# sgt_argmax_seq

Fig. 1: sgt_argmax_seq, sequential cells grouped by signal name
Drawn at 10 px/um. Other sequential cells in the stronger gray, the rest of the logic in the fainter gray.
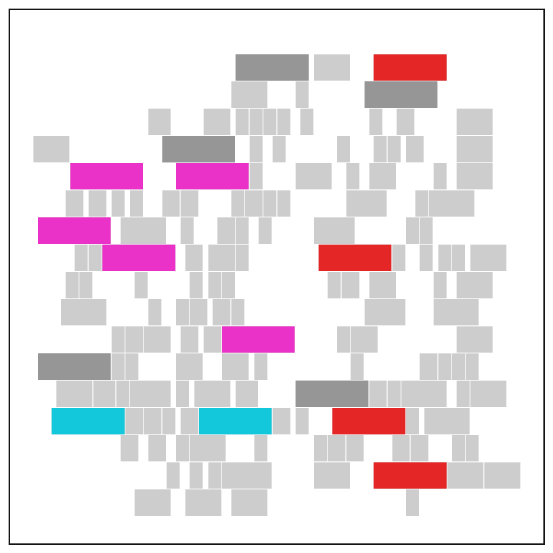

File: src/rtl/sgt_argmax_seq.sv
// Sequential signed arg-max over valid/ready framed words, sharing one coreir_sgt comparator.
// Optional `SGT_ARGMAX_COUNT_EN adds the O_count output (words in the completed frame).

module coreir_sgt #(
  parameter int width = 1
) (
  input  logic [width-1:0] in0,
  input  logic [width-1:0] in1,
  output logic             out
);
  assign out = $signed(in0) > $signed(in1);
endmodule

module sgt_argmax_seq #(
  parameter int WIDTH = 4,
  parameter int IDX_W = 4
) (
  input  logic             CLK,
  input  logic             RESET,
  input  logic             I_valid,
  output logic             I_ready,
  input  logic [WIDTH-1:0] I_data,
  input  logic             I_last,
  output logic             O_valid,
  input  logic             O_ready,
  output logic [WIDTH-1:0] O_max,
  output logic [IDX_W-1:0] O_idx,
  output logic             O_trunc
`ifdef SGT_ARGMAX_COUNT_EN
  ,
  output logic [IDX_W:0]   O_count
`endif
);

  typedef enum logic [1:0] {
    FIRST = 2'd0,
    ACC   = 2'd1,
    OUT   = 2'd2
  } state_t;

  // Index of the final word a frame may hold before it is force-terminated.
  localparam logic [IDX_W:0] LAST_IDX = (IDX_W+1)'((1 << IDX_W) - 1);

  state_t           state_r, state_nxt;
  logic [WIDTH-1:0] max_r;
  logic [IDX_W-1:0] idx_r;
  logic [IDX_W:0]   cnt_r;
  logic             trunc_r;
  logic             gt;

  coreir_sgt #(.width(WIDTH)) u_sgt (
    .in0 (I_data),
    .in1 (max_r),
    .out (gt)
  );

  // NOTE: sequential state uses non-blocking assignments so every register
  // samples pre-edge values, independent of block ordering.
  always_ff @(posedge CLK) begin
    if (RESET) state_r <= FIRST;
    else       state_r <= state_nxt;
  end

  // NOTE: every output of this block gets a default first, so no path can
  // leave a signal unassigned and infer a latch.
  always_comb begin
    state_nxt = state_r;
    I_ready   = 1'b0;
    O_valid   = 1'b0;
    case (state_r)
      FIRST: begin
        I_ready = 1'b1;
        if (I_valid) state_nxt = I_last ? OUT : ACC;
      end
      ACC: begin
        I_ready = 1'b1;
        if (I_valid && (I_last || cnt_r == LAST_IDX)) state_nxt = OUT;
      end
      OUT: begin
        O_valid = 1'b1;
        if (O_ready) state_nxt = FIRST;
      end
      default: state_nxt = FIRST;
    endcase
  end

  always_ff @(posedge CLK) begin
    if (RESET) begin
      max_r   <= '0;
      idx_r   <= '0;
      cnt_r   <= '0;
      trunc_r <= 1'b0;
    end else begin
      case (state_r)
        FIRST: if (I_valid) begin
          max_r   <= I_data;
          idx_r   <= '0;
          cnt_r   <= (IDX_W+1)'(1);
          trunc_r <= 1'b0;
        end
        ACC: if (I_valid) begin
          // Strictly greater only, so ties keep the earlier index.
          if (gt) begin
            max_r <= I_data;
            idx_r <= cnt_r[IDX_W-1:0];
          end
          cnt_r <= cnt_r + 1'b1;
          if (!I_last && cnt_r == LAST_IDX) trunc_r <= 1'b1;
        end
        default: ;
      endcase
    end
  end

  assign O_max   = max_r;
  assign O_idx   = idx_r;
  assign O_trunc = trunc_r;
`ifdef SGT_ARGMAX_COUNT_EN
  assign O_count = cnt_r;
`endif

endmodule

File: config.mk
export PLATFORM = sky130hd
export DESIGN_NAME = sgt_argmax_seq
export DESIGN_NICKNAME = d
export VERILOG_FILES = /design/src/rtl/sgt_argmax_seq.sv
export SDC_FILE = /design/constraint.sdc
export NUM_CORES = 1
export LEC_CHECK = 0
export ABC_AREA = 1
export CAP_MARGIN = 0
export CELL_PAD_IN_SITES_DETAIL_PLACEMENT = 0
export CELL_PAD_IN_SITES_GLOBAL_PLACEMENT = 1
export CORE_MARGIN = 2
export CORE_UTILIZATION = 37
export DETAILED_ROUTE_END_ITERATION = 8
export GPL_TIMING_DRIVEN = 0
export PLACE_DENSITY = 0.85
export SLEW_MARGIN = 30
export SYNTH_ARGS = -nofsm -noshare
export SYNTH_HDL_FRONTEND = slang
export SYNTH_SLANG_ARGS = --single-unit
File: constraint.sdc
create_clock -name CLK -period 3.7 [get_ports CLK]
set_clock_uncertainty 0.05 [all_clocks]
set_input_delay 0.74 -clock CLK [delete_from_list [all_inputs] [get_ports CLK]]
set_output_delay 0.74 -clock CLK [all_outputs]
set_load 0.1 [all_outputs]
# irq_encoder_16_to_4_flat

**src/rtl/irq_encoder_16_to_4_pkg.sv**
```systemverilog
// Shared constants, state encoding and helpers for the 16-to-4 request encoder.
package irq_enc_pkg;

  localparam int N_REQ  = 16;
  localparam int CODE_W = 4;

  typedef enum logic {
    IDLE    = 1'b0,
    PRESENT = 1'b1
  } state_t;

  // One-hot of a code; the inverse of the encoder, used to clear a served line.
  function automatic logic [N_REQ-1:0] code_to_onehot(input logic [CODE_W-1:0] code);
    return N_REQ'(1) << code;
  endfunction

endpackage

```
**src/rtl/irq_encoder_16_to_4_if.sv**
```systemverilog
// Code/valid/ack handshake between the encoder (master) and the control unit (slave).
interface irq_encoder_16_to_4_if;
  import irq_enc_pkg::*;

  logic [CODE_W-1:0] code_out;
  logic              valid_out;
  logic              ack_in;

  modport master (output code_out, output valid_out, input ack_in);
  modport slave  (input code_out, input valid_out, output ack_in);

endinterface

```
**src/rtl/prio_enc_16_to_4.sv**
```systemverilog
// Combinational find-first-set: lowest set bit wins; all-zero gives index 0, found 0.
module prio_enc_16_to_4
  import irq_enc_pkg::*;
(
  input  logic [N_REQ-1:0]  vec,
  output logic [CODE_W-1:0] idx,
  output logic              found
);

  always_comb begin
    // NOTE: every output of a combinational block gets a default first so no latch is inferred.
    idx   = '0;
    found = |vec;
    // Scanning downward lets the lowest set bit overwrite any higher one.
    for (int i = N_REQ - 1; i >= 0; i--) begin
      if (vec[i]) idx = CODE_W'(i);
    end
  end

endmodule

```
**src/rtl/irq_encoder_16_to_4.sv**
```systemverilog
// Sticky 16-line request latch presenting one pending, unmasked index at a time over valid/ack.
module irq_encoder_16_to_4
  import irq_enc_pkg::*;
(
  input  logic                  clk,
  input  logic                  rst_n,
  input  logic [N_REQ-1:0]      req_in,
  input  logic [N_REQ-1:0]      mask_in,
  output logic [N_REQ-1:0]      pending_out,
  output logic                  any_pending_out,
  irq_encoder_16_to_4_if.master bus
);

  state_t            state;
  logic [N_REQ-1:0]  pending;
  logic [N_REQ-1:0]  clr;
  logic [CODE_W-1:0] sel_idx;
  logic              sel_found;

  prio_enc_16_to_4 u_prio (
    .vec   (pending & ~mask_in),
    .idx   (sel_idx),
    .found (sel_found)
  );

  // Only a handshake that actually completes clears the presented line.
  assign clr = (bus.valid_out && bus.ack_in) ? code_to_onehot(bus.code_out) : '0;

  assign pending_out     = pending;
  assign any_pending_out = sel_found;

  // NOTE: reset is synchronous (sampled on the clock edge) and all state uses non-blocking assignments.
  always_ff @(posedge clk) begin
    if (!rst_n) begin
      state         <= IDLE;
      pending       <= '0;
      bus.code_out  <= '0;
      bus.valid_out <= 1'b0;
    end else begin
      // A fresh request in the ack cycle re-sets the bit being cleared.
      pending <= (pending & ~clr) | req_in;
      case (state)
        IDLE: begin
          if (sel_found) begin
            bus.code_out  <= sel_idx;
            bus.valid_out <= 1'b1;
            state         <= PRESENT;
          end
        end
        PRESENT: begin
          // code_out is frozen here; it keeps its value after ack as well.
          if (bus.ack_in) begin
            bus.valid_out <= 1'b0;
            state         <= IDLE;
          end
        end
        default: state <= IDLE;
      endcase
    end
  end

endmodule

```
**src/flat_wrapper.sv**
```systemverilog
// flat-port wrapper written by rule: the top's interface ports become plain ports
module irq_encoder_16_to_4_flat import irq_enc_pkg::*;
  (clk, rst_n, req_in, mask_in, pending_out, any_pending_out, bus_code_out, bus_valid_out, bus_ack_in);
  irq_encoder_16_to_4_if bus_i ();
  input  logic clk;
  input  logic rst_n;
  input  logic [N_REQ-1:0] req_in;
  input  logic [N_REQ-1:0] mask_in;
  output logic [N_REQ-1:0] pending_out;
  output logic any_pending_out;
  output wire logic [$bits(bus_i.code_out)-1:0] bus_code_out;
  output wire logic [$bits(bus_i.valid_out)-1:0] bus_valid_out;
  input wire logic [$bits(bus_i.ack_in)-1:0] bus_ack_in;
  assign bus_code_out = bus_i.code_out;
  assign bus_valid_out = bus_i.valid_out;
  assign bus_i.ack_in = bus_ack_in;
  irq_encoder_16_to_4 u_core (.clk(clk), .rst_n(rst_n), .req_in(req_in), .mask_in(mask_in), .pending_out(pending_out), .any_pending_out(any_pending_out), .bus(bus_i));
endmodule
```
**config.mk**
```make
export PLATFORM = sky130hd
export DESIGN_NAME = irq_encoder_16_to_4_flat
export DESIGN_NICKNAME = d
export VERILOG_FILES = /design/src/rtl/irq_encoder_16_to_4_pkg.sv /design/src/rtl/irq_encoder_16_to_4_if.sv /design/src/rtl/prio_enc_16_to_4.sv /design/src/rtl/irq_encoder_16_to_4.sv /design/src/flat_wrapper.sv
export SDC_FILE = /design/constraint.sdc
export NUM_CORES = 1
export LEC_CHECK = 0
export CAP_MARGIN = 20
export CORE_UTILIZATION = 43
export DETAILED_ROUTE_END_ITERATION = 8
export PLACE_DENSITY = 0.83
export SLEW_MARGIN = 20
export SYNTH_ARGS = -nofsm -noshare
export SYNTH_HDL_FRONTEND = slang
export SYNTH_SLANG_ARGS = --single-unit
```
**constraint.sdc**
```tcl
create_clock -name clk -period 2.9 [get_ports clk]
set_clock_uncertainty 0.05 [all_clocks]
set_input_delay 0.58 -clock clk [delete_from_list [all_inputs] [get_ports clk]]
set_output_delay 0.58 -clock clk [all_outputs]
set_load 0.01 [all_outputs]
```
# vram_port_arbiter

### src/rtl/vram_port_arbiter.sv
// Arbitrates two write clients and one read client onto the single-word SDRAM FIFO port,
// sequencing each access through address load, settle/status wait, request and completion.
module vram_port_arbiter #(
    parameter int ADDR_W  = 25,
    parameter int DATA_W  = 16,
    parameter int SETTLE  = 8,
    parameter int TIMEOUT = 1024
) (
    input  logic              clk,
    input  logic              reset_n,
    input  logic              w0_req,
    input  logic [ADDR_W-1:0] w0_addr,
    input  logic [DATA_W-1:0] w0_data,
    output logic              w0_ack,
    input  logic              w1_req,
    input  logic [ADDR_W-1:0] w1_addr,
    input  logic [DATA_W-1:0] w1_data,
    output logic              w1_ack,
    input  logic              r_req,
    input  logic [ADDR_W-1:0] r_addr,
    output logic              r_valid,
    output logic [DATA_W-1:0] r_data,
    output logic              r_err,
    output logic              write_ld,
    output logic [ADDR_W-1:0] writeaddr,
    output logic              write_req,
    output logic [DATA_W-1:0] writedata,
    input  logic              wr_full,
    output logic              read_ld,
    output logic [ADDR_W-1:0] readaddr,
    output logic              read_req,
    input  logic              rd_empty,
    input  logic [DATA_W-1:0] readdata,
    output logic              busy,
    output logic              timeout_err
);

    localparam int CNT_W = $clog2(TIMEOUT);

    typedef enum logic [3:0] {
        IDLE   = 4'd0,
        W_LD   = 4'd1,
        W_WAIT = 4'd2,
        W_REQ  = 4'd3,
        W_DONE = 4'd4,
        R_LD   = 4'd5,
        R_WAIT = 4'd6,
        R_REQ  = 4'd7,
        R_CAP  = 4'd8,
        R_DONE = 4'd9
    } state_t;

    state_t             state_r;
    state_t             state_s;
    logic [CNT_W-1:0]   cnt_r;
    logic               rr_last_r;
    logic               wsel_r;
    logic               grant_w_s;
    logic               grant_sel_s;
    logic               abort_s;
    logic               settle_ok_s;
    logic               expired_s;

    assign settle_ok_s = (cnt_r >= CNT_W'(SETTLE - 1));
    assign expired_s   = (cnt_r == CNT_W'(TIMEOUT - 1));

    // Next-state, grant selection and timeout abort decode
    always_comb begin
        state_s     = state_r;
        grant_w_s   = 1'b0;
        grant_sel_s = 1'b0;
        abort_s     = 1'b0;
        case (state_r)
            IDLE: begin
                if (r_req) begin
                    state_s = R_LD;
                end else if (w0_req || w1_req) begin
                    state_s   = W_LD;
                    grant_w_s = 1'b1;
                    // rr_last names the last write client served; the other one goes next
                    if (w0_req && w1_req) begin
                        grant_sel_s = ~rr_last_r;
                    end else begin
                        grant_sel_s = w1_req;
                    end
                end else begin
                    state_s = IDLE;
                end
            end
            W_LD:   state_s = W_WAIT;
            W_WAIT: begin
                if (settle_ok_s && !wr_full) begin
                    state_s = W_REQ;
                end else if (expired_s) begin
                    state_s = W_DONE;
                    abort_s = 1'b1;
                end else begin
                    state_s = W_WAIT;
                end
            end
            W_REQ:  state_s = W_DONE;
            W_DONE: state_s = IDLE;
            R_LD:   state_s = R_WAIT;
            R_WAIT: begin
                if (settle_ok_s && !rd_empty) begin
                    state_s = R_REQ;
                end else if (expired_s) begin
                    state_s = R_DONE;
                    abort_s = 1'b1;
                end else begin
                    state_s = R_WAIT;
                end
            end
            R_REQ:  state_s = R_CAP;
            R_CAP:  state_s = R_DONE;
            R_DONE: state_s = IDLE;
            default: state_s = IDLE;
        endcase
    end

    // State, wait counter, latched access parameters and registered strobes
    always_ff @(posedge clk or negedge reset_n) begin
        if (!reset_n) begin
            state_r     <= IDLE;
            cnt_r       <= {CNT_W{1'b0}};
            rr_last_r   <= 1'b1;
            wsel_r      <= 1'b0;
            writeaddr   <= {ADDR_W{1'b0}};
            writedata   <= {DATA_W{1'b0}};
            readaddr    <= {ADDR_W{1'b0}};
            r_data      <= {DATA_W{1'b0}};
            r_err       <= 1'b0;
            timeout_err <= 1'b0;
            write_ld    <= 1'b0;
            write_req   <= 1'b0;
            read_ld     <= 1'b0;
            read_req    <= 1'b0;
            w0_ack      <= 1'b0;
            w1_ack      <= 1'b0;
            r_valid     <= 1'b0;
            busy        <= 1'b0;
        end else begin
            state_r <= state_s;
            if ((state_r == W_WAIT) || (state_r == R_WAIT)) begin
                cnt_r <= cnt_r + CNT_W'(1);
            end else begin
                cnt_r <= {CNT_W{1'b0}};
            end
            if (grant_w_s) begin
                wsel_r    <= grant_sel_s;
                rr_last_r <= grant_sel_s;
                writeaddr <= grant_sel_s ? w1_addr : w0_addr;
                writedata <= grant_sel_s ? w1_data : w0_data;
            end
            if ((state_r == IDLE) && (state_s == R_LD)) begin
                readaddr <= r_addr;
            end
            // An aborted read reports zero data alongside r_err
            if (state_r == R_CAP) begin
                r_data <= readdata;
            end else if (abort_s && (state_r == R_WAIT)) begin
                r_data <= {DATA_W{1'b0}};
            end
            if (abort_s) begin
                timeout_err <= 1'b1;
            end
            r_err     <= abort_s && (state_r == R_WAIT);
            write_ld  <= (state_s == W_LD);
            write_req <= (state_s == W_REQ);
            read_ld   <= (state_s == R_LD);
            read_req  <= (state_s == R_REQ);
            w0_ack    <= (state_s == W_DONE) && !wsel_r;
            w1_ack    <= (state_s == W_DONE) && wsel_r;
            r_valid   <= (state_s == R_DONE);
            busy      <= (state_s != IDLE);
        end
    end

endmodule
### config.mk
export PLATFORM = sky130hd
export DESIGN_NAME = vram_port_arbiter
export DESIGN_NICKNAME = d
export VERILOG_FILES = /design/src/rtl/vram_port_arbiter.sv
export SDC_FILE = /design/constraint.sdc
export NUM_CORES = 1
export LEC_CHECK = 0
export CORE_MARGIN = 10
export CORE_UTILIZATION = 37
export CTS_CLUSTER_SIZE = 28
export DETAILED_ROUTE_END_ITERATION = 10
export PLACE_DENSITY = 0.72
export SLEW_MARGIN = 40
export SYNTH_ARGS = -nofsm -noshare
export SYNTH_HDL_FRONTEND = slang
export SYNTH_SLANG_ARGS = --single-unit
### constraint.sdc
create_clock -name clk -period 3.6 [get_ports clk]
set_input_delay 0.72 -clock clk [delete_from_list [all_inputs] [get_ports clk]]
set_output_delay 0.72 -clock clk [all_outputs]
set_load 0.02 [all_outputs]
# invader_hit_detect

$ cat src/rtl/invader_hit_detect.sv
// Per-frame bullet vs. invader-grid collision test, producing the encoded hit index.
// Latency: frame in cycle N -> REPORT in cycle N+5+col+row (worst case N+19); misses return to IDLE early.
// Backpressure: none; a frame pulse arriving while busy is dropped and the in-flight check runs to completion.
//
// Ports:
//   clk, rst_n           clock, asynchronous active-low reset
//   frame                one-cycle pulse that starts a check (if bullet_active and idle)
//   bullet_active        player bullet in flight
//   bullet_x/bullet_y    bullet tip position, pixels
//   invaders             alive bitmap, bit idx = row*COLS+col (row 0 top, col 0 left)
//   invaders_x/y         grid origin (top-left of invader 0)
//   invader_collision    idx+1 of the hit invader for exactly one cycle, else 0
//   bullet_hit           one-cycle pulse coincident with a nonzero invader_collision
//   busy                 high whenever the checker is not idle
//
// The default geometry (11x5 grid) sets the fixed widths: col 4 bits, row 3 bits, index 6 bits.
module invader_hit_detect #(
  parameter int COLS    = 11,
  parameter int ROWS    = 5,
  parameter int PITCH_X = 24,
  parameter int PITCH_Y = 24,
  parameter int INV_W   = 16,
  parameter int INV_H   = 16
) (
  input  logic                 clk,
  input  logic                 rst_n,
  input  logic                 frame,
  input  logic                 bullet_active,
  input  logic [9:0]           bullet_x,
  input  logic [9:0]           bullet_y,
  input  logic [COLS*ROWS-1:0] invaders,
  input  logic [9:0]           invaders_x,
  input  logic [9:0]           invaders_y,
  output logic [5:0]           invader_collision,
  output logic                 bullet_hit,
  output logic                 busy
);

  // Geometry constants sized to the 11-bit datapath so every compare is width-matched.
  localparam logic [10:0] SPAN_X = 11'(COLS * PITCH_X);
  localparam logic [10:0] SPAN_Y = 11'(ROWS * PITCH_Y);
  localparam logic [10:0] PX     = 11'(PITCH_X);
  localparam logic [10:0] PY     = 11'(PITCH_Y);
  localparam logic [10:0] IW     = 11'(INV_W);
  localparam logic [10:0] IH     = 11'(INV_H);
  localparam logic [5:0]  COLS6  = 6'(COLS);

  typedef enum logic [2:0] {
    S_IDLE,
    S_BOUNDS,
    S_DIV_X,
    S_DIV_Y,
    S_LOOKUP,
    S_REPORT
  } state_t;

  state_t state_q, state_d;

  // Snapshot of the frame inputs; the check runs only on these.
  logic [9:0]           bx_q, bx_d;
  logic [9:0]           by_q, by_d;
  logic [9:0]           ix_q, ix_d;
  logic [9:0]           iy_q, iy_d;
  logic [COLS*ROWS-1:0] inv_q, inv_d;

  // Iterative division state: remainder within the cell and cell coordinate.
  logic [10:0] rem_x_q, rem_x_d;
  logic [10:0] rem_y_q, rem_y_d;
  logic [3:0]  col_q, col_d;
  logic [2:0]  row_q, row_d;

  // Registered outputs.
  logic [5:0] coll_q, coll_d;
  logic       hit_q, hit_d;

  // Offsets from the grid origin; zero-extended so bit 10 is the borrow (negative).
  logic [10:0] dx, dy;
  logic [5:0]  idx;

  assign dx  = {1'b0, bx_q} - {1'b0, ix_q};
  assign dy  = {1'b0, by_q} - {1'b0, iy_q};
  assign idx = 6'(row_q) * COLS6 + 6'(col_q);

  always_comb begin
    state_d = state_q;
    bx_d    = bx_q;
    by_d    = by_q;
    ix_d    = ix_q;
    iy_d    = iy_q;
    inv_d   = inv_q;
    rem_x_d = rem_x_q;
    rem_y_d = rem_y_q;
    col_d   = col_q;
    row_d   = row_q;
    coll_d  = 6'd0;
    hit_d   = 1'b0;

    case (state_q)
      S_IDLE: begin
        if (frame && bullet_active) begin
          bx_d    = bullet_x;
          by_d    = bullet_y;
          ix_d    = invaders_x;
          iy_d    = invaders_y;
          inv_d   = invaders;
          col_d   = 4'd0;
          row_d   = 3'd0;
          state_d = S_BOUNDS;
        end
      end

      S_BOUNDS: begin
        // Outside the grid rectangle: no cell can contain the bullet.
        if (dx[10] || dy[10] || (dx >= SPAN_X) || (dy >= SPAN_Y)) begin
          state_d = S_IDLE;
        end else begin
          rem_x_d = dx;
          rem_y_d = dy;
          state_d = S_DIV_X;
        end
      end

      S_DIV_X: begin
        if (rem_x_q >= PX) begin
          rem_x_d = rem_x_q - PX;
          col_d   = col_q + 4'd1;
        end else begin
          state_d = S_DIV_Y;
        end
      end

      S_DIV_Y: begin
        if (rem_y_q >= PY) begin
          rem_y_d = rem_y_q - PY;
          row_d   = row_q + 3'd1;
        end else begin
          state_d = S_LOOKUP;
        end
      end

      S_LOOKUP: begin
        // Remainders beyond the sprite size fall in the gap between invaders.
        if ((rem_x_q < IW) && (rem_y_q < IH) && inv_q[idx]) begin
          coll_d  = idx + 6'd1;
          hit_d   = 1'b1;
          state_d = S_REPORT;
        end else begin
          state_d = S_IDLE;
        end
      end

      S_REPORT: begin
        state_d = S_IDLE;
      end

      default: begin
        state_d = S_IDLE;
      end
    endcase
  end

  always_ff @(posedge clk or negedge rst_n) begin
    if (!rst_n) begin
      state_q <= S_IDLE;
      bx_q    <= '0;
      by_q    <= '0;
      ix_q    <= '0;
      iy_q    <= '0;
      inv_q   <= '0;
      rem_x_q <= '0;
      rem_y_q <= '0;
      col_q   <= '0;
      row_q   <= '0;
      coll_q  <= '0;
      hit_q   <= 1'b0;
    end else begin
      state_q <= state_d;
      bx_q    <= bx_d;
      by_q    <= by_d;
      ix_q    <= ix_d;
      iy_q    <= iy_d;
      inv_q   <= inv_d;
      rem_x_q <= rem_x_d;
      rem_y_q <= rem_y_d;
      col_q   <= col_d;
      row_q   <= row_d;
      coll_q  <= coll_d;
      hit_q   <= hit_d;
    end
  end

  // Output registers load only on the LOOKUP->REPORT transition, so they are
  // nonzero exactly during the REPORT cycle.
  assign invader_collision = coll_q;
  assign bullet_hit        = hit_q;
  assign busy              = (state_q != S_IDLE);

endmodule

$ cat config.mk
export PLATFORM = sky130hd
export DESIGN_NAME = invader_hit_detect
export DESIGN_NICKNAME = d
export VERILOG_FILES = /design/src/rtl/invader_hit_detect.sv
export SDC_FILE = /design/constraint.sdc
export NUM_CORES = 1
export LEC_CHECK = 0
export CORE_MARGIN = 4
export CORE_UTILIZATION = 30
export DETAILED_ROUTE_END_ITERATION = 10
export MAX_ROUTING_LAYER = met4
export SYNTH_ARGS = -nofsm -noshare
export SYNTH_HDL_FRONTEND = slang
export SYNTH_SLANG_ARGS = --single-unit
$ cat constraint.sdc
create_clock -name clk -period 5.5 [get_ports clk]
set_input_delay 1.375 -clock clk [delete_from_list [all_inputs] [get_ports clk]]
set_output_delay 1.375 -clock clk [all_outputs]
set_load 0.03 [all_outputs]
Fig. 2: irq_encoder_16_to_4_flat, routing congestion
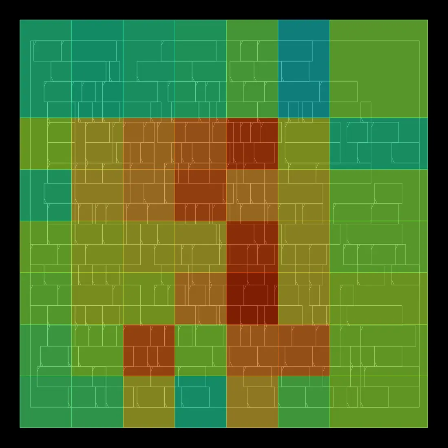
most used routing layer in global routing: met2
met1 usage: 28.9%
Tot GR Track Use: 24.6%
Wirelength per Cell: 14.6 um
met3 GRT Util: 6.67%

Fig. 3: irq_encoder_16_to_4_flat, sequential cells grouped by signal name
Drawn at 8 px/um. Other sequential cells in the stronger gray, the rest of the logic in the fainter gray.
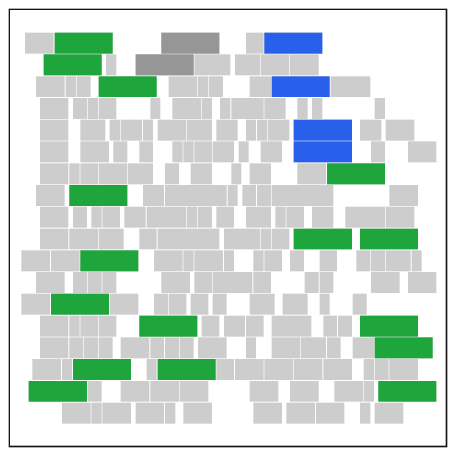
color	netlist name	sequential cells
green	`u_core.pending_out`	16
blue	`u_core.bus.code_out`	4

==> flow_metrics.tcl, irq_encoder_16_to_4_flat <==
# collected from the flow reports
set metrics [dict create \
    ant_nets 0 \
    fp_util_pct 46.5 \
    swShare_pct 29.2 \
    ys_sh_xor_pct 0 \
    place_ws_ns 0.0565 \
    fin_area_sq_mm 0.00185 \
    mi_logic_area_sq_um 709 \
    worstPathArrival_ns 1.87 \
    rsz0062_at_grt "false" \
    cp-start-kind "primary input" \
    yosys_warnings 0 \
    hold_path.class "flip-flop to flip-flop" \
    area_delta_synth_final_pct 56.3 \
    final_nets 242 \
    aoi_share_pct 23.9 \
    cts_tree "done" \
    synth_area_per_cell_sq_um 8.05 \
    p_switching_uw 221 \
    r2r-end "u_core.bus.code_out[1]$_SDFFE_PN0P_" \
    overflow 0 \
    final-clk-cell-share_pct 1.96 \
    clock_latency_ns 0.31 \
    num_io_pins 57 \
    run_status "finished, final reports clean" \
    top_logic_kind "simple AND/OR/NAND/NOR gates" \
    n_all_buffers 58 \
    min_to "u_core.pending_out[5]$_SDFF_PN0_" \
    fin_cells 236 \
    routed_wirelength_um 3450 \
    worstPathRequired_ns 2.27 \
    path_max_fanout 4 \
    ys_cells 147 \
]
[irq_encoder_16_to_4_flat: worst max-delay path, stage by stage]
cell and delay, ns:
clkdlybuf4s50_1 0.45, nand2b_2 0.16, nand4_4 0.13, nor4_4 0.32, inv_2 0.06, dlymetal6s2s_1 0.17
[irq_encoder_16_to_4_flat: power by group through the flow]
stage / logic, mW / registers, mW / clock network [mW]
floorplan: 0.0980 / 0.365 / 0
CTS: 0.222 / 0.359 / 0.174
finish: 0.225 / 0.361 / 0.170
global placement: 0.215 / 0.364 / 0
global route: 0.244 / 0.364 / 0.183
detailed placement: 0.221 / 0.366 / 0
[irq_encoder_16_to_4_flat: metal layers]
metal | share of wire [%] | wire, um
met5 | 0 | 0
met3 | 6.2 | 215
met2 | 51 | 1760
met4 | 0.99 | 34
met1 | 42 | 1440
[irq_encoder_16_to_4_flat: timing repair]
action                     in CTS  in global routing
gates resized                   0                  5
setup endpoints to repair       0                  1
buffers inserted                0                  0
[irq_encoder_16_to_4_flat: sequential cells by signal (all words and copies together), names as in the netlist]
signal                cells
u_core.pending_out       16
u_core.bus.code_out       4
u_core.bus.valid_out      1
u_core.state              1
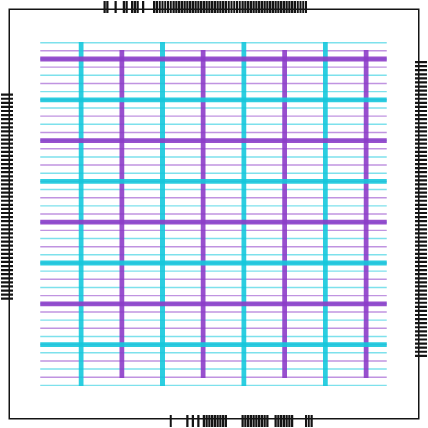
Fig. 4. Floorplan with the power grid (vram_port_arbiter).
Drawn at 3 px/um. Pins as bars on the die edge.
color	net
cyan	VSS
purple	VDD
met5 straps	8
signal pins	222

==> flow_metrics.tcl, vram_port_arbiter <==
# collected from the flow reports
set metrics [dict create \
    area_delta_synth_final_pct 52.7 \
    flop-count 108 \
    syn-instance-count 369 \
    vias 3662 \
    clock_power_share_pct 16.7 \
    run_status "finished, final reports clean" \
    nClkBuffers 11 \
    nWellTaps 176 \
    ant_nets 0 \
    path_cells "clkdlybuf4s50_1, inv_1, a2111oi_0, o22a_2, nand2_2, nor4b_4, buf_12, mux2_2" \
    fin_cells 769 \
    warning_count 26 \
    antenna_found_initial 0 \
    finClkSkew_ns 0.00592 \
    swShare_pct 34.9 \
    crit_buf_inv 3 \
    grt.total_usage_pct 14.8 \
    overflow 0 \
    ys_types 41 \
    place_inst 754 \
    cp-start-kind "primary input" \
    ys_cells 369 \
    mux_area_share_pct 27.2 \
    sh_comb_area_pct 27.2 \
    synth_seq_share_pct 54.3 \
    wl_met3_um 1680 \
    async_flop_share_pct 100 \
    setup_viol 0 \
    wl_met2_um 6840 \
    grt_pass1_vias 4013 \
    postCtsHoldBufs 0 \
    cts_tree "done" \
    grt_pass1_wl_um 21600 \
    intPower_mw 4.03 \
    synth-simple-area-share_pct 9.15 \
    ctsResizeCount 0 \
    finalMaxSlewViolations 0 \
    finalHoldViolations 0 \
    final-clk-cell-share_pct 4.03 \
    cts_max_level 3 \
    period_used_pct 79.0 \
    power_density_mw_per_mm2 813 \
]
[vram_port_arbiter: power groups by stage]
stage	Sequential, mW	Combinational [mW]	Clock (mW)
floorplan	2.60	1.21	0
global placement	2.08	3.04	0
detailed placement	2.10	3.11	0
CTS	2.09	3.12	1.07
global route	2.15	3.26	1.12
finish	2.08	3.07	1.03
[vram_port_arbiter: synthesized netlist by cell type, types with 6 or more instances]
library cell	count	share of area, %
mux2_2	70	16
clkbuf_1	6	0.45
nand2_1	42	3.2
clkbuf_8	7	1.9
o21ai_0	20	2.0
buf_6	6	1.4
dfrtp_1	107	54
nor2_1	13	0.98
inv_1	6	0.45
mux2_4	37	11
[vram_port_arbiter: worst max-delay path by stage]
stage	start	end	slack, ns	depth (start not counted)
floorplan	cnt_r[0]$_DFF_PN0_	writeaddr[0]$_DFFE_PN0P_	1.09	8
global placement	rd_empty	writedata[2]$_DFFE_PN0P_	0.52	8
detailed placement	rd_empty	writedata[2]$_DFFE_PN0P_	0.43	8
CTS	rd_empty	writedata[3]$_DFFE_PN0P_	0.80	8
global route	cnt_r[0]$_DFF_PN0_	writedata[3]$_DFFE_PN0P_	0.64	8
finish	rd_empty	writedata[3]$_DFFE_PN0P_	0.75	8
Fig. 5: invader_hit_detect, floorplan with the power grid
Drawn at 2 px/um. Pins as bars on the die edge.
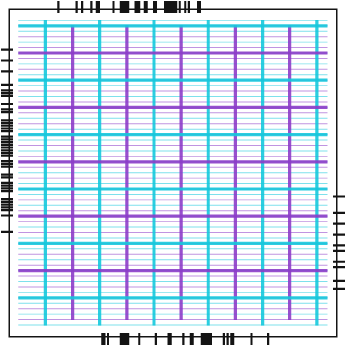
color	net
cyan	VSS
purple	VDD
met5 straps	11
signal pins	107
met4 straps	11

==> flow_metrics.tcl, invader_hit_detect <==
# collected from the flow reports
set metrics [dict create \
    period_used_pct 67.8 \
    drt-initial-drc-count 223 \
    run_status "finished, final reports clean" \
    hold_path_startpoint "inv_q[30]$_DFFE_PN0P_" \
    fin_area_sq_mm 0.00920 \
    die_x_um 163 \
    ys_types 69 \
    ys_cells 805 \
    wl_per_cell_um 14.2 \
    synth_flops 128 \
    async_flop_share_pct 100 \
    ys_area_sq_mm 0.00720 \
    cts-root-buf "clkbuf_16" \
    dp_hpwl_um 12800 \
    dominant_cells "combinational gates" \
    dr.max_layer_used "met4" \
    vias_per_cell 4.70 \
    n_all_buffers 111 \
    min_to "inv_q[30]$_DFFE_PN0P_" \
    tightest_slew_ns 0.993 \
]
invader_hit_detect: where the power goes:
group          internal [mW]  total, mW  switching [mW]
combinational          0.995       2.34            1.35
sequential              1.31       1.53           0.221
clock                  0.655       1.16           0.503
invader_hit_detect: worst register-to-register path: cells and delay by family (launching register included):
kind	cells	cell delay [ns]
AOI/OAI and AO/OA	2	0.24
and+or+nand+nor	1	0.25
xor gates and xnor gates	1	0.51
adders and majority gates	3	1.28
buffers and inverters	1	0.05
muxes	3	0.84
DFF	1	0.43
invader_hit_detect: registers in the layout, summed over array words and instances, names as in the netlist:
register	flops
state_q	3
rem_y_q	8
inv_q	55
ix_q	10
iy_q	10
col_q	4
rem_x_q	8
invader_collision	6
bx_q	10
by_q	10
bullet_hit	1
row_q	3
invader_hit_detect: routing by layer:
metal	up-vias	GRT usage, %
met5	-	-
met4	0	3.89
met3	15	2.91
met2	93	22.5
met1	2767	18.4
li1	2921	-
invader_hit_detect: cells by family after synthesis:
family	after synthesis	share of synthesized area, %
simple gates	388	23.2
flops	128	44.5
compound gates	125	12.1
buf+inv	82	4.50
fa+ha+maj	39	7.30
mux	24	6.18
xor+xnor	19	2.31
Fig. 6: sgt_argmax_seq, routing congestion
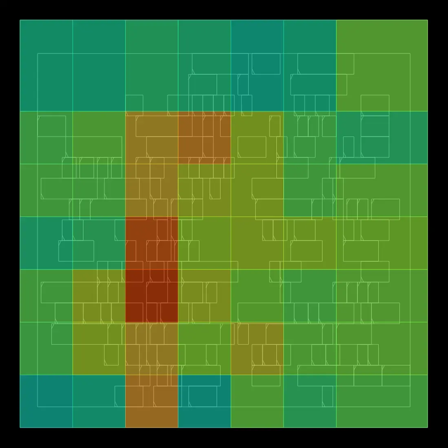
Wirelength per Cell: 10.2 um
most used routing layer in global routing: met2
met3 GRT Util: 2.54%
Tot GR Track Use: 15.2%

Notes on Fig. 1 above:
color	netlist name	sequential cells
cyan	`state_r`	2
magenta	`cnt_r`	5
red	`O_max`	4
not colored	5

==> flow_metrics.tcl, sgt_argmax_seq <==
# collected from the flow reports
set metrics [dict create \
    run_status "finished, final reports clean" \
    num_io_pins 20 \
    syn-num-nets 146 \
    crit_path_start "state_r[1]$_SDFFE_PP0P_" \
    top_cell_area_share_pct 35.6 \
    p_clk_uw 116 \
    period_used_pct 78.8 \
    mux_area_share_pct 0 \
    top_logic_kind "simple AND/OR/NAND/NOR gates" \
    fin_crit_ns 2.92 \
    place_congestion 0.820 \
    warning_count 26 \
    max_freq_mhz 343 \
    fin_cells 182 \
    layout-drive-gt1-share_pct 9.74 \
    setup_viol 0 \
    cpMaxStageDelayCell "clkdlybuf4s50_1" \
]
[sgt_argmax_seq: registers in the layout, summed over array words and instances (netlist names)]
register / flops
state_r: 2
O_trunc: 1
O_idx: 4
O_max: 4
cnt_r: 5
[sgt_argmax_seq: cell type report]
| cell class | instances | area (sq um) | area share (%) |
|---|---|---|---|
| repair buffers | 19 | 190 | 16.4 |
| multi-input cells | 89 | 470 | 40.5 |
| well taps | 28 | 35.0 | 3.01 |
| inverters | 23 | 86.3 | 7.43 |
| flip-flops and latches | 16 | 320 | 27.6 |
| clock buffers | 4 | 36.3 | 3.12 |
| plain buffers | 3 | 23.8 | 2.05 |
[sgt_argmax_seq: cell usage after synthesis]
library cell  instances
nand3_1               6
o21ai_1               1
a31oi_1               1
o21ai_0               4
nor2_2                2
nand3_2               1
ha_1                  6
nand2_1              28
nor2_4                2
buf_2                 1
a22oi_1               1
nor3_1                4
inv_1                21
buf_6                 1
nor2_1               18
a21oi_1              11
dfxtp_1              16
clkbuf_4              1
inv_2                 2
nand2_4               1
nand3b_1              3
[sgt_argmax_seq: layer usage]
metal	GRT usage, %	share of wire [%]
met5	0	0
met4	7.69	0.43
met3	2.54	3.9
met2	26.5	47
met1	17.6	48

==> screenshots <==
Cell classes on the final placement.
Plate I
Drawn at 3 px/um. Fill, decap, tap and diode cells in gray.
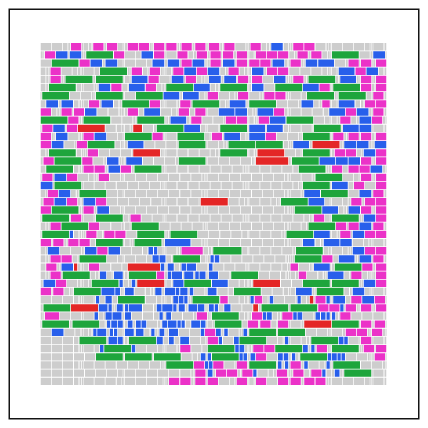
Plate II
Drawn at 10 px/um. Fill, decap, tap and diode cells in gray.
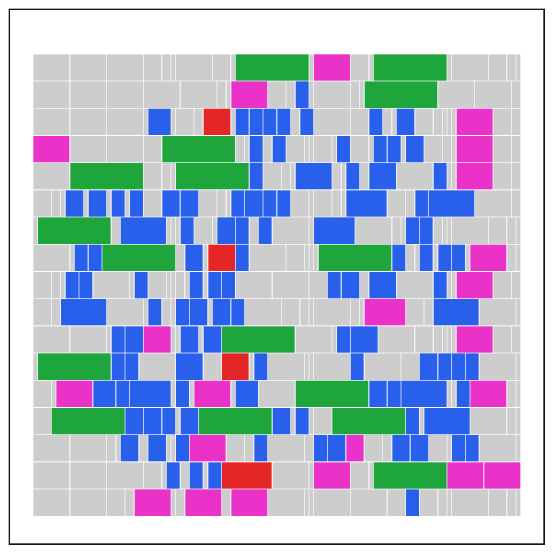
Plate III
Drawn at 3 px/um. Fill, decap, tap and diode cells in gray.
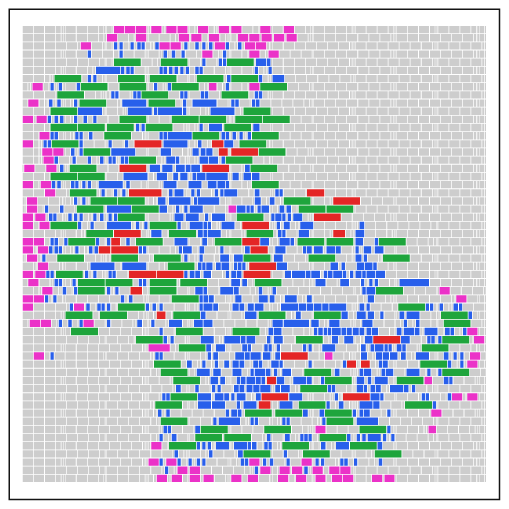
Plate IV
Drawn at 8 px/um. Fill, decap, tap and diode cells in gray.
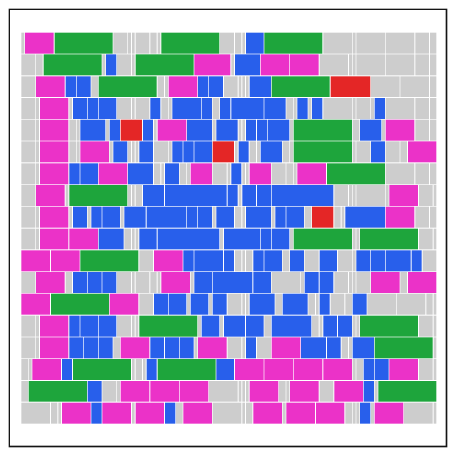
vram_port_arbiter is Plate I.
invader_hit_detect is Plate III.
irq_encoder_16_to_4_flat is Plate IV.
sgt_argmax_seq is Plate II.

Key to Plate III:
color	class	cells	share of their area
blue	remaining logic cells	644	44%
magenta	remaining buffers and delay cells	111	13%
green	registers	128	36%
red	clock drivers and dummy loads	32	7.0%


# wb_regfile_write_ctrl

Fig. 7: wb_regfile_write_ctrl, sequential cells grouped by signal name
Drawn at 4 px/um. Other sequential cells in the stronger gray, the rest of the logic in the fainter gray.
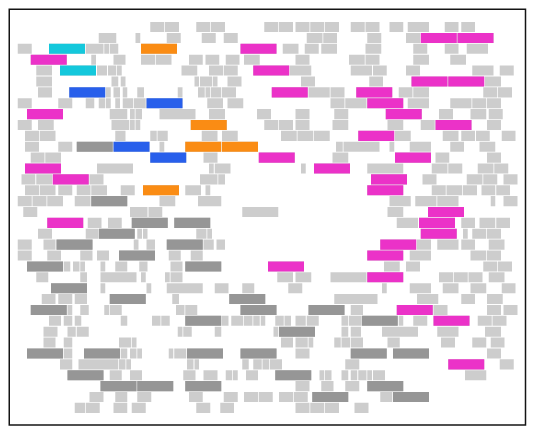

[src/rtl/wb_regfile_write_ctrl.sv]
// wb_regfile_write_ctrl: shares the register-file write port between WB and debug, sequences halt/drain/step, counts commits
module wb_regfile_write_ctrl #(
    parameter int DATA_WIDTH   = 32,
    parameter int ADDR_WIDTH   = 5,
    parameter int DRAIN_CYCLES = 4,
    parameter int COUNT_WIDTH  = 32
) (
    input  logic                   i_clk,
    input  logic                   i_reset,
    input  logic                   i_wb_regwrite,
    input  logic [ADDR_WIDTH-1:0]  i_wb_rd,
    input  logic [DATA_WIDTH-1:0]  i_wb_data,
    input  logic                   i_dbg_halt_req,
    input  logic                   i_dbg_step,
    input  logic                   i_dbg_valid,
    input  logic [ADDR_WIDTH-1:0]  i_dbg_rd,
    input  logic [DATA_WIDTH-1:0]  i_dbg_data,
    output logic                   o_dbg_ready,
    output logic                   o_stall,
    output logic                   o_halted,
    output logic                   o_rf_we,
    output logic [ADDR_WIDTH-1:0]  o_rf_addr,
    output logic [DATA_WIDTH-1:0]  o_rf_data,
    output logic [COUNT_WIDTH-1:0] o_commit_count
);
    typedef enum logic [1:0] {RUN, DRAIN, HALTED, STEP} state_t;
    state_t                 state_q, state_d;
    logic [3:0]             cnt_q, cnt_d;
    logic                   we_q, we_d;
    logic [ADDR_WIDTH-1:0]  addr_q;
    logic [DATA_WIDTH-1:0]  data_q;
    logic [COUNT_WIDTH-1:0] count_q;
    logic                   dbg_xfer;
    logic [ADDR_WIDTH-1:0]  sel_rd;
    logic [DATA_WIDTH-1:0]  sel_data;
    // next-state logic: dropping halt_req always returns to RUN, even over a step
    always_comb begin
        state_d = state_q;
        cnt_d   = cnt_q;
        case (state_q)
            RUN: begin
                state_d = i_dbg_halt_req ? DRAIN : RUN;
                cnt_d   = i_dbg_halt_req ? 4'(DRAIN_CYCLES) : 4'd0;
            end
            DRAIN: begin
                state_d = !i_dbg_halt_req ? RUN : (cnt_q == 4'd1 ? HALTED : DRAIN);
                cnt_d   = !i_dbg_halt_req ? 4'd0 : cnt_q - 4'd1;
            end
            HALTED: state_d = !i_dbg_halt_req ? RUN : (i_dbg_step ? STEP : HALTED);
            default: begin
                state_d = i_dbg_halt_req ? DRAIN : RUN;
                cnt_d   = i_dbg_halt_req ? 4'(DRAIN_CYCLES) : 4'd0;
            end
        endcase
    end
    // write-port arbitration: WB never waits, debug only lands on a halted core
    always_comb begin
        o_dbg_ready = (state_q == HALTED) & ~i_wb_regwrite;
        dbg_xfer    = i_dbg_valid & o_dbg_ready;
        sel_rd      = i_wb_regwrite ? i_wb_rd : i_dbg_rd;
        sel_data    = i_wb_regwrite ? i_wb_data : i_dbg_data;
        we_d        = (i_wb_regwrite | dbg_xfer) & (sel_rd != '0);
    end
    // state, registered write port and commit counter
    always_ff @(posedge i_clk or negedge i_reset) begin
        if (!i_reset) begin
            state_q <= RUN;
            cnt_q   <= '0;
            we_q    <= 1'b0;
            addr_q  <= '0;
            data_q  <= '0;
            count_q <= '0;
        end else begin
            state_q <= state_d;
            cnt_q   <= cnt_d;
            we_q    <= we_d;
            if (we_d) begin
                addr_q <= sel_rd;
                data_q <= sel_data;
            end
            if (i_wb_regwrite && i_wb_rd != '0) count_q <= count_q + 1'b1;
        end
    end
    assign o_stall        = (state_q == DRAIN) | (state_q == HALTED);
    assign o_halted       = state_q == HALTED;
    assign o_rf_we        = we_q;
    assign o_rf_addr      = addr_q;
    assign o_rf_data      = data_q;
    assign o_commit_count = count_q;
endmodule
[config.mk]
export PLATFORM = sky130hd
export DESIGN_NAME = wb_regfile_write_ctrl
export DESIGN_NICKNAME = d
export VERILOG_FILES = /design/src/rtl/wb_regfile_write_ctrl.sv
export SDC_FILE = /design/constraint.sdc
export NUM_CORES = 1
export LEC_CHECK = 0
export CORE_ASPECT_RATIO = 0.8
export CORE_MARGIN = 1.5
export CORE_UTILIZATION = 30
export CTS_BUF_LIST = sky130_fd_sc_hd__clkbuf_16
export CTS_CLUSTER_DIAMETER = 120
export DETAILED_ROUTE_END_ITERATION = 8
export GPL_TIMING_DRIVEN = 0
export PLACE_DENSITY_LB_ADDON = 0.08
export SLEW_MARGIN = 0
export SYNTH_ARGS = -nofsm -noshare
export SYNTH_HDL_FRONTEND = slang
export SYNTH_SLANG_ARGS = --single-unit
[constraint.sdc]
create_clock -name i_clk -period 5 [get_ports i_clk]
set_input_delay 1 -clock i_clk [delete_from_list [all_inputs] [get_ports i_clk]]
set_output_delay 1 -clock i_clk [all_outputs]
set_load 0.005 [all_outputs]
# noc_out_arbiter_flat

===== src/rtl/noc_pkg.sv =====
// Shared definitions for tree-NoC switch output ports.
//   - NUM_REQ       : number of input ports competing for one output link
//   - out_state_e   : state of the single-entry output register stage
//   - addr_msb/lsb  : position of the destination address field in a flit
//   - addr_in_range : inclusive unsigned destination range test
package noc_pkg;

    localparam int unsigned NUM_REQ = 3;

    typedef enum logic {
        StEmpty,
        StFull
    } out_state_e;

    // The destination address occupies the top AddrWidth bits of a flit.
    function automatic int unsigned addr_msb(input int unsigned data_width);
        return data_width - 1;
    endfunction

    function automatic int unsigned addr_lsb(input int unsigned data_width,
                                             input int unsigned addr_width);
        return data_width - addr_width;
    endfunction

    function automatic logic addr_in_range(input int unsigned addr,
                                           input int unsigned lo,
                                           input int unsigned hi);
        return (addr >= lo) && (addr <= hi);
    endfunction

endpackage


===== src/rtl/noc_out_arbiter_if.sv =====
// Handshake bundle between three switch input ports and one output link.
//   i_data0/1/2, i_data_valid0/1/2 : flits offered by the requesters
//   o_data_ready0/1/2              : per-requester accept strobe
//   o_data, o_data_valid           : registered output flit toward downstream
//   i_data_ready                   : downstream accepts o_data
//   o_grant                        : one-hot index of the last loaded requester
// The slave modport is the arbiter's view; master is the surrounding switch.
interface noc_out_arbiter_if #(
    parameter int unsigned DataWidth = 34
);
    logic [DataWidth-1:0] i_data0;
    logic [DataWidth-1:0] i_data1;
    logic [DataWidth-1:0] i_data2;
    logic                 i_data_valid0;
    logic                 i_data_valid1;
    logic                 i_data_valid2;
    logic                 o_data_ready0;
    logic                 o_data_ready1;
    logic                 o_data_ready2;
    logic [DataWidth-1:0] o_data;
    logic                 o_data_valid;
    logic                 i_data_ready;
    logic [2:0]           o_grant;

    modport slave (
        input  i_data0, i_data1, i_data2,
        input  i_data_valid0, i_data_valid1, i_data_valid2,
        output o_data_ready0, o_data_ready1, o_data_ready2,
        output o_data, o_data_valid,
        input  i_data_ready,
        output o_grant
    );

    modport master (
        output i_data0, i_data1, i_data2,
        output i_data_valid0, i_data_valid1, i_data_valid2,
        input  o_data_ready0, o_data_ready1, o_data_ready2,
        input  o_data, o_data_valid,
        output i_data_ready,
        input  o_grant
    );

endinterface


===== src/rtl/rr_pick3.sv =====
// Combinational three-way round-robin pick.
//   req   : request vector
//   ptr   : index granted last time (0..2); search starts just after it
//   grant : one-hot winner, all zero when nothing requests
//   index : binary winner index (meaningful only when grant is non-zero)
module rr_pick3
    import noc_pkg::*;
(
    input  logic [NUM_REQ-1:0] req,
    input  logic [1:0]         ptr,
    output logic [NUM_REQ-1:0] grant,
    output logic [1:0]         index
);

    logic [1:0] order [NUM_REQ];
    logic       found;

    always_comb begin
        // Search order (ptr+1)%3, (ptr+2)%3, ptr; the unused code 3 behaves like 2.
        case (ptr)
            2'd0: begin
                order[0] = 2'd1;
                order[1] = 2'd2;
                order[2] = 2'd0;
            end
            2'd1: begin
                order[0] = 2'd2;
                order[1] = 2'd0;
                order[2] = 2'd1;
            end
            default: begin
                order[0] = 2'd0;
                order[1] = 2'd1;
                order[2] = 2'd2;
            end
        endcase
    end

    always_comb begin
        grant = '0;
        index = 2'd0;
        found = 1'b0;
        for (int i = 0; i < NUM_REQ; i++) begin
            if (!found && req[order[i]]) begin
                found           = 1'b1;
                grant[order[i]] = 1'b1;
                index           = order[i];
            end
        end
    end

endmodule


===== src/rtl/noc_out_arbiter.sv =====
// Round-robin arbiter sharing one outgoing switch link among three input ports.
// Only flits whose destination lies in [DestMin, DestMax] are forwarded; the
// winner is registered into a single-entry output stage (valid/ready).
//   i_clk, i_reset : clock and asynchronous active-high reset
//   bus (slave)    : requester flits/valids/readies, output flit, downstream ready, grant
module noc_out_arbiter
    import noc_pkg::*;
#(
    parameter int unsigned DataWidth  = 34,
    parameter int unsigned AddrWidth  = 2,
    parameter int unsigned DestMin    = 0,
    parameter int unsigned DestMax    = 0,
    parameter logic [2:0]  PortEnable = 3'b111
) (
    input  logic                i_clk,
    input  logic                i_reset,
    noc_out_arbiter_if.slave    bus
);

    localparam int unsigned AddrMsb = addr_msb(DataWidth);

    logic [DataWidth-1:0] data_in  [NUM_REQ];
    logic [NUM_REQ-1:0]   valid_in;
    logic [AddrWidth-1:0] dest     [NUM_REQ];
    logic [NUM_REQ-1:0]   req;

    logic [NUM_REQ-1:0]   pick_grant;
    logic [1:0]           pick_index;

    out_state_e           state_q, state_d;
    logic [DataWidth-1:0] data_q, data_d;
    logic [1:0]           ptr_q, ptr_d;
    logic [NUM_REQ-1:0]   grant_q, grant_d;

    logic                 can_load;
    logic                 load_ok;

    assign data_in[0] = bus.i_data0;
    assign data_in[1] = bus.i_data1;
    assign data_in[2] = bus.i_data2;
    assign valid_in   = {bus.i_data_valid2, bus.i_data_valid1, bus.i_data_valid0};

    always_comb begin
        for (int k = 0; k < NUM_REQ; k++) begin
            dest[k] = data_in[k][AddrMsb -: AddrWidth];
            req[k]  = valid_in[k] & PortEnable[k] &
                      addr_in_range(32'(dest[k]), DestMin, DestMax);
        end
    end

    rr_pick3 u_pick (
        .req   (req),
        .ptr   (ptr_q),
        .grant (pick_grant),
        .index (pick_index)
    );

    // The stage can take a flit when empty or when its current flit drains now.
    assign can_load = (state_q == StEmpty) | bus.i_data_ready;
    // Readies are forced low while reset is asserted even though the stage is empty.
    assign load_ok  = can_load & ~i_reset;

    assign bus.o_data_ready0 = load_ok & pick_grant[0];
    assign bus.o_data_ready1 = load_ok & pick_grant[1];
    assign bus.o_data_ready2 = load_ok & pick_grant[2];

    always_comb begin
        state_d = state_q;
        data_d  = data_q;
        ptr_d   = ptr_q;
        grant_d = grant_q;
        if (can_load) begin
            if (|req) begin
                state_d = StFull;
                ptr_d   = pick_index;
                grant_d = pick_grant;
                for (int k = 0; k < NUM_REQ; k++) begin
                    if (pick_grant[k]) begin
                        data_d = data_in[k];
                    end
                end
            end else begin
                state_d = StEmpty;
            end
        end
    end

    always_ff @(posedge i_clk or posedge i_reset) begin
        if (i_reset) begin
            state_q <= StEmpty;
            data_q  <= '0;
            ptr_q   <= 2'd2;  // port 0 gets first priority after reset
            grant_q <= '0;
        end else begin
            state_q <= state_d;
            data_q  <= data_d;
            ptr_q   <= ptr_d;
            grant_q <= grant_d;
        end
    end

    assign bus.o_data       = data_q;
    assign bus.o_data_valid = (state_q == StFull);
    assign bus.o_grant      = grant_q;

endmodule


===== src/flat_wrapper.sv =====
// flat-port wrapper written by rule: the top's interface ports become plain ports
module noc_out_arbiter_flat import noc_pkg::*;
#(
    parameter int unsigned DataWidth  = 34,
    parameter int unsigned AddrWidth  = 2,
    parameter int unsigned DestMin    = 0,
    parameter int unsigned DestMax    = 0,
    parameter logic [2:0]  PortEnable = 3'b111
)
  (i_clk, i_reset, bus_i_data0, bus_i_data1, bus_i_data2, bus_i_data_valid0, bus_i_data_valid1, bus_i_data_valid2, bus_o_data_ready0, bus_o_data_ready1, bus_o_data_ready2, bus_o_data, bus_o_data_valid, bus_i_data_ready, bus_o_grant);
  noc_out_arbiter_if #(.DataWidth(DataWidth)) bus_i ();
  input  logic i_clk;
  input  logic i_reset;
  input wire logic [$bits(bus_i.i_data0)-1:0] bus_i_data0;
  input wire logic [$bits(bus_i.i_data1)-1:0] bus_i_data1;
  input wire logic [$bits(bus_i.i_data2)-1:0] bus_i_data2;
  input wire logic [$bits(bus_i.i_data_valid0)-1:0] bus_i_data_valid0;
  input wire logic [$bits(bus_i.i_data_valid1)-1:0] bus_i_data_valid1;
  input wire logic [$bits(bus_i.i_data_valid2)-1:0] bus_i_data_valid2;
  output wire logic [$bits(bus_i.o_data_ready0)-1:0] bus_o_data_ready0;
  output wire logic [$bits(bus_i.o_data_ready1)-1:0] bus_o_data_ready1;
  output wire logic [$bits(bus_i.o_data_ready2)-1:0] bus_o_data_ready2;
  output wire logic [$bits(bus_i.o_data)-1:0] bus_o_data;
  output wire logic [$bits(bus_i.o_data_valid)-1:0] bus_o_data_valid;
  input wire logic [$bits(bus_i.i_data_ready)-1:0] bus_i_data_ready;
  output wire logic [$bits(bus_i.o_grant)-1:0] bus_o_grant;
  assign bus_i.i_data0 = bus_i_data0;
  assign bus_i.i_data1 = bus_i_data1;
  assign bus_i.i_data2 = bus_i_data2;
  assign bus_i.i_data_valid0 = bus_i_data_valid0;
  assign bus_i.i_data_valid1 = bus_i_data_valid1;
  assign bus_i.i_data_valid2 = bus_i_data_valid2;
  assign bus_o_data_ready0 = bus_i.o_data_ready0;
  assign bus_o_data_ready1 = bus_i.o_data_ready1;
  assign bus_o_data_ready2 = bus_i.o_data_ready2;
  assign bus_o_data = bus_i.o_data;
  assign bus_o_data_valid = bus_i.o_data_valid;
  assign bus_i.i_data_ready = bus_i_data_ready;
  assign bus_o_grant = bus_i.o_grant;
  noc_out_arbiter #(.DataWidth(DataWidth), .AddrWidth(AddrWidth), .DestMin(DestMin), .DestMax(DestMax), .PortEnable(PortEnable)) u_core (.i_clk(i_clk), .i_reset(i_reset), .bus(bus_i));
endmodule

===== config.mk =====
export PLATFORM = sky130hd
export DESIGN_NAME = noc_out_arbiter_flat
export DESIGN_NICKNAME = d
export VERILOG_FILES = /design/src/rtl/noc_pkg.sv /design/src/rtl/noc_out_arbiter_if.sv /design/src/rtl/rr_pick3.sv /design/src/rtl/noc_out_arbiter.sv /design/src/flat_wrapper.sv
export SDC_FILE = /design/constraint.sdc
export NUM_CORES = 1
export LEC_CHECK = 0
export CAP_MARGIN = 20
export CORE_AREA = 2 2 97 99
export CTS_CLUSTER_SIZE = 8
export DETAILED_ROUTE_END_ITERATION = 12
export DIE_AREA = 0 0 99 101
export HOLD_SLACK_MARGIN = 0.03
export PLACE_DENSITY = 0.83
export RECOVER_POWER = 100
export SLEW_MARGIN = 20
export SYNTH_ARGS = -nofsm -noshare
export SYNTH_HDL_FRONTEND = slang
export SYNTH_SLANG_ARGS = --single-unit

===== constraint.sdc =====
create_clock -name i_clk -period 1.8 [get_ports i_clk]
set_input_delay 0.36 -clock i_clk [delete_from_list [all_inputs] [get_ports i_clk]]
set_output_delay 0.36 -clock i_clk [all_outputs]
set_load 0.02 [all_outputs]

# wta_spike_out

`src/rtl/wta_spike_out.sv`:
```
// wta_spike_out: winner-take-all output stage for the tinySNN neuron array.
//
// Each cycle this block registers every neuron output. It then picks the
// largest nonzero value from that registered sample; on a tie the lowest index
// wins. It offers the winner on a valid/ready interface. After the winner is
// accepted, a refractory window of p_refrac cycles follows, and only then does
// the block arbitrate again. Lateral inhibition is high for the whole time a
// winner is pending and for the whole refractory window.
//
// Ports:
//   i_clk          clock, all state updates on the rising edge
//   i_rst          synchronous active-high reset
//   i_enable       arbitration enable, only looked at while idle
//   i_neuronout    packed unsigned neuron outputs, lane n at [(n+1)*p_vw-1 : n*p_vw]
//   o_spike_valid  winner available
//   i_spike_ready  consumer accepts the winner
//   o_spike_idx    winning lane index (0-based); holds its value after acceptance
//   o_spike_value  winner's sampled value; holds its value after acceptance
//   o_inhibit      lateral inhibition, high while a winner is pending or refractory
//   o_miss_cnt     saturating count of candidate cycles suppressed by inhibition
//   o_spike_cnt    wrapping count of accepted spikes
//
// p_vw is derived from the neuron datapath widths and is not meant to be
// overridden. p_idxw must satisfy 2**p_idxw >= p_neurons.

module wta_spike_out #(
  parameter int p_neurons = 8,
  parameter int p_width   = 8,
  parameter int p_shift   = 8,
  parameter int p_vw      = p_width + p_shift + 6,
  parameter int p_idxw    = 4,
  parameter int p_refrac  = 16
) (
  input  logic                      i_clk,
  input  logic                      i_rst,
  input  logic                      i_enable,
  input  logic [p_neurons*p_vw-1:0] i_neuronout,
  output logic                      o_spike_valid,
  input  logic                      i_spike_ready,
  output logic [p_idxw-1:0]         o_spike_idx,
  output logic [p_vw-1:0]           o_spike_value,
  output logic                      o_inhibit,
  output logic [7:0]                o_miss_cnt,
  output logic [15:0]               o_spike_cnt
);

  typedef enum logic [1:0] {
    ST_IDLE   = 2'd0,
    ST_HOLD   = 2'd1,
    ST_REFRAC = 2'd2
  } state_e;

  localparam logic [7:0] lp_refrac_load = 8'(p_refrac);

  state_e                      state_q, state_d;
  logic [p_neurons*p_vw-1:0]   r_in_q;
  logic                        valid_q, valid_d;
  logic [p_idxw-1:0]           idx_q, idx_d;
  logic [p_vw-1:0]             value_q, value_d;
  logic                        inhibit_q, inhibit_d;
  logic [7:0]                  refrac_q, refrac_d;
  logic [7:0]                  miss_q, miss_d;
  logic [15:0]                 spike_cnt_q, spike_cnt_d;

  logic                        win_found;
  logic [p_idxw-1:0]           win_idx;
  logic [p_vw-1:0]             win_val;

  // Argmax over the registered sample. The running maximum starts at zero, so
  // a zero lane can never win. The comparison is strict, so a later lane with
  // an equal value does not replace an earlier one: the lowest index wins ties.
  always_comb begin
    win_val = '0;
    win_idx = '0;
    for (int n = 0; n < p_neurons; n++) begin
      if (r_in_q[n*p_vw +: p_vw] > win_val) begin
        win_val = r_in_q[n*p_vw +: p_vw];
        win_idx = p_idxw'(n);
      end
    end
    win_found = (win_val != '0);
  end

  // NOTE: every variable gets its hold value before the case statement, so a
  // branch that leaves a variable untouched cannot infer a latch.
  always_comb begin
    state_d     = state_q;
    valid_d     = valid_q;
    idx_d       = idx_q;
    value_d     = value_q;
    inhibit_d   = inhibit_q;
    refrac_d    = refrac_q;
    spike_cnt_d = spike_cnt_q;
    miss_d      = miss_q;

    unique case (state_q)
      ST_IDLE: begin
        if (i_enable && win_found) begin
          state_d   = ST_HOLD;
          valid_d   = 1'b1;
          idx_d     = win_idx;
          value_d   = win_val;
          inhibit_d = 1'b1;
        end
      end
      ST_HOLD: begin
        // i_enable is deliberately ignored here. Once a winner is offered,
        // the handshake always completes.
        if (i_spike_ready) begin
          valid_d     = 1'b0;
          spike_cnt_d = spike_cnt_q + 16'd1;
          if (p_refrac == 0) begin
            state_d   = ST_IDLE;
            inhibit_d = 1'b0;
          end else begin
            state_d  = ST_REFRAC;
            refrac_d = lp_refrac_load;
          end
        end
      end
      ST_REFRAC: begin
        refrac_d = refrac_q - 8'd1;
        // The counter is loaded with p_refrac. Leaving on the count of 1
        // makes the window exactly p_refrac edges long.
        if (refrac_q == 8'd1) begin
          state_d   = ST_IDLE;
          inhibit_d = 1'b0;
        end
      end
      default: begin
        state_d   = ST_IDLE;
        valid_d   = 1'b0;
        inhibit_d = 1'b0;
      end
    endcase

    if ((state_q != ST_IDLE) && win_found && (miss_q != 8'hFF)) begin
      miss_d = miss_q + 8'd1;
    end
  end

  // NOTE: state registers use non-blocking assignments, so every flop samples
  // the values from before the edge regardless of statement order.
  always_ff @(posedge i_clk) begin
    if (i_rst) begin
      state_q     <= ST_IDLE;
      r_in_q      <= '0;
      valid_q     <= 1'b0;
      idx_q       <= '0;
      value_q     <= '0;
      inhibit_q   <= 1'b0;
      refrac_q    <= '0;
      miss_q      <= '0;
      spike_cnt_q <= '0;
    end else begin
      state_q     <= state_d;
      r_in_q      <= i_neuronout;
      valid_q     <= valid_d;
      idx_q       <= idx_d;
      value_q     <= value_d;
      inhibit_q   <= inhibit_d;
      refrac_q    <= refrac_d;
      miss_q      <= miss_d;
      spike_cnt_q <= spike_cnt_d;
    end
  end

  assign o_spike_valid = valid_q;
  assign o_spike_idx   = idx_q;
  assign o_spike_value = value_q;
  assign o_inhibit     = inhibit_q;
  assign o_miss_cnt    = miss_q;
  assign o_spike_cnt   = spike_cnt_q;

endmodule

```
`config.mk`:
```
export PLATFORM = sky130hd
export DESIGN_NAME = wta_spike_out
export DESIGN_NICKNAME = d
export VERILOG_FILES = /design/src/rtl/wta_spike_out.sv
export SDC_FILE = /design/constraint.sdc
export NUM_CORES = 1
export LEC_CHECK = 0
export CELL_PAD_IN_SITES_DETAIL_PLACEMENT = 0
export CELL_PAD_IN_SITES_GLOBAL_PLACEMENT = 1
export CORE_ASPECT_RATIO = 0.8
export CORE_UTILIZATION = 30
export CTS_BUF_LIST = sky130_fd_sc_hd__clkbuf_8
export DETAILED_ROUTE_END_ITERATION = 16
export PLACE_DENSITY = 0.66
export SLEW_MARGIN = 20
export SYNTH_ARGS = -nofsm -noshare
export SYNTH_HDL_FRONTEND = slang
export SYNTH_SLANG_ARGS = --single-unit
```
`constraint.sdc`:
```
create_clock -name i_clk -period 51.1 [get_ports i_clk]
set_input_delay 10.22 -clock i_clk [delete_from_list [all_inputs] [get_ports i_clk]]
set_output_delay 10.22 -clock i_clk [all_outputs]
set_load 0.02 [all_outputs]
```
# bcd_calc_engine

--- config.mk ---
export PLATFORM = sky130hd
export DESIGN_NAME = bcd_calc_engine
export DESIGN_NICKNAME = d
export VERILOG_FILES = /design/src/rtl/bcd_calc_engine.sv
export SDC_FILE = /design/constraint.sdc
export NUM_CORES = 1
export LEC_CHECK = 0
export ABC_CLOCK_PERIOD_IN_PS = 5500
export CORE_MARGIN = 3
export CORE_UTILIZATION = 50
export CTS_BUF_LIST = sky130_fd_sc_hd__clkbuf_4 sky130_fd_sc_hd__clkbuf_8
export CTS_CLUSTER_SIZE = 16
export DETAILED_ROUTE_END_ITERATION = 16
export PLACE_DENSITY = 0.72
export SLEW_MARGIN = 20
export SYNTH_ARGS = -nofsm -noshare
export SYNTH_HDL_FRONTEND = slang
export SYNTH_SLANG_ARGS = --single-unit
--- constraint.sdc ---
create_clock -name clock -period 5.5 [get_ports clock]
set_input_delay 0.55 -clock clock [delete_from_list [all_inputs] [get_ports clock]]
set_output_delay 0.55 -clock clock [all_outputs]
set_load 0.005 [all_outputs]
--- src/rtl/bcd_calc_engine.sv ---
// Sign-magnitude BCD keypad calculator: operand entry FSM with a digit-serial add/subtract core.
// Define MEM_EN to build the MS/MR/MC memory register; without it mem_valid is tied low.
module bcd_calc_engine #(
  parameter int unsigned NDIGITS = 3
) (
  input  logic                 clock,
  input  logic                 resetn,
  input  logic                 dig_in,
  input  logic [3:0]           dig_code,
  input  logic                 op_in,
  input  logic [1:0]           op_code,
  input  logic                 sub_in,
  input  logic                 ex_in,
  input  logic                 reset_in,
  input  logic                 bksp_in,
  input  logic                 MS_in,
  input  logic                 MR_in,
  input  logic                 MC_in,
  output logic [4*NDIGITS-1:0] disp_bcd,
  output logic [3:0]           disp_neg,
  output logic [2:0]           LED,
  output logic                 busy,
  output logic                 done,
  output logic                 ovf,
  output logic                 mem_valid
);
  localparam int unsigned W    = 4 * NDIGITS;
  localparam int unsigned CntW = $clog2(NDIGITS + 1);
  localparam int unsigned IdxW = $clog2(NDIGITS);
  localparam logic [CntW-1:0] CntMax  = CntW'(NDIGITS);
  localparam logic [IdxW-1:0] IdxLast = IdxW'(NDIGITS - 1);

  typedef enum logic [2:0] {StEnterA, StEnterB, StExec, StFix, StShowR} state_e;

  state_e          state_q, state_d;
  logic [W-1:0]    a_q, a_d, b_q, b_d, r_q, r_d;
  logic            a_neg_q, a_neg_d, b_neg_q, b_neg_d, r_neg_q, r_neg_d;
  logic [CntW-1:0] a_cnt_q, a_cnt_d, b_cnt_q, b_cnt_d;
  logic [1:0]      op_q, op_d;
  logic [IdxW-1:0] idx_q, idx_d;
  logic            cy_q, cy_d, ovf_q, ovf_d;
  logic [2:0]      led_q, led_d;
  logic            busy_q, busy_d, done_q, done_d;
  logic [W-1:0]    disp_mag, r_ins;
  logic            disp_sgn, same_sign, fix_mode, dcy;
  logic [3:0]      da, db, dr;
  logic [4:0]      dsum;

`ifdef MEM_EN
  logic [W-1:0] mem_q, mem_d;
  logic         mem_neg_q, mem_neg_d, mem_valid_q, mem_valid_d;
`endif

  function automatic logic [CntW-1:0] sig_digits(input logic [W-1:0] v);
    sig_digits = '0;
    for (int i = 0; i < NDIGITS; i++) begin
      if (v[4*i +: 4] != 4'd0) sig_digits = CntW'(i + 1);
    end
  endfunction

  function automatic logic [3:0] digit_at(input logic [W-1:0] v, input logic [IdxW-1:0] i);
    digit_at = 4'd0;
    for (int k = 0; k < NDIGITS; k++) begin
      if (IdxW'(k) == i) digit_at = v[4*k +: 4];
    end
  endfunction

  // EXEC/FIX keep showing the operand that was on screen when execute was pressed (B).
  always_comb begin
    unique case (state_q)
      StEnterA: begin disp_mag = a_q; disp_sgn = a_neg_q; end
      StShowR:  begin disp_mag = r_q; disp_sgn = r_neg_q; end
      default:  begin disp_mag = b_q; disp_sgn = b_neg_q; end
    endcase
  end

  // One BCD digit per cycle; FIX reuses the subtractor as 0 - R.
  always_comb begin
    same_sign = (a_neg_q == (b_neg_q ^ (op_q == 2'b01)));
    fix_mode  = (state_q == StFix);
    da        = fix_mode ? 4'd0 : digit_at(a_q, idx_q);
    db        = fix_mode ? digit_at(r_q, idx_q) : digit_at(b_q, idx_q);
    if (same_sign && !fix_mode) begin
      dsum = {1'b0, da} + {1'b0, db} + {4'd0, cy_q};
      dcy  = (dsum > 5'd9);
      dr   = dcy ? 4'(dsum - 5'd10) : dsum[3:0];
    end else begin
      dsum = {1'b0, da} - {1'b0, db} - {4'd0, cy_q};
      dcy  = dsum[4];
      dr   = dcy ? 4'(dsum + 5'd10) : dsum[3:0];
    end
    r_ins = r_q;
    for (int k = 0; k < NDIGITS; k++) begin
      if (IdxW'(k) == idx_q) r_ins[4*k +: 4] = dr;
    end
  end

  always_comb begin
    state_d = state_q;
    a_d = a_q; a_neg_d = a_neg_q; a_cnt_d = a_cnt_q;
    b_d = b_q; b_neg_d = b_neg_q; b_cnt_d = b_cnt_q;
    r_d = r_q; r_neg_d = r_neg_q;
    op_d = op_q; idx_d = idx_q; cy_d = cy_q; ovf_d = ovf_q;
`ifdef MEM_EN
    mem_d = mem_q; mem_neg_d = mem_neg_q; mem_valid_d = mem_valid_q;
`endif
    if (reset_in) begin
      state_d = StEnterA;
      a_d = '0; a_neg_d = 1'b0; a_cnt_d = '0;
      b_d = '0; b_neg_d = 1'b0; b_cnt_d = '0;
      r_d = '0; r_neg_d = 1'b0;
      op_d = 2'b00; idx_d = '0; cy_d = 1'b0; ovf_d = 1'b0;
    end else if (state_q == StExec || state_q == StFix) begin
      r_d   = r_ins;
      cy_d  = dcy;
      idx_d = idx_q + IdxW'(1);
      if (idx_q == IdxLast) begin
        idx_d = '0;
        cy_d  = 1'b0;
        if (state_q == StFix) begin
          r_neg_d = ~a_neg_q && (r_ins != '0);
          state_d = StShowR;
        end else if (op_q[1]) begin
          r_d = '0; r_neg_d = 1'b0; ovf_d = 1'b1; state_d = StShowR;
        end else if (!same_sign && dcy) begin
          state_d = StFix;
        end else begin
          ovf_d   = same_sign && dcy;
          r_neg_d = a_neg_q && (r_ins != '0);
          state_d = StShowR;
        end
      end
    end else if (ex_in) begin
      if (state_q == StEnterB) begin
        state_d = StExec; idx_d = '0; cy_d = 1'b0; ovf_d = 1'b0;
      end
    end else if (op_in || sub_in) begin
      if (!op_in && state_q == StEnterA && a_cnt_q == '0) begin
        a_neg_d = ~a_neg_q;
      end else if (!op_in && state_q == StEnterB && b_cnt_q == '0) begin
        b_neg_d = ~b_neg_q;
      end else begin
        op_d = op_in ? op_code : 2'b01;
        if (state_q != StEnterB) begin
          b_d = '0; b_neg_d = 1'b0; b_cnt_d = '0;
          state_d = StEnterB;
        end
        if (state_q == StShowR) begin
          a_d = r_q; a_neg_d = r_neg_q; a_cnt_d = sig_digits(r_q); ovf_d = 1'b0;
        end
      end
    end else if (dig_in) begin
      if (dig_code <= 4'd9) begin
        if (state_q == StShowR) begin
          a_d = W'(dig_code); a_neg_d = 1'b0; a_cnt_d = CntW'(dig_code != 4'd0);
          b_d = '0; b_neg_d = 1'b0; b_cnt_d = '0;
          r_d = '0; r_neg_d = 1'b0; ovf_d = 1'b0;
          state_d = StEnterA;
        end else if (state_q == StEnterA && a_cnt_q != CntMax &&
                     !(a_cnt_q == '0 && dig_code == 4'd0)) begin
          a_d = {a_q[W-5:0], dig_code}; a_cnt_d = a_cnt_q + CntW'(1);
        end else if (state_q == StEnterB && b_cnt_q != CntMax &&
                     !(b_cnt_q == '0 && dig_code == 4'd0)) begin
          b_d = {b_q[W-5:0], dig_code}; b_cnt_d = b_cnt_q + CntW'(1);
        end
      end
    end else if (bksp_in) begin
      if (state_q == StEnterA) begin
        if (a_cnt_q == '0) a_neg_d = 1'b0;
        else begin a_d = a_q >> 4; a_cnt_d = a_cnt_q - CntW'(1); end
      end else if (state_q == StEnterB) begin
        if (b_cnt_q == '0) b_neg_d = 1'b0;
        else begin b_d = b_q >> 4; b_cnt_d = b_cnt_q - CntW'(1); end
      end
`ifdef MEM_EN
    end else if (MS_in) begin
      mem_d = disp_mag; mem_neg_d = disp_sgn; mem_valid_d = 1'b1;
    end else if (MR_in) begin
      if (mem_valid_q) begin
        if (state_q == StEnterB) begin
          b_d = mem_q; b_neg_d = mem_neg_q; b_cnt_d = sig_digits(mem_q);
        end else begin
          a_d = mem_q; a_neg_d = mem_neg_q; a_cnt_d = sig_digits(mem_q);
          ovf_d = 1'b0; state_d = StEnterA;
        end
      end
    end else if (MC_in) begin
      mem_d = '0; mem_neg_d = 1'b0; mem_valid_d = 1'b0;
`endif
    end

    unique case (state_d)
      StEnterA: led_d = 3'b001;
      StEnterB: led_d = 3'b010;
      StShowR:  led_d = 3'b011;
      default:  led_d = 3'b100;
    endcase
    busy_d = (state_d == StExec) || (state_d == StFix);
    done_d = (state_d == StShowR) && (state_q != StShowR);
  end

  always_ff @(posedge clock or negedge resetn) begin
    if (!resetn) begin
      state_q <= StEnterA;
      a_q <= '0; a_neg_q <= 1'b0; a_cnt_q <= '0;
      b_q <= '0; b_neg_q <= 1'b0; b_cnt_q <= '0;
      r_q <= '0; r_neg_q <= 1'b0;
      op_q <= 2'b00; idx_q <= '0; cy_q <= 1'b0; ovf_q <= 1'b0;
      led_q <= 3'b001; busy_q <= 1'b0; done_q <= 1'b0;
    end else begin
      state_q <= state_d;
      a_q <= a_d; a_neg_q <= a_neg_d; a_cnt_q <= a_cnt_d;
      b_q <= b_d; b_neg_q <= b_neg_d; b_cnt_q <= b_cnt_d;
      r_q <= r_d; r_neg_q <= r_neg_d;
      op_q <= op_d; idx_q <= idx_d; cy_q <= cy_d; ovf_q <= ovf_d;
      led_q <= led_d; busy_q <= busy_d; done_q <= done_d;
    end
  end

`ifdef MEM_EN
  always_ff @(posedge clock or negedge resetn) begin
    if (!resetn) begin
      mem_q <= '0; mem_neg_q <= 1'b0; mem_valid_q <= 1'b0;
    end else begin
      mem_q <= mem_d; mem_neg_q <= mem_neg_d; mem_valid_q <= mem_valid_d;
    end
  end
  assign mem_valid = mem_valid_q;
`else
  assign mem_valid = 1'b0;
`endif

  assign disp_bcd = disp_mag;
  assign disp_neg = disp_sgn ? 4'hA : 4'hF;
  assign LED      = led_q;
  assign busy     = busy_q;
  assign done     = done_q;
  assign ovf      = ovf_q;
endmodule

==> notes/layouts.md <==
Pictures saved along the way, in no particular order.

Routing congestion.
panel A
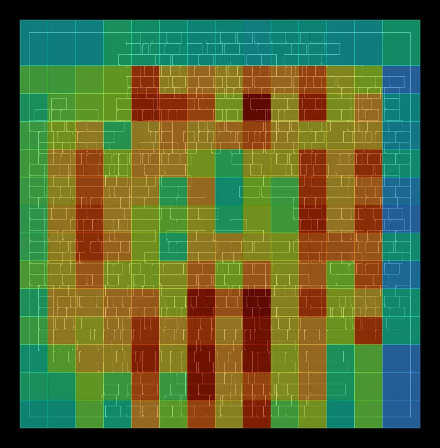
panel B
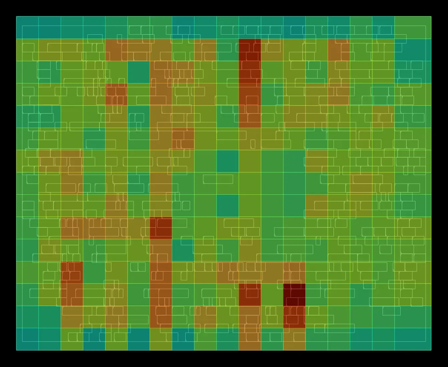
panel C
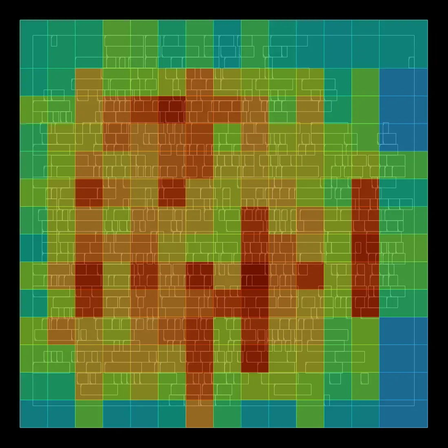
panel D
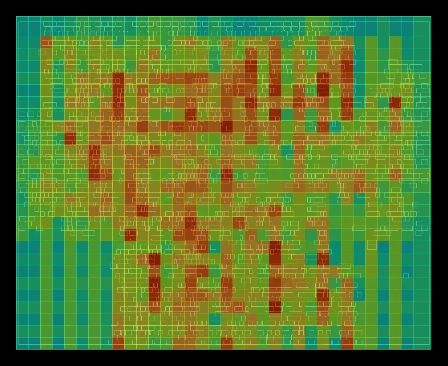
bcd_calc_engine: panel C
wta_spike_out: panel D
wb_regfile_write_ctrl: panel B
noc_out_arbiter_flat: panel A
- lowest utilization: panel D
- lowest track usage: panel B

Fig. 8: bcd_calc_engine, cell classes on the final placement
Drawn at 4 px/um. Fill, decap, tap and diode cells in gray.
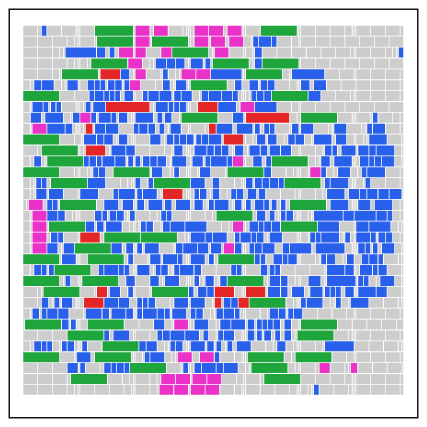
color	class	cells	share of their area
green	registers	57	28%
red	clock drivers and dummy loads	16	4.3%
magenta	remaining buffers and delay cells	43	8.0%
blue	remaining logic cells	463	59%

==> flow_metrics.tcl, bcd_calc_engine <==
# collected from the flow reports
set metrics [dict create \
    run_status "finished, final reports clean" \
    final-nonclk-buf-share_pct 7.76 \
    cpPeakStageDelay_ns 0.63 \
    finalHoldViolations 0 \
    cpMaxStageDelayCell "dfrtp_1" \
    yosys.cell_count.top_type "nand2_1" \
    ys_types 77 \
    synth_flops 57 \
    seq_area_sq_mm 0.00143 \
    drc_errors 0 \
    crit_path_start "idx_q[0]$_DFFE_PN0P_" \
    top_logic_kind "AND-OR/OR-AND gates" \
    die_h_um 102 \
    synth.area.top_cells "dfrtp_1 (31%), mux2i_1 (7.9%), nand2_1 (5.5%)" \
    inverters 21 \
    sh_comb_area_pct 56.3 \
    cts_made_buffers 9 \
    nWellTaps 108 \
    flop-count 57 \
    cts.sinks 57 \
    finClkSkew_ns 0.00519 \
    antenna_found_initial 0 \
    coreArea_sq_mm 0.00881 \
    tightest_slew_ns 0.925 \
    num_io_pins 40 \
    cp-start-kind "flip-flop" \
    worstPathRequired_ns 5.76 \
    ys_area_sq_mm 0.00458 \
    dp_hpwl_um 9150 \
    power_density_mw_per_mm2 300 \
    grt_pass1_wl_um 20700 \
    dominant_cells "combinational gates" \
    period_used_pct 79.1 \
    final.setup.tns_ns 0 \
    die_area_sq_mm 0.0104 \
    ys_sh_xor_pct 2.78 \
    lay_top_count "nand2_1" \
]
## bcd_calc_engine: where the power goes
part | leakage, nW | internal (mW) | total, mW | switching, mW
registers | 0.771 | 0.457 | 0.508 | 0.0509
clock network | 0.109 | 0.258 | 0.436 | 0.178
logic | 1.28 | 0.272 | 0.607 | 0.335
total | 2.16 | 0.986 | 1.55 | 0.564
## bcd_calc_engine: per-layer routing
layer  up-vias  track usage [%]
met5         -                0
met3        29             4.27
met4         0             8.49
met1      2003             35.2
li1       2013                -
met2       162             40.3
## bcd_calc_engine: per-stage QoR
stage	instances	hold WS [ns]	utilization (%)	worst slack (ns)	power (mW)
4_1_cts	687	0.384	58.5	1.23	1.55
3_3_place_gp	671	0.492	56.1	1.33	1.09
5_1_grt	687	0.413	58.6	0.824	1.64
2_1_floorplan	557	0.254	-	1.65	0.911
6_report	687	0.351	58.6	1.15	1.55
3_5_place_dp	671	0.501	56.1	1.22	1.11
## bcd_calc_engine: critical path: cells and delay by family, from the launching register on
family          cells  cell delay, ns
flops               1            0.63
simple gates        5            1.52
buf+inv             1            0.08
compound gates      6            1.04
fa+ha+maj           2            0.97
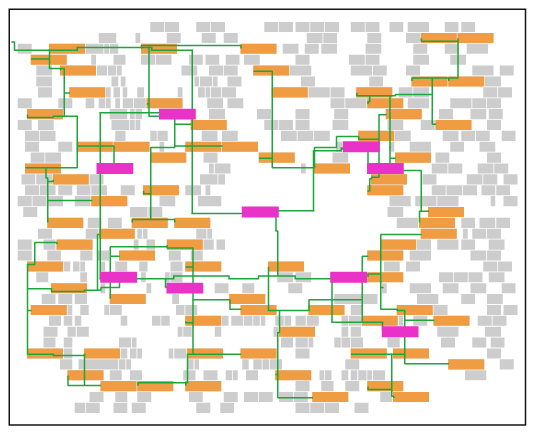
Fig. 9. Clock network drawn from the DEF (wb_regfile_write_ctrl).
Drawn at 4 px/um.
[green] clock wires | length: 1150 um
[orange] flip-flops | count: 76
[magenta] clock-net drivers | count: 9
flops lie	all over the die
routed clock nets	10

Notes on Fig. 7 above:
color	netlist name	sequential cells
blue	`cnt_q`	4
magenta	`o_rf_data`	32
orange	`o_rf_addr`	5
cyan	`state_q`	2

==> flow_metrics.tcl, wb_regfile_write_ctrl <==
# collected from the flow reports
set metrics [dict create \
    swShare_pct 24.6 \
    crit_buf_inv 3 \
    leakage_nw 2.49 \
    die_x_um 129 \
    intPower_mw 1.34 \
    crit_family "buffers and inverters" \
    edf_count 0 \
    ctsResizeCount 0 \
    top_logic_kind "multiplexers" \
    lay_top_count "clkdlybuf4s50_1" \
    yosys_warnings 0 \
    area_delta_synth_final_pct 53.4 \
    inverters 13 \
    synth-simple-area-share_pct 11.5 \
    cts_max_level 3 \
    ys_cells 304 \
    grt_max_degree 42 \
    utilization_pct 47.5 \
    power_density_mw_per_mm2 305 \
    comb_cells 202 \
    rsz0062_at_grt "false" \
    cp-start-kind "primary input" \
    cap_viol_max_count 0 \
    worstPathArrival_ns 2.42 \
    ys_sh_adder_pct 1.65 \
    hold_ws_ns 0.471 \
    run_status "finished, final reports clean" \
    cpMaxStageDelayCell "clkbuf_1" \
    tightest_slew_ns 0.664 \
    cts-root-buf "clkbuf_16" \
    aoi_share_pct 2.87 \
    period_used_pct 68.3 \
    r2r_cells 5 \
    grt.total_usage_pct 15.3 \
    cts.sinks 76 \
    ys_area_sq_mm 0.00379 \
]
wb_regfile_write_ctrl: stage by stage:
| stage | power (mW) | setup slack (ns) | std cells |
|---|---|---|---|
| finish | 1.77 | 1.58 | 642 |
| detailed placement | 1.17 | 1.51 | 627 |
| CTS | 1.81 | 1.50 | 642 |
| global route | 1.88 | 1.43 | 642 |
| global placement | 1.16 | 0.00161 | 626 |
| floorplan | 0.911 | 2.32 | 304 |
wb_regfile_write_ctrl: layer usage:
metal / GRT usage [%] / vias to the layer above
met5: 0 / -
met4: 6.18 / 0
met3: 5.42 / 17
met2: 22.8 / 112
met1: 20.0 / 1383
li1: - / 1401
wb_regfile_write_ctrl: worst paths after layout:
check                                                  to                      startpoint
hold reg to reg            o_commit_count[31]$_DFFE_PN0P_  o_commit_count[31]$_DFFE_PN0P_
setup / recovery                              o_dbg_ready                   i_wb_regwrite
hold / removal             o_commit_count[31]$_DFFE_PN0P_  o_commit_count[31]$_DFFE_PN0P_
setup reg to reg           o_commit_count[31]$_DFFE_PN0P_   o_commit_count[2]$_DFFE_PN0P_
min in group asynchronous  o_commit_count[17]$_DFFE_PN0P_                         i_reset
max in group asynchronous       o_rf_data[31]$_DFFE_PN0P_                         i_reset
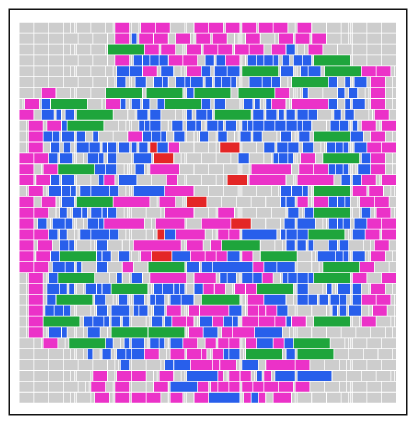
Fig. 10. Cell classes on the final placement (noc_out_arbiter_flat).
Drawn at 4 px/um. Fill, decap, tap and diode cells in gray.
color	class	cells	share of their area
red	clock drivers and dummy loads	8	1.7%
magenta	remaining buffers and delay cells	210	40%
green	registers	40	18%
blue	remaining logic cells	324	40%

==> flow_metrics.tcl, noc_out_arbiter_flat <==
# collected from the flow reports
set metrics [dict create \
    run_status "complete, but fails checks" \
    failed_checks "negative setup slack" \
    wl_met1_um 5220 \
    swShare_pct 37.2 \
    dp_hpwl_um 8090 \
    hold_ws_ns 0.509 \
    clock_power_share_pct 17.2 \
    vias 4182 \
    grt_pass1_vias 3860 \
    grt_pass1_wl_um 18700 \
    top_usage_layer "met2" \
    utilization_pct 62.9 \
    r2r-start "u_core.ptr_q[1]$_DFFE_PP1P_" \
    wl_met2_um 6790 \
    hold_path.class "flip-flop to flip-flop" \
    cpPeakStageDelay_ns 0.60 \
    worstHoldPathCells 1 \
    timing.final.ws_setup_ns -0.0332 \
    path_max_fanout 4 \
    crit_path_start "u_core.ptr_q[1]$_DFFE_PP1P_" \
    max_freq_mhz 546 \
    syn-instance-count 421 \
    combinationalPowerShare_pct 51.4 \
    met3_usage_pct 2.98 \
    power.group.top "combinational cells" \
    setup_viol 3 \
    ys_cells 421 \
    grt_max_degree 43 \
    die_x_um 99 \
    p_switching_mw 1.37 \
    die_h_um 101 \
    fin_crit_ns 1.83 \
    met2_usage_pct 39.9 \
    tightest_slew_ns 0.959 \
    path_cells "nor4b_4, o21a_4, nor4_4, buf_4" \
    finalMaxSlewViolations 0 \
    layout-drive-gt1-share_pct 24.9 \
    fin_area_sq_mm 0.00565 \
    seqPwrFrac_pct 31.4 \
    num_rows 35 \
    antenna_cells 0 \
    postCtsSetupRepairBufs 8 \
    fin_cells 693 \
]
==> noc_out_arbiter_flat: sequential cells by signal, summed over array words and instances (netlist names) <==
name                     flops
u_core.ptr_q                 2
u_core.bus.o_data           34
u_core.bus.o_data_valid      1
u_core.bus.o_grant           3
==> noc_out_arbiter_flat: final cells by class <==
class,instances,area (sq um)
fill,728,3330
multi-input combinational,323,2210
timing repair buffer,210,2200
sequential,40,1000
tap,111,139
clock buffer,6,82.6
clock inverter,2,10.0
inverter,1,3.75
==> noc_out_arbiter_flat: cells by family (layout without fill, tap and decap cells) <==
| logic type | count (synthesis) | in the layout |
|---|---|---|
| AOI/OAI and AO/OA | 204 | 204 |
| DFF | 40 | 40 |
| and+or+nand+nor | 119 | 119 |
| buffers and inverters | 58 | 219 |
==> noc_out_arbiter_flat: synth_stat cells, drive strengths merged <==
master,count
o22ai,64
dfrtp,39
nor2,36
buf,35
nand2,35
o32ai,33
or2,33
a211oi,32
a21o,32
a21oi,32
clkbuf,22
o21ai,3
or3b,3
and2,2
nor3b,2
nor4,2
nor4b,2
o21a,2
o31ai,2
a31o,1
a31oi,1
and3,1
dfstp,1
inv,1
nand3b,1
nor2b,1
nor3,1
o22a,1
o41ai,1
Fig. 11: wta_spike_out, sequential cells grouped by signal name
Drawn at 2 px/um. Other sequential cells in the stronger gray, the rest of the logic in the fainter gray.
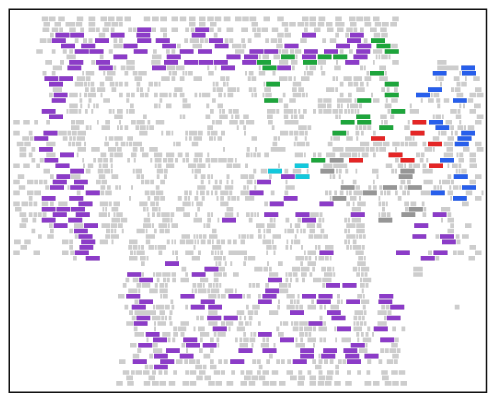
color	netlist name	sequential cells
green	`o_spike_value`	22
blue	`o_spike_cnt`	16
red	`o_miss_cnt`	8
cyan	`o_spike_idx`	3
purple	`r_in_q`	176
not colored	12

==> flow_metrics.tcl, wta_spike_out <==
# collected from the flow reports
set metrics [dict create \
    run_status "finished, final reports clean" \
    lay_top_count "dfxtp_1" \
    utilization_pct 39.2 \
    leakage_nw 7.09 \
    drtPass1Iterations 5 \
    fp_util_pct 30.7 \
    vias_per_cell 4.98 \
    p_seq_uw 214 \
    ys_cells 1527 \
    vias 11800 \
    clock_latency_ns 0.58 \
    die_h_um 191 \
    p_clk_uw 190 \
    cp-end-kind "flip-flop" \
    top_cell_area_share_pct 35.5 \
    path_max_fanout 51 \
    antenna_found_initial 0 \
    grt.total_usage_pct 19.5 \
    clk_pin_slew_ns 0.06 \
    finalMaxSlewViolations 0 \
    antenna_cells 0 \
    drc_errors 0 \
    rsz0062_at_grt "false" \
    regMostFlops "r_in_q" \
    final.setup.tns_ns 0 \
    power.group.top "combinational cells" \
    common_cells "dfxtp_1 (237), nor2b_1 (186), ha_1 (156), a21oi_1 (119), nor2_1 (115)" \
    peakVddDrop_mv 0.0309 \
    postPlaceCellArea_sq_mm 0.0161 \
]
wta_spike_out: cells by family after synthesis:
| logic type | count (synthesis) | synth area share (%) |
|---|---|---|
| DFF | 237 | 35.5 |
| muxes | 42 | 3.26 |
| AOI/OAI and AO/OA | 364 | 18.0 |
| and+or+nand+nor | 574 | 23.1 |
| adders and majority gates | 156 | 14.6 |
| buffers and inverters | 136 | 4.32 |
| xor gates and xnor gates | 17 | 1.11 |
| other | 1 | 0.0281 |
wta_spike_out: metrics by stage:
stage | setup slack [ns] | hold slack, ns
finish | 30.65 | 0.489
global route | 29.12 | 0.523
CTS | 30.36 | 0.497
detailed placement | 30.40 | 0.482
global placement | 31.02 | 0.473
floorplan | 34.34 | 0.462
wta_spike_out: area by class of cell:
type	instances	area, sq um	area share [%]
Clock buffer	55	757	4.43
Clock inverter	19	153	0.894
Inverter	69	259	1.52
Multi-Input combinational cell	1154	8060	47.2
Sequential cell	237	4740	27.8
Tap cell	595	744	4.36
Timing Repair Buffer	236	2370	13.9
wta_spike_out: metal layers:
metal	global-route usage (%)	routed length [um]
met3	4.08	3030
met5	0	0
met1	28.0	22000
met2	29.4	18800
met4	4.59	841

# scmp_bus_target

Fig. 12: scmp_bus_target, clock network drawn from the DEF
Drawn at 6 px/um.
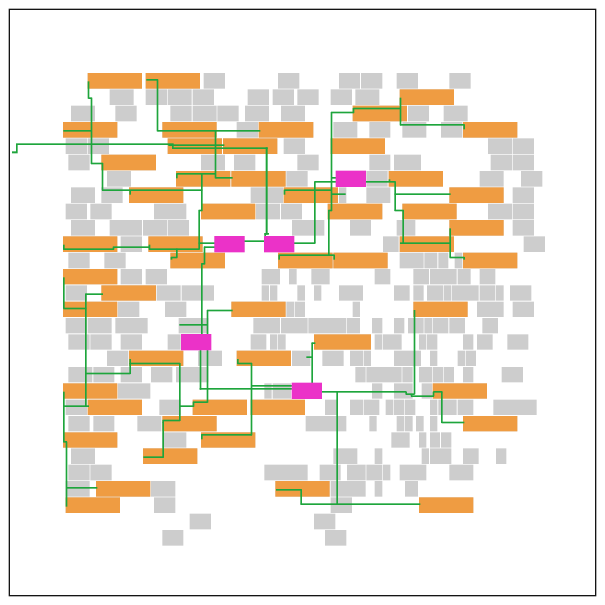

$ cat src/rtl/scmp_bus_target.sv
// ---------------------------------------------------------------------------
// scmp_bus_target
//
// Bus responder for the SC/MP external bus. At the address strobe it latches
// the 16-bit address and the H/D/I/R status flags. If the address falls inside
// the decode window, it serves the following read or write strobe from a
// simple synchronous memory back end. The core is held off with active-low
// bus_HOLD_n until the back-end data is ready.
//
// Optional feature (macro SCMP_BUS_TGT_HALT_EN):
//   When the macro is defined, the block adds the halt_o output and the
//   cont_i input. A read cycle whose latched H flag is set then parks in DONE
//   with halt_o=1 and bus_HOLD_n=0 until cont_i is sampled high.
//   In the default build (macro undefined) these ports do not exist, and the
//   H flag is only reported on flags_o.
//
// Parameters:
//   BASE         window base address, compared under MASK
//   MASK         address bits compared; select = ((addr ^ BASE) & MASK) == 0
//   WAIT_CYCLES  extra hold cycles inserted after mem_ack (0..15)
//
// Ports:
//   clk, rst_n          system clock, asynchronous active-low reset
//   bus_ADS_n           address strobe (active low)
//   bus_RD_n, bus_WR_n  read / write strobes (active low)
//   A_i[11:0]           low 12 address bits
//   D_i[7:0]            data in; during ADS: {H,D,I,R,addr[15:12]}
//   D_o[7:0], D_oe      read data to the core and its enable
//   bus_HOLD_n          active-low wait request to the core
//   flags_o[3:0]        latched {H,D,I,R} of the current cycle
//   sel_o               current cycle decodes inside the window
//   err_o               sticky: RD_n and WR_n seen low together
//   mem_addr[15:0]      back-end address
//   mem_rd, mem_wr      back-end request pulses (one cycle)
//   mem_wdata[7:0]      back-end write data
//   mem_rdata[7:0]      back-end read data, valid with mem_ack
//   mem_ack             back-end completion
//   halt_o, cont_i      halt handshake (SCMP_BUS_TGT_HALT_EN only)
// ---------------------------------------------------------------------------
module scmp_bus_target #(
    parameter logic [15:0] BASE        = 16'h0000,
    parameter logic [15:0] MASK        = 16'hF000,
    parameter int unsigned WAIT_CYCLES = 0
) (
    input  logic        clk,
    input  logic        rst_n,
    input  logic        bus_ADS_n,
    input  logic        bus_RD_n,
    input  logic        bus_WR_n,
    input  logic [11:0] A_i,
    input  logic [7:0]  D_i,
    output logic [7:0]  D_o,
    output logic        D_oe,
    output logic        bus_HOLD_n,
    output logic [3:0]  flags_o,
    output logic        sel_o,
    output logic        err_o,
    output logic [15:0] mem_addr,
    output logic        mem_rd,
    output logic        mem_wr,
    output logic [7:0]  mem_wdata,
    input  logic [7:0]  mem_rdata,
`ifdef SCMP_BUS_TGT_HALT_EN
    input  logic        cont_i,
    output logic        halt_o,
`endif
    input  logic        mem_ack
);

    typedef enum logic [2:0] {
        IDLE  = 3'd0,
        ADDR  = 3'd1,
        REQ   = 3'd2,
        WAIT  = 3'd3,
        HOLDX = 3'd4,
        DRIVE = 3'd5,
        DONE  = 3'd6
    } state_t;

    state_t      r_state;
    logic        r_is_read;   // direction of the cycle being served
    logic        r_abandon;   // strobe released before the back end finished
    logic [3:0]  r_cnt;       // remaining extra hold cycles

    logic [15:0] w_new_addr;
    logic        w_new_sel;
    logic        w_strobe_lost;
    logic        w_abandon;
    logic        w_abort;
    logic        w_finish;
    logic        w_halt_req;

    assign w_new_addr = {D_i[3:0], A_i};
    assign w_new_sel  = ((w_new_addr ^ BASE) & MASK) == 16'h0000;

    // The strobe that matters is the one matching the direction of the cycle.
    assign w_strobe_lost = r_is_read ? bus_RD_n : bus_WR_n;
    assign w_abandon     = r_abandon | w_strobe_lost;

    // A new address strobe outside IDLE/ADDR restarts the bus cycle.
    assign w_abort = !bus_ADS_n &&
                     (r_state inside {REQ, WAIT, HOLDX, DRIVE, DONE});

    // The back-end transaction is complete, including any extra hold cycles.
    assign w_finish = ((r_state == WAIT) && mem_ack && (WAIT_CYCLES == 0)) ||
                      ((r_state == HOLDX) && (r_cnt == 4'd1));

`ifdef SCMP_BUS_TGT_HALT_EN
    assign w_halt_req = r_is_read & flags_o[3];
`else
    assign w_halt_req = 1'b0;
`endif

    // NOTE: all state and registered outputs use non-blocking assignments, so
    // every branch reads the values from before the edge, and a later
    // assignment in the same block (the w_finish override) wins.
    always_ff @(posedge clk or negedge rst_n) begin
        if (!rst_n) begin
            r_state    <= IDLE;
            r_is_read  <= 1'b0;
            r_abandon  <= 1'b0;
            r_cnt      <= 4'd0;
            D_o        <= 8'h00;
            D_oe       <= 1'b0;
            bus_HOLD_n <= 1'b1;
            flags_o    <= 4'h0;
            sel_o      <= 1'b0;
            err_o      <= 1'b0;
            mem_addr   <= 16'h0000;
            mem_rd     <= 1'b0;
            mem_wr     <= 1'b0;
            mem_wdata  <= 8'h00;
`ifdef SCMP_BUS_TGT_HALT_EN
            halt_o     <= 1'b0;
`endif
        end else begin
            // Request strobes are single-cycle pulses by default.
            mem_rd <= 1'b0;
            mem_wr <= 1'b0;

            if (w_abort) begin
                // An issued mem_wr is not retracted; only the bus side restarts.
                mem_addr   <= w_new_addr;
                flags_o    <= D_i[7:4];
                sel_o      <= w_new_sel;
                bus_HOLD_n <= 1'b1;
                D_oe       <= 1'b0;
                r_abandon  <= 1'b0;
                r_cnt      <= 4'd0;
`ifdef SCMP_BUS_TGT_HALT_EN
                halt_o     <= 1'b0;
`endif
                r_state    <= ADDR;
            end else begin
                unique case (r_state)
                    IDLE: begin
                        if (!bus_ADS_n) begin
                            mem_addr <= w_new_addr;
                            flags_o  <= D_i[7:4];
                            sel_o    <= w_new_sel;
                            r_state  <= ADDR;
                        end
                    end

                    ADDR: begin
                        if (!bus_ADS_n) begin
                            // Strobe still low, or a fresh one: track the address.
                            mem_addr <= w_new_addr;
                            flags_o  <= D_i[7:4];
                            sel_o    <= w_new_sel;
                        end else if (!sel_o) begin
                            r_state <= IDLE;
                        end else if (!bus_RD_n && !bus_WR_n) begin
                            err_o <= 1'b1;
                        end else if (!bus_RD_n) begin
                            r_is_read  <= 1'b1;
                            r_abandon  <= 1'b0;
                            mem_rd     <= 1'b1;
                            bus_HOLD_n <= 1'b0;
                            r_state    <= REQ;
                        end else if (!bus_WR_n) begin
                            r_is_read  <= 1'b0;
                            r_abandon  <= 1'b0;
                            mem_wdata  <= D_i;
                            mem_wr     <= 1'b1;
                            bus_HOLD_n <= 1'b0;
                            r_state    <= REQ;
                        end
                    end

                    REQ: begin
                        r_abandon <= w_abandon;
                        r_state   <= WAIT;
                    end

                    WAIT: begin
                        r_abandon <= w_abandon;
                        if (mem_ack) begin
                            if (r_is_read) begin
                                D_o <= mem_rdata;
                            end
                            if (WAIT_CYCLES != 0) begin
                                r_cnt   <= 4'(WAIT_CYCLES);
                                r_state <= HOLDX;
                            end
                        end
                    end

                    HOLDX: begin
                        r_abandon <= w_abandon;
                        r_cnt     <= r_cnt - 4'd1;
                    end

                    DRIVE: begin
                        if (bus_RD_n) begin
                            D_oe       <= 1'b0;
                            bus_HOLD_n <= ~w_halt_req;
`ifdef SCMP_BUS_TGT_HALT_EN
                            halt_o     <= w_halt_req;
`endif
                            r_state    <= DONE;
                        end
                    end

                    DONE: begin
`ifdef SCMP_BUS_TGT_HALT_EN
                        if (halt_o) begin
                            if (cont_i) begin
                                halt_o     <= 1'b0;
                                bus_HOLD_n <= 1'b1;
                                r_state    <= IDLE;
                            end
                        end else
`endif
                        if (bus_RD_n && bus_WR_n) begin
                            r_state <= IDLE;
                        end
                    end

                    default: r_state <= IDLE;
                endcase

                // Completion of the back-end transaction: present the read data,
                // or close the cycle when it was a write or the read was abandoned.
                if (w_finish) begin
                    r_cnt <= 4'd0;
                    if (r_is_read && !w_abandon) begin
                        D_oe       <= 1'b1;
                        bus_HOLD_n <= 1'b1;
                        r_state    <= DRIVE;
                    end else begin
                        bus_HOLD_n <= ~w_halt_req;
`ifdef SCMP_BUS_TGT_HALT_EN
                        halt_o     <= w_halt_req;
`endif
                        r_state    <= DONE;
                    end
                end
            end
        end
    end

endmodule

$ cat config.mk
export PLATFORM = sky130hd
export DESIGN_NAME = scmp_bus_target
export DESIGN_NICKNAME = d
export VERILOG_FILES = /design/src/rtl/scmp_bus_target.sv
export SDC_FILE = /design/constraint.sdc
export NUM_CORES = 1
export LEC_CHECK = 0
export CAP_MARGIN = 5
export CELL_PAD_IN_SITES_DETAIL_PLACEMENT = 0
export CELL_PAD_IN_SITES_GLOBAL_PLACEMENT = 1
export CORE_MARGIN = 8
export CORE_UTILIZATION = 36
export CTS_CLUSTER_DIAMETER = 100
export DETAILED_ROUTE_END_ITERATION = 12
export PLACE_DENSITY = 0.8
export SLEW_MARGIN = 15
export SYNTH_ARGS = -nofsm -noshare
export SYNTH_HDL_FRONTEND = slang
export SYNTH_SLANG_ARGS = --single-unit
$ cat constraint.sdc
create_clock -name clk -period 2.3 [get_ports clk]
set_input_delay 0.46 -clock clk [delete_from_list [all_inputs] [get_ports clk]]
set_output_delay 0.46 -clock clk [all_outputs]
set_load 0.01 [all_outputs]
# switch_debouncer

File: config.mk
export PLATFORM = sky130hd
export DESIGN_NAME = switch_debouncer
export DESIGN_NICKNAME = d
export VERILOG_FILES = /design/src/rtl/lab1_pkg.sv /design/src/rtl/debounce_bit.sv /design/src/rtl/switch_debouncer.sv
export SDC_FILE = /design/constraint.sdc
export NUM_CORES = 1
export LEC_CHECK = 0
export CAP_MARGIN = 20
export CORE_AREA = 2 2 149 151
export DETAILED_ROUTE_END_ITERATION = 6
export DIE_AREA = 0 0 151 153
export PLACE_DENSITY = 0.52
export REMOVE_ABC_BUFFERS = 1
export SETUP_SLACK_MARGIN = 0.1
export SYNTH_ARGS = -nofsm -noshare
export SYNTH_HDL_FRONTEND = slang
export SYNTH_SLANG_ARGS = --single-unit
File: constraint.sdc
create_clock -name clk -period 16 [get_ports clk]
set_input_delay 3.2 -clock clk [delete_from_list [all_inputs] [get_ports clk]]
set_output_delay 3.2 -clock clk [all_outputs]
set_load 0.02 [all_outputs]
File: src/rtl/lab1_pkg.sv
// Shared constants for the lab 1 switch front end: bus width and debounce
// windows for silicon (5 ms at 100 MHz) and for fast simulation.
package lab1_pkg;

    localparam int SW_WIDTH                = 8;
    localparam int DEBOUNCE_CYCLES_DEFAULT = 500000;
    localparam int DEBOUNCE_CYCLES_SIM     = 4;

    // Counter must hold 0 .. DEBOUNCE_CYCLES-1; sized on DEBOUNCE_CYCLES+1 to keep width >= 1.
    function automatic int cnt_width(input int cycles);
        return $clog2(cycles + 1);
    endfunction

endpackage

File: src/rtl/debounce_bit.sv
// One-bit switch conditioner: 2-flop synchronizer, stability counter, clean flop
// and registered edge pulses (compiled in only when SWITCH_DEBOUNCE_EDGE_EN is defined).
module debounce_bit
    import lab1_pkg::*;
#(
    parameter int DEBOUNCE_CYCLES = DEBOUNCE_CYCLES_DEFAULT
) (
    input  logic clk,
    input  logic rst,
    input  logic raw,
    output logic clean,
    output logic rise,
    output logic fall
);

    localparam int                CNT_W    = cnt_width(DEBOUNCE_CYCLES);
    localparam logic [CNT_W-1:0] CNT_LAST = CNT_W'(DEBOUNCE_CYCLES - 1);

    logic             sync1_q;
    logic             sync2_q;
    logic             clean_q;
    logic             clean_d;
    logic [CNT_W-1:0] cnt_q;
    logic [CNT_W-1:0] cnt_d;
    logic             accept;

    // Counter only runs while the synchronized sample disagrees with the clean level.
    always_comb begin
        accept  = 1'b0;
        cnt_d   = '0;
        if (sync2_q != clean_q) begin
            if (cnt_q == CNT_LAST) begin
                accept = 1'b1;
            end else begin
                cnt_d = cnt_q + 1'b1;
            end
        end
        clean_d = accept ? sync2_q : clean_q;
    end

    always_ff @(posedge clk or posedge rst) begin
        if (rst) begin
            sync1_q <= 1'b0;
            sync2_q <= 1'b0;
            cnt_q   <= '0;
            clean_q <= 1'b0;
        end else begin
            sync1_q <= raw;
            sync2_q <= sync1_q;
            cnt_q   <= cnt_d;
            clean_q <= clean_d;
        end
    end

    assign clean = clean_q;

`ifdef SWITCH_DEBOUNCE_EDGE_EN
    logic rise_q;
    logic rise_d;
    logic fall_q;
    logic fall_d;

    // Pulses are registered alongside clean so they coincide with its first new cycle.
    always_comb begin
        rise_d = accept & sync2_q;
        fall_d = accept & ~sync2_q;
    end

    always_ff @(posedge clk or posedge rst) begin
        if (rst) begin
            rise_q <= 1'b0;
            fall_q <= 1'b0;
        end else begin
            rise_q <= rise_d;
            fall_q <= fall_d;
        end
    end

    assign rise = rise_q;
    assign fall = fall_q;
`else
    assign rise = 1'b0;
    assign fall = 1'b0;
`endif

endmodule

File: src/rtl/switch_debouncer.sv
// WIDTH-bit switch debouncer feeding the LED logic stage; each bit is an independent
// debounce_bit. Edge pulses are present only with SWITCH_DEBOUNCE_EDGE_EN defined.
module switch_debouncer
    import lab1_pkg::*;
#(
    parameter int WIDTH           = SW_WIDTH,
    parameter int DEBOUNCE_CYCLES = DEBOUNCE_CYCLES_DEFAULT
) (
    input  logic             clk,
    input  logic             rst,
    input  logic [WIDTH-1:0] switch_raw,
    output logic [WIDTH-1:0] switch_clean,
    output logic [WIDTH-1:0] switch_rise,
    output logic [WIDTH-1:0] switch_fall
);

    for (genvar i = 0; i < WIDTH; i++) begin : g_bit
        debounce_bit #(
            .DEBOUNCE_CYCLES(DEBOUNCE_CYCLES)
        ) u_bit (
            .clk  (clk),
            .rst  (rst),
            .raw  (switch_raw[i]),
            .clean(switch_clean[i]),
            .rise (switch_rise[i]),
            .fall (switch_fall[i])
        );
    end

endmodule

# systolic_array_ctrl

File: src/rtl/systolic_array_ctrl.sv
// Sequencer for a 5x5 output-stationary systolic array: buffers A/B, feeds skewed lanes, sweeps PE reads.
// Start to done is 41 cycles; all outputs registered; loads and start are ignored outside IDLE.
module systolic_array_ctrl #(
  parameter int N   = 32,
  parameter int DIM = 5,
  parameter int M   = 25
) (
  input  logic         clk,
  input  logic         clr,
  input  logic         ld_en,
  input  logic         ld_sel,
  input  logic [4:0]   ld_addr,
  input  logic [N-1:0] ld_data,
  input  logic         start,
  output logic [N-1:0] A0,
  output logic [N-1:0] A1,
  output logic [N-1:0] A2,
  output logic [N-1:0] A3,
  output logic [N-1:0] A4,
  output logic [N-1:0] B0,
  output logic [N-1:0] B1,
  output logic [N-1:0] B2,
  output logic [N-1:0] B3,
  output logic [N-1:0] B4,
  output logic [M-1:0] pe_clr,
  output logic [M-1:0] pe_write,
  output logic [M-1:0] pe_read,
  output logic         res_valid,
  output logic [4:0]   res_idx,
  output logic         busy,
  output logic         done
);

  typedef enum logic [2:0] {
    S_IDLE, S_CLEAR, S_FEED, S_DRAIN, S_READ, S_DONE
  } state_t;

  state_t       state;
  logic [4:0]   cnt;
  logic [N-1:0] a_buf  [M];
  logic [N-1:0] b_buf  [M];
  logic [N-1:0] a_lane [DIM];
  logic [N-1:0] b_lane [DIM];

  // Row lane i carries A[i][f-i]; column lane j carries B[f-j][j].
  function automatic logic [N-1:0] a_skew(input int i, input int f);
    int k;
    k = f - i;
    if (k >= 0 && k < DIM) return a_buf[5'(i * DIM + k)];
    return '0;
  endfunction

  function automatic logic [N-1:0] b_skew(input int j, input int f);
    int k;
    k = f - j;
    if (k >= 0 && k < DIM) return b_buf[5'(k * DIM + j)];
    return '0;
  endfunction

  // Operand buffers survive clr so a pass can be rerun without reloading.
  always_ff @(posedge clk) begin
    if (!clr && ld_en && state == S_IDLE && ld_addr < 5'(M)) begin
      if (ld_sel) b_buf[ld_addr] <= ld_data;
      else        a_buf[ld_addr] <= ld_data;
    end
  end

  always_ff @(posedge clk) begin
    if (clr) begin
      state     <= S_IDLE;
      cnt       <= '0;
      pe_clr    <= '1;
      pe_write  <= '0;
      pe_read   <= '0;
      res_valid <= 1'b0;
      res_idx   <= '0;
      busy      <= 1'b0;
      done      <= 1'b0;
      for (int i = 0; i < DIM; i++) begin
        a_lane[i] <= '0;
        b_lane[i] <= '0;
      end
    end else begin
      pe_clr    <= '0;
      pe_write  <= '0;
      pe_read   <= '0;
      res_valid <= 1'b0;
      res_idx   <= '0;
      busy      <= 1'b0;
      done      <= 1'b0;
      for (int i = 0; i < DIM; i++) begin
        a_lane[i] <= '0;
        b_lane[i] <= '0;
      end
      case (state)
        S_IDLE: begin
          if (start) begin
            state  <= S_CLEAR;
            pe_clr <= '1;
            busy   <= 1'b1;
          end
        end
        S_CLEAR: begin
          state    <= S_FEED;
          cnt      <= '0;
          pe_write <= '1;
          busy     <= 1'b1;
          for (int i = 0; i < DIM; i++) begin
            a_lane[i] <= a_skew(i, 0);
            b_lane[i] <= b_skew(i, 0);
          end
        end
        S_FEED: begin
          pe_write <= '1;
          busy     <= 1'b1;
          if (cnt < 5'(2 * DIM - 2)) begin
            cnt <= cnt + 5'd1;
            for (int i = 0; i < DIM; i++) begin
              a_lane[i] <= a_skew(i, int'(cnt) + 1);
              b_lane[i] <= b_skew(i, int'(cnt) + 1);
            end
          end else begin
            state <= S_DRAIN;
            cnt   <= '0;
          end
        end
        S_DRAIN: begin
          busy <= 1'b1;
          if (cnt < 5'(DIM - 1)) begin
            cnt      <= cnt + 5'd1;
            pe_write <= '1;
          end else begin
            state     <= S_READ;
            cnt       <= '0;
            pe_read   <= M'(1);
            res_valid <= 1'b1;
            res_idx   <= '0;
          end
        end
        S_READ: begin
          if (cnt < 5'(M - 1)) begin
            cnt       <= cnt + 5'd1;
            pe_read   <= M'(1) << (cnt + 5'd1);
            res_valid <= 1'b1;
            res_idx   <= cnt + 5'd1;
            busy      <= 1'b1;
          end else begin
            state <= S_DONE;
            done  <= 1'b1;
          end
        end
        S_DONE: begin
          state <= S_IDLE;
        end
        default: state <= S_IDLE;
      endcase
    end
  end

  assign A0 = a_lane[0];
  assign A1 = a_lane[1];
  assign A2 = a_lane[2];
  assign A3 = a_lane[3];
  assign A4 = a_lane[4];
  assign B0 = b_lane[0];
  assign B1 = b_lane[1];
  assign B2 = b_lane[2];
  assign B3 = b_lane[3];
  assign B4 = b_lane[4];

endmodule
File: config.mk
export PLATFORM = sky130hd
export DESIGN_NAME = systolic_array_ctrl
export DESIGN_NICKNAME = d
export VERILOG_FILES = /design/src/rtl/systolic_array_ctrl.sv
export SDC_FILE = /design/constraint.sdc
export NUM_CORES = 2
export LEC_CHECK = 0
export CORE_ASPECT_RATIO = 0.9
export CORE_UTILIZATION = 36
export CTS_CLUSTER_DIAMETER = 100
export DETAILED_ROUTE_END_ITERATION = 10
export SYNTH_ARGS = -nofsm -noshare
export SYNTH_HDL_FRONTEND = slang
export SYNTH_SLANG_ARGS = --single-unit
File: constraint.sdc
create_clock -name clk -period 11.7 [get_ports clk]
set_input_delay 2.925 -clock clk [delete_from_list [all_inputs] [get_ports clk]]
set_output_delay 2.925 -clock clk [all_outputs]
set_load 0.02 [all_outputs]
Fig. 13: systolic_array_ctrl, cell classes on the final placement
Drawn at 1 px/um. Fill, decap, tap and diode cells in gray.
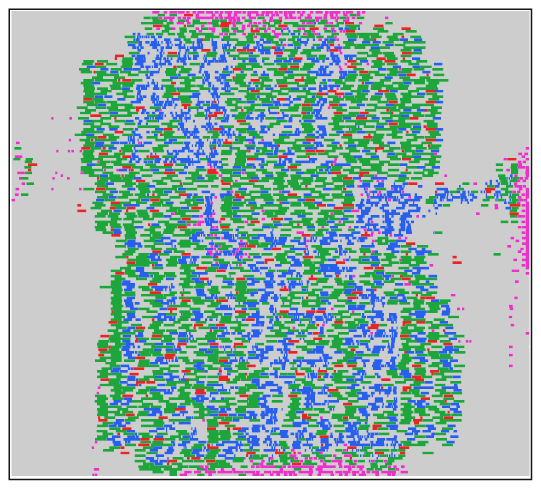
color	class	cells	share of their area
blue	remaining logic cells	2732	31%
red	clock drivers and dummy loads	378	7.0%
green	registers	1963	57%
magenta	remaining buffers and delay cells	565	5.3%

==> flow_metrics.tcl, systolic_array_ctrl <==
# collected from the flow reports
set metrics [dict create \
    run_status "complete, but fails checks" \
    failed_checks "max-capacitance violations, max-slew violations" \
    overflow 0 \
    fin_area_sq_mm 0.102 \
    max_freq_mhz 148 \
    postPlaceCellArea_sq_mm 0.0950 \
    place_inst 8460 \
    top_cell_area_share_pct 55.1 \
    ys_cells 5134 \
    place_ws_ns 4.45 \
    finalMaxSlewViolations 1 \
    synth_flops 1963 \
    postCtsSetupRepairBufs 0 \
    fp_util_pct 36.2 \
    synth.area.top_cells "edfxtp_1 (55%), mux4_2 (19%), dfxtp_1 (8.3%)" \
    lay_top_count "edfxtp_1" \
    tightest_slew_ns 1.46 \
    ys_sh_adder_pct 0.482 \
    die_h_um 469 \
    final_nets 5537 \
    cap_viol_max_count 1 \
    r2r_cells 10 \
    cp-start-kind "flip-flop" \
    async_flop_share_pct 0 \
]
[systolic_array_ctrl: final cells by class]
type / instances / area, sq um
Tap cell: 3200 / 4000
Inverter: 21 / 88.8
Clock buffer: 264 / 5630
Sequential cell: 1963 / 55300
Fill cell: 21200 / 139000
Clock inverter: 114 / 1250
Multi-Input combinational cell: 2711 / 30400
Timing Repair Buffer: 565 / 5240
Antenna cell: 7 / 17.5
[systolic_array_ctrl: registers in the layout, summed over array words and instances, names as in the netlist]
| register | cells |
|---|---|
| pe_write | 1 |
| done | 1 |
| busy | 1 |
| b_buf | 800 |
| state | 3 |
| res_valid | 1 |
| a_lane | 160 |
| cnt | 5 |
| a_buf | 800 |
| b_lane | 160 |
| pe_read | 25 |
| pe_clr | 1 |
| res_idx | 5 |
[systolic_array_ctrl: power breakdown]
part,switching (mW),internal [mW]
logic,2.96,1.85
registers,0.0476,7.58
clock network,2.80,3.91
[systolic_array_ctrl: worst max-delay path: cells and delay by family, from the launching register on]
kind | cells | cell delay (ns)
fa+ha+maj | 1 | 0.88
simple gates | 1 | 0.17
buf+inv | 4 | 3.00
mux | 1 | 0.60
compound gates | 3 | 0.81
flops | 1 | 0.82
Fig. 14: scmp_bus_target, sequential cells grouped by signal name
Drawn at 4 px/um. Other sequential cells in the stronger gray, the rest of the logic in the fainter gray.
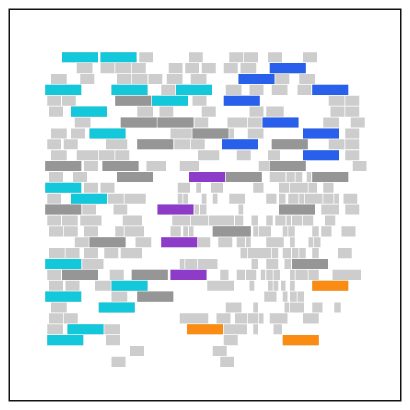
color	netlist name	sequential cells
orange	`r_state`	3
cyan	`mem_addr`	16
blue	`D_o`	8
purple	`r_cnt`	4
not colored	20

Notes on Fig. 12 above:
[orange] flip-flops | count: 51
[green] clock wires | length: 663 um
[magenta] clock-net drivers | count: 5
routed clock nets	6

==> flow_metrics.tcl, scmp_bus_target <==
# collected from the flow reports
set metrics [dict create \
    run_status "finished, final reports clean" \
    utilization_pct 53.5 \
    syn-instance-count 186 \
    area_delta_synth_final_pct 43.0 \
    lay_top_count "clkdlybuf4s50_1" \
    rsz0062_at_grt "false" \
    num_io_pins 76 \
    max_freq_mhz 483 \
    drc_errors 0 \
    sh_comb_area_pct 30.6 \
    ctsResizeCount 0 \
    worstSetupPathType "primary input to flip-flop" \
    cp-end-kind "flip-flop" \
    seq_area_sq_mm 0.00128 \
    setup_viol 0 \
    dp_hpwl_um 4340 \
    grt_pass1_wl_um 10100 \
    finClkSkew_ns 0.00439 \
    aoi_share_pct 9.21 \
    flop-count 51 \
    synth_flops 51 \
    clock_latency_ns 0.30 \
    worstPathArrival_ns 2.26 \
    cpMostUsedCell "o21ai_0" \
    top_cell_area_share_pct 52.3 \
    cts_tree "done" \
    cts.sinks 51 \
    tightest_slew_ns 0.610 \
    worstPathRequired_ns 2.49 \
    synth_area_per_cell_sq_um 12.9 \
    synth_seq_share_pct 53.4 \
    clk_pin_slew_ns 0.09 \
    sh_seq_area_pct 37.4 \
    yosysTopAreaCell "dfrtp_1" \
    die_area_sq_mm 0.00951 \
    syn-num-nets 228 \
    fp_util_pct 37.4 \
    final_nets 318 \
    final.setup.tns_ns 0 \
    cpPeakStageDelay_ns 0.54 \
    nClkBuffers 7 \
    ys_sh_xor_pct 1.10 \
    place_inst 346 \
    postPlaceCellArea_sq_mm 0.00332 \
    yosys_warnings 0 \
    ant_nets 0 \
    inverters 8 \
]
[scmp_bus_target: worst register-to-register path: stages, from the launching register on]
cell	delay [ns]
dfrtp_1	0.53
inv_1	0.10
ha_1	0.33
inv_1	0.07
a21oi_4	0.26
nor2_1	0.10
a21oi_2	0.16
mux2_2	0.35
[scmp_bus_target: report_power, final]
part | leakage (nW) | internal [mW] | switching (mW)
registers | 0.648 | 1.24 | 0.245
logic | 0.825 | 1.00 | 0.689
clock network | 0.0484 | 0.247 | 0.301
total | 1.52 | 2.49 | 1.23
[scmp_bus_target: path summary, 6_finish.rpt]
| kind | endpoint | cells past startpoint |
|---|---|---|
| min reg2reg | err_o$_DFFE_PN0P_ | 1 |
| max in group asynchronous | bus_HOLD_n$_DFFE_PN1P_ | 2 |
| max reg2reg | r_state[0]$_DFFE_PN0P_ | 7 |
| min | r_state[2]$_DFFE_PN0P_ | 1 |
| min in group clk | err_o$_DFFE_PN0P_ | 1 |
| max | r_state[0]$_DFFE_PN0P_ | 8 |
[scmp_bus_target: metal layers]
metal	track usage (%)	vias up
met5	0	-
met4	2.45	0
met3	5.83	4
met2	20.5	48
met1	15.0	870
li1	-	827
Fig. 15: switch_debouncer, cell classes on the final placement
Drawn at 3 px/um. Fill, decap, tap and diode cells in gray.
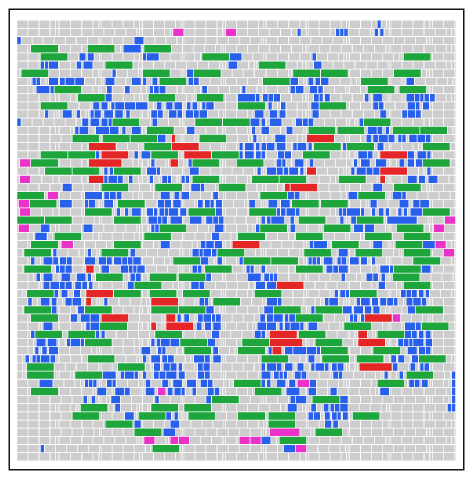
color	class	cells	share of their area
red	clock drivers and dummy loads	32	6.6%
green	registers	176	48%
magenta	remaining buffers and delay cells	23	2.7%
blue	remaining logic cells	634	42%

==> flow_metrics.tcl, switch_debouncer <==
# collected from the flow reports
set metrics [dict create \
    run_status "finished, final reports clean" \
    grt.total_usage_pct 14.6 \
    clockBufferDepth 2 \
    finalHoldViolations 0 \
    ctsResizeCount 0 \
    mux_area_share_pct 1.06 \
    postCtsSetupRepairBufs 0 \
    grt_util_met1_pct 19.1 \
    overflow 0 \
    dr.max_layer_used "met4" \
    rsz0062_at_grt "false" \
    final_nets 870 \
    max_freq_mhz 216 \
    fin_cells 1145 \
    finClkSkew_ns 0.0116 \
    die_area_sq_mm 0.0231 \
    r2r_cells 3 \
    ys_sh_xor_pct 10.1 \
    synth_seq_share_pct 51.9 \
    wl_met2_um 7660 \
    netlist_area_sq_mm 0.00848 \
    ys_sh_adder_pct 1.18 \
    coreArea_sq_mm 0.0215 \
    ys_area_sq_mm 0.00848 \
    antenna_found_initial 0 \
    edf_count 0 \
    leakage_nw 3.84 \
    setup_viol 0 \
    antenna_cells 0 \
    grt_pass1_wl_um 27900 \
    area_delta_synth_final_pct 11.7 \
    yosysTopAreaCell "dfrtp_1" \
    relSlewSlack_pct 38.9 \
    warning_count 26 \
    cp-end-kind "primary output" \
    vias_per_cell 5.20 \
    synth_flops 176 \
    synth_area_per_cell_sq_um 10.1 \
    wl_met1_um 7510 \
    place_congestion 0.796 \
    met3_usage_pct 3.73 \
    syn-instance-count 838 \
    worstHoldPathCells 0 \
    peakVddDrop_mv 0.0621 \
    cts.sinks 176 \
    cp-start-kind "flip-flop" \
    min_to "g_bit[2].u_bit.sync2_q$_DFF_PP0_" \
]
switch_debouncer: state kept, by name (all words and copies together), names as in the netlist:
register	count
g_bit.u_bit.cnt_q	152
g_bit.u_bit.clean	8
g_bit.u_bit.sync1_q	8
g_bit.u_bit.sync2_q	8
switch_debouncer: report_power, final:
part	internal, mW	switching (mW)	leakage [nW]
logic	0.00963	0.0238	1.14
clock network	0.250	0.175	0.293
registers	0.452	0.00614	2.40
total	0.712	0.205	3.84
switch_debouncer: cell type report:
cell class,count,share of cell area [%]
Timing Repair Buffer,23,2.56
Sequential cell,176,46.5
Clock buffer,19,4.68
Tap cell,280,3.70
Inverter,26,1.08
Multi-Input combinational cell,608,39.8
Clock inverter,13,1.69
switch_debouncer: placed cells by master (no fill, tap or decap), types with 20 or more instances in the layout:
cell type,synthesis,layout
or4_1,25,25
xnor2_1,49,49
nand3_1,55,55
nor2_1,112,112
inv_1,26,25
nand4_1,31,31
nand2_1,42,42
dfrtp_1,176,176
or3_1,29,29
a21oi_1,46,46
xor2_1,49,49
o31ai_1,20,20
o21ai_0,26,26

==> gallery <==
Floorplan with the power grid.
shot_01.png
Drawn at 2 px/um. Pins as bars on the die edge.
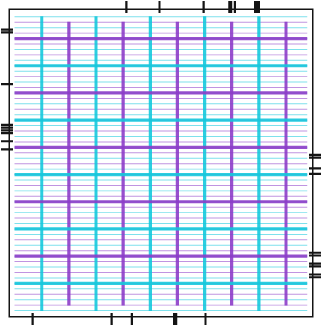
shot_02.png
Drawn at 4 px/um. Pins as bars on the die edge.
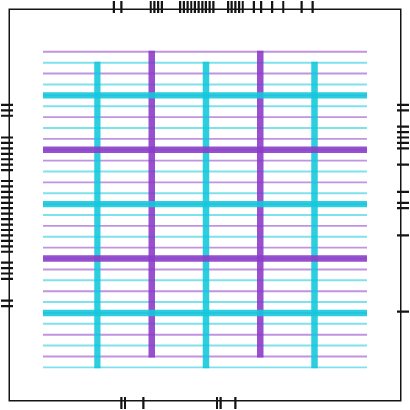
shot_03.png
Pins as bars on the die edge.
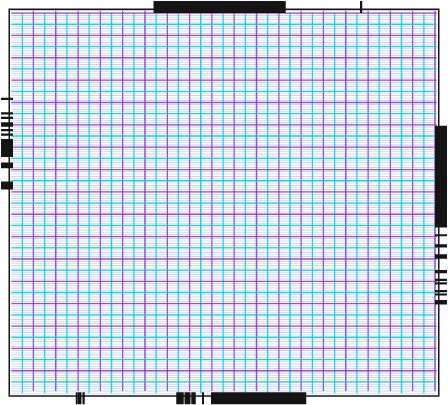
systolic_array_ctrl: shot_03.png
switch_debouncer: shot_01.png
scmp_bus_target: shot_02.png
The one with the fewest pins is shot_01.png.
The one with the smallest die is shot_02.png.


# pay_cash_ctrl_flat

Fig. 16: pay_cash_ctrl_flat, clock network drawn from the DEF
Drawn at 4 px/um.
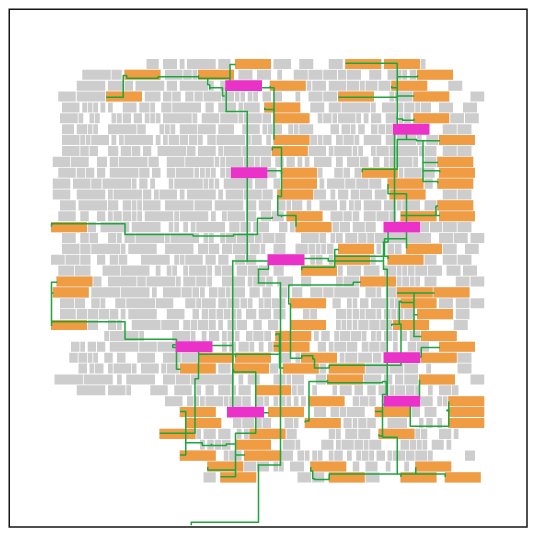

--- config.mk ---
export PLATFORM = sky130hd
export DESIGN_NAME = pay_cash_ctrl_flat
export DESIGN_NICKNAME = d
export VERILOG_FILES = /design/src/rtl/pay_cash_ctrl_if.sv /design/src/rtl/pay_cash_ctrl.sv /design/src/flat_wrapper.sv
export SDC_FILE = /design/constraint.sdc
export NUM_CORES = 1
export LEC_CHECK = 0
export ABC_AREA = 0
export CAP_MARGIN = 25
export CORE_MARGIN = 10
export CORE_UTILIZATION = 61
export CTS_CLUSTER_DIAMETER = 120
export DETAILED_ROUTE_END_ITERATION = 8
export PLACE_DENSITY = 0.85
export SKIP_LAST_GASP = 1
export SLEW_MARGIN = 15
export SYNTH_ARGS = -nofsm -noshare
export SYNTH_HDL_FRONTEND = slang
export SYNTH_SLANG_ARGS = --single-unit
--- constraint.sdc ---
create_clock -name clk -period 5.8 [get_ports clk]
set_input_delay 0.87 -clock clk [delete_from_list [all_inputs] [get_ports clk]]
set_output_delay 0.87 -clock clk [all_outputs]
set_load 0.05 [all_outputs]
--- src/rtl/pay_cash_ctrl_if.sv ---
// Cash-payment controller bus: checkout requests, coin pulses and display results.
// Ports: master drives start/count_in/price_in/confirm/cancel/coin_valid/coin_val;
//        slave drives state/count/fee/paid/ch4nge/refund/coin_rej/done/ok.
interface pay_cash_ctrl_if;
    logic       start;
    logic [8:0] count_in;
    logic [8:0] price_in;
    logic       confirm;
    logic       cancel;
    logic       coin_valid;
    logic [1:0] coin_val;

    logic [4:0] state;
    logic [8:0] count;
    logic [8:0] fee;
    logic [8:0] paid;
    logic [8:0] ch4nge;
    logic [8:0] refund;
    logic       coin_rej;
    logic       done;
    logic       ok;

    modport master (
        output start, count_in, price_in,
        output confirm, cancel,
        output coin_valid, coin_val,
        input  state, count, fee, paid,
        input  ch4nge, refund,
        input  coin_rej, done, ok
    );

    modport slave (
        input  start, count_in, price_in,
        input  confirm, cancel,
        input  coin_valid, coin_val,
        output state, count, fee, paid,
        output ch4nge, refund,
        output coin_rej, done, ok
    );
endinterface

--- src/rtl/pay_cash_ctrl.sv ---
// Non-member cash checkout: fee = count*price, coin accumulation, change or refund.
// Ports: clk, rst (async active-low), bus (slave side of pay_cash_ctrl_if).
module pay_cash_ctrl #(
    parameter int unsigned SHOW_CYC = 100_000_000,
    parameter int unsigned HOLD_CYC = 200_000_000,
    parameter int unsigned TIMEOUT  = 1_000_000_000
) (
    input  logic           clk,
    input  logic           rst,
    pay_cash_ctrl_if.slave bus
);

    typedef enum logic [4:0] {
        S_IDLE   = 5'd0,
        S_SHOW   = 5'd1,
        S_INSERT = 5'd2,
        S_CHANGE = 5'd3,
        S_FAIL   = 5'd4
    } state_t;

    // Timer compares against "last cycle" so exits land exactly N cycles after entry.
    localparam logic [31:0] L_SHOW_LAST = 32'(SHOW_CYC - 1);
    localparam logic [31:0] L_HOLD_LAST = 32'(HOLD_CYC - 1);
    localparam logic [31:0] L_TO_LAST   = 32'(TIMEOUT - 1);

    state_t      r_state;
    logic [31:0] r_tmr;
    logic [8:0]  r_count;
    logic [8:0]  r_fee;
    logic [8:0]  r_paid;
    logic [8:0]  r_ch4nge;
    logic [8:0]  r_refund;
    logic        r_coin_rej;
    logic        r_done;
    logic        r_ok;

    state_t      w_state_nxt;
    logic [31:0] w_tmr_nxt;
    logic        w_tmr_clr;
    logic [8:0]  w_count_nxt;
    logic [8:0]  w_fee_nxt;
    logic [8:0]  w_paid_nxt;
    logic [8:0]  w_ch4nge_nxt;
    logic [8:0]  w_refund_nxt;
    logic        w_coin_rej_nxt;
    logic        w_done_nxt;
    logic        w_ok_nxt;

    logic [17:0] w_prod;
    logic [9:0]  w_coin_amt;
    logic [9:0]  w_sum;
    logic        w_coin_fits;
    logic        w_paid_enough;
    logic        w_show_end;
    logic        w_hold_end;
    logic        w_ins_end;

    assign w_prod = {9'd0, bus.count_in} * {9'd0, bus.price_in};

    always_comb begin
        w_coin_amt = 10'd1;
        unique case (bus.coin_val)
            2'd0: w_coin_amt = 10'd1;
            2'd1: w_coin_amt = 10'd5;
            2'd2: w_coin_amt = 10'd10;
            2'd3: w_coin_amt = 10'd20;
        endcase
    end

    assign w_sum         = {1'b0, r_paid} + w_coin_amt;
    assign w_coin_fits   = (w_sum <= 10'd511);
    assign w_paid_enough = (w_sum >= {1'b0, r_fee});

    assign w_show_end = (r_tmr == L_SHOW_LAST);
    assign w_hold_end = (r_tmr == L_HOLD_LAST);
    assign w_ins_end  = (r_tmr == L_TO_LAST);

    always_comb begin
        w_state_nxt    = r_state;
        w_tmr_clr      = 1'b0;
        w_count_nxt    = r_count;
        w_fee_nxt      = r_fee;
        w_paid_nxt     = r_paid;
        w_ch4nge_nxt   = r_ch4nge;
        w_refund_nxt   = r_refund;
        w_coin_rej_nxt = 1'b0;
        w_done_nxt     = 1'b0;
        w_ok_nxt       = 1'b0;

        unique case (r_state)
            S_IDLE: begin
                if (bus.start) begin
                    w_count_nxt = bus.count_in;
                    if (w_prod > 18'd511) begin
                        w_fee_nxt    = 9'd511;
                        w_refund_nxt = 9'd0;
                        w_state_nxt  = S_FAIL;
                    end else begin
                        w_fee_nxt   = w_prod[8:0];
                        w_paid_nxt  = 9'd0;
                        w_state_nxt = S_SHOW;
                    end
                end
            end

            S_SHOW: begin
                if (bus.confirm || w_show_end) begin
                    if (r_fee == 9'd0) begin
                        w_ch4nge_nxt = 9'd0;
                        w_state_nxt  = S_CHANGE;
                    end else begin
                        w_state_nxt = S_INSERT;
                    end
                end
            end

            S_INSERT: begin
                // Cancel wins over a coin arriving in the same cycle.
                if (bus.cancel) begin
                    w_refund_nxt = r_paid;
                    w_state_nxt  = S_FAIL;
                end else if (bus.coin_valid && w_coin_fits) begin
                    w_paid_nxt = w_sum[8:0];
                    w_tmr_clr  = 1'b1;
                    if (w_paid_enough) begin
                        w_ch4nge_nxt = w_sum[8:0] - r_fee;
                        w_state_nxt  = S_CHANGE;
                    end
                end else begin
                    // A refused coin does not reload the timeout.
                    w_coin_rej_nxt = bus.coin_valid;
                    if (w_ins_end) begin
                        w_refund_nxt = r_paid;
                        w_state_nxt  = S_FAIL;
                    end
                end
            end

            S_CHANGE, S_FAIL: begin
                if (w_hold_end) begin
                    w_done_nxt   = 1'b1;
                    w_ok_nxt     = (r_state == S_CHANGE);
                    w_paid_nxt   = 9'd0;
                    w_ch4nge_nxt = 9'd0;
                    w_refund_nxt = 9'd0;
                    w_state_nxt  = S_IDLE;
                end
            end

            default: begin
                w_state_nxt = S_IDLE;
            end
        endcase

        if (w_state_nxt != r_state) begin
            w_tmr_clr = 1'b1;
        end
        w_tmr_nxt = w_tmr_clr ? 32'd0 : r_tmr + 32'd1;
    end

    always_ff @(posedge clk or negedge rst) begin
        if (!rst) begin
            r_state    <= S_IDLE;
            r_tmr      <= 32'd0;
            r_count    <= 9'd0;
            r_fee      <= 9'd0;
            r_paid     <= 9'd0;
            r_ch4nge   <= 9'd0;
            r_refund   <= 9'd0;
            r_coin_rej <= 1'b0;
            r_done     <= 1'b0;
            r_ok       <= 1'b0;
        end else begin
            r_state    <= w_state_nxt;
            r_tmr      <= w_tmr_nxt;
            r_count    <= w_count_nxt;
            r_fee      <= w_fee_nxt;
            r_paid     <= w_paid_nxt;
            r_ch4nge   <= w_ch4nge_nxt;
            r_refund   <= w_refund_nxt;
            r_coin_rej <= w_coin_rej_nxt;
            r_done     <= w_done_nxt;
            r_ok       <= w_ok_nxt;
        end
    end

    assign bus.state    = r_state;
    assign bus.count    = r_count;
    assign bus.fee      = r_fee;
    assign bus.paid     = r_paid;
    assign bus.ch4nge   = r_ch4nge;
    assign bus.refund   = r_refund;
    assign bus.coin_rej = r_coin_rej;
    assign bus.done     = r_done;
    assign bus.ok       = r_ok;

endmodule
--- src/flat_wrapper.sv ---
// flat-port wrapper written by rule: the top's interface ports become plain ports
module pay_cash_ctrl_flat 
#(
    parameter int unsigned SHOW_CYC = 100_000_000,
    parameter int unsigned HOLD_CYC = 200_000_000,
    parameter int unsigned TIMEOUT  = 1_000_000_000
)
  (clk, rst, bus_start, bus_count_in, bus_price_in, bus_confirm, bus_cancel, bus_coin_valid, bus_coin_val, bus_state, bus_count, bus_fee, bus_paid, bus_ch4nge, bus_refund, bus_coin_rej, bus_done, bus_ok);
  pay_cash_ctrl_if bus_i ();
  input  logic clk;
  input  logic rst;
  input wire logic [$bits(bus_i.start)-1:0] bus_start;
  input wire logic [$bits(bus_i.count_in)-1:0] bus_count_in;
  input wire logic [$bits(bus_i.price_in)-1:0] bus_price_in;
  input wire logic [$bits(bus_i.confirm)-1:0] bus_confirm;
  input wire logic [$bits(bus_i.cancel)-1:0] bus_cancel;
  input wire logic [$bits(bus_i.coin_valid)-1:0] bus_coin_valid;
  input wire logic [$bits(bus_i.coin_val)-1:0] bus_coin_val;
  output wire logic [$bits(bus_i.state)-1:0] bus_state;
  output wire logic [$bits(bus_i.count)-1:0] bus_count;
  output wire logic [$bits(bus_i.fee)-1:0] bus_fee;
  output wire logic [$bits(bus_i.paid)-1:0] bus_paid;
  output wire logic [$bits(bus_i.ch4nge)-1:0] bus_ch4nge;
  output wire logic [$bits(bus_i.refund)-1:0] bus_refund;
  output wire logic [$bits(bus_i.coin_rej)-1:0] bus_coin_rej;
  output wire logic [$bits(bus_i.done)-1:0] bus_done;
  output wire logic [$bits(bus_i.ok)-1:0] bus_ok;
  assign bus_i.start = bus_start;
  assign bus_i.count_in = bus_count_in;
  assign bus_i.price_in = bus_price_in;
  assign bus_i.confirm = bus_confirm;
  assign bus_i.cancel = bus_cancel;
  assign bus_i.coin_valid = bus_coin_valid;
  assign bus_i.coin_val = bus_coin_val;
  assign bus_state = bus_i.state;
  assign bus_count = bus_i.count;
  assign bus_fee = bus_i.fee;
  assign bus_paid = bus_i.paid;
  assign bus_ch4nge = bus_i.ch4nge;
  assign bus_refund = bus_i.refund;
  assign bus_coin_rej = bus_i.coin_rej;
  assign bus_done = bus_i.done;
  assign bus_ok = bus_i.ok;
  pay_cash_ctrl #(.SHOW_CYC(SHOW_CYC), .HOLD_CYC(HOLD_CYC), .TIMEOUT(TIMEOUT)) u_core (.clk(clk), .rst(rst), .bus(bus_i));
endmodule
# priority_encoder_rr

### src/rtl/priority_encoder_rr.sv
// priority_encoder_rr
//   N-to-IDX_W encoder with one registered output stage and valid/ready on
//   both sides. The block accepts one request vector per handshake. The next
//   cycle it presents the winning index and two flags: the vector was all
//   zeros, or more than one bit was set.
//   MODE 0 : fixed priority, the highest set bit wins.
//   MODE 1 : round-robin. The search starts at a rotating pointer, and the
//            pointer moves to one past each winner.
// Ports
//   clk, rst              clock; asynchronous active-high reset
//   in_valid / in_ready   upstream handshake (in_ready = !out_valid || out_ready)
//   in_req   [N-1:0]      request vector, sampled only on accept
//   out_valid / out_ready downstream handshake
//   out_idx  [IDX_W-1:0]  winning index (0 for an all-zero vector)
//   out_zero, out_multi   all-zero / multi-hot flags of the accepted vector
module priority_encoder_rr #(
  parameter int N     = 8,
  parameter int IDX_W = 3,
  parameter int MODE  = 0
) (
  input  logic             clk,
  input  logic             rst,
  input  logic             in_valid,
  output logic             in_ready,
  input  logic [N-1:0]     in_req,
  output logic             out_valid,
  input  logic             out_ready,
  output logic [IDX_W-1:0] out_idx,
  output logic             out_zero,
  output logic             out_multi
);

  localparam logic [IDX_W:0]   N_EXT = (IDX_W + 1)'(N);
  localparam logic [IDX_W-1:0] LAST  = IDX_W'(N - 1);

  // (a + b) mod N, where a and b are both already below N.
  function automatic logic [IDX_W-1:0] mod_add(input logic [IDX_W-1:0] a,
                                               input logic [IDX_W-1:0] b);
    logic [IDX_W:0] s;
    s = {1'b0, a} + {1'b0, b};
    if (s >= N_EXT) s = s - N_EXT;
    return s[IDX_W-1:0];
  endfunction

  // Next pointer after a winner. The wrap point is N-1, not 2^IDX_W-1.
  function automatic logic [IDX_W-1:0] wrap_inc(input logic [IDX_W-1:0] a);
    return (a == LAST) ? '0 : a + IDX_W'(1);
  endfunction

  logic             out_valid_q, out_valid_d;
  logic [IDX_W-1:0] out_idx_q,   out_idx_d;
  logic             out_zero_q,  out_zero_d;
  logic             out_multi_q, out_multi_d;
  logic [IDX_W-1:0] ptr_q,       ptr_d;

  logic [2*N-1:0]   rot_wide;
  logic [N-1:0]     rot;
  logic [IDX_W-1:0] rr_off;
  logic [IDX_W-1:0] fixed_idx;
  logic [IDX_W-1:0] win;
  logic             req_zero;
  logic             req_multi;
  logic             accept;

  assign in_ready = !out_valid_q || out_ready;
  assign accept   = in_valid && in_ready;

  // Winner selection and flags (combinational, ahead of the output register)
  always_comb begin
    // Rotate the vector so that the pointer position lands at bit 0. The
    // lowest set bit of the rotated vector is then the distance from ptr to
    // the round-robin winner.
    rot_wide = {in_req, in_req} >> ptr_q;
    rot      = rot_wide[N-1:0];
    rr_off   = '0;
    for (int i = N - 1; i >= 0; i--) begin
      if (rot[i]) rr_off = IDX_W'(i);
    end

    fixed_idx = '0;
    for (int i = 0; i < N; i++) begin
      if (in_req[i]) fixed_idx = IDX_W'(i);
    end

    win       = (MODE == 0) ? fixed_idx : mod_add(ptr_q, rr_off);
    req_zero  = (in_req == '0);
    // Clearing the lowest set bit leaves something only if there were two or more.
    req_multi = |(in_req & (in_req - N'(1)));
  end

  always_comb begin
    out_valid_d = out_valid_q;
    out_idx_d   = out_idx_q;
    out_zero_d  = out_zero_q;
    out_multi_d = out_multi_q;
    ptr_d       = ptr_q;
    if (accept) begin
      out_valid_d = 1'b1;
      out_idx_d   = req_zero ? '0 : win;
      out_zero_d  = req_zero;
      out_multi_d = req_multi;
      if ((MODE != 0) && !req_zero) ptr_d = wrap_inc(win);
    end else if (out_ready) begin
      out_valid_d = 1'b0;
    end
  end

  // Output register stage
  always_ff @(posedge clk or posedge rst) begin
    if (rst) begin
      out_valid_q <= 1'b0;
      out_idx_q   <= '0;
      out_zero_q  <= 1'b0;
      out_multi_q <= 1'b0;
      ptr_q       <= '0;
    end else begin
      out_valid_q <= out_valid_d;
      out_idx_q   <= out_idx_d;
      out_zero_q  <= out_zero_d;
      out_multi_q <= out_multi_d;
      ptr_q       <= ptr_d;
    end
  end

  assign out_valid = out_valid_q;
  assign out_idx   = out_idx_q;
  assign out_zero  = out_zero_q;
  assign out_multi = out_multi_q;

endmodule
### config.mk
export PLATFORM = sky130hd
export DESIGN_NAME = priority_encoder_rr
export DESIGN_NICKNAME = d
export VERILOG_FILES = /design/src/rtl/priority_encoder_rr.sv
export SDC_FILE = /design/constraint.sdc
export NUM_CORES = 1
export LEC_CHECK = 0
export ABC_AREA = 1
export CAP_MARGIN = 30
export CORE_AREA = 10 10 47 49
export CTS_BUF_LIST = sky130_fd_sc_hd__clkbuf_8 sky130_fd_sc_hd__clkbuf_16
export DETAILED_ROUTE_END_ITERATION = 8
export DIE_AREA = 0 0 57 59
export PLACE_DENSITY = 0.56
export SYNTH_ARGS = -nofsm -noshare
export SYNTH_HDL_FRONTEND = slang
export SYNTH_SLANG_ARGS = --single-unit
### constraint.sdc
create_clock -name clk -period 1.9 [get_ports clk]
set_input_delay 0.38 -clock clk [delete_from_list [all_inputs] [get_ports clk]]
set_output_delay 0.38 -clock clk [all_outputs]
set_load 0.02 [all_outputs]
Fig. 17: pay_cash_ctrl_flat, floorplan with the power grid
Drawn at 3 px/um. Pins as bars on the die edge.
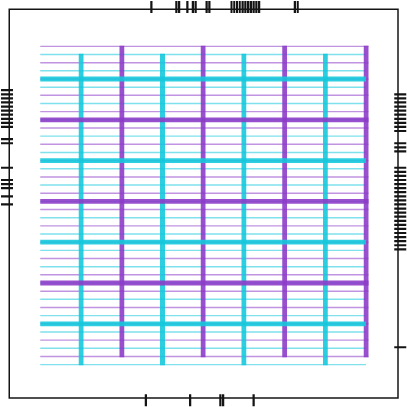
color	net
purple	VDD
cyan	VSS
met4 straps	8
signal pins	79

Notes on Fig. 16 above:
[orange] flip-flops | count: 85
[magenta] clock-net drivers | count: 9
[green] clock wires | length: 1160 um
routed clock nets	10

==> flow_metrics.tcl, pay_cash_ctrl_flat <==
# collected from the flow reports
set metrics [dict create \
    place_congestion 0.963 \
    grt_max_degree 50 \
    worstSetupPathType "primary input to flip-flop" \
    cp.depth 17 \
    worstPathRequired_ns 6.03 \
    run_status "finished, final reports clean" \
    drtPass1Iterations 6 \
    rsz0062_at_grt "false" \
    final-clk-cell-share_pct 3.68 \
    vias_per_cell 5.85 \
    lay_top_count "inv_1" \
    p_switching_uw 993 \
    ys_sh_xor_pct 6.15 \
    ys_cells 797 \
    nFillCells 747 \
    antenna_cells 0 \
    postCtsSetupRepairBufs 0 \
    tightest_slew_ns 0.724 \
    warning_count 26 \
    cp-start-kind "primary input" \
    ys_area_sq_mm 0.00726 \
    postCtsHoldBufs 0 \
    timing.final.ws_setup_ns 0.265 \
    fin_total_pwr_mw 2.59 \
    path_max_fanout 10 \
    cpMaxStageDelayCell "fa_1" \
    flop-count 85 \
    power.group.top "combinational cells" \
    ys_sh_adder_pct 23.5 \
    finClkSkew_ns 0.00995 \
    largest_reg_flops 32 \
    p_clk_uw 645 \
    cpMostUsedCell "fa_1" \
    setup_viol 0 \
    wl_met1_um 7490 \
    grt_util_met1_pct 27.0 \
    hold_ws_ns 0.455 \
]
==> pay_cash_ctrl_flat: cell usage after synthesis, types with 3 or more instances <==
library cell,number,area (sq um)
fa_1,52,1040
dfrtp_1,85,2130
nor3_1,13,65.1
nand4_1,17,106
a22o_1,16,140
o21bai_1,4,30.0
nand2_1,60,225
inv_1,111,417
and3_1,8,50.1
o21ai_0,28,140
buf_6,3,33.8
ha_1,53,663
a211o_1,3,26.3
nand2b_1,5,31.3
nand3_1,16,80.1
nor2b_1,5,31.3
a31oi_1,10,62.6
and2_1,61,382
a21oi_1,18,90.1
buf_2,4,20.0
nor2_1,76,285
xor2_1,28,245
clkbuf_1,21,78.8
nand3b_1,3,22.5
o31ai_1,6,45.0
o21a_1,3,22.5
and4_1,4,35.0
or4_1,3,22.5
a21o_1,10,75.1
mux2_2,11,124
xnor2_1,23,201
==> pay_cash_ctrl_flat: worst register-to-register path: cells and delay by family, from the launching register on <==
kind | cells | cell delay, ns
compound gates | 9 | 2.24
fa+ha+maj | 2 | 0.71
flops | 1 | 0.45
mux | 1 | 0.39
simple gates | 1 | 0.15
xor+xnor | 1 | 0.14
Fig. 18: priority_encoder_rr, layout detail
Window x 33 to 53, y 34 to 54 um. Cells in gray, sequential cells in the stronger gray; small squares are vias.
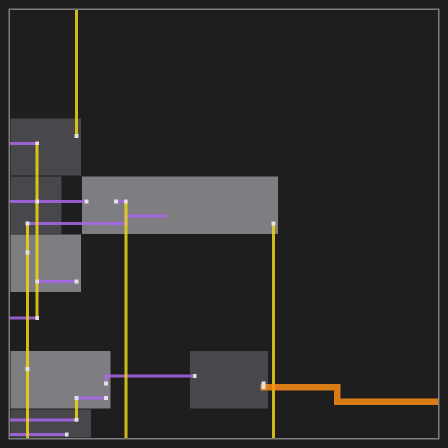
color	layer
purple	M1
yellow	M2
orange	M3
netlist names of flops here include	`out_idx` (2)
sequential cells in the window	2
most frequent	dfrtp_1 (2), clkdlybuf4s50_1 (2), clkbuf_8 (1)
cells with their middle in the window	5

==> flow_metrics.tcl, priority_encoder_rr <==
# collected from the flow reports
set metrics [dict create \
    run_status "finished, final reports clean" \
    ys_sh_adder_pct 0 \
    hold_ws_ns 0.378 \
    grt_max_degree 7 \
    ys.flop_type "dfrtp_1" \
    synth_flops 6 \
    die_x_um 57 \
    utilization_pct 44.6 \
    relSlewSlack_pct 84.9 \
    fin_crit_ns 1.65 \
    clockBufferDepth 2 \
    coreArea_sq_mm 0.00140 \
    path_max_fanout 2 \
    num_io_pins 19 \
    vias_per_cell 4.34 \
    cp-end-kind "primary output" \
    vias 395 \
    ant_nets 0 \
    timing.final.ws_setup_ns 0.251 \
]
## priority_encoder_rr: layout make-up
class	count	share of cell area [%]
tap	16	3.21
multi-input combinational	40	31.7
clock buffer	3	6.61
inverter	7	4.61
sequential	6	24.0
timing repair buffer	19	29.9
## priority_encoder_rr: cells by family (layout without fill, tap and decap cells)
logic type,Yosys count,in the layout
and+or+nand+nor,34,34
AOI/OAI and AO/OA,6,6
DFF,6,6
buffers and inverters,7,29
## priority_encoder_rr: report_power, final
part / switching (mW) / internal (mW)
Combinational: 0.0574 / 0.0561
Sequential: 0.00610 / 0.139
Clock: 0.0475 / 0.135
Total: 0.111 / 0.331
## priority_encoder_rr: metal layers
| layer | global-route usage, % | vias up |
|---|---|---|
| met2 | 10.4 | 12 |
| met4 | 7.05 | 0 |
| met5 | 0 | - |
| met1 | 6.12 | 169 |
| li1 | - | 212 |
| met3 | 2.15 | 2 |
## priority_encoder_rr: state kept, by name (all words and copies together), names as in the netlist
| register | cells |
|---|---|
| out_idx | 3 |
| out_multi | 1 |
| out_valid | 1 |
| out_zero | 1 |

# skinny_sbox8_domd_pipelined

Fig. 19: skinny_sbox8_domd_pipelined, clock network drawn from the DEF
Drawn at 4 px/um.
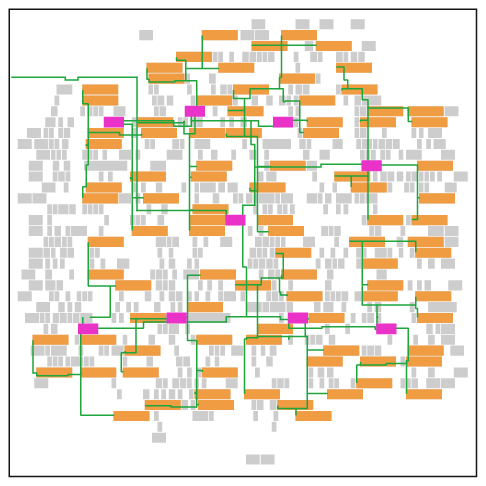

File: src/rtl/skinny_sbox8_dom_pkg.sv
// Shared constants and helpers for the masked SKINNY-128 8-bit S-box pipeline.
//   ns(d)   share count for masking order d
//   rpg(d)  fresh random bits consumed per NOR-XOR gadget
//   ridx    index of r_ij (i<j) inside one gadget's randomness slice
//   tidx    index of cross term t_ij (i!=j) inside a gadget's cross-term register
//   BO_SRC  which a-value drives each output bit
//   GADGET_STAGE  pipeline stage (0-based) that registers each gadget
package skinny_sbox8_dom_pkg;

  localparam int STAGES  = 4;
  localparam int GADGETS = 8;

  // bo bits 7..0 come from a3,a0,a1,a6,a4,a2,a5,a7
  localparam logic [7:0][2:0] BO_SRC = {3'd3, 3'd0, 3'd1, 3'd6, 3'd4, 3'd2, 3'd5, 3'd7};

  // gadgets a0..a2 in stage 0, a3/a4 in 1, a5/a6 in 2, a7 in 3
  localparam logic [7:0][1:0] GADGET_STAGE = {2'd3, 2'd2, 2'd2, 2'd1, 2'd1, 2'd0, 2'd0, 2'd0};

  function automatic int ns(input int d);
    return d + 1;
  endfunction

  function automatic int rpg(input int d);
    return d * (d + 1) / 2;
  endfunction

  // pairs enumerated (0,1),(0,2)..(0,n-1),(1,2)..
  function automatic int ridx(input int i, input int j, input int n);
    return i * n - i * (i + 1) / 2 + (j - i - 1);
  endfunction

  // row i holds the n-1 terms t_ij, j skipping the diagonal
  function automatic int tidx(input int i, input int j, input int n);
    return i * (n - 1) + ((j < i) ? j : j - 1);
  endfunction

endpackage

File: src/rtl/skinny_sbox8_domd_pipelined_gadget.sv
// dom_cfn_gadget: one registered DOM-independent NOR-XOR gadget,
// f = (x NOR y) XOR z over NS = D+1 Boolean shares.
// Ports:
//   clk, rst   clock, asynchronous active-high reset
//   en         load enable (pipeline advance)
//   zero       when set together with en, load all-zero terms (bubble scrubbing)
//   x, y, z    input shares, one bit per share
//   r          fresh randomness, one bit per share pair
//   f          output shares (combinational XOR of the registered terms)
module dom_cfn_gadget
  import skinny_sbox8_dom_pkg::*;
#(
  parameter int D = 1
) (
  input  logic              clk,
  input  logic              rst,
  input  logic              en,
  input  logic              zero,
  input  logic [ns(D)-1:0]  x,
  input  logic [ns(D)-1:0]  y,
  input  logic [ns(D)-1:0]  z,
  input  logic [rpg(D)-1:0] r,
  output logic [ns(D)-1:0]  f
);
  localparam int NS = ns(D);
  localparam int NT = NS * (NS - 1);
  // complementing one share of x and y turns the masked AND into a NOR
  localparam logic [NS-1:0] CMASK = {1'b1, {D{1'b0}}};

  logic [NS-1:0] xp, yp;
  logic [NS-1:0] g_d, g_q;
  logic [NT-1:0] t_d, t_q;

  assign xp = x ^ CMASK;
  assign yp = y ^ CMASK;

  for (genvar i = 0; i < NS; i++) begin : g_sh
    assign g_d[i] = (xp[i] & yp[i]) ^ z[i];
    for (genvar j = 0; j < NS; j++) begin : g_cr
      if (j != i) begin : g_t
        localparam int TI = tidx(i, j, NS);
        localparam int RI = (i < j) ? ridx(i, j, NS) : ridx(j, i, NS);
        // t_ij and t_ji share r_ij so the pair cancels on recombination
        assign t_d[TI] = (xp[i] & yp[j]) ^ r[RI];
      end
    end
  end

  always_ff @(posedge clk or posedge rst) begin
    if (rst) begin
      g_q <= '0;
      t_q <= '0;
    end else if (en) begin
      if (zero) begin
        g_q <= '0;
        t_q <= '0;
      end else begin
        g_q <= g_d;
        t_q <= t_d;
      end
    end
  end

  // compression only after the registers, so no glitch crosses shares
  always_comb begin
    f = g_q;
    for (int i = 0; i < NS; i++) begin
      for (int j = 0; j < NS; j++) begin
        if (j != i) f[i] = f[i] ^ t_q[tidx(i, j, NS)];
      end
    end
  end

endmodule

File: src/rtl/skinny_sbox8_domd_pipelined.sv
// skinny_sbox8_domd_pipelined: NUM_SBOX parallel masked SKINNY-128 8-bit S-boxes,
// order-D DOM, four-stage pipeline (one gadget layer per stage), valid/ready on
// both sides with a single global advance.
// Ports:
//   clk, rst             clock, asynchronous active-high reset
//   in_valid / in_ready  input handshake
//   si                   input shares, share s at [s*W +: W], S-box k at byte k
//   r                    fresh randomness for the beat, S-box k at k*8*RPG,
//                        gadgets a0..a7 in order, RPG bits each
//   out_valid/out_ready  output handshake
//   bo                   output shares, same packing as si
// Build option: SKINNY_SBOX8_ZEROIZE_EN makes bubble beats load all-zero shares
// and randomness, so bo is 0 whenever out_valid is 0.
module skinny_sbox8_domd_pipelined
  import skinny_sbox8_dom_pkg::*;
#(
  parameter int D        = 1,
  parameter int NUM_SBOX = 1
) (
  input  logic                          clk,
  input  logic                          rst,
  input  logic                          in_valid,
  output logic                          in_ready,
  input  logic [ns(D)*8*NUM_SBOX-1:0]   si,
  input  logic [8*rpg(D)*NUM_SBOX-1:0]  r,
  output logic                          out_valid,
  input  logic                          out_ready,
  output logic [ns(D)*8*NUM_SBOX-1:0]   bo
);
  localparam int NS  = ns(D);
  localparam int W   = 8 * NUM_SBOX;
  localparam int RPG = rpg(D);

  logic              adv;
  logic [STAGES:1]   v_q;
  logic [STAGES-1:0] zero_ld;  // per stage: incoming beat is a bubble to scrub

  assign adv       = ~v_q[STAGES] | out_ready;
  assign in_ready  = adv;
  assign out_valid = v_q[STAGES];

  always_ff @(posedge clk or posedge rst) begin
    if (rst) v_q <= '0;
    else if (adv) v_q <= {v_q[STAGES-1:1], in_valid};
  end

`ifdef SKINNY_SBOX8_ZEROIZE_EN
  assign zero_ld = ~{v_q[STAGES-1:1], in_valid};
`else
  assign zero_ld = '0;
`endif

  for (genvar k = 0; k < NUM_SBOX; k++) begin : g_sbox
    localparam int RB = k * GADGETS * RPG;

    logic [7:0][NS-1:0]       b;
    logic [GADGETS-1:0][NS-1:0] a;
    logic [GADGETS-1:0][NS-1:0] gx, gy, gz;
    logic [GADGETS-1:0][RPG-1:0] gr;
    logic [GADGETS-1:0][NS-1:0] fin;

    // carried shares, named by the value they hold
    logic [NS-1:0] s1_b7, s1_b5, s1_b3, s1_b2, s1_b1;
    logic [NS-1:0] s2_a0, s2_a1, s2_a2, s2_b7, s2_b3, s2_b2;
    logic [NS-1:0] s3_a0, s3_a1, s3_a2, s3_a3, s3_a4, s3_b2;
    logic [NS-1:0] s4_a0, s4_a1, s4_a2, s4_a3, s4_a4, s4_a5, s4_a6;

    // randomness for gadgets a3..a7, a5..a7 and a7, travelling with the beat
    logic [5*RPG-1:0] rd1;
    logic [3*RPG-1:0] rd2;
    logic [RPG-1:0]   rd3;

    // stage 1: a0, a1, a2 from input bits
    assign gx[0] = b[7];  assign gy[0] = b[6];  assign gz[0] = b[4];
    assign gx[1] = b[3];  assign gy[1] = b[2];  assign gz[1] = b[0];
    assign gx[2] = b[2];  assign gy[2] = b[1];  assign gz[2] = b[6];
    assign gr[0] = r[RB + 0*RPG +: RPG];
    assign gr[1] = r[RB + 1*RPG +: RPG];
    assign gr[2] = r[RB + 2*RPG +: RPG];

    // stage 2: a3, a4
    assign gx[3] = a[0];  assign gy[3] = a[1];  assign gz[3] = s1_b5;
    assign gx[4] = a[1];  assign gy[4] = s1_b3; assign gz[4] = s1_b1;
    assign gr[3] = rd1[0 +: RPG];
    assign gr[4] = rd1[RPG +: RPG];

    // stage 3: a5, a6
    assign gx[5] = s2_a2; assign gy[5] = a[3];  assign gz[5] = s2_b7;
    assign gx[6] = a[3];  assign gy[6] = s2_a0; assign gz[6] = s2_b3;
    assign gr[5] = rd2[0 +: RPG];
    assign gr[6] = rd2[RPG +: RPG];

    // stage 4: a7
    assign gx[7] = s3_a4; assign gy[7] = a[5];  assign gz[7] = s3_b2;
    assign gr[7] = rd3;

    for (genvar g = 0; g < GADGETS; g++) begin : g_gad
      dom_cfn_gadget #(.D(D)) u_gad (
        .clk  (clk),
        .rst  (rst),
        .en   (adv),
        .zero (zero_ld[GADGET_STAGE[g]]),
        .x    (gx[g]),
        .y    (gy[g]),
        .z    (gz[g]),
        .r    (gr[g]),
        .f    (a[g])
      );
    end

    always_ff @(posedge clk or posedge rst) begin
      if (rst) begin
        s1_b7 <= '0; s1_b5 <= '0; s1_b3 <= '0; s1_b2 <= '0; s1_b1 <= '0;
        rd1   <= '0;
      end else if (adv) begin
        if (zero_ld[0]) begin
          s1_b7 <= '0; s1_b5 <= '0; s1_b3 <= '0; s1_b2 <= '0; s1_b1 <= '0;
          rd1   <= '0;
        end else begin
          s1_b7 <= b[7]; s1_b5 <= b[5]; s1_b3 <= b[3]; s1_b2 <= b[2]; s1_b1 <= b[1];
          rd1   <= r[RB + 3*RPG +: 5*RPG];
        end
      end
    end

    always_ff @(posedge clk or posedge rst) begin
      if (rst) begin
        s2_a0 <= '0; s2_a1 <= '0; s2_a2 <= '0; s2_b7 <= '0; s2_b3 <= '0; s2_b2 <= '0;
        rd2   <= '0;
      end else if (adv) begin
        if (zero_ld[1]) begin
          s2_a0 <= '0; s2_a1 <= '0; s2_a2 <= '0; s2_b7 <= '0; s2_b3 <= '0; s2_b2 <= '0;
          rd2   <= '0;
        end else begin
          s2_a0 <= a[0]; s2_a1 <= a[1]; s2_a2 <= a[2];
          s2_b7 <= s1_b7; s2_b3 <= s1_b3; s2_b2 <= s1_b2;
          rd2   <= rd1[2*RPG +: 3*RPG];
        end
      end
    end

    always_ff @(posedge clk or posedge rst) begin
      if (rst) begin
        s3_a0 <= '0; s3_a1 <= '0; s3_a2 <= '0; s3_a3 <= '0; s3_a4 <= '0; s3_b2 <= '0;
        rd3   <= '0;
      end else if (adv) begin
        if (zero_ld[2]) begin
          s3_a0 <= '0; s3_a1 <= '0; s3_a2 <= '0; s3_a3 <= '0; s3_a4 <= '0; s3_b2 <= '0;
          rd3   <= '0;
        end else begin
          s3_a0 <= s2_a0; s3_a1 <= s2_a1; s3_a2 <= s2_a2;
          s3_a3 <= a[3];  s3_a4 <= a[4];  s3_b2 <= s2_b2;
          rd3   <= rd2[2*RPG +: RPG];
        end
      end
    end

    always_ff @(posedge clk or posedge rst) begin
      if (rst) begin
        s4_a0 <= '0; s4_a1 <= '0; s4_a2 <= '0; s4_a3 <= '0;
        s4_a4 <= '0; s4_a5 <= '0; s4_a6 <= '0;
      end else if (adv) begin
        if (zero_ld[3]) begin
          s4_a0 <= '0; s4_a1 <= '0; s4_a2 <= '0; s4_a3 <= '0;
          s4_a4 <= '0; s4_a5 <= '0; s4_a6 <= '0;
        end else begin
          s4_a0 <= s3_a0; s4_a1 <= s3_a1; s4_a2 <= s3_a2; s4_a3 <= s3_a3;
          s4_a4 <= s3_a4; s4_a5 <= a[5];  s4_a6 <= a[6];
        end
      end
    end

    assign fin = {a[7], s4_a6, s4_a5, s4_a4, s4_a3, s4_a2, s4_a1, s4_a0};

    for (genvar s = 0; s < NS; s++) begin : g_sh
      for (genvar i = 0; i < 8; i++) begin : g_bit
        assign b[i][s]             = si[s*W + 8*k + i];
        assign bo[s*W + 8*k + i]   = fin[BO_SRC[i]][s];
      end
    end
  end

endmodule

File: config.mk
export PLATFORM = sky130hd
export DESIGN_NAME = skinny_sbox8_domd_pipelined
export DESIGN_NICKNAME = d
export VERILOG_FILES = /design/src/rtl/skinny_sbox8_dom_pkg.sv /design/src/rtl/skinny_sbox8_domd_pipelined_gadget.sv /design/src/rtl/skinny_sbox8_domd_pipelined.sv
export SDC_FILE = /design/constraint.sdc
export NUM_CORES = 1
export LEC_CHECK = 0
export ABC_AREA = 1
export CAP_MARGIN = 20
export CORE_MARGIN = 1.5
export CORE_UTILIZATION = 35
export CTS_BUF_LIST = sky130_fd_sc_hd__clkbuf_8
export CTS_CLUSTER_SIZE = 20
export DETAILED_ROUTE_END_ITERATION = 12
export GPL_ROUTABILITY_DRIVEN = 0
export GPL_TIMING_DRIVEN = 0
export PLACE_DENSITY_LB_ADDON = 0.2
export SETUP_SLACK_MARGIN = 0.5
export SYNTH_ARGS = -nofsm -noshare
export SYNTH_HDL_FRONTEND = slang
export SYNTH_HIERARCHICAL = 1
export SYNTH_SLANG_ARGS = --single-unit
File: constraint.sdc
create_clock -name clk -period 4.33 [get_ports clk]
set_input_delay 0.866 -clock clk [delete_from_list [all_inputs] [get_ports clk]]
set_output_delay 0.866 -clock clk [all_outputs]
set_load 0.01 [all_outputs]
# io_bus_arbiter

File: src/rtl/io_bus_arbiter.sv
// Round-robin arbiter for the shared tri-state peripheral bus.
// Grants one master at a time and drives bus_en as the peripheral EN.
// Idle turnaround cycles are inserted between owners.
// Unlocked ownership is bounded by a hold timeout.
module io_bus_arbiter #(
  parameter int unsigned NUM_REQ  = 4,
  parameter int unsigned ID_WIDTH = 2,
  parameter int unsigned MAX_HOLD = 16,
  parameter int unsigned TURN_CYC = 1
) (
  input  logic                clk,
  input  logic                rst_n,
  input  logic [NUM_REQ-1:0]  req,
  input  logic [NUM_REQ-1:0]  lock,
  output logic [NUM_REQ-1:0]  gnt,
  output logic                bus_en,
  output logic [ID_WIDTH-1:0] owner,
  output logic                busy,
  output logic                timeout
);

  localparam int unsigned HOLD_W  = 8;
  localparam int unsigned TURN_W  = 3;
  localparam int unsigned LAST_ID = NUM_REQ - 1;

  localparam logic [HOLD_W-1:0] HOLD_LAST = HOLD_W'(MAX_HOLD - 1);
  localparam logic [HOLD_W-1:0] HOLD_SAT  = HOLD_W'(MAX_HOLD);
  localparam logic [TURN_W-1:0] TURN_LAST = TURN_W'(TURN_CYC - 1);

  typedef enum logic [1:0] {
    ST_IDLE  = 2'd0,
    ST_GRANT = 2'd1,
    ST_TURN  = 2'd2
  } state_t;

  state_t              state_q, state_d;
  logic [ID_WIDTH-1:0] rr_q, rr_d;
  logic [HOLD_W-1:0]   hold_q, hold_d;
  logic [TURN_W-1:0]   turn_q, turn_d;

  logic [NUM_REQ-1:0]  gnt_d;
  logic [ID_WIDTH-1:0] owner_d;
  logic                bus_en_d;
  logic                busy_d;
  logic                timeout_d;

  logic                win_valid;
  logic [ID_WIDTH-1:0] win_id;
  logic [ID_WIDTH-1:0] scan_id;
  logic [ID_WIDTH-1:0] rr_after;

  // Winner: first requesting master scanning upward from rr_q, wrapping at NUM_REQ.
  always_comb begin
    win_valid = 1'b0;
    win_id    = '0;
    scan_id   = '0;
    for (int unsigned i = 0; i < NUM_REQ; i++) begin
      if (32'(rr_q) + i >= NUM_REQ) begin
        scan_id = ID_WIDTH'(32'(rr_q) + i - NUM_REQ);
      end else begin
        scan_id = ID_WIDTH'(32'(rr_q) + i);
      end
      if (!win_valid && req[scan_id]) begin
        win_valid = 1'b1;
        win_id    = scan_id;
      end
    end
  end

  // Priority pointer after the current owner lets go: the master just above it.
  always_comb begin
    if (32'(owner) == LAST_ID) begin
      rr_after = '0;
    end else begin
      rr_after = owner + ID_WIDTH'(1);
    end
  end

  // Next-state and next-output logic.
  always_comb begin
    state_d   = state_q;
    rr_d      = rr_q;
    hold_d    = hold_q;
    turn_d    = turn_q;
    gnt_d     = gnt;
    owner_d   = owner;
    timeout_d = 1'b0;

    case (state_q)
      ST_IDLE: begin
        if (win_valid) begin
          state_d = ST_GRANT;
          gnt_d   = NUM_REQ'(1) << win_id;
          owner_d = win_id;
          hold_d  = '0;
        end
      end

      ST_GRANT: begin
        if (hold_q != HOLD_SAT) begin
          hold_d = hold_q + HOLD_W'(1);
        end
        if (!req[owner]) begin
          state_d = ST_TURN;
          gnt_d   = '0;
          turn_d  = '0;
          rr_d    = rr_after;
        end else if ((hold_q >= HOLD_LAST) && !lock[owner]) begin
          state_d   = ST_TURN;
          gnt_d     = '0;
          turn_d    = '0;
          rr_d      = rr_after;
          timeout_d = 1'b1;
        end
      end

      ST_TURN: begin
        gnt_d = '0;
        if (turn_q == TURN_LAST) begin
          if (win_valid) begin
            state_d = ST_GRANT;
            gnt_d   = NUM_REQ'(1) << win_id;
            owner_d = win_id;
            hold_d  = '0;
          end else begin
            state_d = ST_IDLE;
          end
        end else begin
          turn_d = turn_q + TURN_W'(1);
        end
      end

      default: begin
        state_d = ST_IDLE;
        gnt_d   = '0;
      end
    endcase

    bus_en_d = |gnt_d;
    busy_d   = (state_d != ST_IDLE);
  end

  // State and registered outputs; reset drops the grant without waiting for a clock.
  always_ff @(posedge clk or negedge rst_n) begin
    if (!rst_n) begin
      state_q <= ST_IDLE;
      rr_q    <= '0;
      hold_q  <= '0;
      turn_q  <= '0;
      gnt     <= '0;
      owner   <= '0;
      bus_en  <= 1'b0;
      busy    <= 1'b0;
      timeout <= 1'b0;
    end else begin
      state_q <= state_d;
      rr_q    <= rr_d;
      hold_q  <= hold_d;
      turn_q  <= turn_d;
      gnt     <= gnt_d;
      owner   <= owner_d;
      bus_en  <= bus_en_d;
      busy    <= busy_d;
      timeout <= timeout_d;
    end
  end

endmodule

File: config.mk
export PLATFORM = sky130hd
export DESIGN_NAME = io_bus_arbiter
export DESIGN_NICKNAME = d
export VERILOG_FILES = /design/src/rtl/io_bus_arbiter.sv
export SDC_FILE = /design/constraint.sdc
export NUM_CORES = 1
export LEC_CHECK = 0
export ABC_AREA = 1
export CORE_ASPECT_RATIO = 1.2
export CORE_MARGIN = 3
export CORE_UTILIZATION = 55
export DETAILED_ROUTE_END_ITERATION = 7
export PLACE_DENSITY = 0.79
export REMOVE_ABC_BUFFERS = 1
export SETUP_SLACK_MARGIN = 0.3
export SYNTH_ARGS = -nofsm -noshare
export SYNTH_HDL_FRONTEND = slang
export SYNTH_SLANG_ARGS = --single-unit
File: constraint.sdc
create_clock -name clk -period 1.8 [get_ports clk]
set_input_delay 0.36 -clock clk [delete_from_list [all_inputs] [get_ports clk]]
set_output_delay 0.36 -clock clk [all_outputs]
set_load 0.01 [all_outputs]
# biquad_coeff_ctrl

<file path="config.mk">
export PLATFORM = sky130hd
export DESIGN_NAME = biquad_coeff_ctrl
export DESIGN_NICKNAME = d
export VERILOG_FILES = /design/src/rtl/biquad_coeff_pkg.sv /design/src/rtl/biquad_coeff_chan.sv /design/src/rtl/biquad_coeff_ctrl.sv
export SDC_FILE = /design/constraint.sdc
export NUM_CORES = 1
export LEC_CHECK = 0
export CAP_MARGIN = 25
export CELL_PAD_IN_SITES_DETAIL_PLACEMENT = 0
export CELL_PAD_IN_SITES_GLOBAL_PLACEMENT = 2
export CORE_UTILIZATION = 40
export CTS_CLUSTER_SIZE = 40
export DETAILED_ROUTE_END_ITERATION = 16
export GPL_TIMING_DRIVEN = 0
export PLACE_DENSITY_LB_ADDON = 0.1
export SLEW_MARGIN = 15
export SYNTH_ARGS = -nofsm -noshare
export SYNTH_HDL_FRONTEND = slang
export SYNTH_HIERARCHICAL = 1
export SYNTH_SLANG_ARGS = --single-unit
</file>
<file path="constraint.sdc">
create_clock -name wb_clk_i -period 4 [get_ports wb_clk_i]
set_input_delay 0.8 -clock wb_clk_i [delete_from_list [all_inputs] [get_ports wb_clk_i]]
set_output_delay 0.8 -clock wb_clk_i [all_outputs]
set_load 0.02 [all_outputs]
</file>
<file path="src/rtl/biquad_coeff_pkg.sv">
// Shared register map, field offsets and counter types for the coefficient controller.
package biquad_coeff_pkg;

    // Register index = wb_adr_i[4:2]
    localparam logic [2:0] REG_CTRL   = 3'd0;
    localparam logic [2:0] REG_FIR    = 3'd1;
    localparam logic [2:0] REG_IIR    = 3'd2;
    localparam logic [2:0] REG_STATUS = 3'd3;
    localparam logic [2:0] REG_POLE0  = 3'd4;

    // CTRL bit positions
    localparam int CTRL_UPDATE = 0;
    localparam int CTRL_FORCE  = 1;
    localparam int CTRL_CLRERR = 2;

    // STATUS field offsets
    localparam int STAT_FIR_LSB     = 0;
    localparam int STAT_POLE_LSB    = 8;
    localparam int STAT_IIR_LSB     = 16;
    localparam int STAT_ERR_PARTIAL = 24;
    localparam int STAT_ERR_OVF     = 25;

    // Counters must hold the largest full-set size (16 pole-FIR words)
    localparam int CNT_W = 5;

    typedef struct packed {
        logic [CNT_W-1:0] fir;
        logic [CNT_W-1:0] pole;
        logic [CNT_W-1:0] iir;
    } chan_cnt_t;

    // Increment that sticks at the full-set size
    function automatic logic [CNT_W-1:0] sat_inc(input logic [CNT_W-1:0] cnt,
                                                  input logic [CNT_W-1:0] lim);
        return (cnt == lim) ? cnt : cnt + 1'b1;
    endfunction

endpackage

</file>
<file path="src/rtl/biquad_coeff_chan.sv">
// Per-channel write counters, error flags and the "complete or untouched" update check.
module biquad_coeff_chan
    import biquad_coeff_pkg::*;
#(
    parameter int FIR_NCOEF  = 8,
    parameter int POLE_NCOEF = 16,
    parameter int IIR_NCOEF  = 4
) (
    input  logic      clk,
    input  logic      rst_n,
    input  logic      wr_fir,
    input  logic      wr_pole,
    input  logic      wr_iir,
    input  logic      chk_req,
    input  logic      force_req,
    input  logic      clr_err,
    output chan_cnt_t cnt,
    output logic      err_partial,
    output logic      err_ovf,
    output logic      grp_ok,
    output logic      update
);

    localparam logic [CNT_W-1:0] FIR_MAX  = CNT_W'(FIR_NCOEF);
    localparam logic [CNT_W-1:0] POLE_MAX = CNT_W'(POLE_NCOEF);
    localparam logic [CNT_W-1:0] IIR_MAX  = CNT_W'(IIR_NCOEF);

    logic fir_full, pole_full, iir_full;
    logic do_update, chk_fail, ovf;

    // Group completeness, update decision and overflow detection
    always_comb begin
        fir_full  = (cnt.fir  == FIR_MAX);
        pole_full = (cnt.pole == POLE_MAX);
        iir_full  = (cnt.iir  == IIR_MAX);
        grp_ok    = ((cnt.fir  == '0) || fir_full)  &&
                    ((cnt.pole == '0) || pole_full) &&
                    ((cnt.iir  == '0) || iir_full);
        // FORCE bypasses the completeness check entirely
        do_update = force_req | (chk_req & grp_ok);
        chk_fail  = chk_req & ~force_req & ~grp_ok;
        ovf       = (wr_fir & fir_full) | (wr_pole & pole_full) | (wr_iir & iir_full);
    end

    // Saturating write counters, cleared whenever the channel goes live
    always_ff @(posedge clk or negedge rst_n) begin
        if (!rst_n) begin
            cnt <= '0;
        end else if (do_update) begin
            cnt <= '0;
        end else begin
            if (wr_fir)  cnt.fir  <= sat_inc(cnt.fir,  FIR_MAX);
            if (wr_pole) cnt.pole <= sat_inc(cnt.pole, POLE_MAX);
            if (wr_iir)  cnt.iir  <= sat_inc(cnt.iir,  IIR_MAX);
        end
    end

    // Sticky error flags; a new error in the clearing cycle takes precedence
    always_ff @(posedge clk or negedge rst_n) begin
        if (!rst_n) begin
            err_partial <= 1'b0;
            err_ovf     <= 1'b0;
        end else begin
            if (chk_fail)     err_partial <= 1'b1;
            else if (clr_err) err_partial <= 1'b0;
            if (ovf)          err_ovf     <= 1'b1;
            else if (clr_err) err_ovf     <= 1'b0;
        end
    end

    // One-cycle update strobe toward the filter core
    always_ff @(posedge clk or negedge rst_n) begin
        if (!rst_n) update <= 1'b0;
        else        update <= do_update;
    end

endmodule

</file>
<file path="src/rtl/biquad_coeff_ctrl.sv">
// WISHBONE-to-coefficient-bus controller: decode, readback mirror and gated channel updates.
module biquad_coeff_ctrl
    import biquad_coeff_pkg::*;
#(
    parameter int NCHAN      = 4,
    parameter int COEFF_BITS = 18,
    parameter int FIR_NCOEF  = 8,
    parameter int POLE_NCOEF = 16,
    parameter int IIR_NCOEF  = 4,
    parameter int ADR_BITS   = 5 + $clog2(NCHAN)
) (
    input  logic                  wb_clk_i,
    input  logic                  wb_rst_ni,
    input  logic                  wb_cyc_i,
    input  logic                  wb_stb_i,
    input  logic                  wb_we_i,
    input  logic [ADR_BITS-1:0]   wb_adr_i,
    input  logic [31:0]           wb_dat_i,
    input  logic [3:0]            wb_sel_i,
    output logic [31:0]           wb_dat_o,
    output logic                  wb_ack_o,
    output logic                  wb_err_o,
    output logic                  wb_rty_o,
    input  logic                  global_update_i,
    output logic [COEFF_BITS-1:0] coeff_dat_o,
    output logic [NCHAN-1:0]      coeff_fir_wr_o,
    output logic [NCHAN-1:0]      coeff_polefir_wr_o,
    output logic [NCHAN-1:0]      coeff_iir_wr_o,
    output logic [1:0]            coeff_polefir_adr_o,
    output logic [NCHAN-1:0]      coeff_update_o
);

    localparam int CH_BITS = (NCHAN > 1) ? $clog2(NCHAN) : 1;

    logic                  accept, wr_acc, coef_wr, ctrl_wr, rd_acc, bus_fail;
    logic                  is_fir, is_iir, is_pole;
    logic                  defer_q, defer_d, glob_eval;
    logic [2:0]            reg_idx;
    logic [CH_BITS-1:0]    ch;
    logic [NCHAN-1:0]      chan_hit, wr_fir, wr_pole, wr_iir, chk_req, force_req, clr_err;
    logic [NCHAN-1:0]      grp_ok, err_partial, err_ovf;
    chan_cnt_t             cnt [NCHAN];
    logic [31:0]           status, rdata;
    logic                  unused_bits;
    logic [COEFF_BITS-1:0] mem [NCHAN*8];

    assign wb_rty_o    = 1'b0;
    assign unused_bits = ^{wb_dat_i, wb_sel_i};

    if (NCHAN > 1) begin : g_ch
        assign ch = wb_adr_i[ADR_BITS-1:5];
    end else begin : g_ch1
        assign ch = 1'b0;
    end

    // Access decode, global-update deferral and per-channel request fan-out
    always_comb begin
        accept  = wb_cyc_i & wb_stb_i & ~wb_ack_o & ~wb_err_o;
        reg_idx = wb_adr_i[4:2];
        is_fir  = (reg_idx == REG_FIR);
        is_iir  = (reg_idx == REG_IIR);
        is_pole = (reg_idx >= REG_POLE0);
        wr_acc  = accept & wb_we_i & wb_sel_i[0];
        coef_wr = wr_acc & (is_fir | is_iir | is_pole);
        ctrl_wr = wr_acc & (reg_idx == REG_CTRL);
        rd_acc  = accept & ~wb_we_i;
        // Global update must not share a cycle with a strobe: push it one cycle
        // later so it sees the counts including this write; repeats merge
        glob_eval = (global_update_i | defer_q) & ~coef_wr;
        defer_d   = (global_update_i | defer_q) &  coef_wr;
        bus_fail  = ctrl_wr & wb_dat_i[CTRL_UPDATE] & ~wb_dat_i[CTRL_FORCE] & ~grp_ok[ch];
        for (int i = 0; i < NCHAN; i++) begin
            chan_hit[i]  = (ch == CH_BITS'(i));
            wr_fir[i]    = coef_wr & chan_hit[i] & is_fir;
            wr_pole[i]   = coef_wr & chan_hit[i] & is_pole;
            wr_iir[i]    = coef_wr & chan_hit[i] & is_iir;
            chk_req[i]   = glob_eval | (ctrl_wr & chan_hit[i] & wb_dat_i[CTRL_UPDATE]);
            force_req[i] = ctrl_wr & chan_hit[i] & wb_dat_i[CTRL_FORCE];
            clr_err[i]   = ctrl_wr & chan_hit[i] & wb_dat_i[CTRL_CLRERR];
        end
    end

    // Read mux: CTRL reads 0, STATUS from the channel block, rest from the mirror
    always_comb begin
        status = '0;
        status[STAT_FIR_LSB  +: CNT_W]  = cnt[ch].fir;
        status[STAT_POLE_LSB +: CNT_W]  = cnt[ch].pole;
        status[STAT_IIR_LSB  +: CNT_W]  = cnt[ch].iir;
        status[STAT_ERR_PARTIAL]        = err_partial[ch];
        status[STAT_ERR_OVF]            = err_ovf[ch];
        case (reg_idx)
            REG_CTRL:   rdata = '0;
            REG_STATUS: rdata = status;
            default:    rdata = 32'(mem[{ch, reg_idx}]);
        endcase
    end

    for (genvar i = 0; i < NCHAN; i++) begin : g_chan
        biquad_coeff_chan #(
            .FIR_NCOEF  (FIR_NCOEF),
            .POLE_NCOEF (POLE_NCOEF),
            .IIR_NCOEF  (IIR_NCOEF)
        ) u_chan (
            .clk         (wb_clk_i),
            .rst_n       (wb_rst_ni),
            .wr_fir      (wr_fir[i]),
            .wr_pole     (wr_pole[i]),
            .wr_iir      (wr_iir[i]),
            .chk_req     (chk_req[i]),
            .force_req   (force_req[i]),
            .clr_err     (clr_err[i]),
            .cnt         (cnt[i]),
            .err_partial (err_partial[i]),
            .err_ovf     (err_ovf[i]),
            .grp_ok      (grp_ok[i]),
            .update      (coeff_update_o[i])
        );
    end

    // Registered bus termination, read data and coefficient strobes
    always_ff @(posedge wb_clk_i or negedge wb_rst_ni) begin
        if (!wb_rst_ni) begin
            wb_ack_o            <= 1'b0;
            wb_err_o            <= 1'b0;
            wb_dat_o            <= '0;
            coeff_dat_o         <= '0;
            coeff_polefir_adr_o <= '0;
            coeff_fir_wr_o      <= '0;
            coeff_polefir_wr_o  <= '0;
            coeff_iir_wr_o      <= '0;
            defer_q             <= 1'b0;
        end else begin
            wb_ack_o           <= accept & ~bus_fail;
            wb_err_o           <= bus_fail;
            wb_dat_o           <= rd_acc ? rdata : '0;
            coeff_fir_wr_o     <= wr_fir;
            coeff_polefir_wr_o <= wr_pole;
            coeff_iir_wr_o     <= wr_iir;
            defer_q            <= defer_d;
            if (coef_wr)           coeff_dat_o         <= wb_dat_i[COEFF_BITS-1:0];
            if (coef_wr & is_pole) coeff_polefir_adr_o <= wb_adr_i[3:2];
        end
    end

    // Readback mirror; contents are deliberately left unreset
    always_ff @(posedge wb_clk_i) begin
        if (coef_wr) mem[{ch, reg_idx}] <= wb_dat_i[COEFF_BITS-1:0];
    end

endmodule

</file>
# ps_conv_ctrl

--- src/rtl/ps_conv_ctrl.sv ---
// ps_conv_ctrl: sequencer and round-robin arbiter for the shared 32-to-8
// parallel-serial converter in the 8-bit AES datapath.
//
// Source A (data/state columns) and source B (key-schedule words) each offer
// a 32-bit word. One word is granted at a time. The block pulses the
// converter's parallel load and presents the word. The converter then emits
// four bytes, MSB first, and this block tags each one with valid, index,
// source and last.
//
// Ports:
//   clk, rst               clock, synchronous active-high reset
//   a_word/a_valid/a_lock  source A request (word held until a_ready)
//   a_ready                source A word accepted this cycle
//   b_word/b_valid/b_lock  source B request
//   b_ready                source B word accepted this cycle
//   conv_pld               converter parallel load (1) / shift (0)
//   conv_pdin              converter parallel word input
//   byte_valid             converter dout carries a valid byte
//   byte_idx               byte index in word, 0 = bits [31:24]
//   byte_src               source of current byte (0 = A, 1 = B)
//   byte_last              high on byte index 3
module ps_conv_ctrl #(
  parameter int unsigned WORD_W    = 32,
  parameter int unsigned BYTE_W    = 8,
  parameter bit          INIT_PRIO = 1'b0
) (
  input  logic              clk,
  input  logic              rst,
  input  logic [WORD_W-1:0] a_word,
  input  logic              a_valid,
  input  logic              a_lock,
  output logic              a_ready,
  input  logic [WORD_W-1:0] b_word,
  input  logic              b_valid,
  input  logic              b_lock,
  output logic              b_ready,
  output logic              conv_pld,
  output logic [WORD_W-1:0] conv_pdin,
  output logic              byte_valid,
  output logic [1:0]        byte_idx,
  output logic              byte_src,
  output logic              byte_last
);

  // The converter is exactly four stages deep.
  if (WORD_W != 4 * BYTE_W) begin : g_bad_width
    $error("ps_conv_ctrl: WORD_W must equal 4 * BYTE_W");
  end

  // State encoding doubles as the byte index of the byte being emitted.
  localparam logic [1:0] StIdle = 2'd0;
  localparam logic [1:0] StS1   = 2'd1;
  localparam logic [1:0] StS2   = 2'd2;
  localparam logic [1:0] StS3   = 2'd3;

  logic [1:0] state_q, state_d;
  logic       last_src_q, last_src_d;
  logic       lock_q, lock_d;

  logic       lock_hold;
  logic       grant;
  logic       grant_src;

  // Arbitration. The locked source is always the most recently granted one.
  always_comb begin
    lock_hold = lock_q && (last_src_q ? b_valid : a_valid);
    if (lock_hold) begin
      grant_src = last_src_q;
    end else if (a_valid && b_valid) begin
      grant_src = ~last_src_q;
    end else begin
      grant_src = b_valid;
    end
    grant = (state_q == StIdle) && (a_valid || b_valid);
  end

  always_comb begin
    state_d    = state_q;
    last_src_d = last_src_q;
    lock_d     = lock_q;
    case (state_q)
      StIdle: begin
        if (grant) begin
          state_d    = StS1;
          last_src_d = grant_src;
          lock_d     = grant_src ? b_lock : a_lock;
        end else begin
          // An unused lock expires at the first idle decision.
          lock_d = 1'b0;
        end
      end
      StS1:    state_d = StS2;
      StS2:    state_d = StS3;
      default: state_d = StIdle;
    endcase
  end

  always_ff @(posedge clk) begin
    if (rst) begin
      state_q    <= StIdle;
      last_src_q <= ~INIT_PRIO;
      lock_q     <= 1'b0;
    end else begin
      state_q    <= state_d;
      last_src_q <= last_src_d;
      lock_q     <= lock_d;
    end
  end

  // Outputs are forced low while rst is high, including mid-word.
  always_comb begin
    a_ready    = 1'b0;
    b_ready    = 1'b0;
    conv_pld   = 1'b0;
    conv_pdin  = '0;
    byte_valid = 1'b0;
    byte_idx   = 2'd0;
    byte_src   = 1'b0;
    byte_last  = 1'b0;
    if (!rst) begin
      if (grant) begin
        conv_pld   = 1'b1;
        conv_pdin  = grant_src ? b_word : a_word;
        a_ready    = ~grant_src;
        b_ready    = grant_src;
        byte_valid = 1'b1;
        byte_src   = grant_src;
      end else if (state_q != StIdle) begin
        byte_valid = 1'b1;
        byte_idx   = state_q;
        byte_src   = last_src_q;
        byte_last  = (state_q == StS3);
      end
    end
  end

endmodule

--- config.mk ---
export PLATFORM = sky130hd
export DESIGN_NAME = ps_conv_ctrl
export DESIGN_NICKNAME = d
export VERILOG_FILES = /design/src/rtl/ps_conv_ctrl.sv
export SDC_FILE = /design/constraint.sdc
export NUM_CORES = 1
export LEC_CHECK = 0
export ABC_AREA = 0
export CAP_MARGIN = 10
export CORE_MARGIN = 4
export CORE_UTILIZATION = 23
export CTS_CLUSTER_SIZE = 16
export DETAILED_ROUTE_END_ITERATION = 12
export PLACE_DENSITY = 0.85
export SLEW_MARGIN = 0
export SYNTH_ARGS = -nofsm -noshare
export SYNTH_HDL_FRONTEND = slang
export SYNTH_SLANG_ARGS = --single-unit
--- constraint.sdc ---
create_clock -name clk -period 1.9 [get_ports clk]
set_input_delay 0.19 -clock clk [delete_from_list [all_inputs] [get_ports clk]]
set_output_delay 0.19 -clock clk [all_outputs]
set_load 0.03 [all_outputs]
Fig. 20: ps_conv_ctrl, layout detail
Window x 38 to 58, y 38 to 58 um. Cells in gray, sequential cells in the stronger gray; small squares are vias.
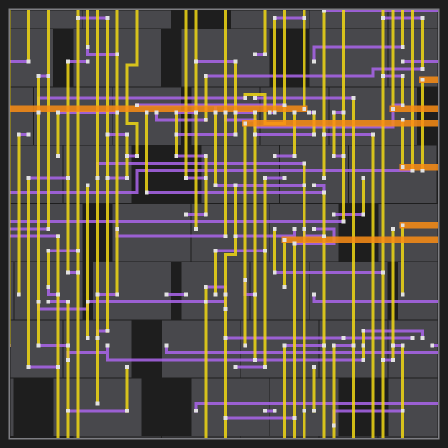
color	layer
yellow	M2
orange	M3
purple	M1
cells with their middle in the window	36
sequential cells in the window	0
most frequent	clkdlybuf4s50_1 (15), a22o_1 (12), buf_6 (8)

==> flow_metrics.tcl, ps_conv_ctrl <==
# collected from the flow reports
set metrics [dict create \
    final-nonclk-buf-share_pct 64.6 \
    period_used_pct 99.6 \
    dp_hpwl_um 2950 \
    crit_buf_inv 4 \
    syn-num-nets 157 \
    aoi_share_pct 52.6 \
    hold_ws_ns 0.357 \
    grt_util_met1_pct 15.3 \
    cts_made_buffers 3 \
    die_h_um 63.9 \
    min_to "state_q[1]$_SDFFE_PP0P_" \
    antenna_found_initial 0 \
    run_status "finished, final reports clean" \
    yosysTopAreaCell "a22o_1" \
    dr.max_layer_used "met4" \
    top_cell_area_share_pct 35.4 \
    grt_pass1_vias 1053 \
    cts.sinks 4 \
    hold_path_startpoint "rst" \
    grt.total_usage_pct 15.0 \
    final.setup.tns_ns 0 \
    p_clk_uw 99.6 \
    clockBufferDepth 2 \
    hold_path.class "primary input to flip-flop" \
    r2r-start "state_q[1]$_SDFFE_PP0P_" \
    yosys.cell_count.top_type "a22o_1" \
    seqPwrFrac_pct 8.7 \
    ys_sh_adder_pct 5.23 \
    portBuffers 109 \
    wl_met2_um 2240 \
    clock_power_share_pct 4.5 \
]
-- ps_conv_ctrl: registers in the layout (all words and copies together), names as in the netlist --
name	flops
lock_q	1
state_q	2
last_src_q	1
-- ps_conv_ctrl: stage by stage --
| stage | worst slack [ns] | power, mW | util, % |
|---|---|---|---|
| after floorplan | 0.0611 | 1.16 | - |
| after global placement | 0.0633 | 1.75 | 59.5 |
| after detailed placement | 0.0167 | 1.77 | 59.5 |
| after CTS | 0.0129 | 1.91 | 60.5 |
| after global routing | -0.0468 | 2.31 | 68.1 |
| final | 0.00753 | 2.19 | 68.1 |
-- ps_conv_ctrl: how the worst max path moves through the flow --
| stage | end | slack (ns) | cells after the start |
|---|---|---|---|
| final | conv_pdin[14] | 0.008 | 8 |
| after global routing | conv_pdin[14] | -0.05 | 8 |
| after CTS | conv_pdin[21] | 0.01 | 6 |
| after detailed placement | conv_pdin[21] | 0.02 | 6 |
| after global placement | conv_pdin[17] | 0.06 | 6 |
| after floorplan | conv_pld | 0.06 | 4 |
-- ps_conv_ctrl: repair_timing --
action / CTS / global route
buffers inserted: 0 / 3
cloned: 0 / 4
resized: 5 / 33
endpoints found under the setup margin: 35 / 32
pin swaps: 0 / 17
Fig. 21: biquad_coeff_ctrl, clock network drawn from the DEF
Drawn at 2 px/um.
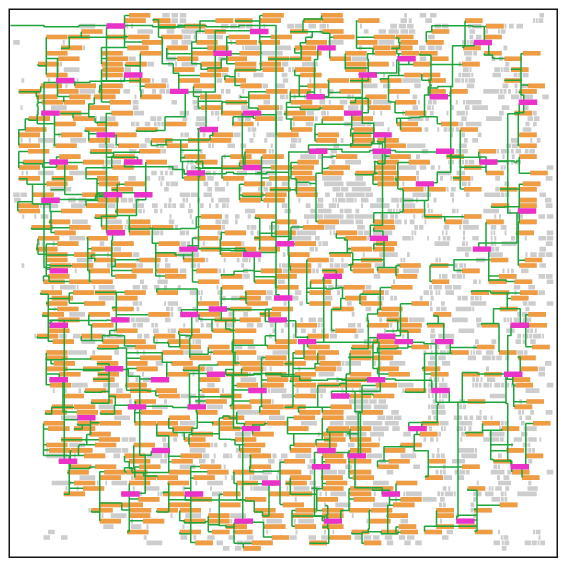
[orange] flip-flops | count: 706
[green] clock wires | length: 9260 um
[magenta] clock-net drivers | count: 78
routed clock nets	79
flops lie	all over the die

==> flow_metrics.tcl, biquad_coeff_ctrl <==
# collected from the flow reports
set metrics [dict create \
    ys_types 72 \
    finalMaxSlewViolations 0 \
    synth-simple-area-share_pct 6.84 \
    dominant_cells "registers" \
    flop-count 706 \
    run_status "finished, final reports clean" \
    fin_crit_ns 3.83 \
    cts.sinks 706 \
    r2r-start "wb_err_o$_DFF_PN0_" \
    routed_wirelength_um 89800 \
    lay_top_count "edfxtp_1" \
    sh_seq_area_pct 57.6 \
    combinationalPowerShare_pct 7.4 \
    postCtsHoldBufs 0 \
    hold_ws_ns 0.0912 \
    wl_met2_um 44300 \
    coreArea_sq_mm 0.0728 \
    cts_tree "done" \
    synth_flops 706 \
    fin_total_pwr_mw 16.8 \
    seq_area_sq_mm 0.0205 \
    timing.final.ws_setup_ns 0.172 \
    ctsResizeCount 3 \
    syn-instance-count 1709 \
    clock_power_share_pct 43.7 \
    p_switching_mw 3.82 \
    place_ws_ns -1.05 \
    peakVddDrop_mv 0.276 \
    final.setup.tns_ns 0 \
    power_density_mw_per_mm2 470 \
    cp-end-kind "flip-flop" \
    num_io_pins 120 \
    reg_top3 "mem (576), g_chan.u_chan/cnt (60), wb_dat_o (23)" \
    final-nonclk-buf-share_pct 6.75 \
    path_max_fanout 10 \
    crit_buf_inv 4 \
    dp_hpwl_um 61400 \
    met2_usage_pct 40.9 \
    netlist_area_sq_mm 0.0294 \
    drc_errors 0 \
    wl_per_cell_um 29.1 \
    cpPeakStageDelay_ns 1.02 \
    max_freq_mhz 261 \
    leakage_nw 12.5 \
]
[biquad_coeff_ctrl: cell usage after synthesis (6+ instances only)]
master	instances	area [sq um]
edfxtp_1	576	17300
dfrtp_1	130	3250
mux4_2	106	2390
inv_1	68	255
a21oi_1	65	325
nor2_1	62	233
mux2i_1	46	460
mux2_2	42	473
nand2_1	40	150
nand3_1	39	195
o22ai_1	34	213
o21ai_0	33	165
clkbuf_1	32	120
buf_2	28	140
nand4_1	25	156
ha_1	24	300
nor2_2	24	150
buf_4	22	165
nor2b_1	21	131
xor2_1	20	175
nand3b_1	19	143
o22a_1	15	131
nand2b_1	14	87.6
a21oi_2	12	105
a32oi_1	12	105
nor3b_1	11	82.6
o221ai_1	10	87.6
o2bb2ai_1	10	87.6
or3_1	10	62.6
a222oi_1	9	90.1
buf_6	9	101
nand4bb_1	9	101
a2111oi_2	8	120
and3_1	8	50.1
mux4_1	8	210
nor4bb_1	8	80.1
buf_12	7	140
nor3_1	7	35.0
a31o_2	6	52.6
o32ai_1	6	52.6
Fig. 22: skinny_sbox8_domd_pipelined, routing congestion
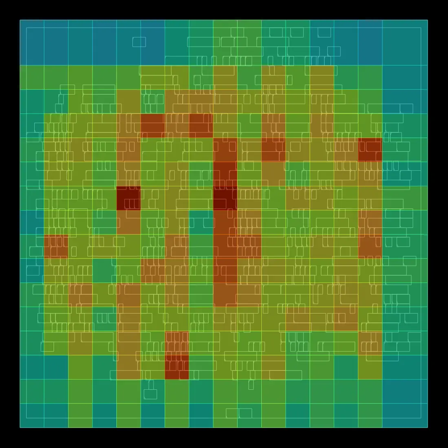
final core occ: 43.2%
Wirelength per Cell: 12.5 um
met3 GRT Util: 4.36%
most used routing layer in global routing: met2

Fig. 23: skinny_sbox8_domd_pipelined, cell classes on the final placement
Drawn at 4 px/um. Fill, decap, tap and diode cells in gray.
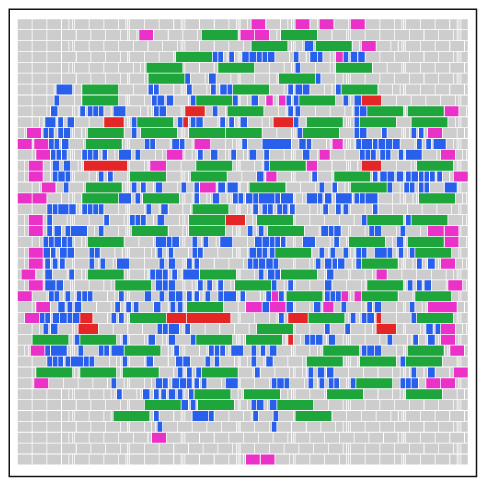
color	class	cells	share of their area
magenta	remaining buffers and delay cells	65	12%
green	registers	93	45%
blue	remaining logic cells	457	39%
red	clock drivers and dummy loads	16	4.2%

## Picture notes: Fig. 19
[magenta] clock-net drivers | count: 9
[orange] flip-flops | count: 93
[green] clock wires | length: 1110 um
flops lie	all over the die

==> flow_metrics.tcl, skinny_sbox8_domd_pipelined <==
# collected from the flow reports
set metrics [dict create \
    common_cells "nand2_1 (241), nand3_1 (116), dfrtp_1 (93), inv_1 (42), xor2_1 (16)" \
    swShare_pct 38.4 \
    rsz0062_at_grt "false" \
    period_used_pct 74.8 \
    min_to "v_q[4]$_DFFE_PP0P_" \
    grt_max_degree 36 \
    clock_power_share_pct 18.2 \
    sh_seq_area_pct 42.8 \
    dp_hpwl_um 7320 \
    vias_per_cell 4.58 \
    mux_area_share_pct 0 \
    warning_count 26 \
    run_status "finished, final reports clean" \
    drt-initial-drc-count 187 \
    num_io_pins 46 \
    die_x_um 116 \
    crit_path_start "out_ready" \
    seqPwrFrac_pct 42.7 \
    aoi_share_pct 1.33 \
    ys.flop_type "dfrtp_1" \
    finClkSkew_ns 0.0101 \
    final.setup.tns_ns 0 \
    cts.sinks 93 \
]
skinny_sbox8_domd_pipelined: flip-flops by register name, indices dropped and copies added, names as in the netlist, 3 cells and up:
name and count:
g_sbox.g_gad.u_gad/g_q 16, g_sbox.g_gad.u_gad/t_q 16, g_sbox.rd1 5, g_sbox.rd2 3, v_q 4
skinny_sbox8_domd_pipelined: cell families (layout without fill, tap and decap cells):
kind of cell | after synthesis | count (layout)
and+or+nand+nor | 374 | 374
AOI/OAI and AO/OA | 8 | 8
buffers and inverters | 70 | 132
other | 1 | 8
xor gates and xnor gates | 16 | 16
DFF | 93 | 93
skinny_sbox8_domd_pipelined: through the flow:
step	hold slack [ns]	util, %	worst slack [ns]
floorplan	0.435	-	1.95
global placement	0.445	41.3	0.334
detailed placement	0.455	41.5	1.08
CTS	0.475	43.2	1.08
global route	0.508	43.2	1.05
finish	0.472	43.2	1.09
skinny_sbox8_domd_pipelined: worst max-delay path: cells and delay by family:
kind | cells | cell delay (ns)
AND/OR/NAND/NOR | 1 | 0.11
buffers and inverters | 4 | 1.38
Fig. 24: io_bus_arbiter, sequential cells grouped by signal name
Drawn at 8 px/um. Other sequential cells in the stronger gray, the rest of the logic in the fainter gray.
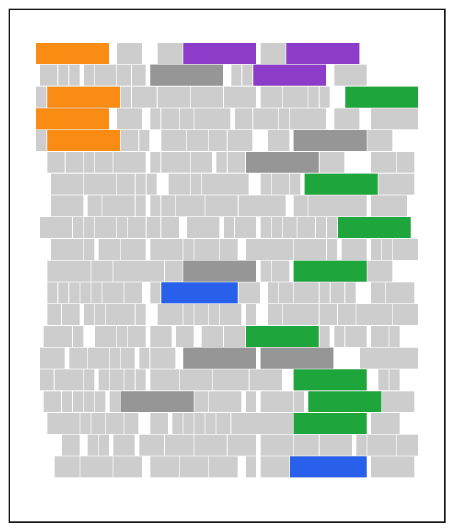
color	netlist name	sequential cells
purple	`turn_q`	3
orange	`gnt`	4
blue	`rr_q`	2
green	`hold_q`	8

==> flow_metrics.tcl, io_bus_arbiter <==
# collected from the flow reports
set metrics [dict create \
    grt_pass1_vias 1519 \
    mostFrequentLayoutCells "nand2_1 (43), dfrtp_1 (22), inv_1 (21)" \
    postCtsSetupRepairBufs 6 \
    grt_util_met1_pct 27.8 \
    utilization_pct 89.5 \
    finalHoldViolations 0 \
    combinationalPowerShare_pct 73.4 \
    edf_count 0 \
    hold_path.class "primary input to asynchronous set/reset pin" \
    drc_errors 0 \
    tightest_slew_ns 0.599 \
    leakage_nw 1.19 \
    hold_ws_ns 0.389 \
    rsz0062_at_grt "true" \
    worstSetupPathType "flip-flop to flip-flop" \
    antenna_cells 0 \
    peakVddDrop_mv 1.40 \
    rrSetupSlack_ns -0.11 \
    p_switching_mw 2.08 \
    timing.final.ws_setup_ns -0.115 \
    yosysTopAreaCell "dfrtp_1" \
    setup_viol 2 \
    warning_count 29 \
    num_rows 20 \
    syn-instance-count 211 \
    fin_crit_ns 1.91 \
    portBuffers 18 \
    worstPathRequired_ns 2.00 \
    run_status "complete, but fails checks" \
    clk_pin_slew_ns 0.12 \
    relSlewSlack_pct 59.9 \
    clock_latency_ns 0.31 \
    layout-drive-gt1-share_pct 42.1 \
    yosys_warnings 0 \
    die_h_um 63.9 \
    worstPathArrival_ns 2.11 \
    overflow 0 \
    power_density_mw_per_mm2 1740 \
    failed_checks "negative setup slack" \
    clock_power_share_pct 5.6 \
    crit_path_start "rr_q[0]$_DFFE_PN0P_" \
    fp_util_pct 59.1 \
    drt-initial-drc-count 80 \
    dr.max_layer_used "met4" \
    postPlaceCellArea_sq_mm 0.00186 \
    synth.area.top_cells "dfrtp_1 (39%), nand2_1 (16%), inv_1 (6.3%)" \
    grt_pass1_wl_um 6550 \
    die_area_sq_mm 0.00347 \
]
## io_bus_arbiter: sequential cells by signal, summed over array words and instances (netlist names)
| name | flops |
|---|---|
| bus_en | 1 |
| gnt | 4 |
| timeout | 1 |
| owner | 2 |
| state_q | 2 |
| turn_q | 3 |
| hold_q | 8 |
| busy | 1 |
| rr_q | 2 |
## io_bus_arbiter: cell families (layout without fill, tap and decap cells)
group | after synthesis | after routing | synth area share [%]
AOI/OAI and AO/OA | 29 | 29 | 11.4
adders and majority gates | 5 | 5 | 4.07
buffers and inverters | 32 | 82 | 8.30
and+or+nand+nor | 115 | 115 | 33.8
xor gates and xnor gates | 6 | 6 | 3.42
DFF | 24 | 24 | 39.1
## io_bus_arbiter: layout make-up
class | instances | area, sq um
clock buffer | 3 | 22.5
tap | 33 | 41.3
timing repair buffer | 47 | 443
multi-input combinational | 155 | 1080
timing repair inverter | 1 | 7.51
sequential | 24 | 603
inverter | 31 | 129
fill | 118 | 273
## io_bus_arbiter: worst max-delay path: cells and delay by family (launching register included)
kind            cells  cell delay [ns]
compound gates      1             0.17
buf+inv             3             0.32
flops               1             0.45
simple gates       10             0.86

# text_buffer

Fig. 25: text_buffer, sequential cells grouped by signal name
Drawn at 2 px/um. Other sequential cells in the stronger gray, the rest of the logic in the fainter gray.
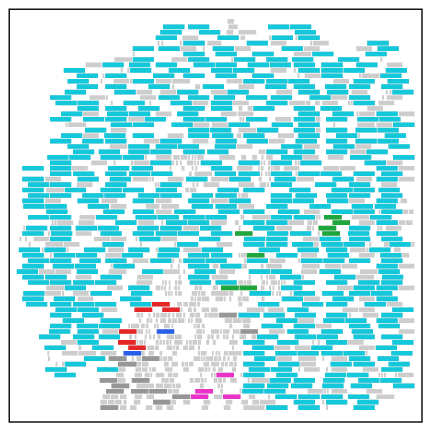

**src/rtl/text_buffer.sv**
```systemverilog
// text_buffer: character-grid screen memory fed by a UART byte stream.
// Printable ASCII is written at the cursor. The control codes newline,
// carriage return, backspace and form-feed move the cursor and clear cells.
// The renderer reads the grid through a registered read port.
// Optional feature: define TEXTBUF_SCROLL_EN to scroll the screen up on a
// newline at the bottom row. Without it, the cursor wraps to the top row.
module text_buffer #(
  parameter int COLS   = 16,
  parameter int ROWS   = 4,
  parameter int ADDR_W = $clog2(COLS*ROWS)
) (
  input  logic                    clk,
  input  logic                    rst_n,
  input  logic [7:0]              rx_data,
  input  logic                    rx_valid,
  input  logic [ADDR_W-1:0]       rd_addr,
  output logic [7:0]              rd_data,
  output logic [$clog2(COLS)-1:0] cursor_col,
  output logic [$clog2(ROWS)-1:0] cursor_row,
  output logic                    busy,
  output logic                    frame_update,
  output logic                    overflow
);
  localparam int COL_W = $clog2(COLS);
  localparam int ROW_W = $clog2(ROWS);
  localparam int CELLS = COLS*ROWS;
  localparam logic [COL_W-1:0]  LAST_COL  = COL_W'(COLS-1);
  localparam logic [ROW_W-1:0]  LAST_ROW  = ROW_W'(ROWS-1);
  localparam logic [ROW_W:0]    ROWS_EXT  = (ROW_W+1)'(ROWS);
  localparam logic [ADDR_W-1:0] LAST_CELL = ADDR_W'(CELLS-1);
  localparam logic [ADDR_W-1:0] LAST_LINE = ADDR_W'(COLS-1);
  localparam logic [ADDR_W-1:0] COLS_A    = ADDR_W'(COLS);

  typedef enum logic [1:0] {CLEAR_ALL, IDLE, CLEAR_LINE} state_t;

  state_t            state, state_next;
  logic [ADDR_W-1:0] cnt, cnt_next;
  logic [COL_W-1:0]  col, col_next;
  logic [ROW_W-1:0]  row, row_next;
  logic [ROW_W-1:0]  top_row, top_next;
  logic [ROW_W-1:0]  clr_row, clr_next;
  logic              fu_next;
  logic              rx_valid_q, accept, consume, newline;
  logic [7:0]        pend;
  logic              pend_valid;
  logic              wr_en;
  logic [ADDR_W-1:0] wr_addr;
  logic [7:0]        wr_data;
  logic [ROW_W-1:0]  rd_lrow;
  logic [COL_W-1:0]  rd_col;
  logic [ADDR_W-1:0] rd_phys;
  logic [7:0]        mem [CELLS];

  // Logical row to physical row: the ring of lines starts at top_row.
  // A compare-subtract keeps this correct for any ROWS, including non-powers of two.
  function automatic logic [ROW_W-1:0] wrap_row(input logic [ROW_W-1:0] lrow,
                                                input logic [ROW_W-1:0] top);
    logic [ROW_W:0] sum;
    sum = {1'b0, lrow} + {1'b0, top};
    if (sum >= ROWS_EXT) sum = sum - ROWS_EXT;
    return sum[ROW_W-1:0];
  endfunction

  function automatic logic [ADDR_W-1:0] cell_addr(input logic [ROW_W-1:0] prow,
                                                  input logic [COL_W-1:0] c);
    return ADDR_W'(prow) * COLS_A + ADDR_W'(c);
  endfunction

  assign accept     = rx_valid & ~rx_valid_q;
  assign busy       = (state != IDLE);
  assign cursor_col = col;
  assign cursor_row = row;

  assign rd_lrow = ROW_W'(rd_addr / COLS_A);
  assign rd_col  = COL_W'(rd_addr % COLS_A);
  assign rd_phys = cell_addr(wrap_row(rd_lrow, top_row), rd_col);

  // Screen memory write port; contents need no reset because CLEAR_ALL follows reset
  always_ff @(posedge clk) begin
    if (wr_en) mem[wr_addr] <= wr_data;
  end

  // Registered read port; a same-cycle write to the same cell returns the old value
  always_ff @(posedge clk or negedge rst_n) begin
    if (!rst_n) rd_data <= 8'h00;
    else        rd_data <= mem[rd_phys];
  end

  // Edge-detect the receiver strobe and hold one byte until the FSM takes it
  always_ff @(posedge clk or negedge rst_n) begin
    if (!rst_n) begin
      rx_valid_q <= 1'b1;
      pend       <= 8'h00;
      pend_valid <= 1'b0;
      overflow   <= 1'b0;
    end else begin
      rx_valid_q <= rx_valid;
      if (accept) begin
        if (!pend_valid || consume) begin
          pend       <= rx_data;
          pend_valid <= 1'b1;
        end else begin
          overflow   <= 1'b1;
        end
      end else if (consume) begin
        pend_valid <= 1'b0;
      end
    end
  end

  // State, cursor and scroll-origin registers
  always_ff @(posedge clk or negedge rst_n) begin
    if (!rst_n) begin
      state        <= CLEAR_ALL;
      cnt          <= '0;
      col          <= '0;
      row          <= '0;
      top_row      <= '0;
      clr_row      <= '0;
      frame_update <= 1'b0;
    end else begin
      state        <= state_next;
      cnt          <= cnt_next;
      col          <= col_next;
      row          <= row_next;
      top_row      <= top_next;
      clr_row      <= clr_next;
      frame_update <= fu_next;
    end
  end

  // Byte interpretation and clear sequencing
  always_comb begin
    state_next = state;
    cnt_next   = cnt;
    col_next   = col;
    row_next   = row;
    top_next   = top_row;
    clr_next   = clr_row;
    fu_next    = 1'b0;
    wr_en      = 1'b0;
    wr_addr    = cell_addr(wrap_row(row, top_row), col);
    wr_data    = 8'h20;
    consume    = 1'b0;
    newline    = 1'b0;
    case (state)
      CLEAR_ALL: begin
        wr_en   = 1'b1;
        wr_addr = cnt;
        if (cnt == LAST_CELL) begin
          state_next = IDLE;
          cnt_next   = '0;
          fu_next    = 1'b1;
        end else begin
          cnt_next = cnt + 1'b1;
        end
      end
      CLEAR_LINE: begin
        wr_en   = 1'b1;
        wr_addr = cell_addr(clr_row, COL_W'(cnt));
        if (cnt == LAST_LINE) begin
          state_next = IDLE;
          cnt_next   = '0;
          fu_next    = 1'b1;
        end else begin
          cnt_next = cnt + 1'b1;
        end
      end
      default: begin
        if (pend_valid) begin
          consume = 1'b1;
          if (pend >= 8'h20 && pend <= 8'h7E) begin
            wr_en   = 1'b1;
            wr_data = pend;
            fu_next = 1'b1;
            if (col == LAST_COL) newline = 1'b1;
            else                 col_next = col + 1'b1;
          end else if (pend == 8'h0A || pend == 8'h0D) begin
            newline = 1'b1;
            fu_next = 1'b1;
          end else if (pend == 8'h08 || pend == 8'h7F) begin
            wr_en   = 1'b1;
            fu_next = 1'b1;
            if (col != '0) begin
              col_next = col - 1'b1;
            end else if (row != '0) begin
              row_next = row - 1'b1;
              col_next = LAST_COL;
            end
            wr_addr = cell_addr(wrap_row(row_next, top_row), col_next);
          end else if (pend == 8'h0C) begin
            col_next   = '0;
            row_next   = '0;
            cnt_next   = '0;
            state_next = CLEAR_ALL;
          end
          if (newline) begin
            col_next = '0;
            if (row != LAST_ROW) begin
              row_next = row + 1'b1;
            end else begin
              // The refresh pulse is deferred until the new bottom line is blank
              fu_next    = 1'b0;
              cnt_next   = '0;
              state_next = CLEAR_LINE;
`ifdef TEXTBUF_SCROLL_EN
              top_next = (top_row == LAST_ROW) ? '0 : top_row + 1'b1;
              clr_next = top_row;
`else
              row_next = '0;
              clr_next = '0;
`endif
            end
          end
        end
      end
    endcase
  end
endmodule

```
**config.mk**
```make
export PLATFORM = sky130hd
export DESIGN_NAME = text_buffer
export DESIGN_NICKNAME = d
export VERILOG_FILES = /design/src/rtl/text_buffer.sv
export SDC_FILE = /design/constraint.sdc
export NUM_CORES = 1
export LEC_CHECK = 0
export CAP_MARGIN = 0
export CORE_MARGIN = 3
export CORE_UTILIZATION = 55
export CTS_CLUSTER_DIAMETER = 80
export CTS_CLUSTER_SIZE = 20
export DETAILED_ROUTE_END_ITERATION = 6
export PLACE_DENSITY = 0.71
export SLEW_MARGIN = 20
export SYNTH_ARGS = -nofsm -noshare
export SYNTH_HDL_FRONTEND = slang
export SYNTH_SLANG_ARGS = --single-unit
```
**constraint.sdc**
```tcl
create_clock -name clk -period 6.5 [get_ports clk]
set_clock_uncertainty 0.05 [all_clocks]
set_input_delay 0.65 -clock clk [delete_from_list [all_inputs] [get_ports clk]]
set_output_delay 0.65 -clock clk [all_outputs]
set_load 0.02 [all_outputs]
```
# mix_sequencer

## config.mk

```make
export PLATFORM = sky130hd
export DESIGN_NAME = mix_sequencer
export DESIGN_NICKNAME = d
export VERILOG_FILES = /design/src/rtl/mix_pkg.sv /design/src/rtl/mix_alu.sv /design/src/rtl/mix_sequencer.sv
export SDC_FILE = /design/constraint.sdc
export NUM_CORES = 1
export LEC_CHECK = 0
export ABC_CLOCK_PERIOD_IN_PS = 13800
export CAP_MARGIN = 20
export CORE_ASPECT_RATIO = 1.4
export CORE_MARGIN = 2
export CORE_UTILIZATION = 49
export DETAILED_ROUTE_END_ITERATION = 16
export HOLD_SLACK_MARGIN = 0.15
export PLACE_DENSITY = 0.63
export SLEW_MARGIN = 0
export SYNTH_ARGS = -nofsm -noshare
export SYNTH_HDL_FRONTEND = slang
export SYNTH_HIERARCHICAL = 1
export SYNTH_SLANG_ARGS = --single-unit
```

## constraint.sdc

```tcl
create_clock -name clk -period 13.8 [get_ports clk]
set_input_delay 1.38 -clock clk [delete_from_list [all_inputs] [get_ports clk]]
set_output_delay 1.38 -clock clk [all_outputs]
set_load 0.05 [all_outputs]
```

## src/rtl/mix_pkg.sv

```systemverilog
// rtl/mix_pkg.sv - shared types and constant tables for the mix sequencer
package mix_pkg;

    localparam int W     = 32;
    localparam int IDX_W = 3;

    typedef enum logic [2:0] {
        ST_IDLE,
        ST_ADD,
        ST_MIX,
        ST_SCALE,
        ST_DONE
    } state_t;

    localparam logic [7:0] K_TAB [0:7] = '{8'd2, 8'd3, 8'd5, 8'd7, 8'd11, 8'd13, 8'd17, 8'd19};
    localparam logic [7:0] C_TAB [0:7] = '{8'd3, 8'd5, 8'd7, 8'd11, 8'd13, 8'd17, 8'd19, 8'd23};

endpackage

```

## src/rtl/mix_alu.sv

```systemverilog
// rtl/mix_alu.sv - shared combinational datapath: a+b-c or a*k+c, modulo 2^W
module mix_alu #(
    parameter int W = 32
) (
    input  logic         op,
    input  logic [W-1:0] a,
    input  logic [W-1:0] b,
    input  logic [W-1:0] c,
    input  logic [W-1:0] k,
    output logic [W-1:0] y
);

    always_comb begin
        if (op) y = a * k + c;
        else    y = a + b - c;
    end

endmodule

```

## src/rtl/mix_sequencer.sv

```systemverilog
// rtl/mix_sequencer.sv - ADD / MIX x R / SCALE sequencer over eight state words
module mix_sequencer #(
    parameter int W    = 32,
    parameter int NREG = 8
) (
    input  logic         clk,
    input  logic         rst_n,
    input  logic         start,
    input  logic [7:0]   rounds,
    input  logic         seed_we,
    input  logic [2:0]   seed_idx,
    input  logic [W-1:0] seed_data,
    input  logic [2:0]   rd_idx,
    output logic [W-1:0] rd_data,
    output logic         busy,
    output logic         done
);
    import mix_pkg::*;

    state_t             state, state_nxt;
    logic [IDX_W-1:0]   idx;
    logic [IDX_W-1:0]   idx_m1, idx_m2;
    logic [7:0]         r_cnt;
    logic [W-1:0]       o [0:NREG-1];

    logic               upd;
    logic               alu_op;
    logic [W-1:0]       alu_b, alu_c, alu_k, alu_y;
    logic               last;

    assign idx_m1  = idx - IDX_W'(1);
    assign idx_m2  = idx - IDX_W'(2);
    assign last    = (idx == IDX_W'(NREG - 1));
    assign rd_data = o[rd_idx];

    always_comb begin
        state_nxt = state;
        busy      = 1'b0;
        done      = 1'b0;
        upd       = 1'b0;
        alu_op    = 1'b0;
        alu_b     = '0;
        alu_c     = '0;
        alu_k     = '0;
        case (state)
            ST_IDLE: begin
                if (start) state_nxt = ST_ADD;
            end
            ST_ADD: begin
                busy  = 1'b1;
                upd   = 1'b1;
                alu_b = W'(idx);
                if (last) state_nxt = (r_cnt != 8'd0) ? ST_MIX : ST_SCALE;
            end
            ST_MIX: begin
                busy  = 1'b1;
                upd   = 1'b1;
                alu_b = o[idx_m1];
                alu_c = o[idx_m2];
                // R is decremented on this same edge, so 1 here means the last pass
                if (last && r_cnt == 8'd1) state_nxt = ST_SCALE;
            end
            ST_SCALE: begin
                busy   = 1'b1;
                upd    = 1'b1;
                alu_op = 1'b1;
                alu_k  = W'(K_TAB[idx]);
                alu_c  = W'(C_TAB[idx]);
                if (last) state_nxt = ST_DONE;
            end
            ST_DONE: begin
                done      = 1'b1;
                state_nxt = ST_IDLE;
            end
            default: state_nxt = ST_IDLE;
        endcase
    end

    mix_alu #(.W(W)) u_alu (
        .op (alu_op),
        .a  (o[idx]),
        .b  (alu_b),
        .c  (alu_c),
        .k  (alu_k),
        .y  (alu_y)
    );

    always_ff @(posedge clk or negedge rst_n) begin
        if (!rst_n) begin
            state <= ST_IDLE;
            idx   <= '0;
            r_cnt <= '0;
            for (int n = 0; n < NREG; n++) o[n] <= W'(n);
        end else begin
            state <= state_nxt;
            if (state == ST_IDLE) begin
                if (seed_we) o[seed_idx] <= seed_data;
                if (start) begin
                    r_cnt <= rounds;
                    idx   <= '0;
                end
            end
            if (upd) begin
                o[idx] <= alu_y;
                idx    <= idx + IDX_W'(1);
            end
            if (state == ST_MIX && last) r_cnt <= r_cnt - 8'd1;
        end
    end

endmodule

```

# nano_cpu_gen2

**src/rtl/nano_cpu_pkg.sv**
```systemverilog
// Shared types and constants for the nano CPU: opcodes, FSM states and IR field positions.
// No configuration macros are used here.
package nano_cpu_pkg;

    localparam int IR_W     = 16;
    localparam int OPC_LSB  = 12;
    localparam int ADDR_LSB = 4;
    localparam int RD_LSB   = 8;
    localparam int RS1_LSB  = 4;
    localparam int RT_LSB   = 0;
    localparam int REG_AW   = 2;

    typedef enum logic [3:0] {
        OP_READ   = 4'd0,
        OP_WRITE  = 4'd1,
        OP_JMP    = 4'd2,
        OP_BRANCH = 4'd3,
        OP_XOR    = 4'd4,
        OP_SUB    = 4'd5,
        OP_ADD    = 4'd6,
        OP_LESS   = 4'd7,
        OP_END    = 4'd8
    } opcode_e;

    typedef enum logic [3:0] {
        S_IDLE,
        S_FETCH,
        S_EXEC,
        S_LD,
        S_WRITE,
        S_ALU,
        S_JMP,
        S_BRANCH,
        S_HALT
    } state_e;

endpackage

```
**src/rtl/nano_regfile.sv**
```systemverilog
// NREG x DW register file: one write port, three combinational read ports, async clear.
module nano_regfile
    import nano_cpu_pkg::*;
#(
    parameter int DW   = 16,
    parameter int NREG = 4
) (
    input  logic              ck,
    input  logic              rst,
    input  logic              we_i,
    input  logic [REG_AW-1:0] waddr_i,
    input  logic [DW-1:0]     wdata_i,
    input  logic [REG_AW-1:0] raddr0_i,
    input  logic [REG_AW-1:0] raddr1_i,
    input  logic [REG_AW-1:0] raddr2_i,
    output logic [DW-1:0]     rdata0_o,
    output logic [DW-1:0]     rdata1_o,
    output logic [DW-1:0]     rdata2_o
);

    logic [DW-1:0] regs_q [NREG];

    always_ff @(posedge ck or posedge rst) begin
        if (rst) begin
            for (int i = 0; i < NREG; i++) begin
                regs_q[i] <= '0;
            end
        end else if (we_i) begin
            regs_q[waddr_i] <= wdata_i;
        end
    end

    assign rdata0_o = regs_q[raddr0_i];
    assign rdata1_o = regs_q[raddr1_i];
    assign rdata2_o = regs_q[raddr2_i];

endmodule

```
**src/rtl/nano_cpu_gen2.sv**
```systemverilog
// Multi-cycle 16-bit-instruction CPU with a single ce/we/mem_rdy memory port.
// Macro NANO_CPU_SIGNED_LESS_EN makes LESS a signed compare (unsigned otherwise).
module nano_cpu_gen2
    import nano_cpu_pkg::*;
#(
    parameter int DW   = 16,
    parameter int AW   = 8,
    parameter int NREG = 4
) (
    input  logic          ck,
    input  logic          rst,
    output logic [AW-1:0] address,
    input  logic [DW-1:0] dataR,
    output logic [DW-1:0] dataW,
    output logic          ce,
    output logic          we,
    input  logic          mem_rdy,
    output logic          halted,
    output state_e        dbg_state_o
);

    if (NREG != 4) begin : g_bad_nreg
        $error("nano_cpu_gen2: NREG must be 4");
    end
    if (DW < 16 || DW > 32 || AW < 4 || AW > 8) begin : g_bad_width
        $error("nano_cpu_gen2: DW must be 16..32 and AW 4..8");
    end

    state_e              state_q, state_d;
    logic [AW-1:0]       pc_q, pc_d, pc_inc, addr_f;
    logic [IR_W-1:0]     ir_q, ir_d;
    logic [3:0]          opc;
    logic [REG_AW-1:0]   rd, rs1, rt;
    logic [DW-1:0]       rs1_val, rs2_val, rt_val, alu_res;
    logic                lt;
    logic                rf_we;
    logic [REG_AW-1:0]   rf_waddr;
    logic [DW-1:0]       rf_wdata;
    logic                unused_ir;

    assign opc       = ir_q[OPC_LSB +: 4];
    assign addr_f    = ir_q[ADDR_LSB +: AW];
    assign rd        = ir_q[RD_LSB +: REG_AW];
    assign rs1       = ir_q[RS1_LSB +: REG_AW];
    assign rt        = ir_q[RT_LSB +: REG_AW];
    assign pc_inc    = pc_q + AW'(1);
    assign unused_ir = ^ir_q;

    // rs2 and rt share IR[1:0]; they get separate read ports to keep ALU and memory paths apart.
    nano_regfile #(.DW(DW), .NREG(NREG)) u_regfile (
        .ck       (ck),
        .rst      (rst),
        .we_i     (rf_we),
        .waddr_i  (rf_waddr),
        .wdata_i  (rf_wdata),
        .raddr0_i (rs1),
        .raddr1_i (rt),
        .raddr2_i (rt),
        .rdata0_o (rs1_val),
        .rdata1_o (rs2_val),
        .rdata2_o (rt_val)
    );

`ifdef NANO_CPU_SIGNED_LESS_EN
    assign lt = $signed(rs1_val) < $signed(rs2_val);
`else
    assign lt = rs1_val < rs2_val;
`endif

    always_comb begin
        alu_res = '0;
        case (opc)
            OP_XOR:  alu_res = rs1_val ^ rs2_val;
            OP_SUB:  alu_res = rs1_val - rs2_val;
            OP_ADD:  alu_res = rs1_val + rs2_val;
            default: alu_res = {{(DW-1){1'b0}}, lt};
        endcase
    end

    always_ff @(posedge ck or posedge rst) begin
        if (rst) begin
            state_q <= S_IDLE;
            pc_q    <= '0;
            ir_q    <= '0;
        end else begin
            state_q <= state_d;
            pc_q    <= pc_d;
            ir_q    <= ir_d;
        end
    end

    // Outputs depend on state only, never on mem_rdy, so the memory sees a stable request.
    always_comb begin
        state_d  = state_q;
        pc_d     = pc_q;
        ir_d     = ir_q;
        ce       = 1'b0;
        we       = 1'b0;
        address  = '0;
        dataW    = '0;
        rf_we    = 1'b0;
        rf_waddr = rt;
        rf_wdata = dataR;
        case (state_q)
            S_IDLE: state_d = S_FETCH;
            S_FETCH: begin
                ce      = 1'b1;
                address = pc_q;
                if (mem_rdy) begin
                    ir_d    = dataR[IR_W-1:0];
                    state_d = S_EXEC;
                end
            end
            S_EXEC: begin
                case (opc)
                    OP_READ:                         state_d = S_LD;
                    OP_WRITE:                        state_d = S_WRITE;
                    OP_JMP:                          state_d = S_JMP;
                    OP_BRANCH:                       state_d = S_BRANCH;
                    OP_XOR, OP_SUB, OP_ADD, OP_LESS: state_d = S_ALU;
                    default:                         state_d = S_HALT;
                endcase
            end
            S_LD: begin
                ce      = 1'b1;
                address = addr_f;
                if (mem_rdy) begin
                    rf_we   = 1'b1;
                    pc_d    = pc_inc;
                    state_d = S_FETCH;
                end
            end
            S_WRITE: begin
                ce      = 1'b1;
                we      = 1'b1;
                address = addr_f;
                dataW   = rt_val;
                if (mem_rdy) begin
                    pc_d    = pc_inc;
                    state_d = S_FETCH;
                end
            end
            S_ALU: begin
                rf_we    = 1'b1;
                rf_waddr = rd;
                rf_wdata = alu_res;
                pc_d     = pc_inc;
                state_d  = S_FETCH;
            end
            S_JMP: begin
                pc_d    = addr_f;
                state_d = S_FETCH;
            end
            S_BRANCH: begin
                pc_d    = (rt_val != '0) ? addr_f : pc_inc;
                state_d = S_FETCH;
            end
            S_HALT:  state_d = S_HALT;
            default: state_d = S_IDLE;
        endcase
    end

    assign halted      = (state_q == S_HALT);
    assign dbg_state_o = state_q;

endmodule

```
**config.mk**
```make
export PLATFORM = sky130hd
export DESIGN_NAME = nano_cpu_gen2
export DESIGN_NICKNAME = d
export VERILOG_FILES = /design/src/rtl/nano_cpu_pkg.sv /design/src/rtl/nano_regfile.sv /design/src/rtl/nano_cpu_gen2.sv
export SDC_FILE = /design/constraint.sdc
export NUM_CORES = 1
export LEC_CHECK = 0
export ABC_AREA = 1
export CORE_MARGIN = 8
export CORE_UTILIZATION = 25
export CTS_CLUSTER_DIAMETER = 150
export DETAILED_ROUTE_END_ITERATION = 8
export GPL_ROUTABILITY_DRIVEN = 0
export REMOVE_ABC_BUFFERS = 1
export SLEW_MARGIN = 0
export SYNTH_ARGS = -nofsm -noshare
export SYNTH_HDL_FRONTEND = slang
export SYNTH_SLANG_ARGS = --single-unit
```
**constraint.sdc**
```tcl
create_clock -name ck -period 6.4 [get_ports ck]
set_clock_uncertainty 0.15 [all_clocks]
set_input_delay 1.28 -clock ck [delete_from_list [all_inputs] [get_ports ck]]
set_output_delay 1.28 -clock ck [all_outputs]
set_load 0.02 [all_outputs]
```
Fig. 26: mix_sequencer, routing congestion
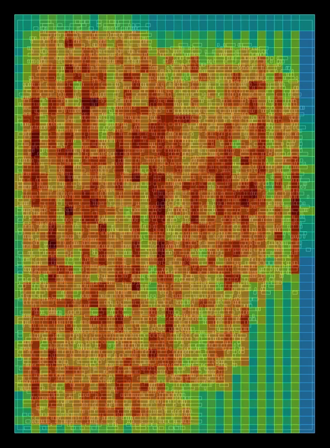
met2 Usage GRT: 54.9%
most used routing layer in global routing: met2
final core occ: 52.8%
Wirelength per Cell: 23.5 um
met1 usage: 40.6%

==> flow_metrics.tcl, mix_sequencer <==
# collected from the flow reports
set metrics [dict create \
    dp_hpwl_um 91400 \
    hold_path_startpoint "r_cnt[6]$_DFFE_PN0P_" \
    finClkSkew_ns 0.0278 \
    cts_max_level 1 \
    clock_latency_ns 0.60 \
    final.setup.tns_ns 0 \
    portBuffers 83 \
    reg_top3 "o (256), r_cnt (8)" \
    grt_pass1_vias 33900 \
    cp-start-kind "flip-flop" \
    drtPass1Iterations 6 \
    place_congestion 0.924 \
    nWellTaps 1071 \
    warning_count 37 \
    crit_buf_inv 8 \
    fin_cells 5625 \
    num_io_pins 84 \
    antenna_cells 1 \
    sh_seq_area_pct 15.7 \
    tightest_slew_ns 1.19 \
    aoi_share_pct 8.09 \
    nFillCells 7644 \
    ys_area_sq_mm 0.0406 \
    netlist_area_sq_mm 0.0406 \
    place_ws_ns 3.81 \
    synth_flops 270 \
    cpMaxStageDelayCell "dfrtp_4" \
    setup.worst_path.end "o[158]$_DFF_PN0_" \
    sh_comb_area_pct 70.3 \
    layout-drive-gt1-share_pct 10.5 \
    cts-root-buf "clkbuf_16" \
    top_logic_kind "adder cells" \
    cts_made_buffers 28 \
    overflow 0 \
    ys.flop_type "dfrtp_1" \
    async_flop_share_pct 100 \
    fin_area_sq_mm 0.0433 \
    die_h_um 345 \
    run_status "finished, final reports clean" \
    cpPeakStageDelay_ns 1.05 \
    grt_max_degree 91 \
    postCtsSetupRepairBufs 0 \
    synth_seq_share_pct 16.7 \
    synth-simple-area-share_pct 18.6 \
    clockBufferDepth 3 \
    final_nets 5223 \
    vias 33200 \
    wl_met3_um 10000 \
    fin_crit_ns 10.07 \
    hold_path.class "flip-flop to flip-flop" \
]
==> mix_sequencer: synth_stat cells (5+ instances only) <==
cell type	count	area share, %
buf_6	7	0.19
clkbuf_2	30	0.37
buf_2	76	0.94
or3_1	12	0.18
and2_1	324	5.0
mux2i_1	45	1.1
xor2_1	32	0.69
nor3_1	12	0.15
a21oi_1	86	1.1
buf_4	34	0.63
and3_1	9	0.14
nand2b_1	13	0.20
a31oi_1	259	4.0
a211oi_1	12	0.22
buf_1	19	0.18
mux2_2	46	1.3
o21ai_1	5	0.062
clkbuf_1	194	1.8
o31ai_1	5	0.092
inv_1	638	5.9
a2111oi_0	5	0.11
nand2_1	924	8.5
fa_1	469	23
nand3_1	36	0.44
o21bai_1	7	0.13
nor2b_1	10	0.15
o21ai_0	55	0.68
a21o_1	14	0.26
o211ai_1	7	0.13
mux4_2	239	13
o21a_1	8	0.15
o22ai_1	11	0.17
ha_1	171	5.3
dfstp_2	12	0.78
dfrtp_1	258	16
nor2_1	338	3.1
xnor2_1	85	1.8
Fig. 27: nano_cpu_gen2, routing congestion
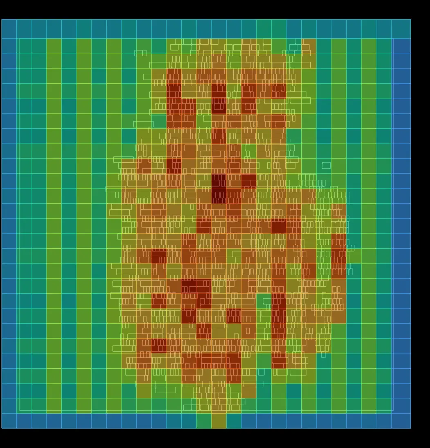
met2 Usage GRT: 23.8%
most used routing layer in global routing: met2
final core occ: 28.9%
met1 usage: 16.7%
Wirelength per Cell: 15.4 um

==> flow_metrics.tcl, nano_cpu_gen2 <==
# collected from the flow reports
set metrics [dict create \
    nWellTaps 390 \
    wl_met3_um 1220 \
    grt_pass1_wl_um 39400 \
    worstPathRequired_ns 4.97 \
    fin_cells 1621 \
    cp.depth 6 \
    place_inst 1605 \
    cpMaxStageDelayCell "dfrtp_1" \
    lay_top_count "nand2_1" \
    hold_path.class "flip-flop to flip-flop" \
    cp-start-kind "flip-flop" \
    crit_family "flip-flops" \
    seq_area_sq_mm 0.00225 \
    worstSetupPathType "flip-flop to primary output" \
    synth-simple-area-share_pct 40.2 \
    cpPeakStageDelay_ns 1.11 \
    mux_area_share_pct 0 \
    final_nets 1285 \
    run_status "finished, final reports clean" \
    wl_met1_um 10500 \
    postCtsHoldBufs 0 \
    wl_met2_um 12200 \
]
-- nano_cpu_gen2: worst min path at each step --
stage	cells after the start	endpoint	start	slack, ns
6_report	2	u_regfile.regs_q[57]$_DFFE_PP0P_	u_regfile.regs_q[57]$_DFFE_PP0P_	0.36
5_1_grt	2	u_regfile.regs_q[22]$_DFFE_PP0P_	u_regfile.regs_q[22]$_DFFE_PP0P_	0.39
4_1_cts	2	u_regfile.regs_q[37]$_DFFE_PP0P_	u_regfile.regs_q[37]$_DFFE_PP0P_	0.35
3_5_place_dp	2	u_regfile.regs_q[37]$_DFFE_PP0P_	u_regfile.regs_q[37]$_DFFE_PP0P_	0.33
3_3_place_gp	2	u_regfile.regs_q[37]$_DFFE_PP0P_	u_regfile.regs_q[37]$_DFFE_PP0P_	0.33
2_1_floorplan	2	u_regfile.regs_q[47]$_DFFE_PP0P_	u_regfile.regs_q[47]$_DFFE_PP0P_	0.32
Fig. 28: text_buffer, cell classes on the final placement
Drawn at 2 px/um. Fill, decap, tap and diode cells in gray.
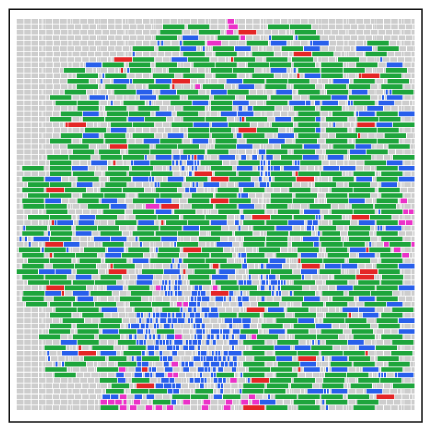
color	class	cells	share of their area
magenta	remaining buffers and delay cells	46	1.9%
red	clock drivers and dummy loads	57	3.9%
green	registers	546	70%
blue	remaining logic cells	534	25%

## Picture notes: Fig. 25
color	netlist name	sequential cells
blue	`state`	2
cyan	`mem`	512
magenta	`cursor_col`	4
green	`rd_data`	8
red	`cnt`	6
not colored	14

==> flow_metrics.tcl, text_buffer <==
# collected from the flow reports
set metrics [dict create \
    routed_wirelength_um 45800 \
    clk_pin_slew_ns 0.08 \
    vias_per_cell 6.26 \
    num_rows 72 \
    grt_max_degree 79 \
    timing.final.ws_setup_ns 2.31 \
    place_congestion 0.876 \
    rrSetupSlack_ns 2.31 \
    fp_util_pct 56.2 \
    layout-drive-gt1-share_pct 21.1 \
    place_inst 1644 \
    hold_path.class "primary input to asynchronous set/reset pin" \
    run_status "finished, final reports clean" \
    synth_area_per_cell_sq_um 20.5 \
]
text_buffer: sequential cells by signal, summed over array words and instances, names as in the netlist:
name and cells:
cnt 6, cursor_col 4, cursor_row 2, frame_update 1
mem 512, overflow 1, pend 8, pend_valid 1
rd_data 8, rx_valid_q 1, state 2
text_buffer: Yosys cell counts (3+ instances only):
library cell,number
clkbuf_1,30
nor3_1,10
inv_1,11
nand2b_1,8
edfxtp_1,512
o31ai_1,3
a22oi_1,18
nor3_2,6
nand4_1,7
mux2_2,10
nand2_1,35
nor2_1,79
o22ai_1,5
o21ai_0,12
nor2b_1,6
dfrtp_1,33
a21oi_1,17
mux4_2,160
and2_1,3
buf_1,12
and3_1,6
mux2i_1,9
buf_2,6
nand3_1,11
ha_1,7
text_buffer: critical path, cell delays in order (launching register included):
cell and delay [ns]:
dfrtp_1 0.83, inv_1 0.38, nor2_1 0.47, o21ai_0 0.50
mux2i_1 0.49, nand3_1 0.28, nor3_2 0.81
text_buffer: logic make-up (layout without fill, tap and decap cells):
logic type	Yosys count	count (layout)
other	1	64
buffers and inverters	63	115
xor gates and xnor gates	2	2
DFF	546	546
AOI/OAI and AO/OA	82	82
muxes	179	179
adders and majority gates	7	7
and+or+nand+nor	188	188

# core_sched

Fig. 29: core_sched, routing congestion
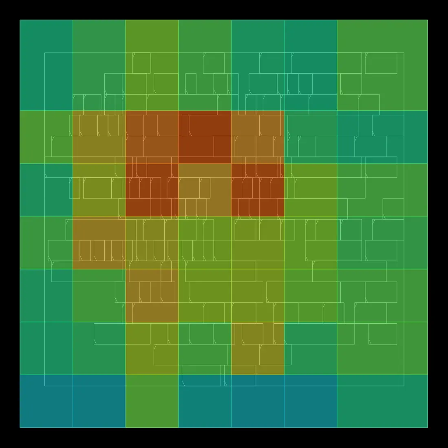

===== src/rtl/core_sched_cnt.sv =====
// Cascaded slot / core / context wrap counter for core_sched.
// epoch_carry is high for the step right after the last cycle of an epoch.
module core_sched_cnt #(
  parameter int N_CORES       = 3,
  parameter int N_CTX         = 2,
  parameter int COMP_INTERVAL = 24,
  parameter int CNT_W         = 5,
  parameter int CORE_W        = 2,
  parameter int CTX_W         = 1
) (
  input  logic              CLK,
  input  logic              RST_N,
  input  logic              en,
  output logic [CNT_W-1:0]  cnt,
  output logic [CORE_W-1:0] core_idx,
  output logic [CTX_W-1:0]  ctx_idx,
  output logic              epoch_carry
);

  logic [CNT_W-1:0]  cnt_r, cnt_nxt_s;
  logic [CORE_W-1:0] core_r, core_nxt_s;
  logic [CTX_W-1:0]  ctx_r, ctx_nxt_s;
  logic              carry_r;
  logic              cnt_last_s, core_last_s, ctx_last_s;

  // next-count cascade: slot counter carries into core index, core into context
  always_comb begin
    cnt_last_s  = (cnt_r == CNT_W'(COMP_INTERVAL - 1));
    core_last_s = (core_r == CORE_W'(N_CORES - 1));
    ctx_last_s  = (ctx_r == CTX_W'(N_CTX - 1));
    cnt_nxt_s   = cnt_last_s ? '0 : cnt_r + CNT_W'(1);
    core_nxt_s  = core_r;
    ctx_nxt_s   = ctx_r;
    if (cnt_last_s) begin
      core_nxt_s = core_last_s ? '0 : core_r + CORE_W'(1);
      if (core_last_s) begin
        ctx_nxt_s = ctx_last_s ? '0 : ctx_r + CTX_W'(1);
      end else begin
        ctx_nxt_s = ctx_r;
      end
    end else begin
      core_nxt_s = core_r;
    end
  end

  // counter state; holds while en is low
  always_ff @(posedge CLK or negedge RST_N) begin
    if (!RST_N) begin
      cnt_r   <= '0;
      core_r  <= '0;
      ctx_r   <= '0;
      carry_r <= 1'b0;
    end else if (en) begin
      cnt_r   <= cnt_nxt_s;
      core_r  <= core_nxt_s;
      ctx_r   <= ctx_nxt_s;
      carry_r <= cnt_last_s && core_last_s && ctx_last_s;
    end
  end

  assign cnt         = cnt_r;
  assign core_idx    = core_r;
  assign ctx_idx     = ctx_r;
  assign epoch_carry = carry_r;

endmodule


===== src/rtl/core_sched.sv =====
// Start-pulse scheduler for N_CORES md5 cores over N_CTX contexts, one
// start per core per context, with freeze, per-core masking and epoch pulse.
module core_sched #(
  parameter int   N_CORES       = 3,
  parameter int   N_CTX         = 2,
  parameter int   TOTAL_CYCLES  = 288,
  parameter int   N_THREADS     = 12,
  parameter int   COMP_INTERVAL = TOTAL_CYCLES / N_THREADS,
  parameter logic SEQ_INIT      = 1'b1,
  localparam int  CTX_W         = (N_CTX > 1) ? $clog2(N_CTX) : 1,
  localparam int  CORE_W        = (N_CORES > 1) ? $clog2(N_CORES) : 1,
  localparam int  CNT_W         = (COMP_INTERVAL > 1) ? $clog2(COMP_INTERVAL) : 1
) (
  input  logic               CLK,
  input  logic               RST_N,
  input  logic               en,
  input  logic [N_CORES-1:0] core_mask,
  output logic [N_CORES-1:0] core_start,
  output logic [CTX_W-1:0]   ctx_num,
  output logic [N_CORES-1:0] seq_num,
  output logic [CORE_W-1:0]  start_core,
  output logic [CTX_W-1:0]   start_ctx,
  output logic               epoch_done
);

  if (COMP_INTERVAL % N_CTX != 0) begin : g_bad_div
    $error("core_sched: COMP_INTERVAL must be a multiple of N_CTX");
  end
  if (COMP_INTERVAL < N_CTX) begin : g_bad_interval
    $error("core_sched: COMP_INTERVAL must be at least N_CTX");
  end
  if (N_CTX < 2) begin : g_bad_ctx
    $error("core_sched: N_CTX must be at least 2");
  end

  logic [CNT_W-1:0]   cnt_s;
  logic [CORE_W-1:0]  core_idx_s;
  logic [CTX_W-1:0]   ctx_idx_s;
  logic               carry_s;
  logic [N_CORES-1:0] start_vec_s;
  logic [CTX_W-1:0]   ctx_nxt_s;

  logic [N_CORES-1:0] core_start_r;
  logic [CTX_W-1:0]   ctx_num_r;
  logic [N_CORES-1:0] seq_num_r;
  logic [CORE_W-1:0]  start_core_r;
  logic [CTX_W-1:0]   start_ctx_r;
  logic               epoch_done_r;

  core_sched_cnt #(
    .N_CORES       (N_CORES),
    .N_CTX         (N_CTX),
    .COMP_INTERVAL (COMP_INTERVAL),
    .CNT_W         (CNT_W),
    .CORE_W        (CORE_W),
    .CTX_W         (CTX_W)
  ) u_cnt (
    .CLK         (CLK),
    .RST_N       (RST_N),
    .en          (en),
    .cnt         (cnt_s),
    .core_idx    (core_idx_s),
    .ctx_idx     (ctx_idx_s),
    .epoch_carry (carry_s)
  );

  // start fires at offset ctx_idx inside the slot, so ctx_num equals start_ctx then
  always_comb begin
    start_vec_s = '0;
    for (int i = 0; i < N_CORES; i++) begin
      start_vec_s[i] = (core_idx_s == CORE_W'(i)) && core_mask[i] &&
                       (cnt_s == CNT_W'(ctx_idx_s));
    end
    ctx_nxt_s = (ctx_num_r == CTX_W'(N_CTX - 1)) ? '0 : ctx_num_r + CTX_W'(1);
  end

  // output registers; pulses drop while frozen, everything else holds
  always_ff @(posedge CLK or negedge RST_N) begin
    if (!RST_N) begin
      core_start_r <= '0;
      ctx_num_r    <= CTX_W'(N_CTX - 1);
      seq_num_r    <= {N_CORES{SEQ_INIT}};
      start_core_r <= '0;
      start_ctx_r  <= '0;
      epoch_done_r <= 1'b0;
    end else if (en) begin
      core_start_r <= start_vec_s;
      ctx_num_r    <= ctx_nxt_s;
      seq_num_r    <= carry_s ? ~seq_num_r : seq_num_r;
      start_core_r <= core_idx_s;
      start_ctx_r  <= ctx_idx_s;
      epoch_done_r <= carry_s;
    end else begin
      core_start_r <= '0;
      epoch_done_r <= 1'b0;
    end
  end

  assign core_start = core_start_r;
  assign ctx_num    = ctx_num_r;
  assign seq_num    = seq_num_r;
  assign start_core = start_core_r;
  assign start_ctx  = start_ctx_r;
  assign epoch_done = epoch_done_r;

endmodule


===== config.mk =====
export PLATFORM = sky130hd
export DESIGN_NAME = core_sched
export DESIGN_NICKNAME = d
export VERILOG_FILES = /design/src/rtl/core_sched_cnt.sv /design/src/rtl/core_sched.sv
export SDC_FILE = /design/constraint.sdc
export NUM_CORES = 1
export LEC_CHECK = 0
export ABC_AREA = 1
export CORE_MARGIN = 3
export CORE_UTILIZATION = 40
export CTS_CLUSTER_SIZE = 16
export DETAILED_ROUTE_END_ITERATION = 8
export PLACE_DENSITY = 0.67
export SYNTH_ARGS = -nofsm -noshare
export SYNTH_HDL_FRONTEND = slang
export SYNTH_HIERARCHICAL = 1
export SYNTH_SLANG_ARGS = --single-unit

===== constraint.sdc =====
create_clock -name CLK -period 1.3 [get_ports CLK]
set_clock_uncertainty 0.2 [all_clocks]
set_input_delay 0.26 -clock CLK [delete_from_list [all_inputs] [get_ports CLK]]
set_output_delay 0.26 -clock CLK [all_outputs]
set_load 0.02 [all_outputs]

# uart_tx_flat

===== config.mk =====
export PLATFORM = sky130hd
export DESIGN_NAME = uart_tx_flat
export DESIGN_NICKNAME = d
export VERILOG_FILES = /design/src/rtl/uart_tx_pkg.sv /design/src/rtl/uart_tx_if.sv /design/src/rtl/uart_baud_tick.sv /design/src/rtl/uart_tx.sv /design/src/flat_wrapper.sv
export SDC_FILE = /design/constraint.sdc
export NUM_CORES = 1
export LEC_CHECK = 0
export CAP_MARGIN = 20
export CORE_ASPECT_RATIO = 0.9
export CORE_MARGIN = 2
export CORE_UTILIZATION = 50
export CTS_BUF_LIST = sky130_fd_sc_hd__clkbuf_8 sky130_fd_sc_hd__clkbuf_16
export DETAILED_ROUTE_END_ITERATION = 8
export PLACE_DENSITY = 0.75
export SKIP_LAST_GASP = 1
export SLEW_MARGIN = 25
export SYNTH_ARGS = -nofsm -noshare
export SYNTH_HDL_FRONTEND = slang
export SYNTH_SLANG_ARGS = --single-unit

===== constraint.sdc =====
create_clock -name clk -period 1.79 [get_ports clk]
set_input_delay 0.2685 -clock clk [delete_from_list [all_inputs] [get_ports clk]]
set_output_delay 0.2685 -clock clk [all_outputs]
set_load 0.05 [all_outputs]

===== src/rtl/uart_tx_pkg.sv =====
// uart_tx_pkg: shared constants and types for the UART transmitter.
//   - parity mode codes (the PARITY parameter takes one of these)
//   - standard baud divisors for a 50 MHz clock
//   - transmitter FSM state encoding
package uart_tx_pkg;

  localparam int UART_PARITY_NONE = 0;
  localparam int UART_PARITY_EVEN = 1;
  localparam int UART_PARITY_ODD  = 2;

  localparam int UART_CLKS_PER_BIT_115200 = 434;
  localparam int UART_CLKS_PER_BIT_921600 = 54;

  typedef enum logic [2:0] {
    ST_IDLE   = 3'd0,
    ST_START  = 3'd1,
    ST_DATA   = 3'd2,
    ST_PARITY = 3'd3,
    ST_STOP   = 3'd4
  } uart_tx_state_t;

endpackage


===== src/rtl/uart_tx_if.sv =====
// uart_tx_if: valid/ready word stream feeding the UART transmitter.
//   in_valid : producer has a word on in_data
//   in_data  : word to transmit, LSB first on the line
//   in_ready : transmitter accepts a word this cycle
// master = producer side, slave = transmitter side.
interface uart_tx_if #(
  parameter int DATA_W = 8
);
  logic              in_valid;
  logic [DATA_W-1:0] in_data;
  logic              in_ready;

  modport master (output in_valid, output in_data, input in_ready);
  modport slave  (input in_valid, input in_data, output in_ready);
endinterface


===== src/rtl/uart_baud_tick.sv =====
// uart_baud_tick: bit-time counter shared by the UART transmitter/receiver.
//   clk, rst   : clock, synchronous active-high reset
//   en         : count this cycle (0..CLKS_PER_BIT-1, wrapping)
//   clr        : force the count to 0 (has priority over en)
//   tick       : high in the terminal-count cycle of each bit
//   tick_early : high in the cycle before the terminal count, so callers can
//                produce registered outputs aligned with the terminal cycle
module uart_baud_tick #(
  parameter int CLKS_PER_BIT = 54
) (
  input  logic clk,
  input  logic rst,
  input  logic en,
  input  logic clr,
  output logic tick,
  output logic tick_early
);

  localparam int CW = (CLKS_PER_BIT > 1) ? $clog2(CLKS_PER_BIT) : 1;
  localparam logic [CW-1:0] TERM  = CW'(CLKS_PER_BIT - 1);
  localparam logic [CW-1:0] EARLY = CW'(CLKS_PER_BIT - 2);

  generate
    if (CLKS_PER_BIT < 2) begin : g_bad_cpb
      $error("uart_baud_tick: CLKS_PER_BIT must be >= 2");
    end
  endgenerate

  logic [CW-1:0] cnt_reg, cnt_next;

  always_comb begin
    cnt_next = cnt_reg;
    if (clr) begin
      cnt_next = '0;
    end else if (en) begin
      cnt_next = (cnt_reg == TERM) ? '0 : cnt_reg + 1'b1;
    end
  end

  always_ff @(posedge clk) begin
    if (rst) cnt_reg <= '0;
    else     cnt_reg <= cnt_next;
  end

  assign tick       = en && !clr && (cnt_reg == TERM);
  assign tick_early = en && !clr && (cnt_reg == EARLY);

endmodule


===== src/rtl/uart_tx.sv =====
// uart_tx: UART transmitter with a one-word holding buffer.
//   clk, rst : clock, synchronous active-high reset
//   in_if    : valid/ready word stream (slave side); in_ready = !buf_full
//   txd      : serial line, idles at 1 (registered)
//   busy     : a frame is on the line (registered)
//   tx_done  : pulse in the final cycle of the last stop bit (registered)
// Frame: start(0), DATA_W bits LSB first, optional parity, STOP_BITS stop(1).
module uart_tx
  import uart_tx_pkg::*;
#(
  parameter int CLKS_PER_BIT = 54,
  parameter int DATA_W       = 8,
  parameter int PARITY       = UART_PARITY_NONE,
  parameter int STOP_BITS    = 1
) (
  input  logic         clk,
  input  logic         rst,
  uart_tx_if.slave     in_if,
  output logic         txd,
  output logic         busy,
  output logic         tx_done
);

  generate
    if (DATA_W < 5 || DATA_W > 9) begin : g_bad_dw
      $error("uart_tx: DATA_W must be 5..9");
    end
    if (PARITY < UART_PARITY_NONE || PARITY > UART_PARITY_ODD) begin : g_bad_par
      $error("uart_tx: PARITY must be NONE, EVEN or ODD");
    end
    if (STOP_BITS < 1 || STOP_BITS > 2) begin : g_bad_sb
      $error("uart_tx: STOP_BITS must be 1 or 2");
    end
  endgenerate

  localparam int            BW         = $clog2(DATA_W);
  localparam logic [BW-1:0] LAST_BIT   = BW'(DATA_W - 1);
  localparam logic          LAST_STOP  = (STOP_BITS == 2);
  localparam bit            HAS_PARITY = (PARITY != UART_PARITY_NONE);
  localparam logic          ODD_PAR    = (PARITY == UART_PARITY_ODD);

  uart_tx_state_t    state_reg, state_next;
  logic [DATA_W-1:0] shift_reg, shift_next;
  logic [DATA_W-1:0] buf_reg, buf_next;
  logic              buf_full_reg, buf_full_next;
  logic              parity_reg, parity_next;
  logic [BW-1:0]     bit_reg, bit_next;
  logic              stop_reg, stop_next;
  logic              txd_reg, txd_next;
  logic              busy_reg, busy_next;
  logic              done_reg, done_next;

  logic              tick, tick_early;
  logic              xfer;
  logic              load;
  logic              load_from_buf;
  logic [DATA_W-1:0] load_word;

  // The counter is held at 0 while idle, so a new frame's first bit is
  // exactly CLKS_PER_BIT cycles; between back-to-back frames it just wraps.
  uart_baud_tick #(.CLKS_PER_BIT(CLKS_PER_BIT)) u_baud (
    .clk        (clk),
    .rst        (rst),
    .en         (state_reg != ST_IDLE),
    .clr        (state_reg == ST_IDLE),
    .tick       (tick),
    .tick_early (tick_early)
  );

  assign in_if.in_ready = !buf_full_reg;
  assign xfer           = in_if.in_valid && !buf_full_reg;

  always_comb begin
    state_next    = state_reg;
    shift_next    = shift_reg;
    buf_next      = buf_reg;
    buf_full_next = buf_full_reg;
    parity_next   = parity_reg;
    bit_next      = bit_reg;
    stop_next     = stop_reg;
    txd_next      = txd_reg;
    busy_next     = busy_reg;
    done_next     = 1'b0;
    load          = 1'b0;
    load_from_buf = 1'b0;
    load_word     = in_if.in_data;

    case (state_reg)
      ST_IDLE: begin
        if (xfer) load = 1'b1;
      end
      ST_START: begin
        if (tick) begin
          state_next = ST_DATA;
          txd_next   = shift_reg[0];
          bit_next   = '0;
        end
      end
      ST_DATA: begin
        if (tick) begin
          if (bit_reg == LAST_BIT) begin
            if (HAS_PARITY) begin
              state_next = ST_PARITY;
              txd_next   = parity_reg;
            end else begin
              state_next = ST_STOP;
              txd_next   = 1'b1;
              stop_next  = 1'b0;
            end
          end else begin
            // Bit on the line next is shift_reg[1]; shift so it lands at [0].
            bit_next   = bit_reg + 1'b1;
            txd_next   = shift_reg[1];
            shift_next = {1'b0, shift_reg[DATA_W-1:1]};
          end
        end
      end
      ST_PARITY: begin
        if (tick) begin
          state_next = ST_STOP;
          txd_next   = 1'b1;
          stop_next  = 1'b0;
        end
      end
      ST_STOP: begin
        done_next = (stop_reg == LAST_STOP) && tick_early;
        if (tick) begin
          if (stop_reg == LAST_STOP) begin
            if (buf_full_reg) begin
              load          = 1'b1;
              load_from_buf = 1'b1;
              load_word     = buf_reg;
              buf_full_next = 1'b0;
            end else if (xfer) begin
              load = 1'b1;
            end else begin
              state_next = ST_IDLE;
              busy_next  = 1'b0;
              txd_next   = 1'b1;
            end
          end else begin
            stop_next = 1'b1;
          end
        end
      end
      default: begin
        state_next = ST_IDLE;
        txd_next   = 1'b1;
        busy_next  = 1'b0;
      end
    endcase

    if (load) begin
      state_next  = ST_START;
      shift_next  = load_word;
      parity_next = (^load_word) ^ ODD_PAR;
      txd_next    = 1'b0;
      busy_next   = 1'b1;
    end

    // A word accepted while a frame is running (and not taken straight
    // into the shift register) waits in the holding buffer.
    if (xfer && !(load && !load_from_buf)) begin
      buf_next      = in_if.in_data;
      buf_full_next = 1'b1;
    end
  end

  always_ff @(posedge clk) begin
    if (rst) begin
      state_reg    <= ST_IDLE;
      shift_reg    <= '0;
      buf_reg      <= '0;
      buf_full_reg <= 1'b0;
      parity_reg   <= 1'b0;
      bit_reg      <= '0;
      stop_reg     <= 1'b0;
      txd_reg      <= 1'b1;
      busy_reg     <= 1'b0;
      done_reg     <= 1'b0;
    end else begin
      state_reg    <= state_next;
      shift_reg    <= shift_next;
      buf_reg      <= buf_next;
      buf_full_reg <= buf_full_next;
      parity_reg   <= parity_next;
      bit_reg      <= bit_next;
      stop_reg     <= stop_next;
      txd_reg      <= txd_next;
      busy_reg     <= busy_next;
      done_reg     <= done_next;
    end
  end

  assign txd     = txd_reg;
  assign busy    = busy_reg;
  assign tx_done = done_reg;

endmodule


===== src/flat_wrapper.sv =====
// flat-port wrapper written by rule: the top's interface ports become plain ports
module uart_tx_flat import uart_tx_pkg::*;
#(
  parameter int CLKS_PER_BIT = 54,
  parameter int DATA_W       = 8,
  parameter int PARITY       = UART_PARITY_NONE,
  parameter int STOP_BITS    = 1
)
  (clk, rst, txd, busy, tx_done, in_if_in_valid, in_if_in_data, in_if_in_ready);
  uart_tx_if #(.DATA_W(DATA_W)) in_if_i ();
  input  logic clk;
  input  logic rst;
  output logic txd;
  output logic busy;
  output logic tx_done;
  input wire logic [$bits(in_if_i.in_valid)-1:0] in_if_in_valid;
  input wire logic [$bits(in_if_i.in_data)-1:0] in_if_in_data;
  output wire logic [$bits(in_if_i.in_ready)-1:0] in_if_in_ready;
  assign in_if_i.in_valid = in_if_in_valid;
  assign in_if_i.in_data = in_if_in_data;
  assign in_if_in_ready = in_if_i.in_ready;
  uart_tx #(.CLKS_PER_BIT(CLKS_PER_BIT), .DATA_W(DATA_W), .PARITY(PARITY), .STOP_BITS(STOP_BITS)) u_core (.clk(clk), .rst(rst), .in_if(in_if_i), .txd(txd), .busy(busy), .tx_done(tx_done));
endmodule


## Gallery

Sequential cells grouped by signal name.
image #1
Drawn at 10 px/um. Other sequential cells in the stronger gray, the rest of the logic in the fainter gray.
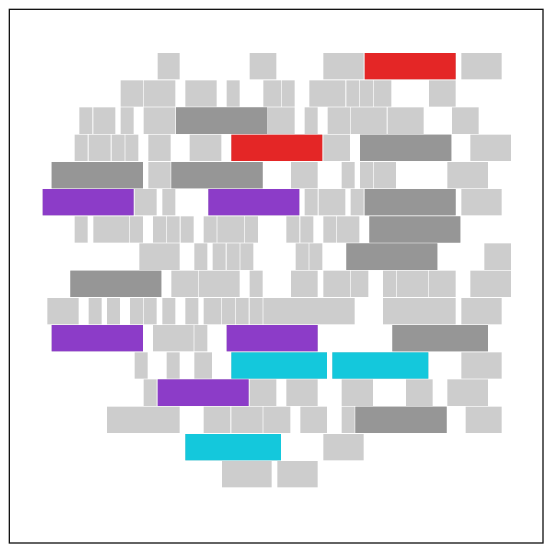
image #2
Drawn at 8 px/um. Other sequential cells in the stronger gray, the rest of the logic in the fainter gray.
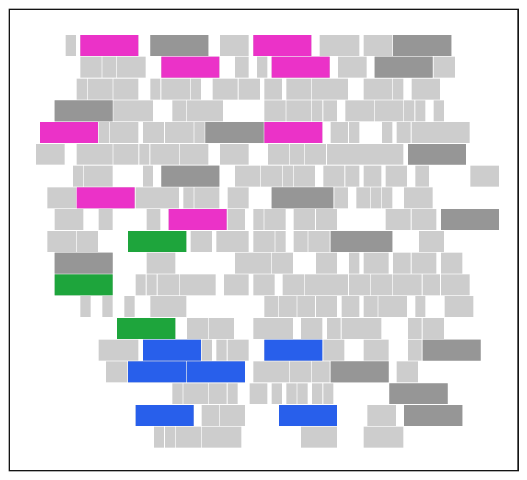
- most sequential cells: image #2
- largest die: image #2
uart_tx_flat is image #2.
core_sched is image #1.

Fig. 30: uart_tx_flat, routing congestion
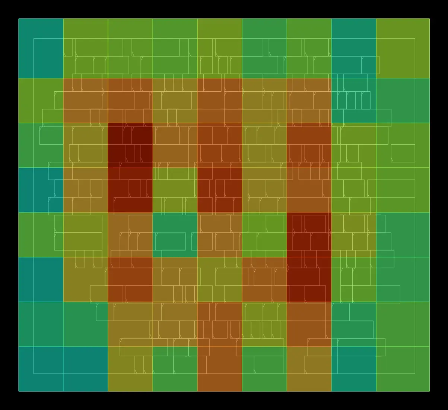
Wirelength per Cell: 15.6 um
met2 Usage GRT: 38.3%
met3 GRT Util: 7.89%
met1 usage: 29.7%

==> flow_metrics.tcl, uart_tx_flat <==
# collected from the flow reports
set metrics [dict create \
    place_inst 239 \
    cp.depth 1 \
    vias 1446 \
    lay_top_count "dfxtp_1" \
    num_rows 19 \
    drtPass1Iterations 5 \
    wl_met2_um 1830 \
    mi_logic_area_sq_um 866 \
    postCtsHoldBufs 0 \
    r2r-end "u_core.shift_reg[6]$_SDFFE_PP0P_" \
    ys_area_sq_mm 0.00159 \
    clockBufferDepth 2 \
    intPower_mw 1.17 \
    worstPathRequired_ns 1.52 \
    grt_max_degree 21 \
    mux_area_share_pct 6.30 \
    p_seq_uw 776 \
    cpPeakStageDelay_ns 0.81 \
    synth-simple-area-share_pct 18.0 \
    run_status "finished, final reports clean" \
    aoi_share_pct 21.9 \
    yosys_warnings 0 \
    crit_family "buffers and inverters" \
    top_logic_kind "AND-OR/OR-AND gates" \
    inverters 12 \
    setup.worst_path.end "busy" \
    nWellTaps 42 \
    worstPathArrival_ns 1.45 \
    syn-instance-count 174 \
    peakVddDrop_mv 0.702 \
    worstSetupPathType "flip-flop to primary output" \
    final-nonclk-buf-share_pct 15.7 \
    clock_power_share_pct 35.3 \
    path_cells "clkdlybuf4s50_1" \
    coreArea_sq_mm 0.00304 \
    min_to "u_core.shift_reg[4]$_SDFFE_PP0P_" \
    cp-end-kind "primary output" \
    dp_hpwl_um 2780 \
]
==> uart_tx_flat: what timing repair did <==
item                                    in CTS  in global routing
pin swaps                                    0                  4
gates resized                                2                  9
buffers inserted                             0                  1
endpoints found under the setup margin       2                 17
==> uart_tx_flat: synth_stat cells, types with 3 or more instances <==
| cell | n | area share (%) |
|---|---|---|
| ha_1 | 5 | 3.9 |
| a22oi_1 | 4 | 1.9 |
| nand2_1 | 8 | 1.9 |
| mux2i_1 | 10 | 6.3 |
| xor2_1 | 4 | 2.2 |
| inv_1 | 12 | 2.8 |
| a211oi_1 | 8 | 3.8 |
| dfxtp_1 | 32 | 40 |
| nand4_1 | 4 | 1.6 |
| o221ai_1 | 6 | 3.3 |
| nor3_1 | 9 | 2.8 |
| buf_2 | 3 | 0.94 |
| nand3_1 | 3 | 0.94 |
| nor2_1 | 19 | 4.5 |
| a21oi_1 | 5 | 1.6 |
| clkbuf_1 | 5 | 1.2 |
==> uart_tx_flat: stage by stage <==
stage                     TNS [ns]  setup slack (ns)
final                            0            0.0736
after global placement           0            0.0183
after global routing        -0.122           -0.0903
after floorplan                  0            0.0566
after CTS                        0           0.00187
after detailed placement   -0.0566           -0.0337
Fig. 31: core_sched, floorplan with the power grid
Drawn at 8 px/um. Pins as bars on the die edge.
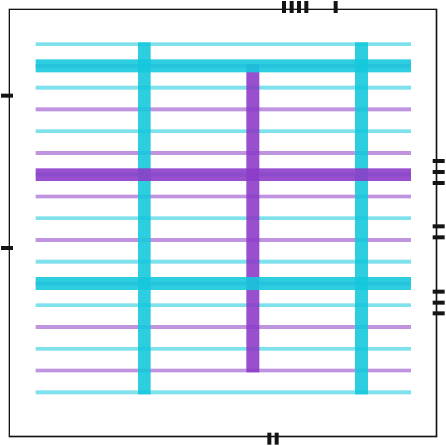
color	net
purple	VDD
cyan	VSS
met4 straps	3
signal pins	17
met5 straps	3
met1 rails	17

About Fig. 29:
met2 Usage GRT: 22.4%
final core occ: 63.8%
met3 GRT Util: 3.38%

==> flow_metrics.tcl, core_sched <==
# collected from the flow reports
set metrics [dict create \
    vias 744 \
    synth.area.top_cells "dfrtp_1 (45%), dfstp_2 (12%), nand2_1 (9.3%)" \
    fp_util_pct 43.7 \
    synth-simple-area-share_pct 24.7 \
    hold_path.class "primary input to asynchronous set/reset pin" \
    leakage_nw 0.679 \
    yosys_warnings 6 \
    hold_ws_ns 0.104 \
    run_status "complete, but fails checks" \
    rrSetupSlack_ns 0.02 \
    mi_logic_area_sq_um 355 \
    yosysTopAreaCell "dfrtp_1" \
    cap_viol_max_count 0 \
    setup_viol 4 \
    num_rows 16 \
    ys_sh_adder_pct 1.40 \
    cts_max_level 1 \
    netlist_area_sq_um 892 \
    clk_pin_slew_ns 0.10 \
    cpMaxStageDelayCell "dfstp_2" \
    routed_wirelength_um 1720 \
    path_max_fanout 2 \
    inverters 15 \
    failed_checks "negative setup slack" \
    sh_seq_area_pct 38.8 \
    final.setup.tns_ns -0.484 \
    timing.final.ws_setup_ns -0.122 \
    wl_per_cell_um 10.8 \
    cpPeakStageDelay_ns 0.55 \
    nWellTaps 27 \
    drc_errors 0 \
    power_density_mw_per_mm2 1640 \
    ys_area_sq_um 892 \
    crit_path_start "seq_num[0]$_DFFE_PN1P_" \
    fin_area_sq_mm 0.00130 \
    relSlewSlack_pct 84.3 \
    tightest_slew_ns 0.235 \
    grt_pass1_vias 669 \
    fin_crit_ns 1.42 \
]
## core_sched: placed cells by master, fill, tap and decap left out, types with 3 or more instances in the layout
cell              n
nand2_2           3
inv_1            14
a21oi_1           3
clkbuf_4          3
xnor2_1           4
buf_4            15
dfrtp_1          16
nor2_1           13
buf_6            12
dfstp_2           4
clkdlybuf4s50_1   4
nand4_1           5
nand2_1          19
## core_sched: power by group
group | switching, mW | total (mW) | internal (mW)
registers | 0.132 | 0.905 | 0.772
logic | 0.460 | 0.886 | 0.426
clock network | 0.183 | 0.354 | 0.171
## core_sched: registers in the layout, summed over array words and instances, names as in the netlist
| signal | cells |
|---|---|
| start_ctx | 1 |
| core_start | 3 |
| u_cnt/cnt | 5 |
| start_core | 2 |
| u_cnt/ctx_idx | 1 |
| seq_num | 3 |
| ctx_num | 1 |
| u_cnt/epoch_carry | 1 |
| epoch_done | 1 |
| u_cnt/core_idx | 2 |
## core_sched: kinds of logic after synthesis
logic type,after synthesis
compound gates,7
xor+xnor,5
fa+ha+maj,1
buf+inv,16
flops,20
simple gates,47


==> notes/layouts.md <==
Pictures saved along the way, in no particular order.

Clock network drawn from the DEF.
(a)
Drawn at 10 px/um.
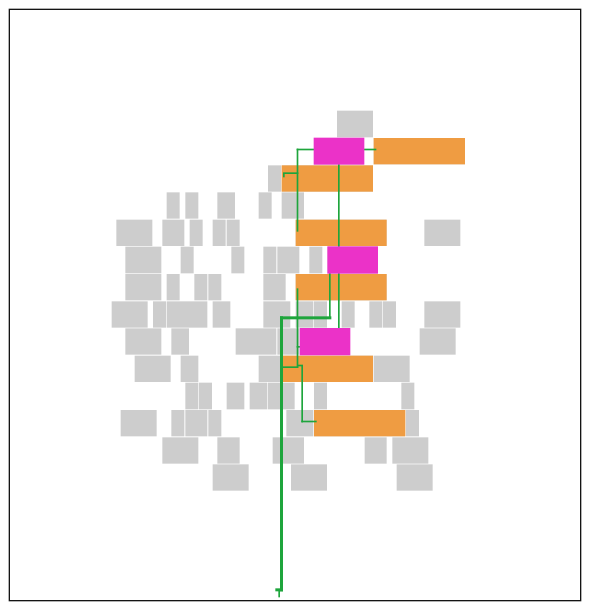
(b)
Drawn at 3 px/um.
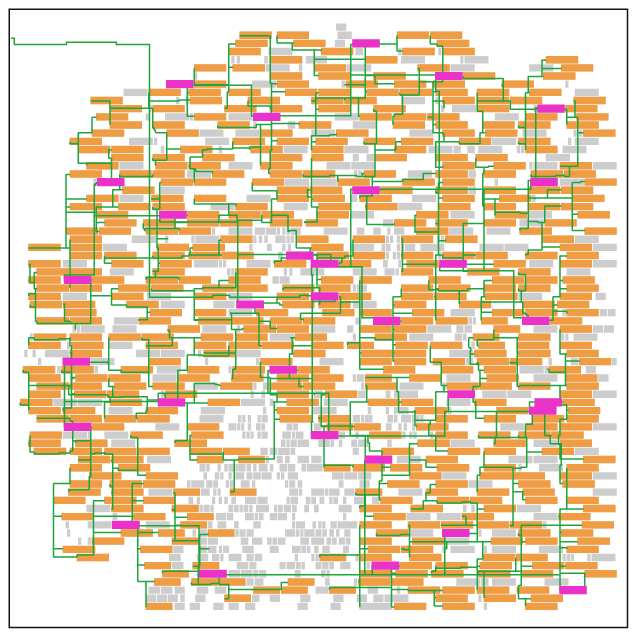
(c)
Drawn at 10 px/um.
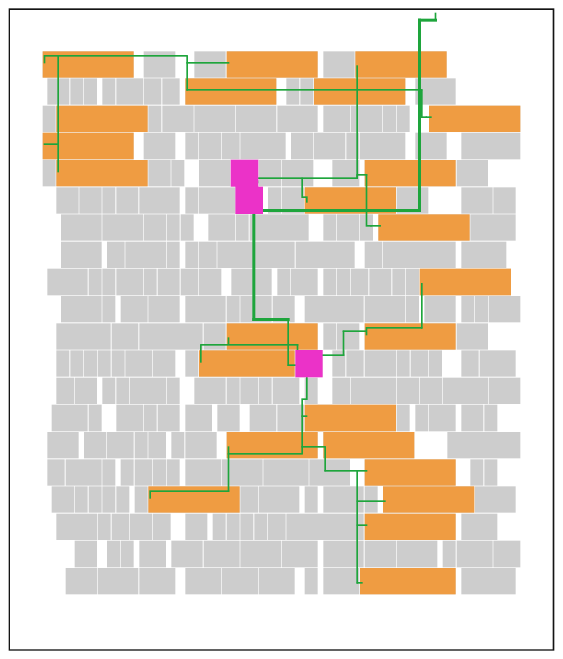
(d)
Drawn at 4 px/um.
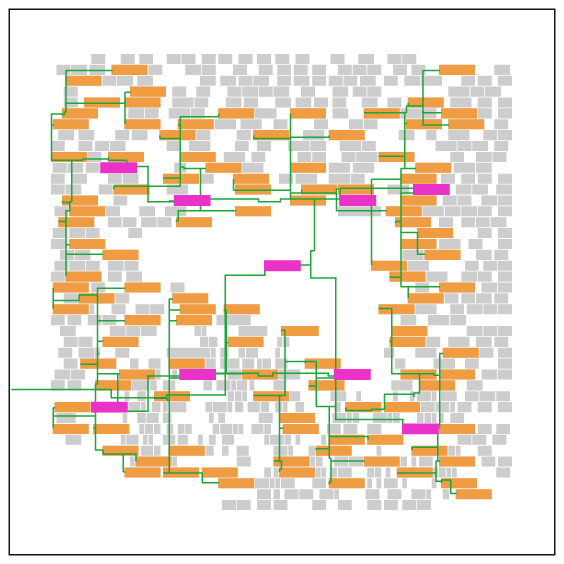
(e)
Drawn at 1 px/um.
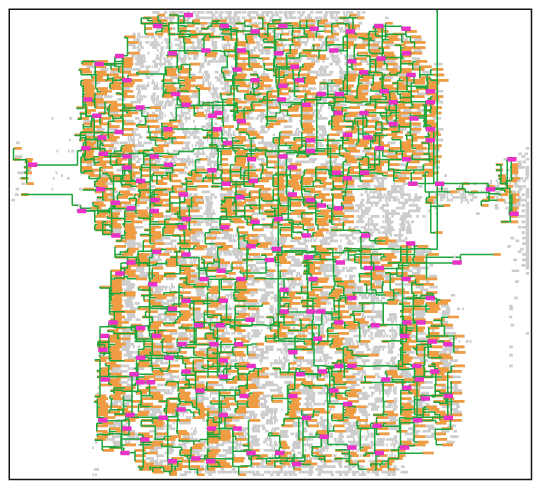
(f)
Drawn at 1.5 px/um.
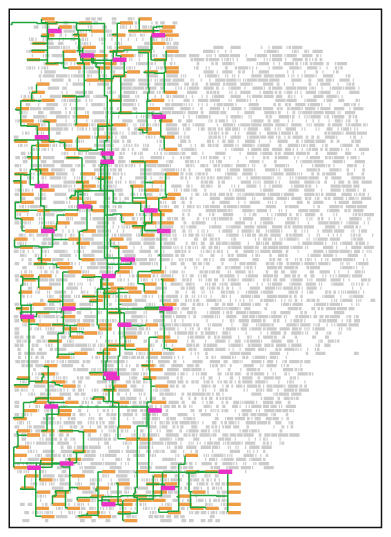
The one with the most sequential cells is (e).
| from | picture |
|---|---|
| priority_encoder_rr | (a) |
| text_buffer | (b) |
| io_bus_arbiter | (c) |
| systolic_array_ctrl | (e) |
| mix_sequencer | (f) |
| vram_port_arbiter | (d) |


==> gallery <==
Clock network drawn from the DEF.
picture 1
Drawn at 10 px/um.
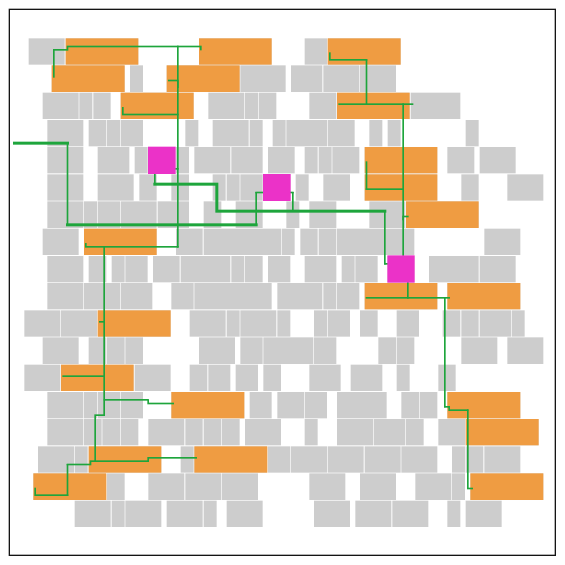
picture 2
Drawn at 6 px/um.
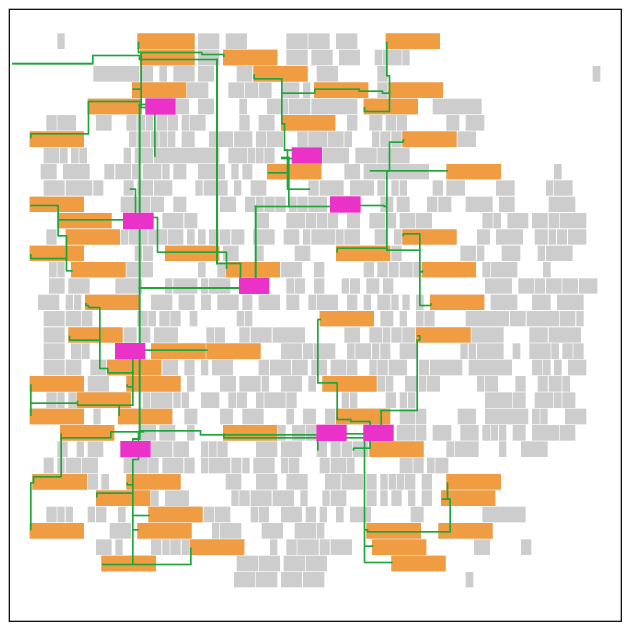
picture 3
Drawn at 3 px/um.
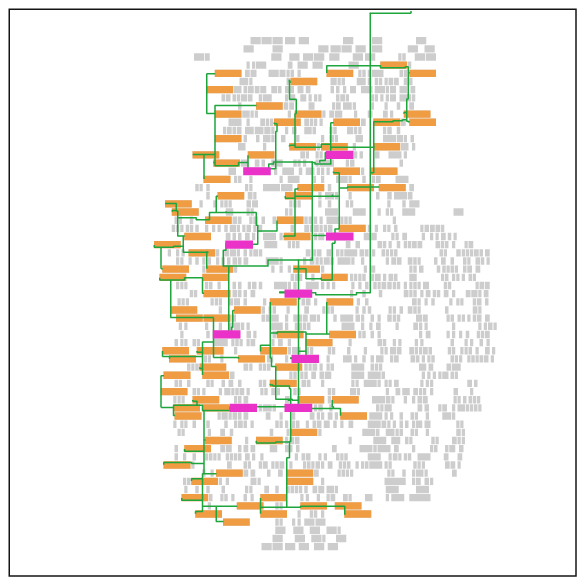
picture 4
Drawn at 4 px/um.
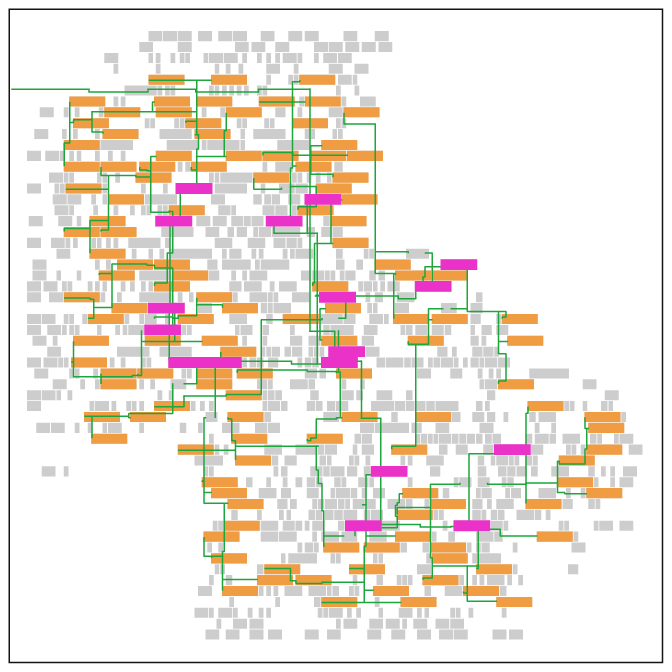
picture 5
Drawn at 4 px/um.
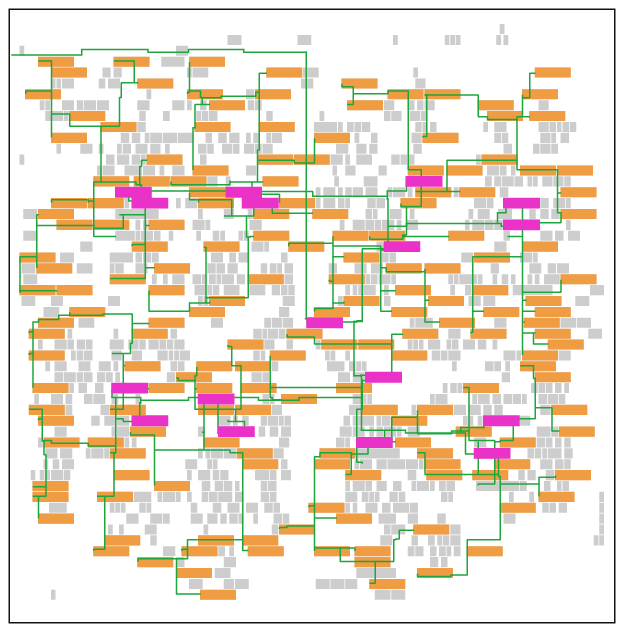
picture 6
Drawn at 10 px/um.
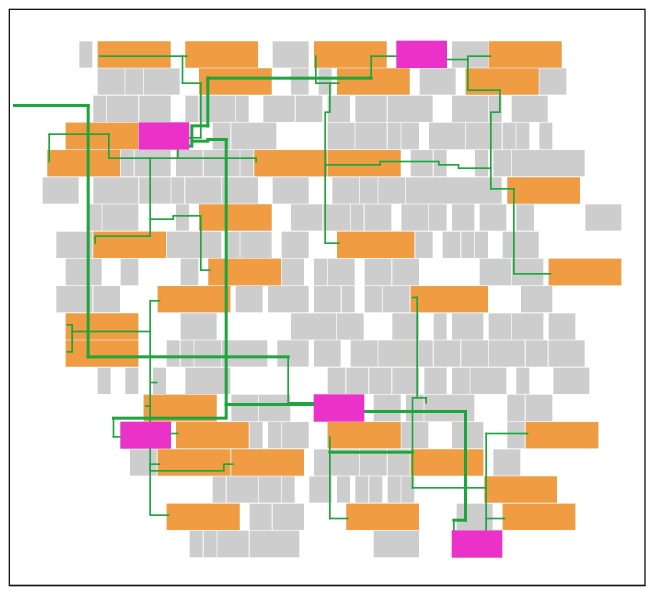
- invader_hit_detect = picture 4
- nano_cpu_gen2 = picture 3
- irq_encoder_16_to_4_flat = picture 1
- switch_debouncer = picture 5
- bcd_calc_engine = picture 2
- uart_tx_flat = picture 6

Power figures rest on the tool's default switching activity, not on a simulated workload.
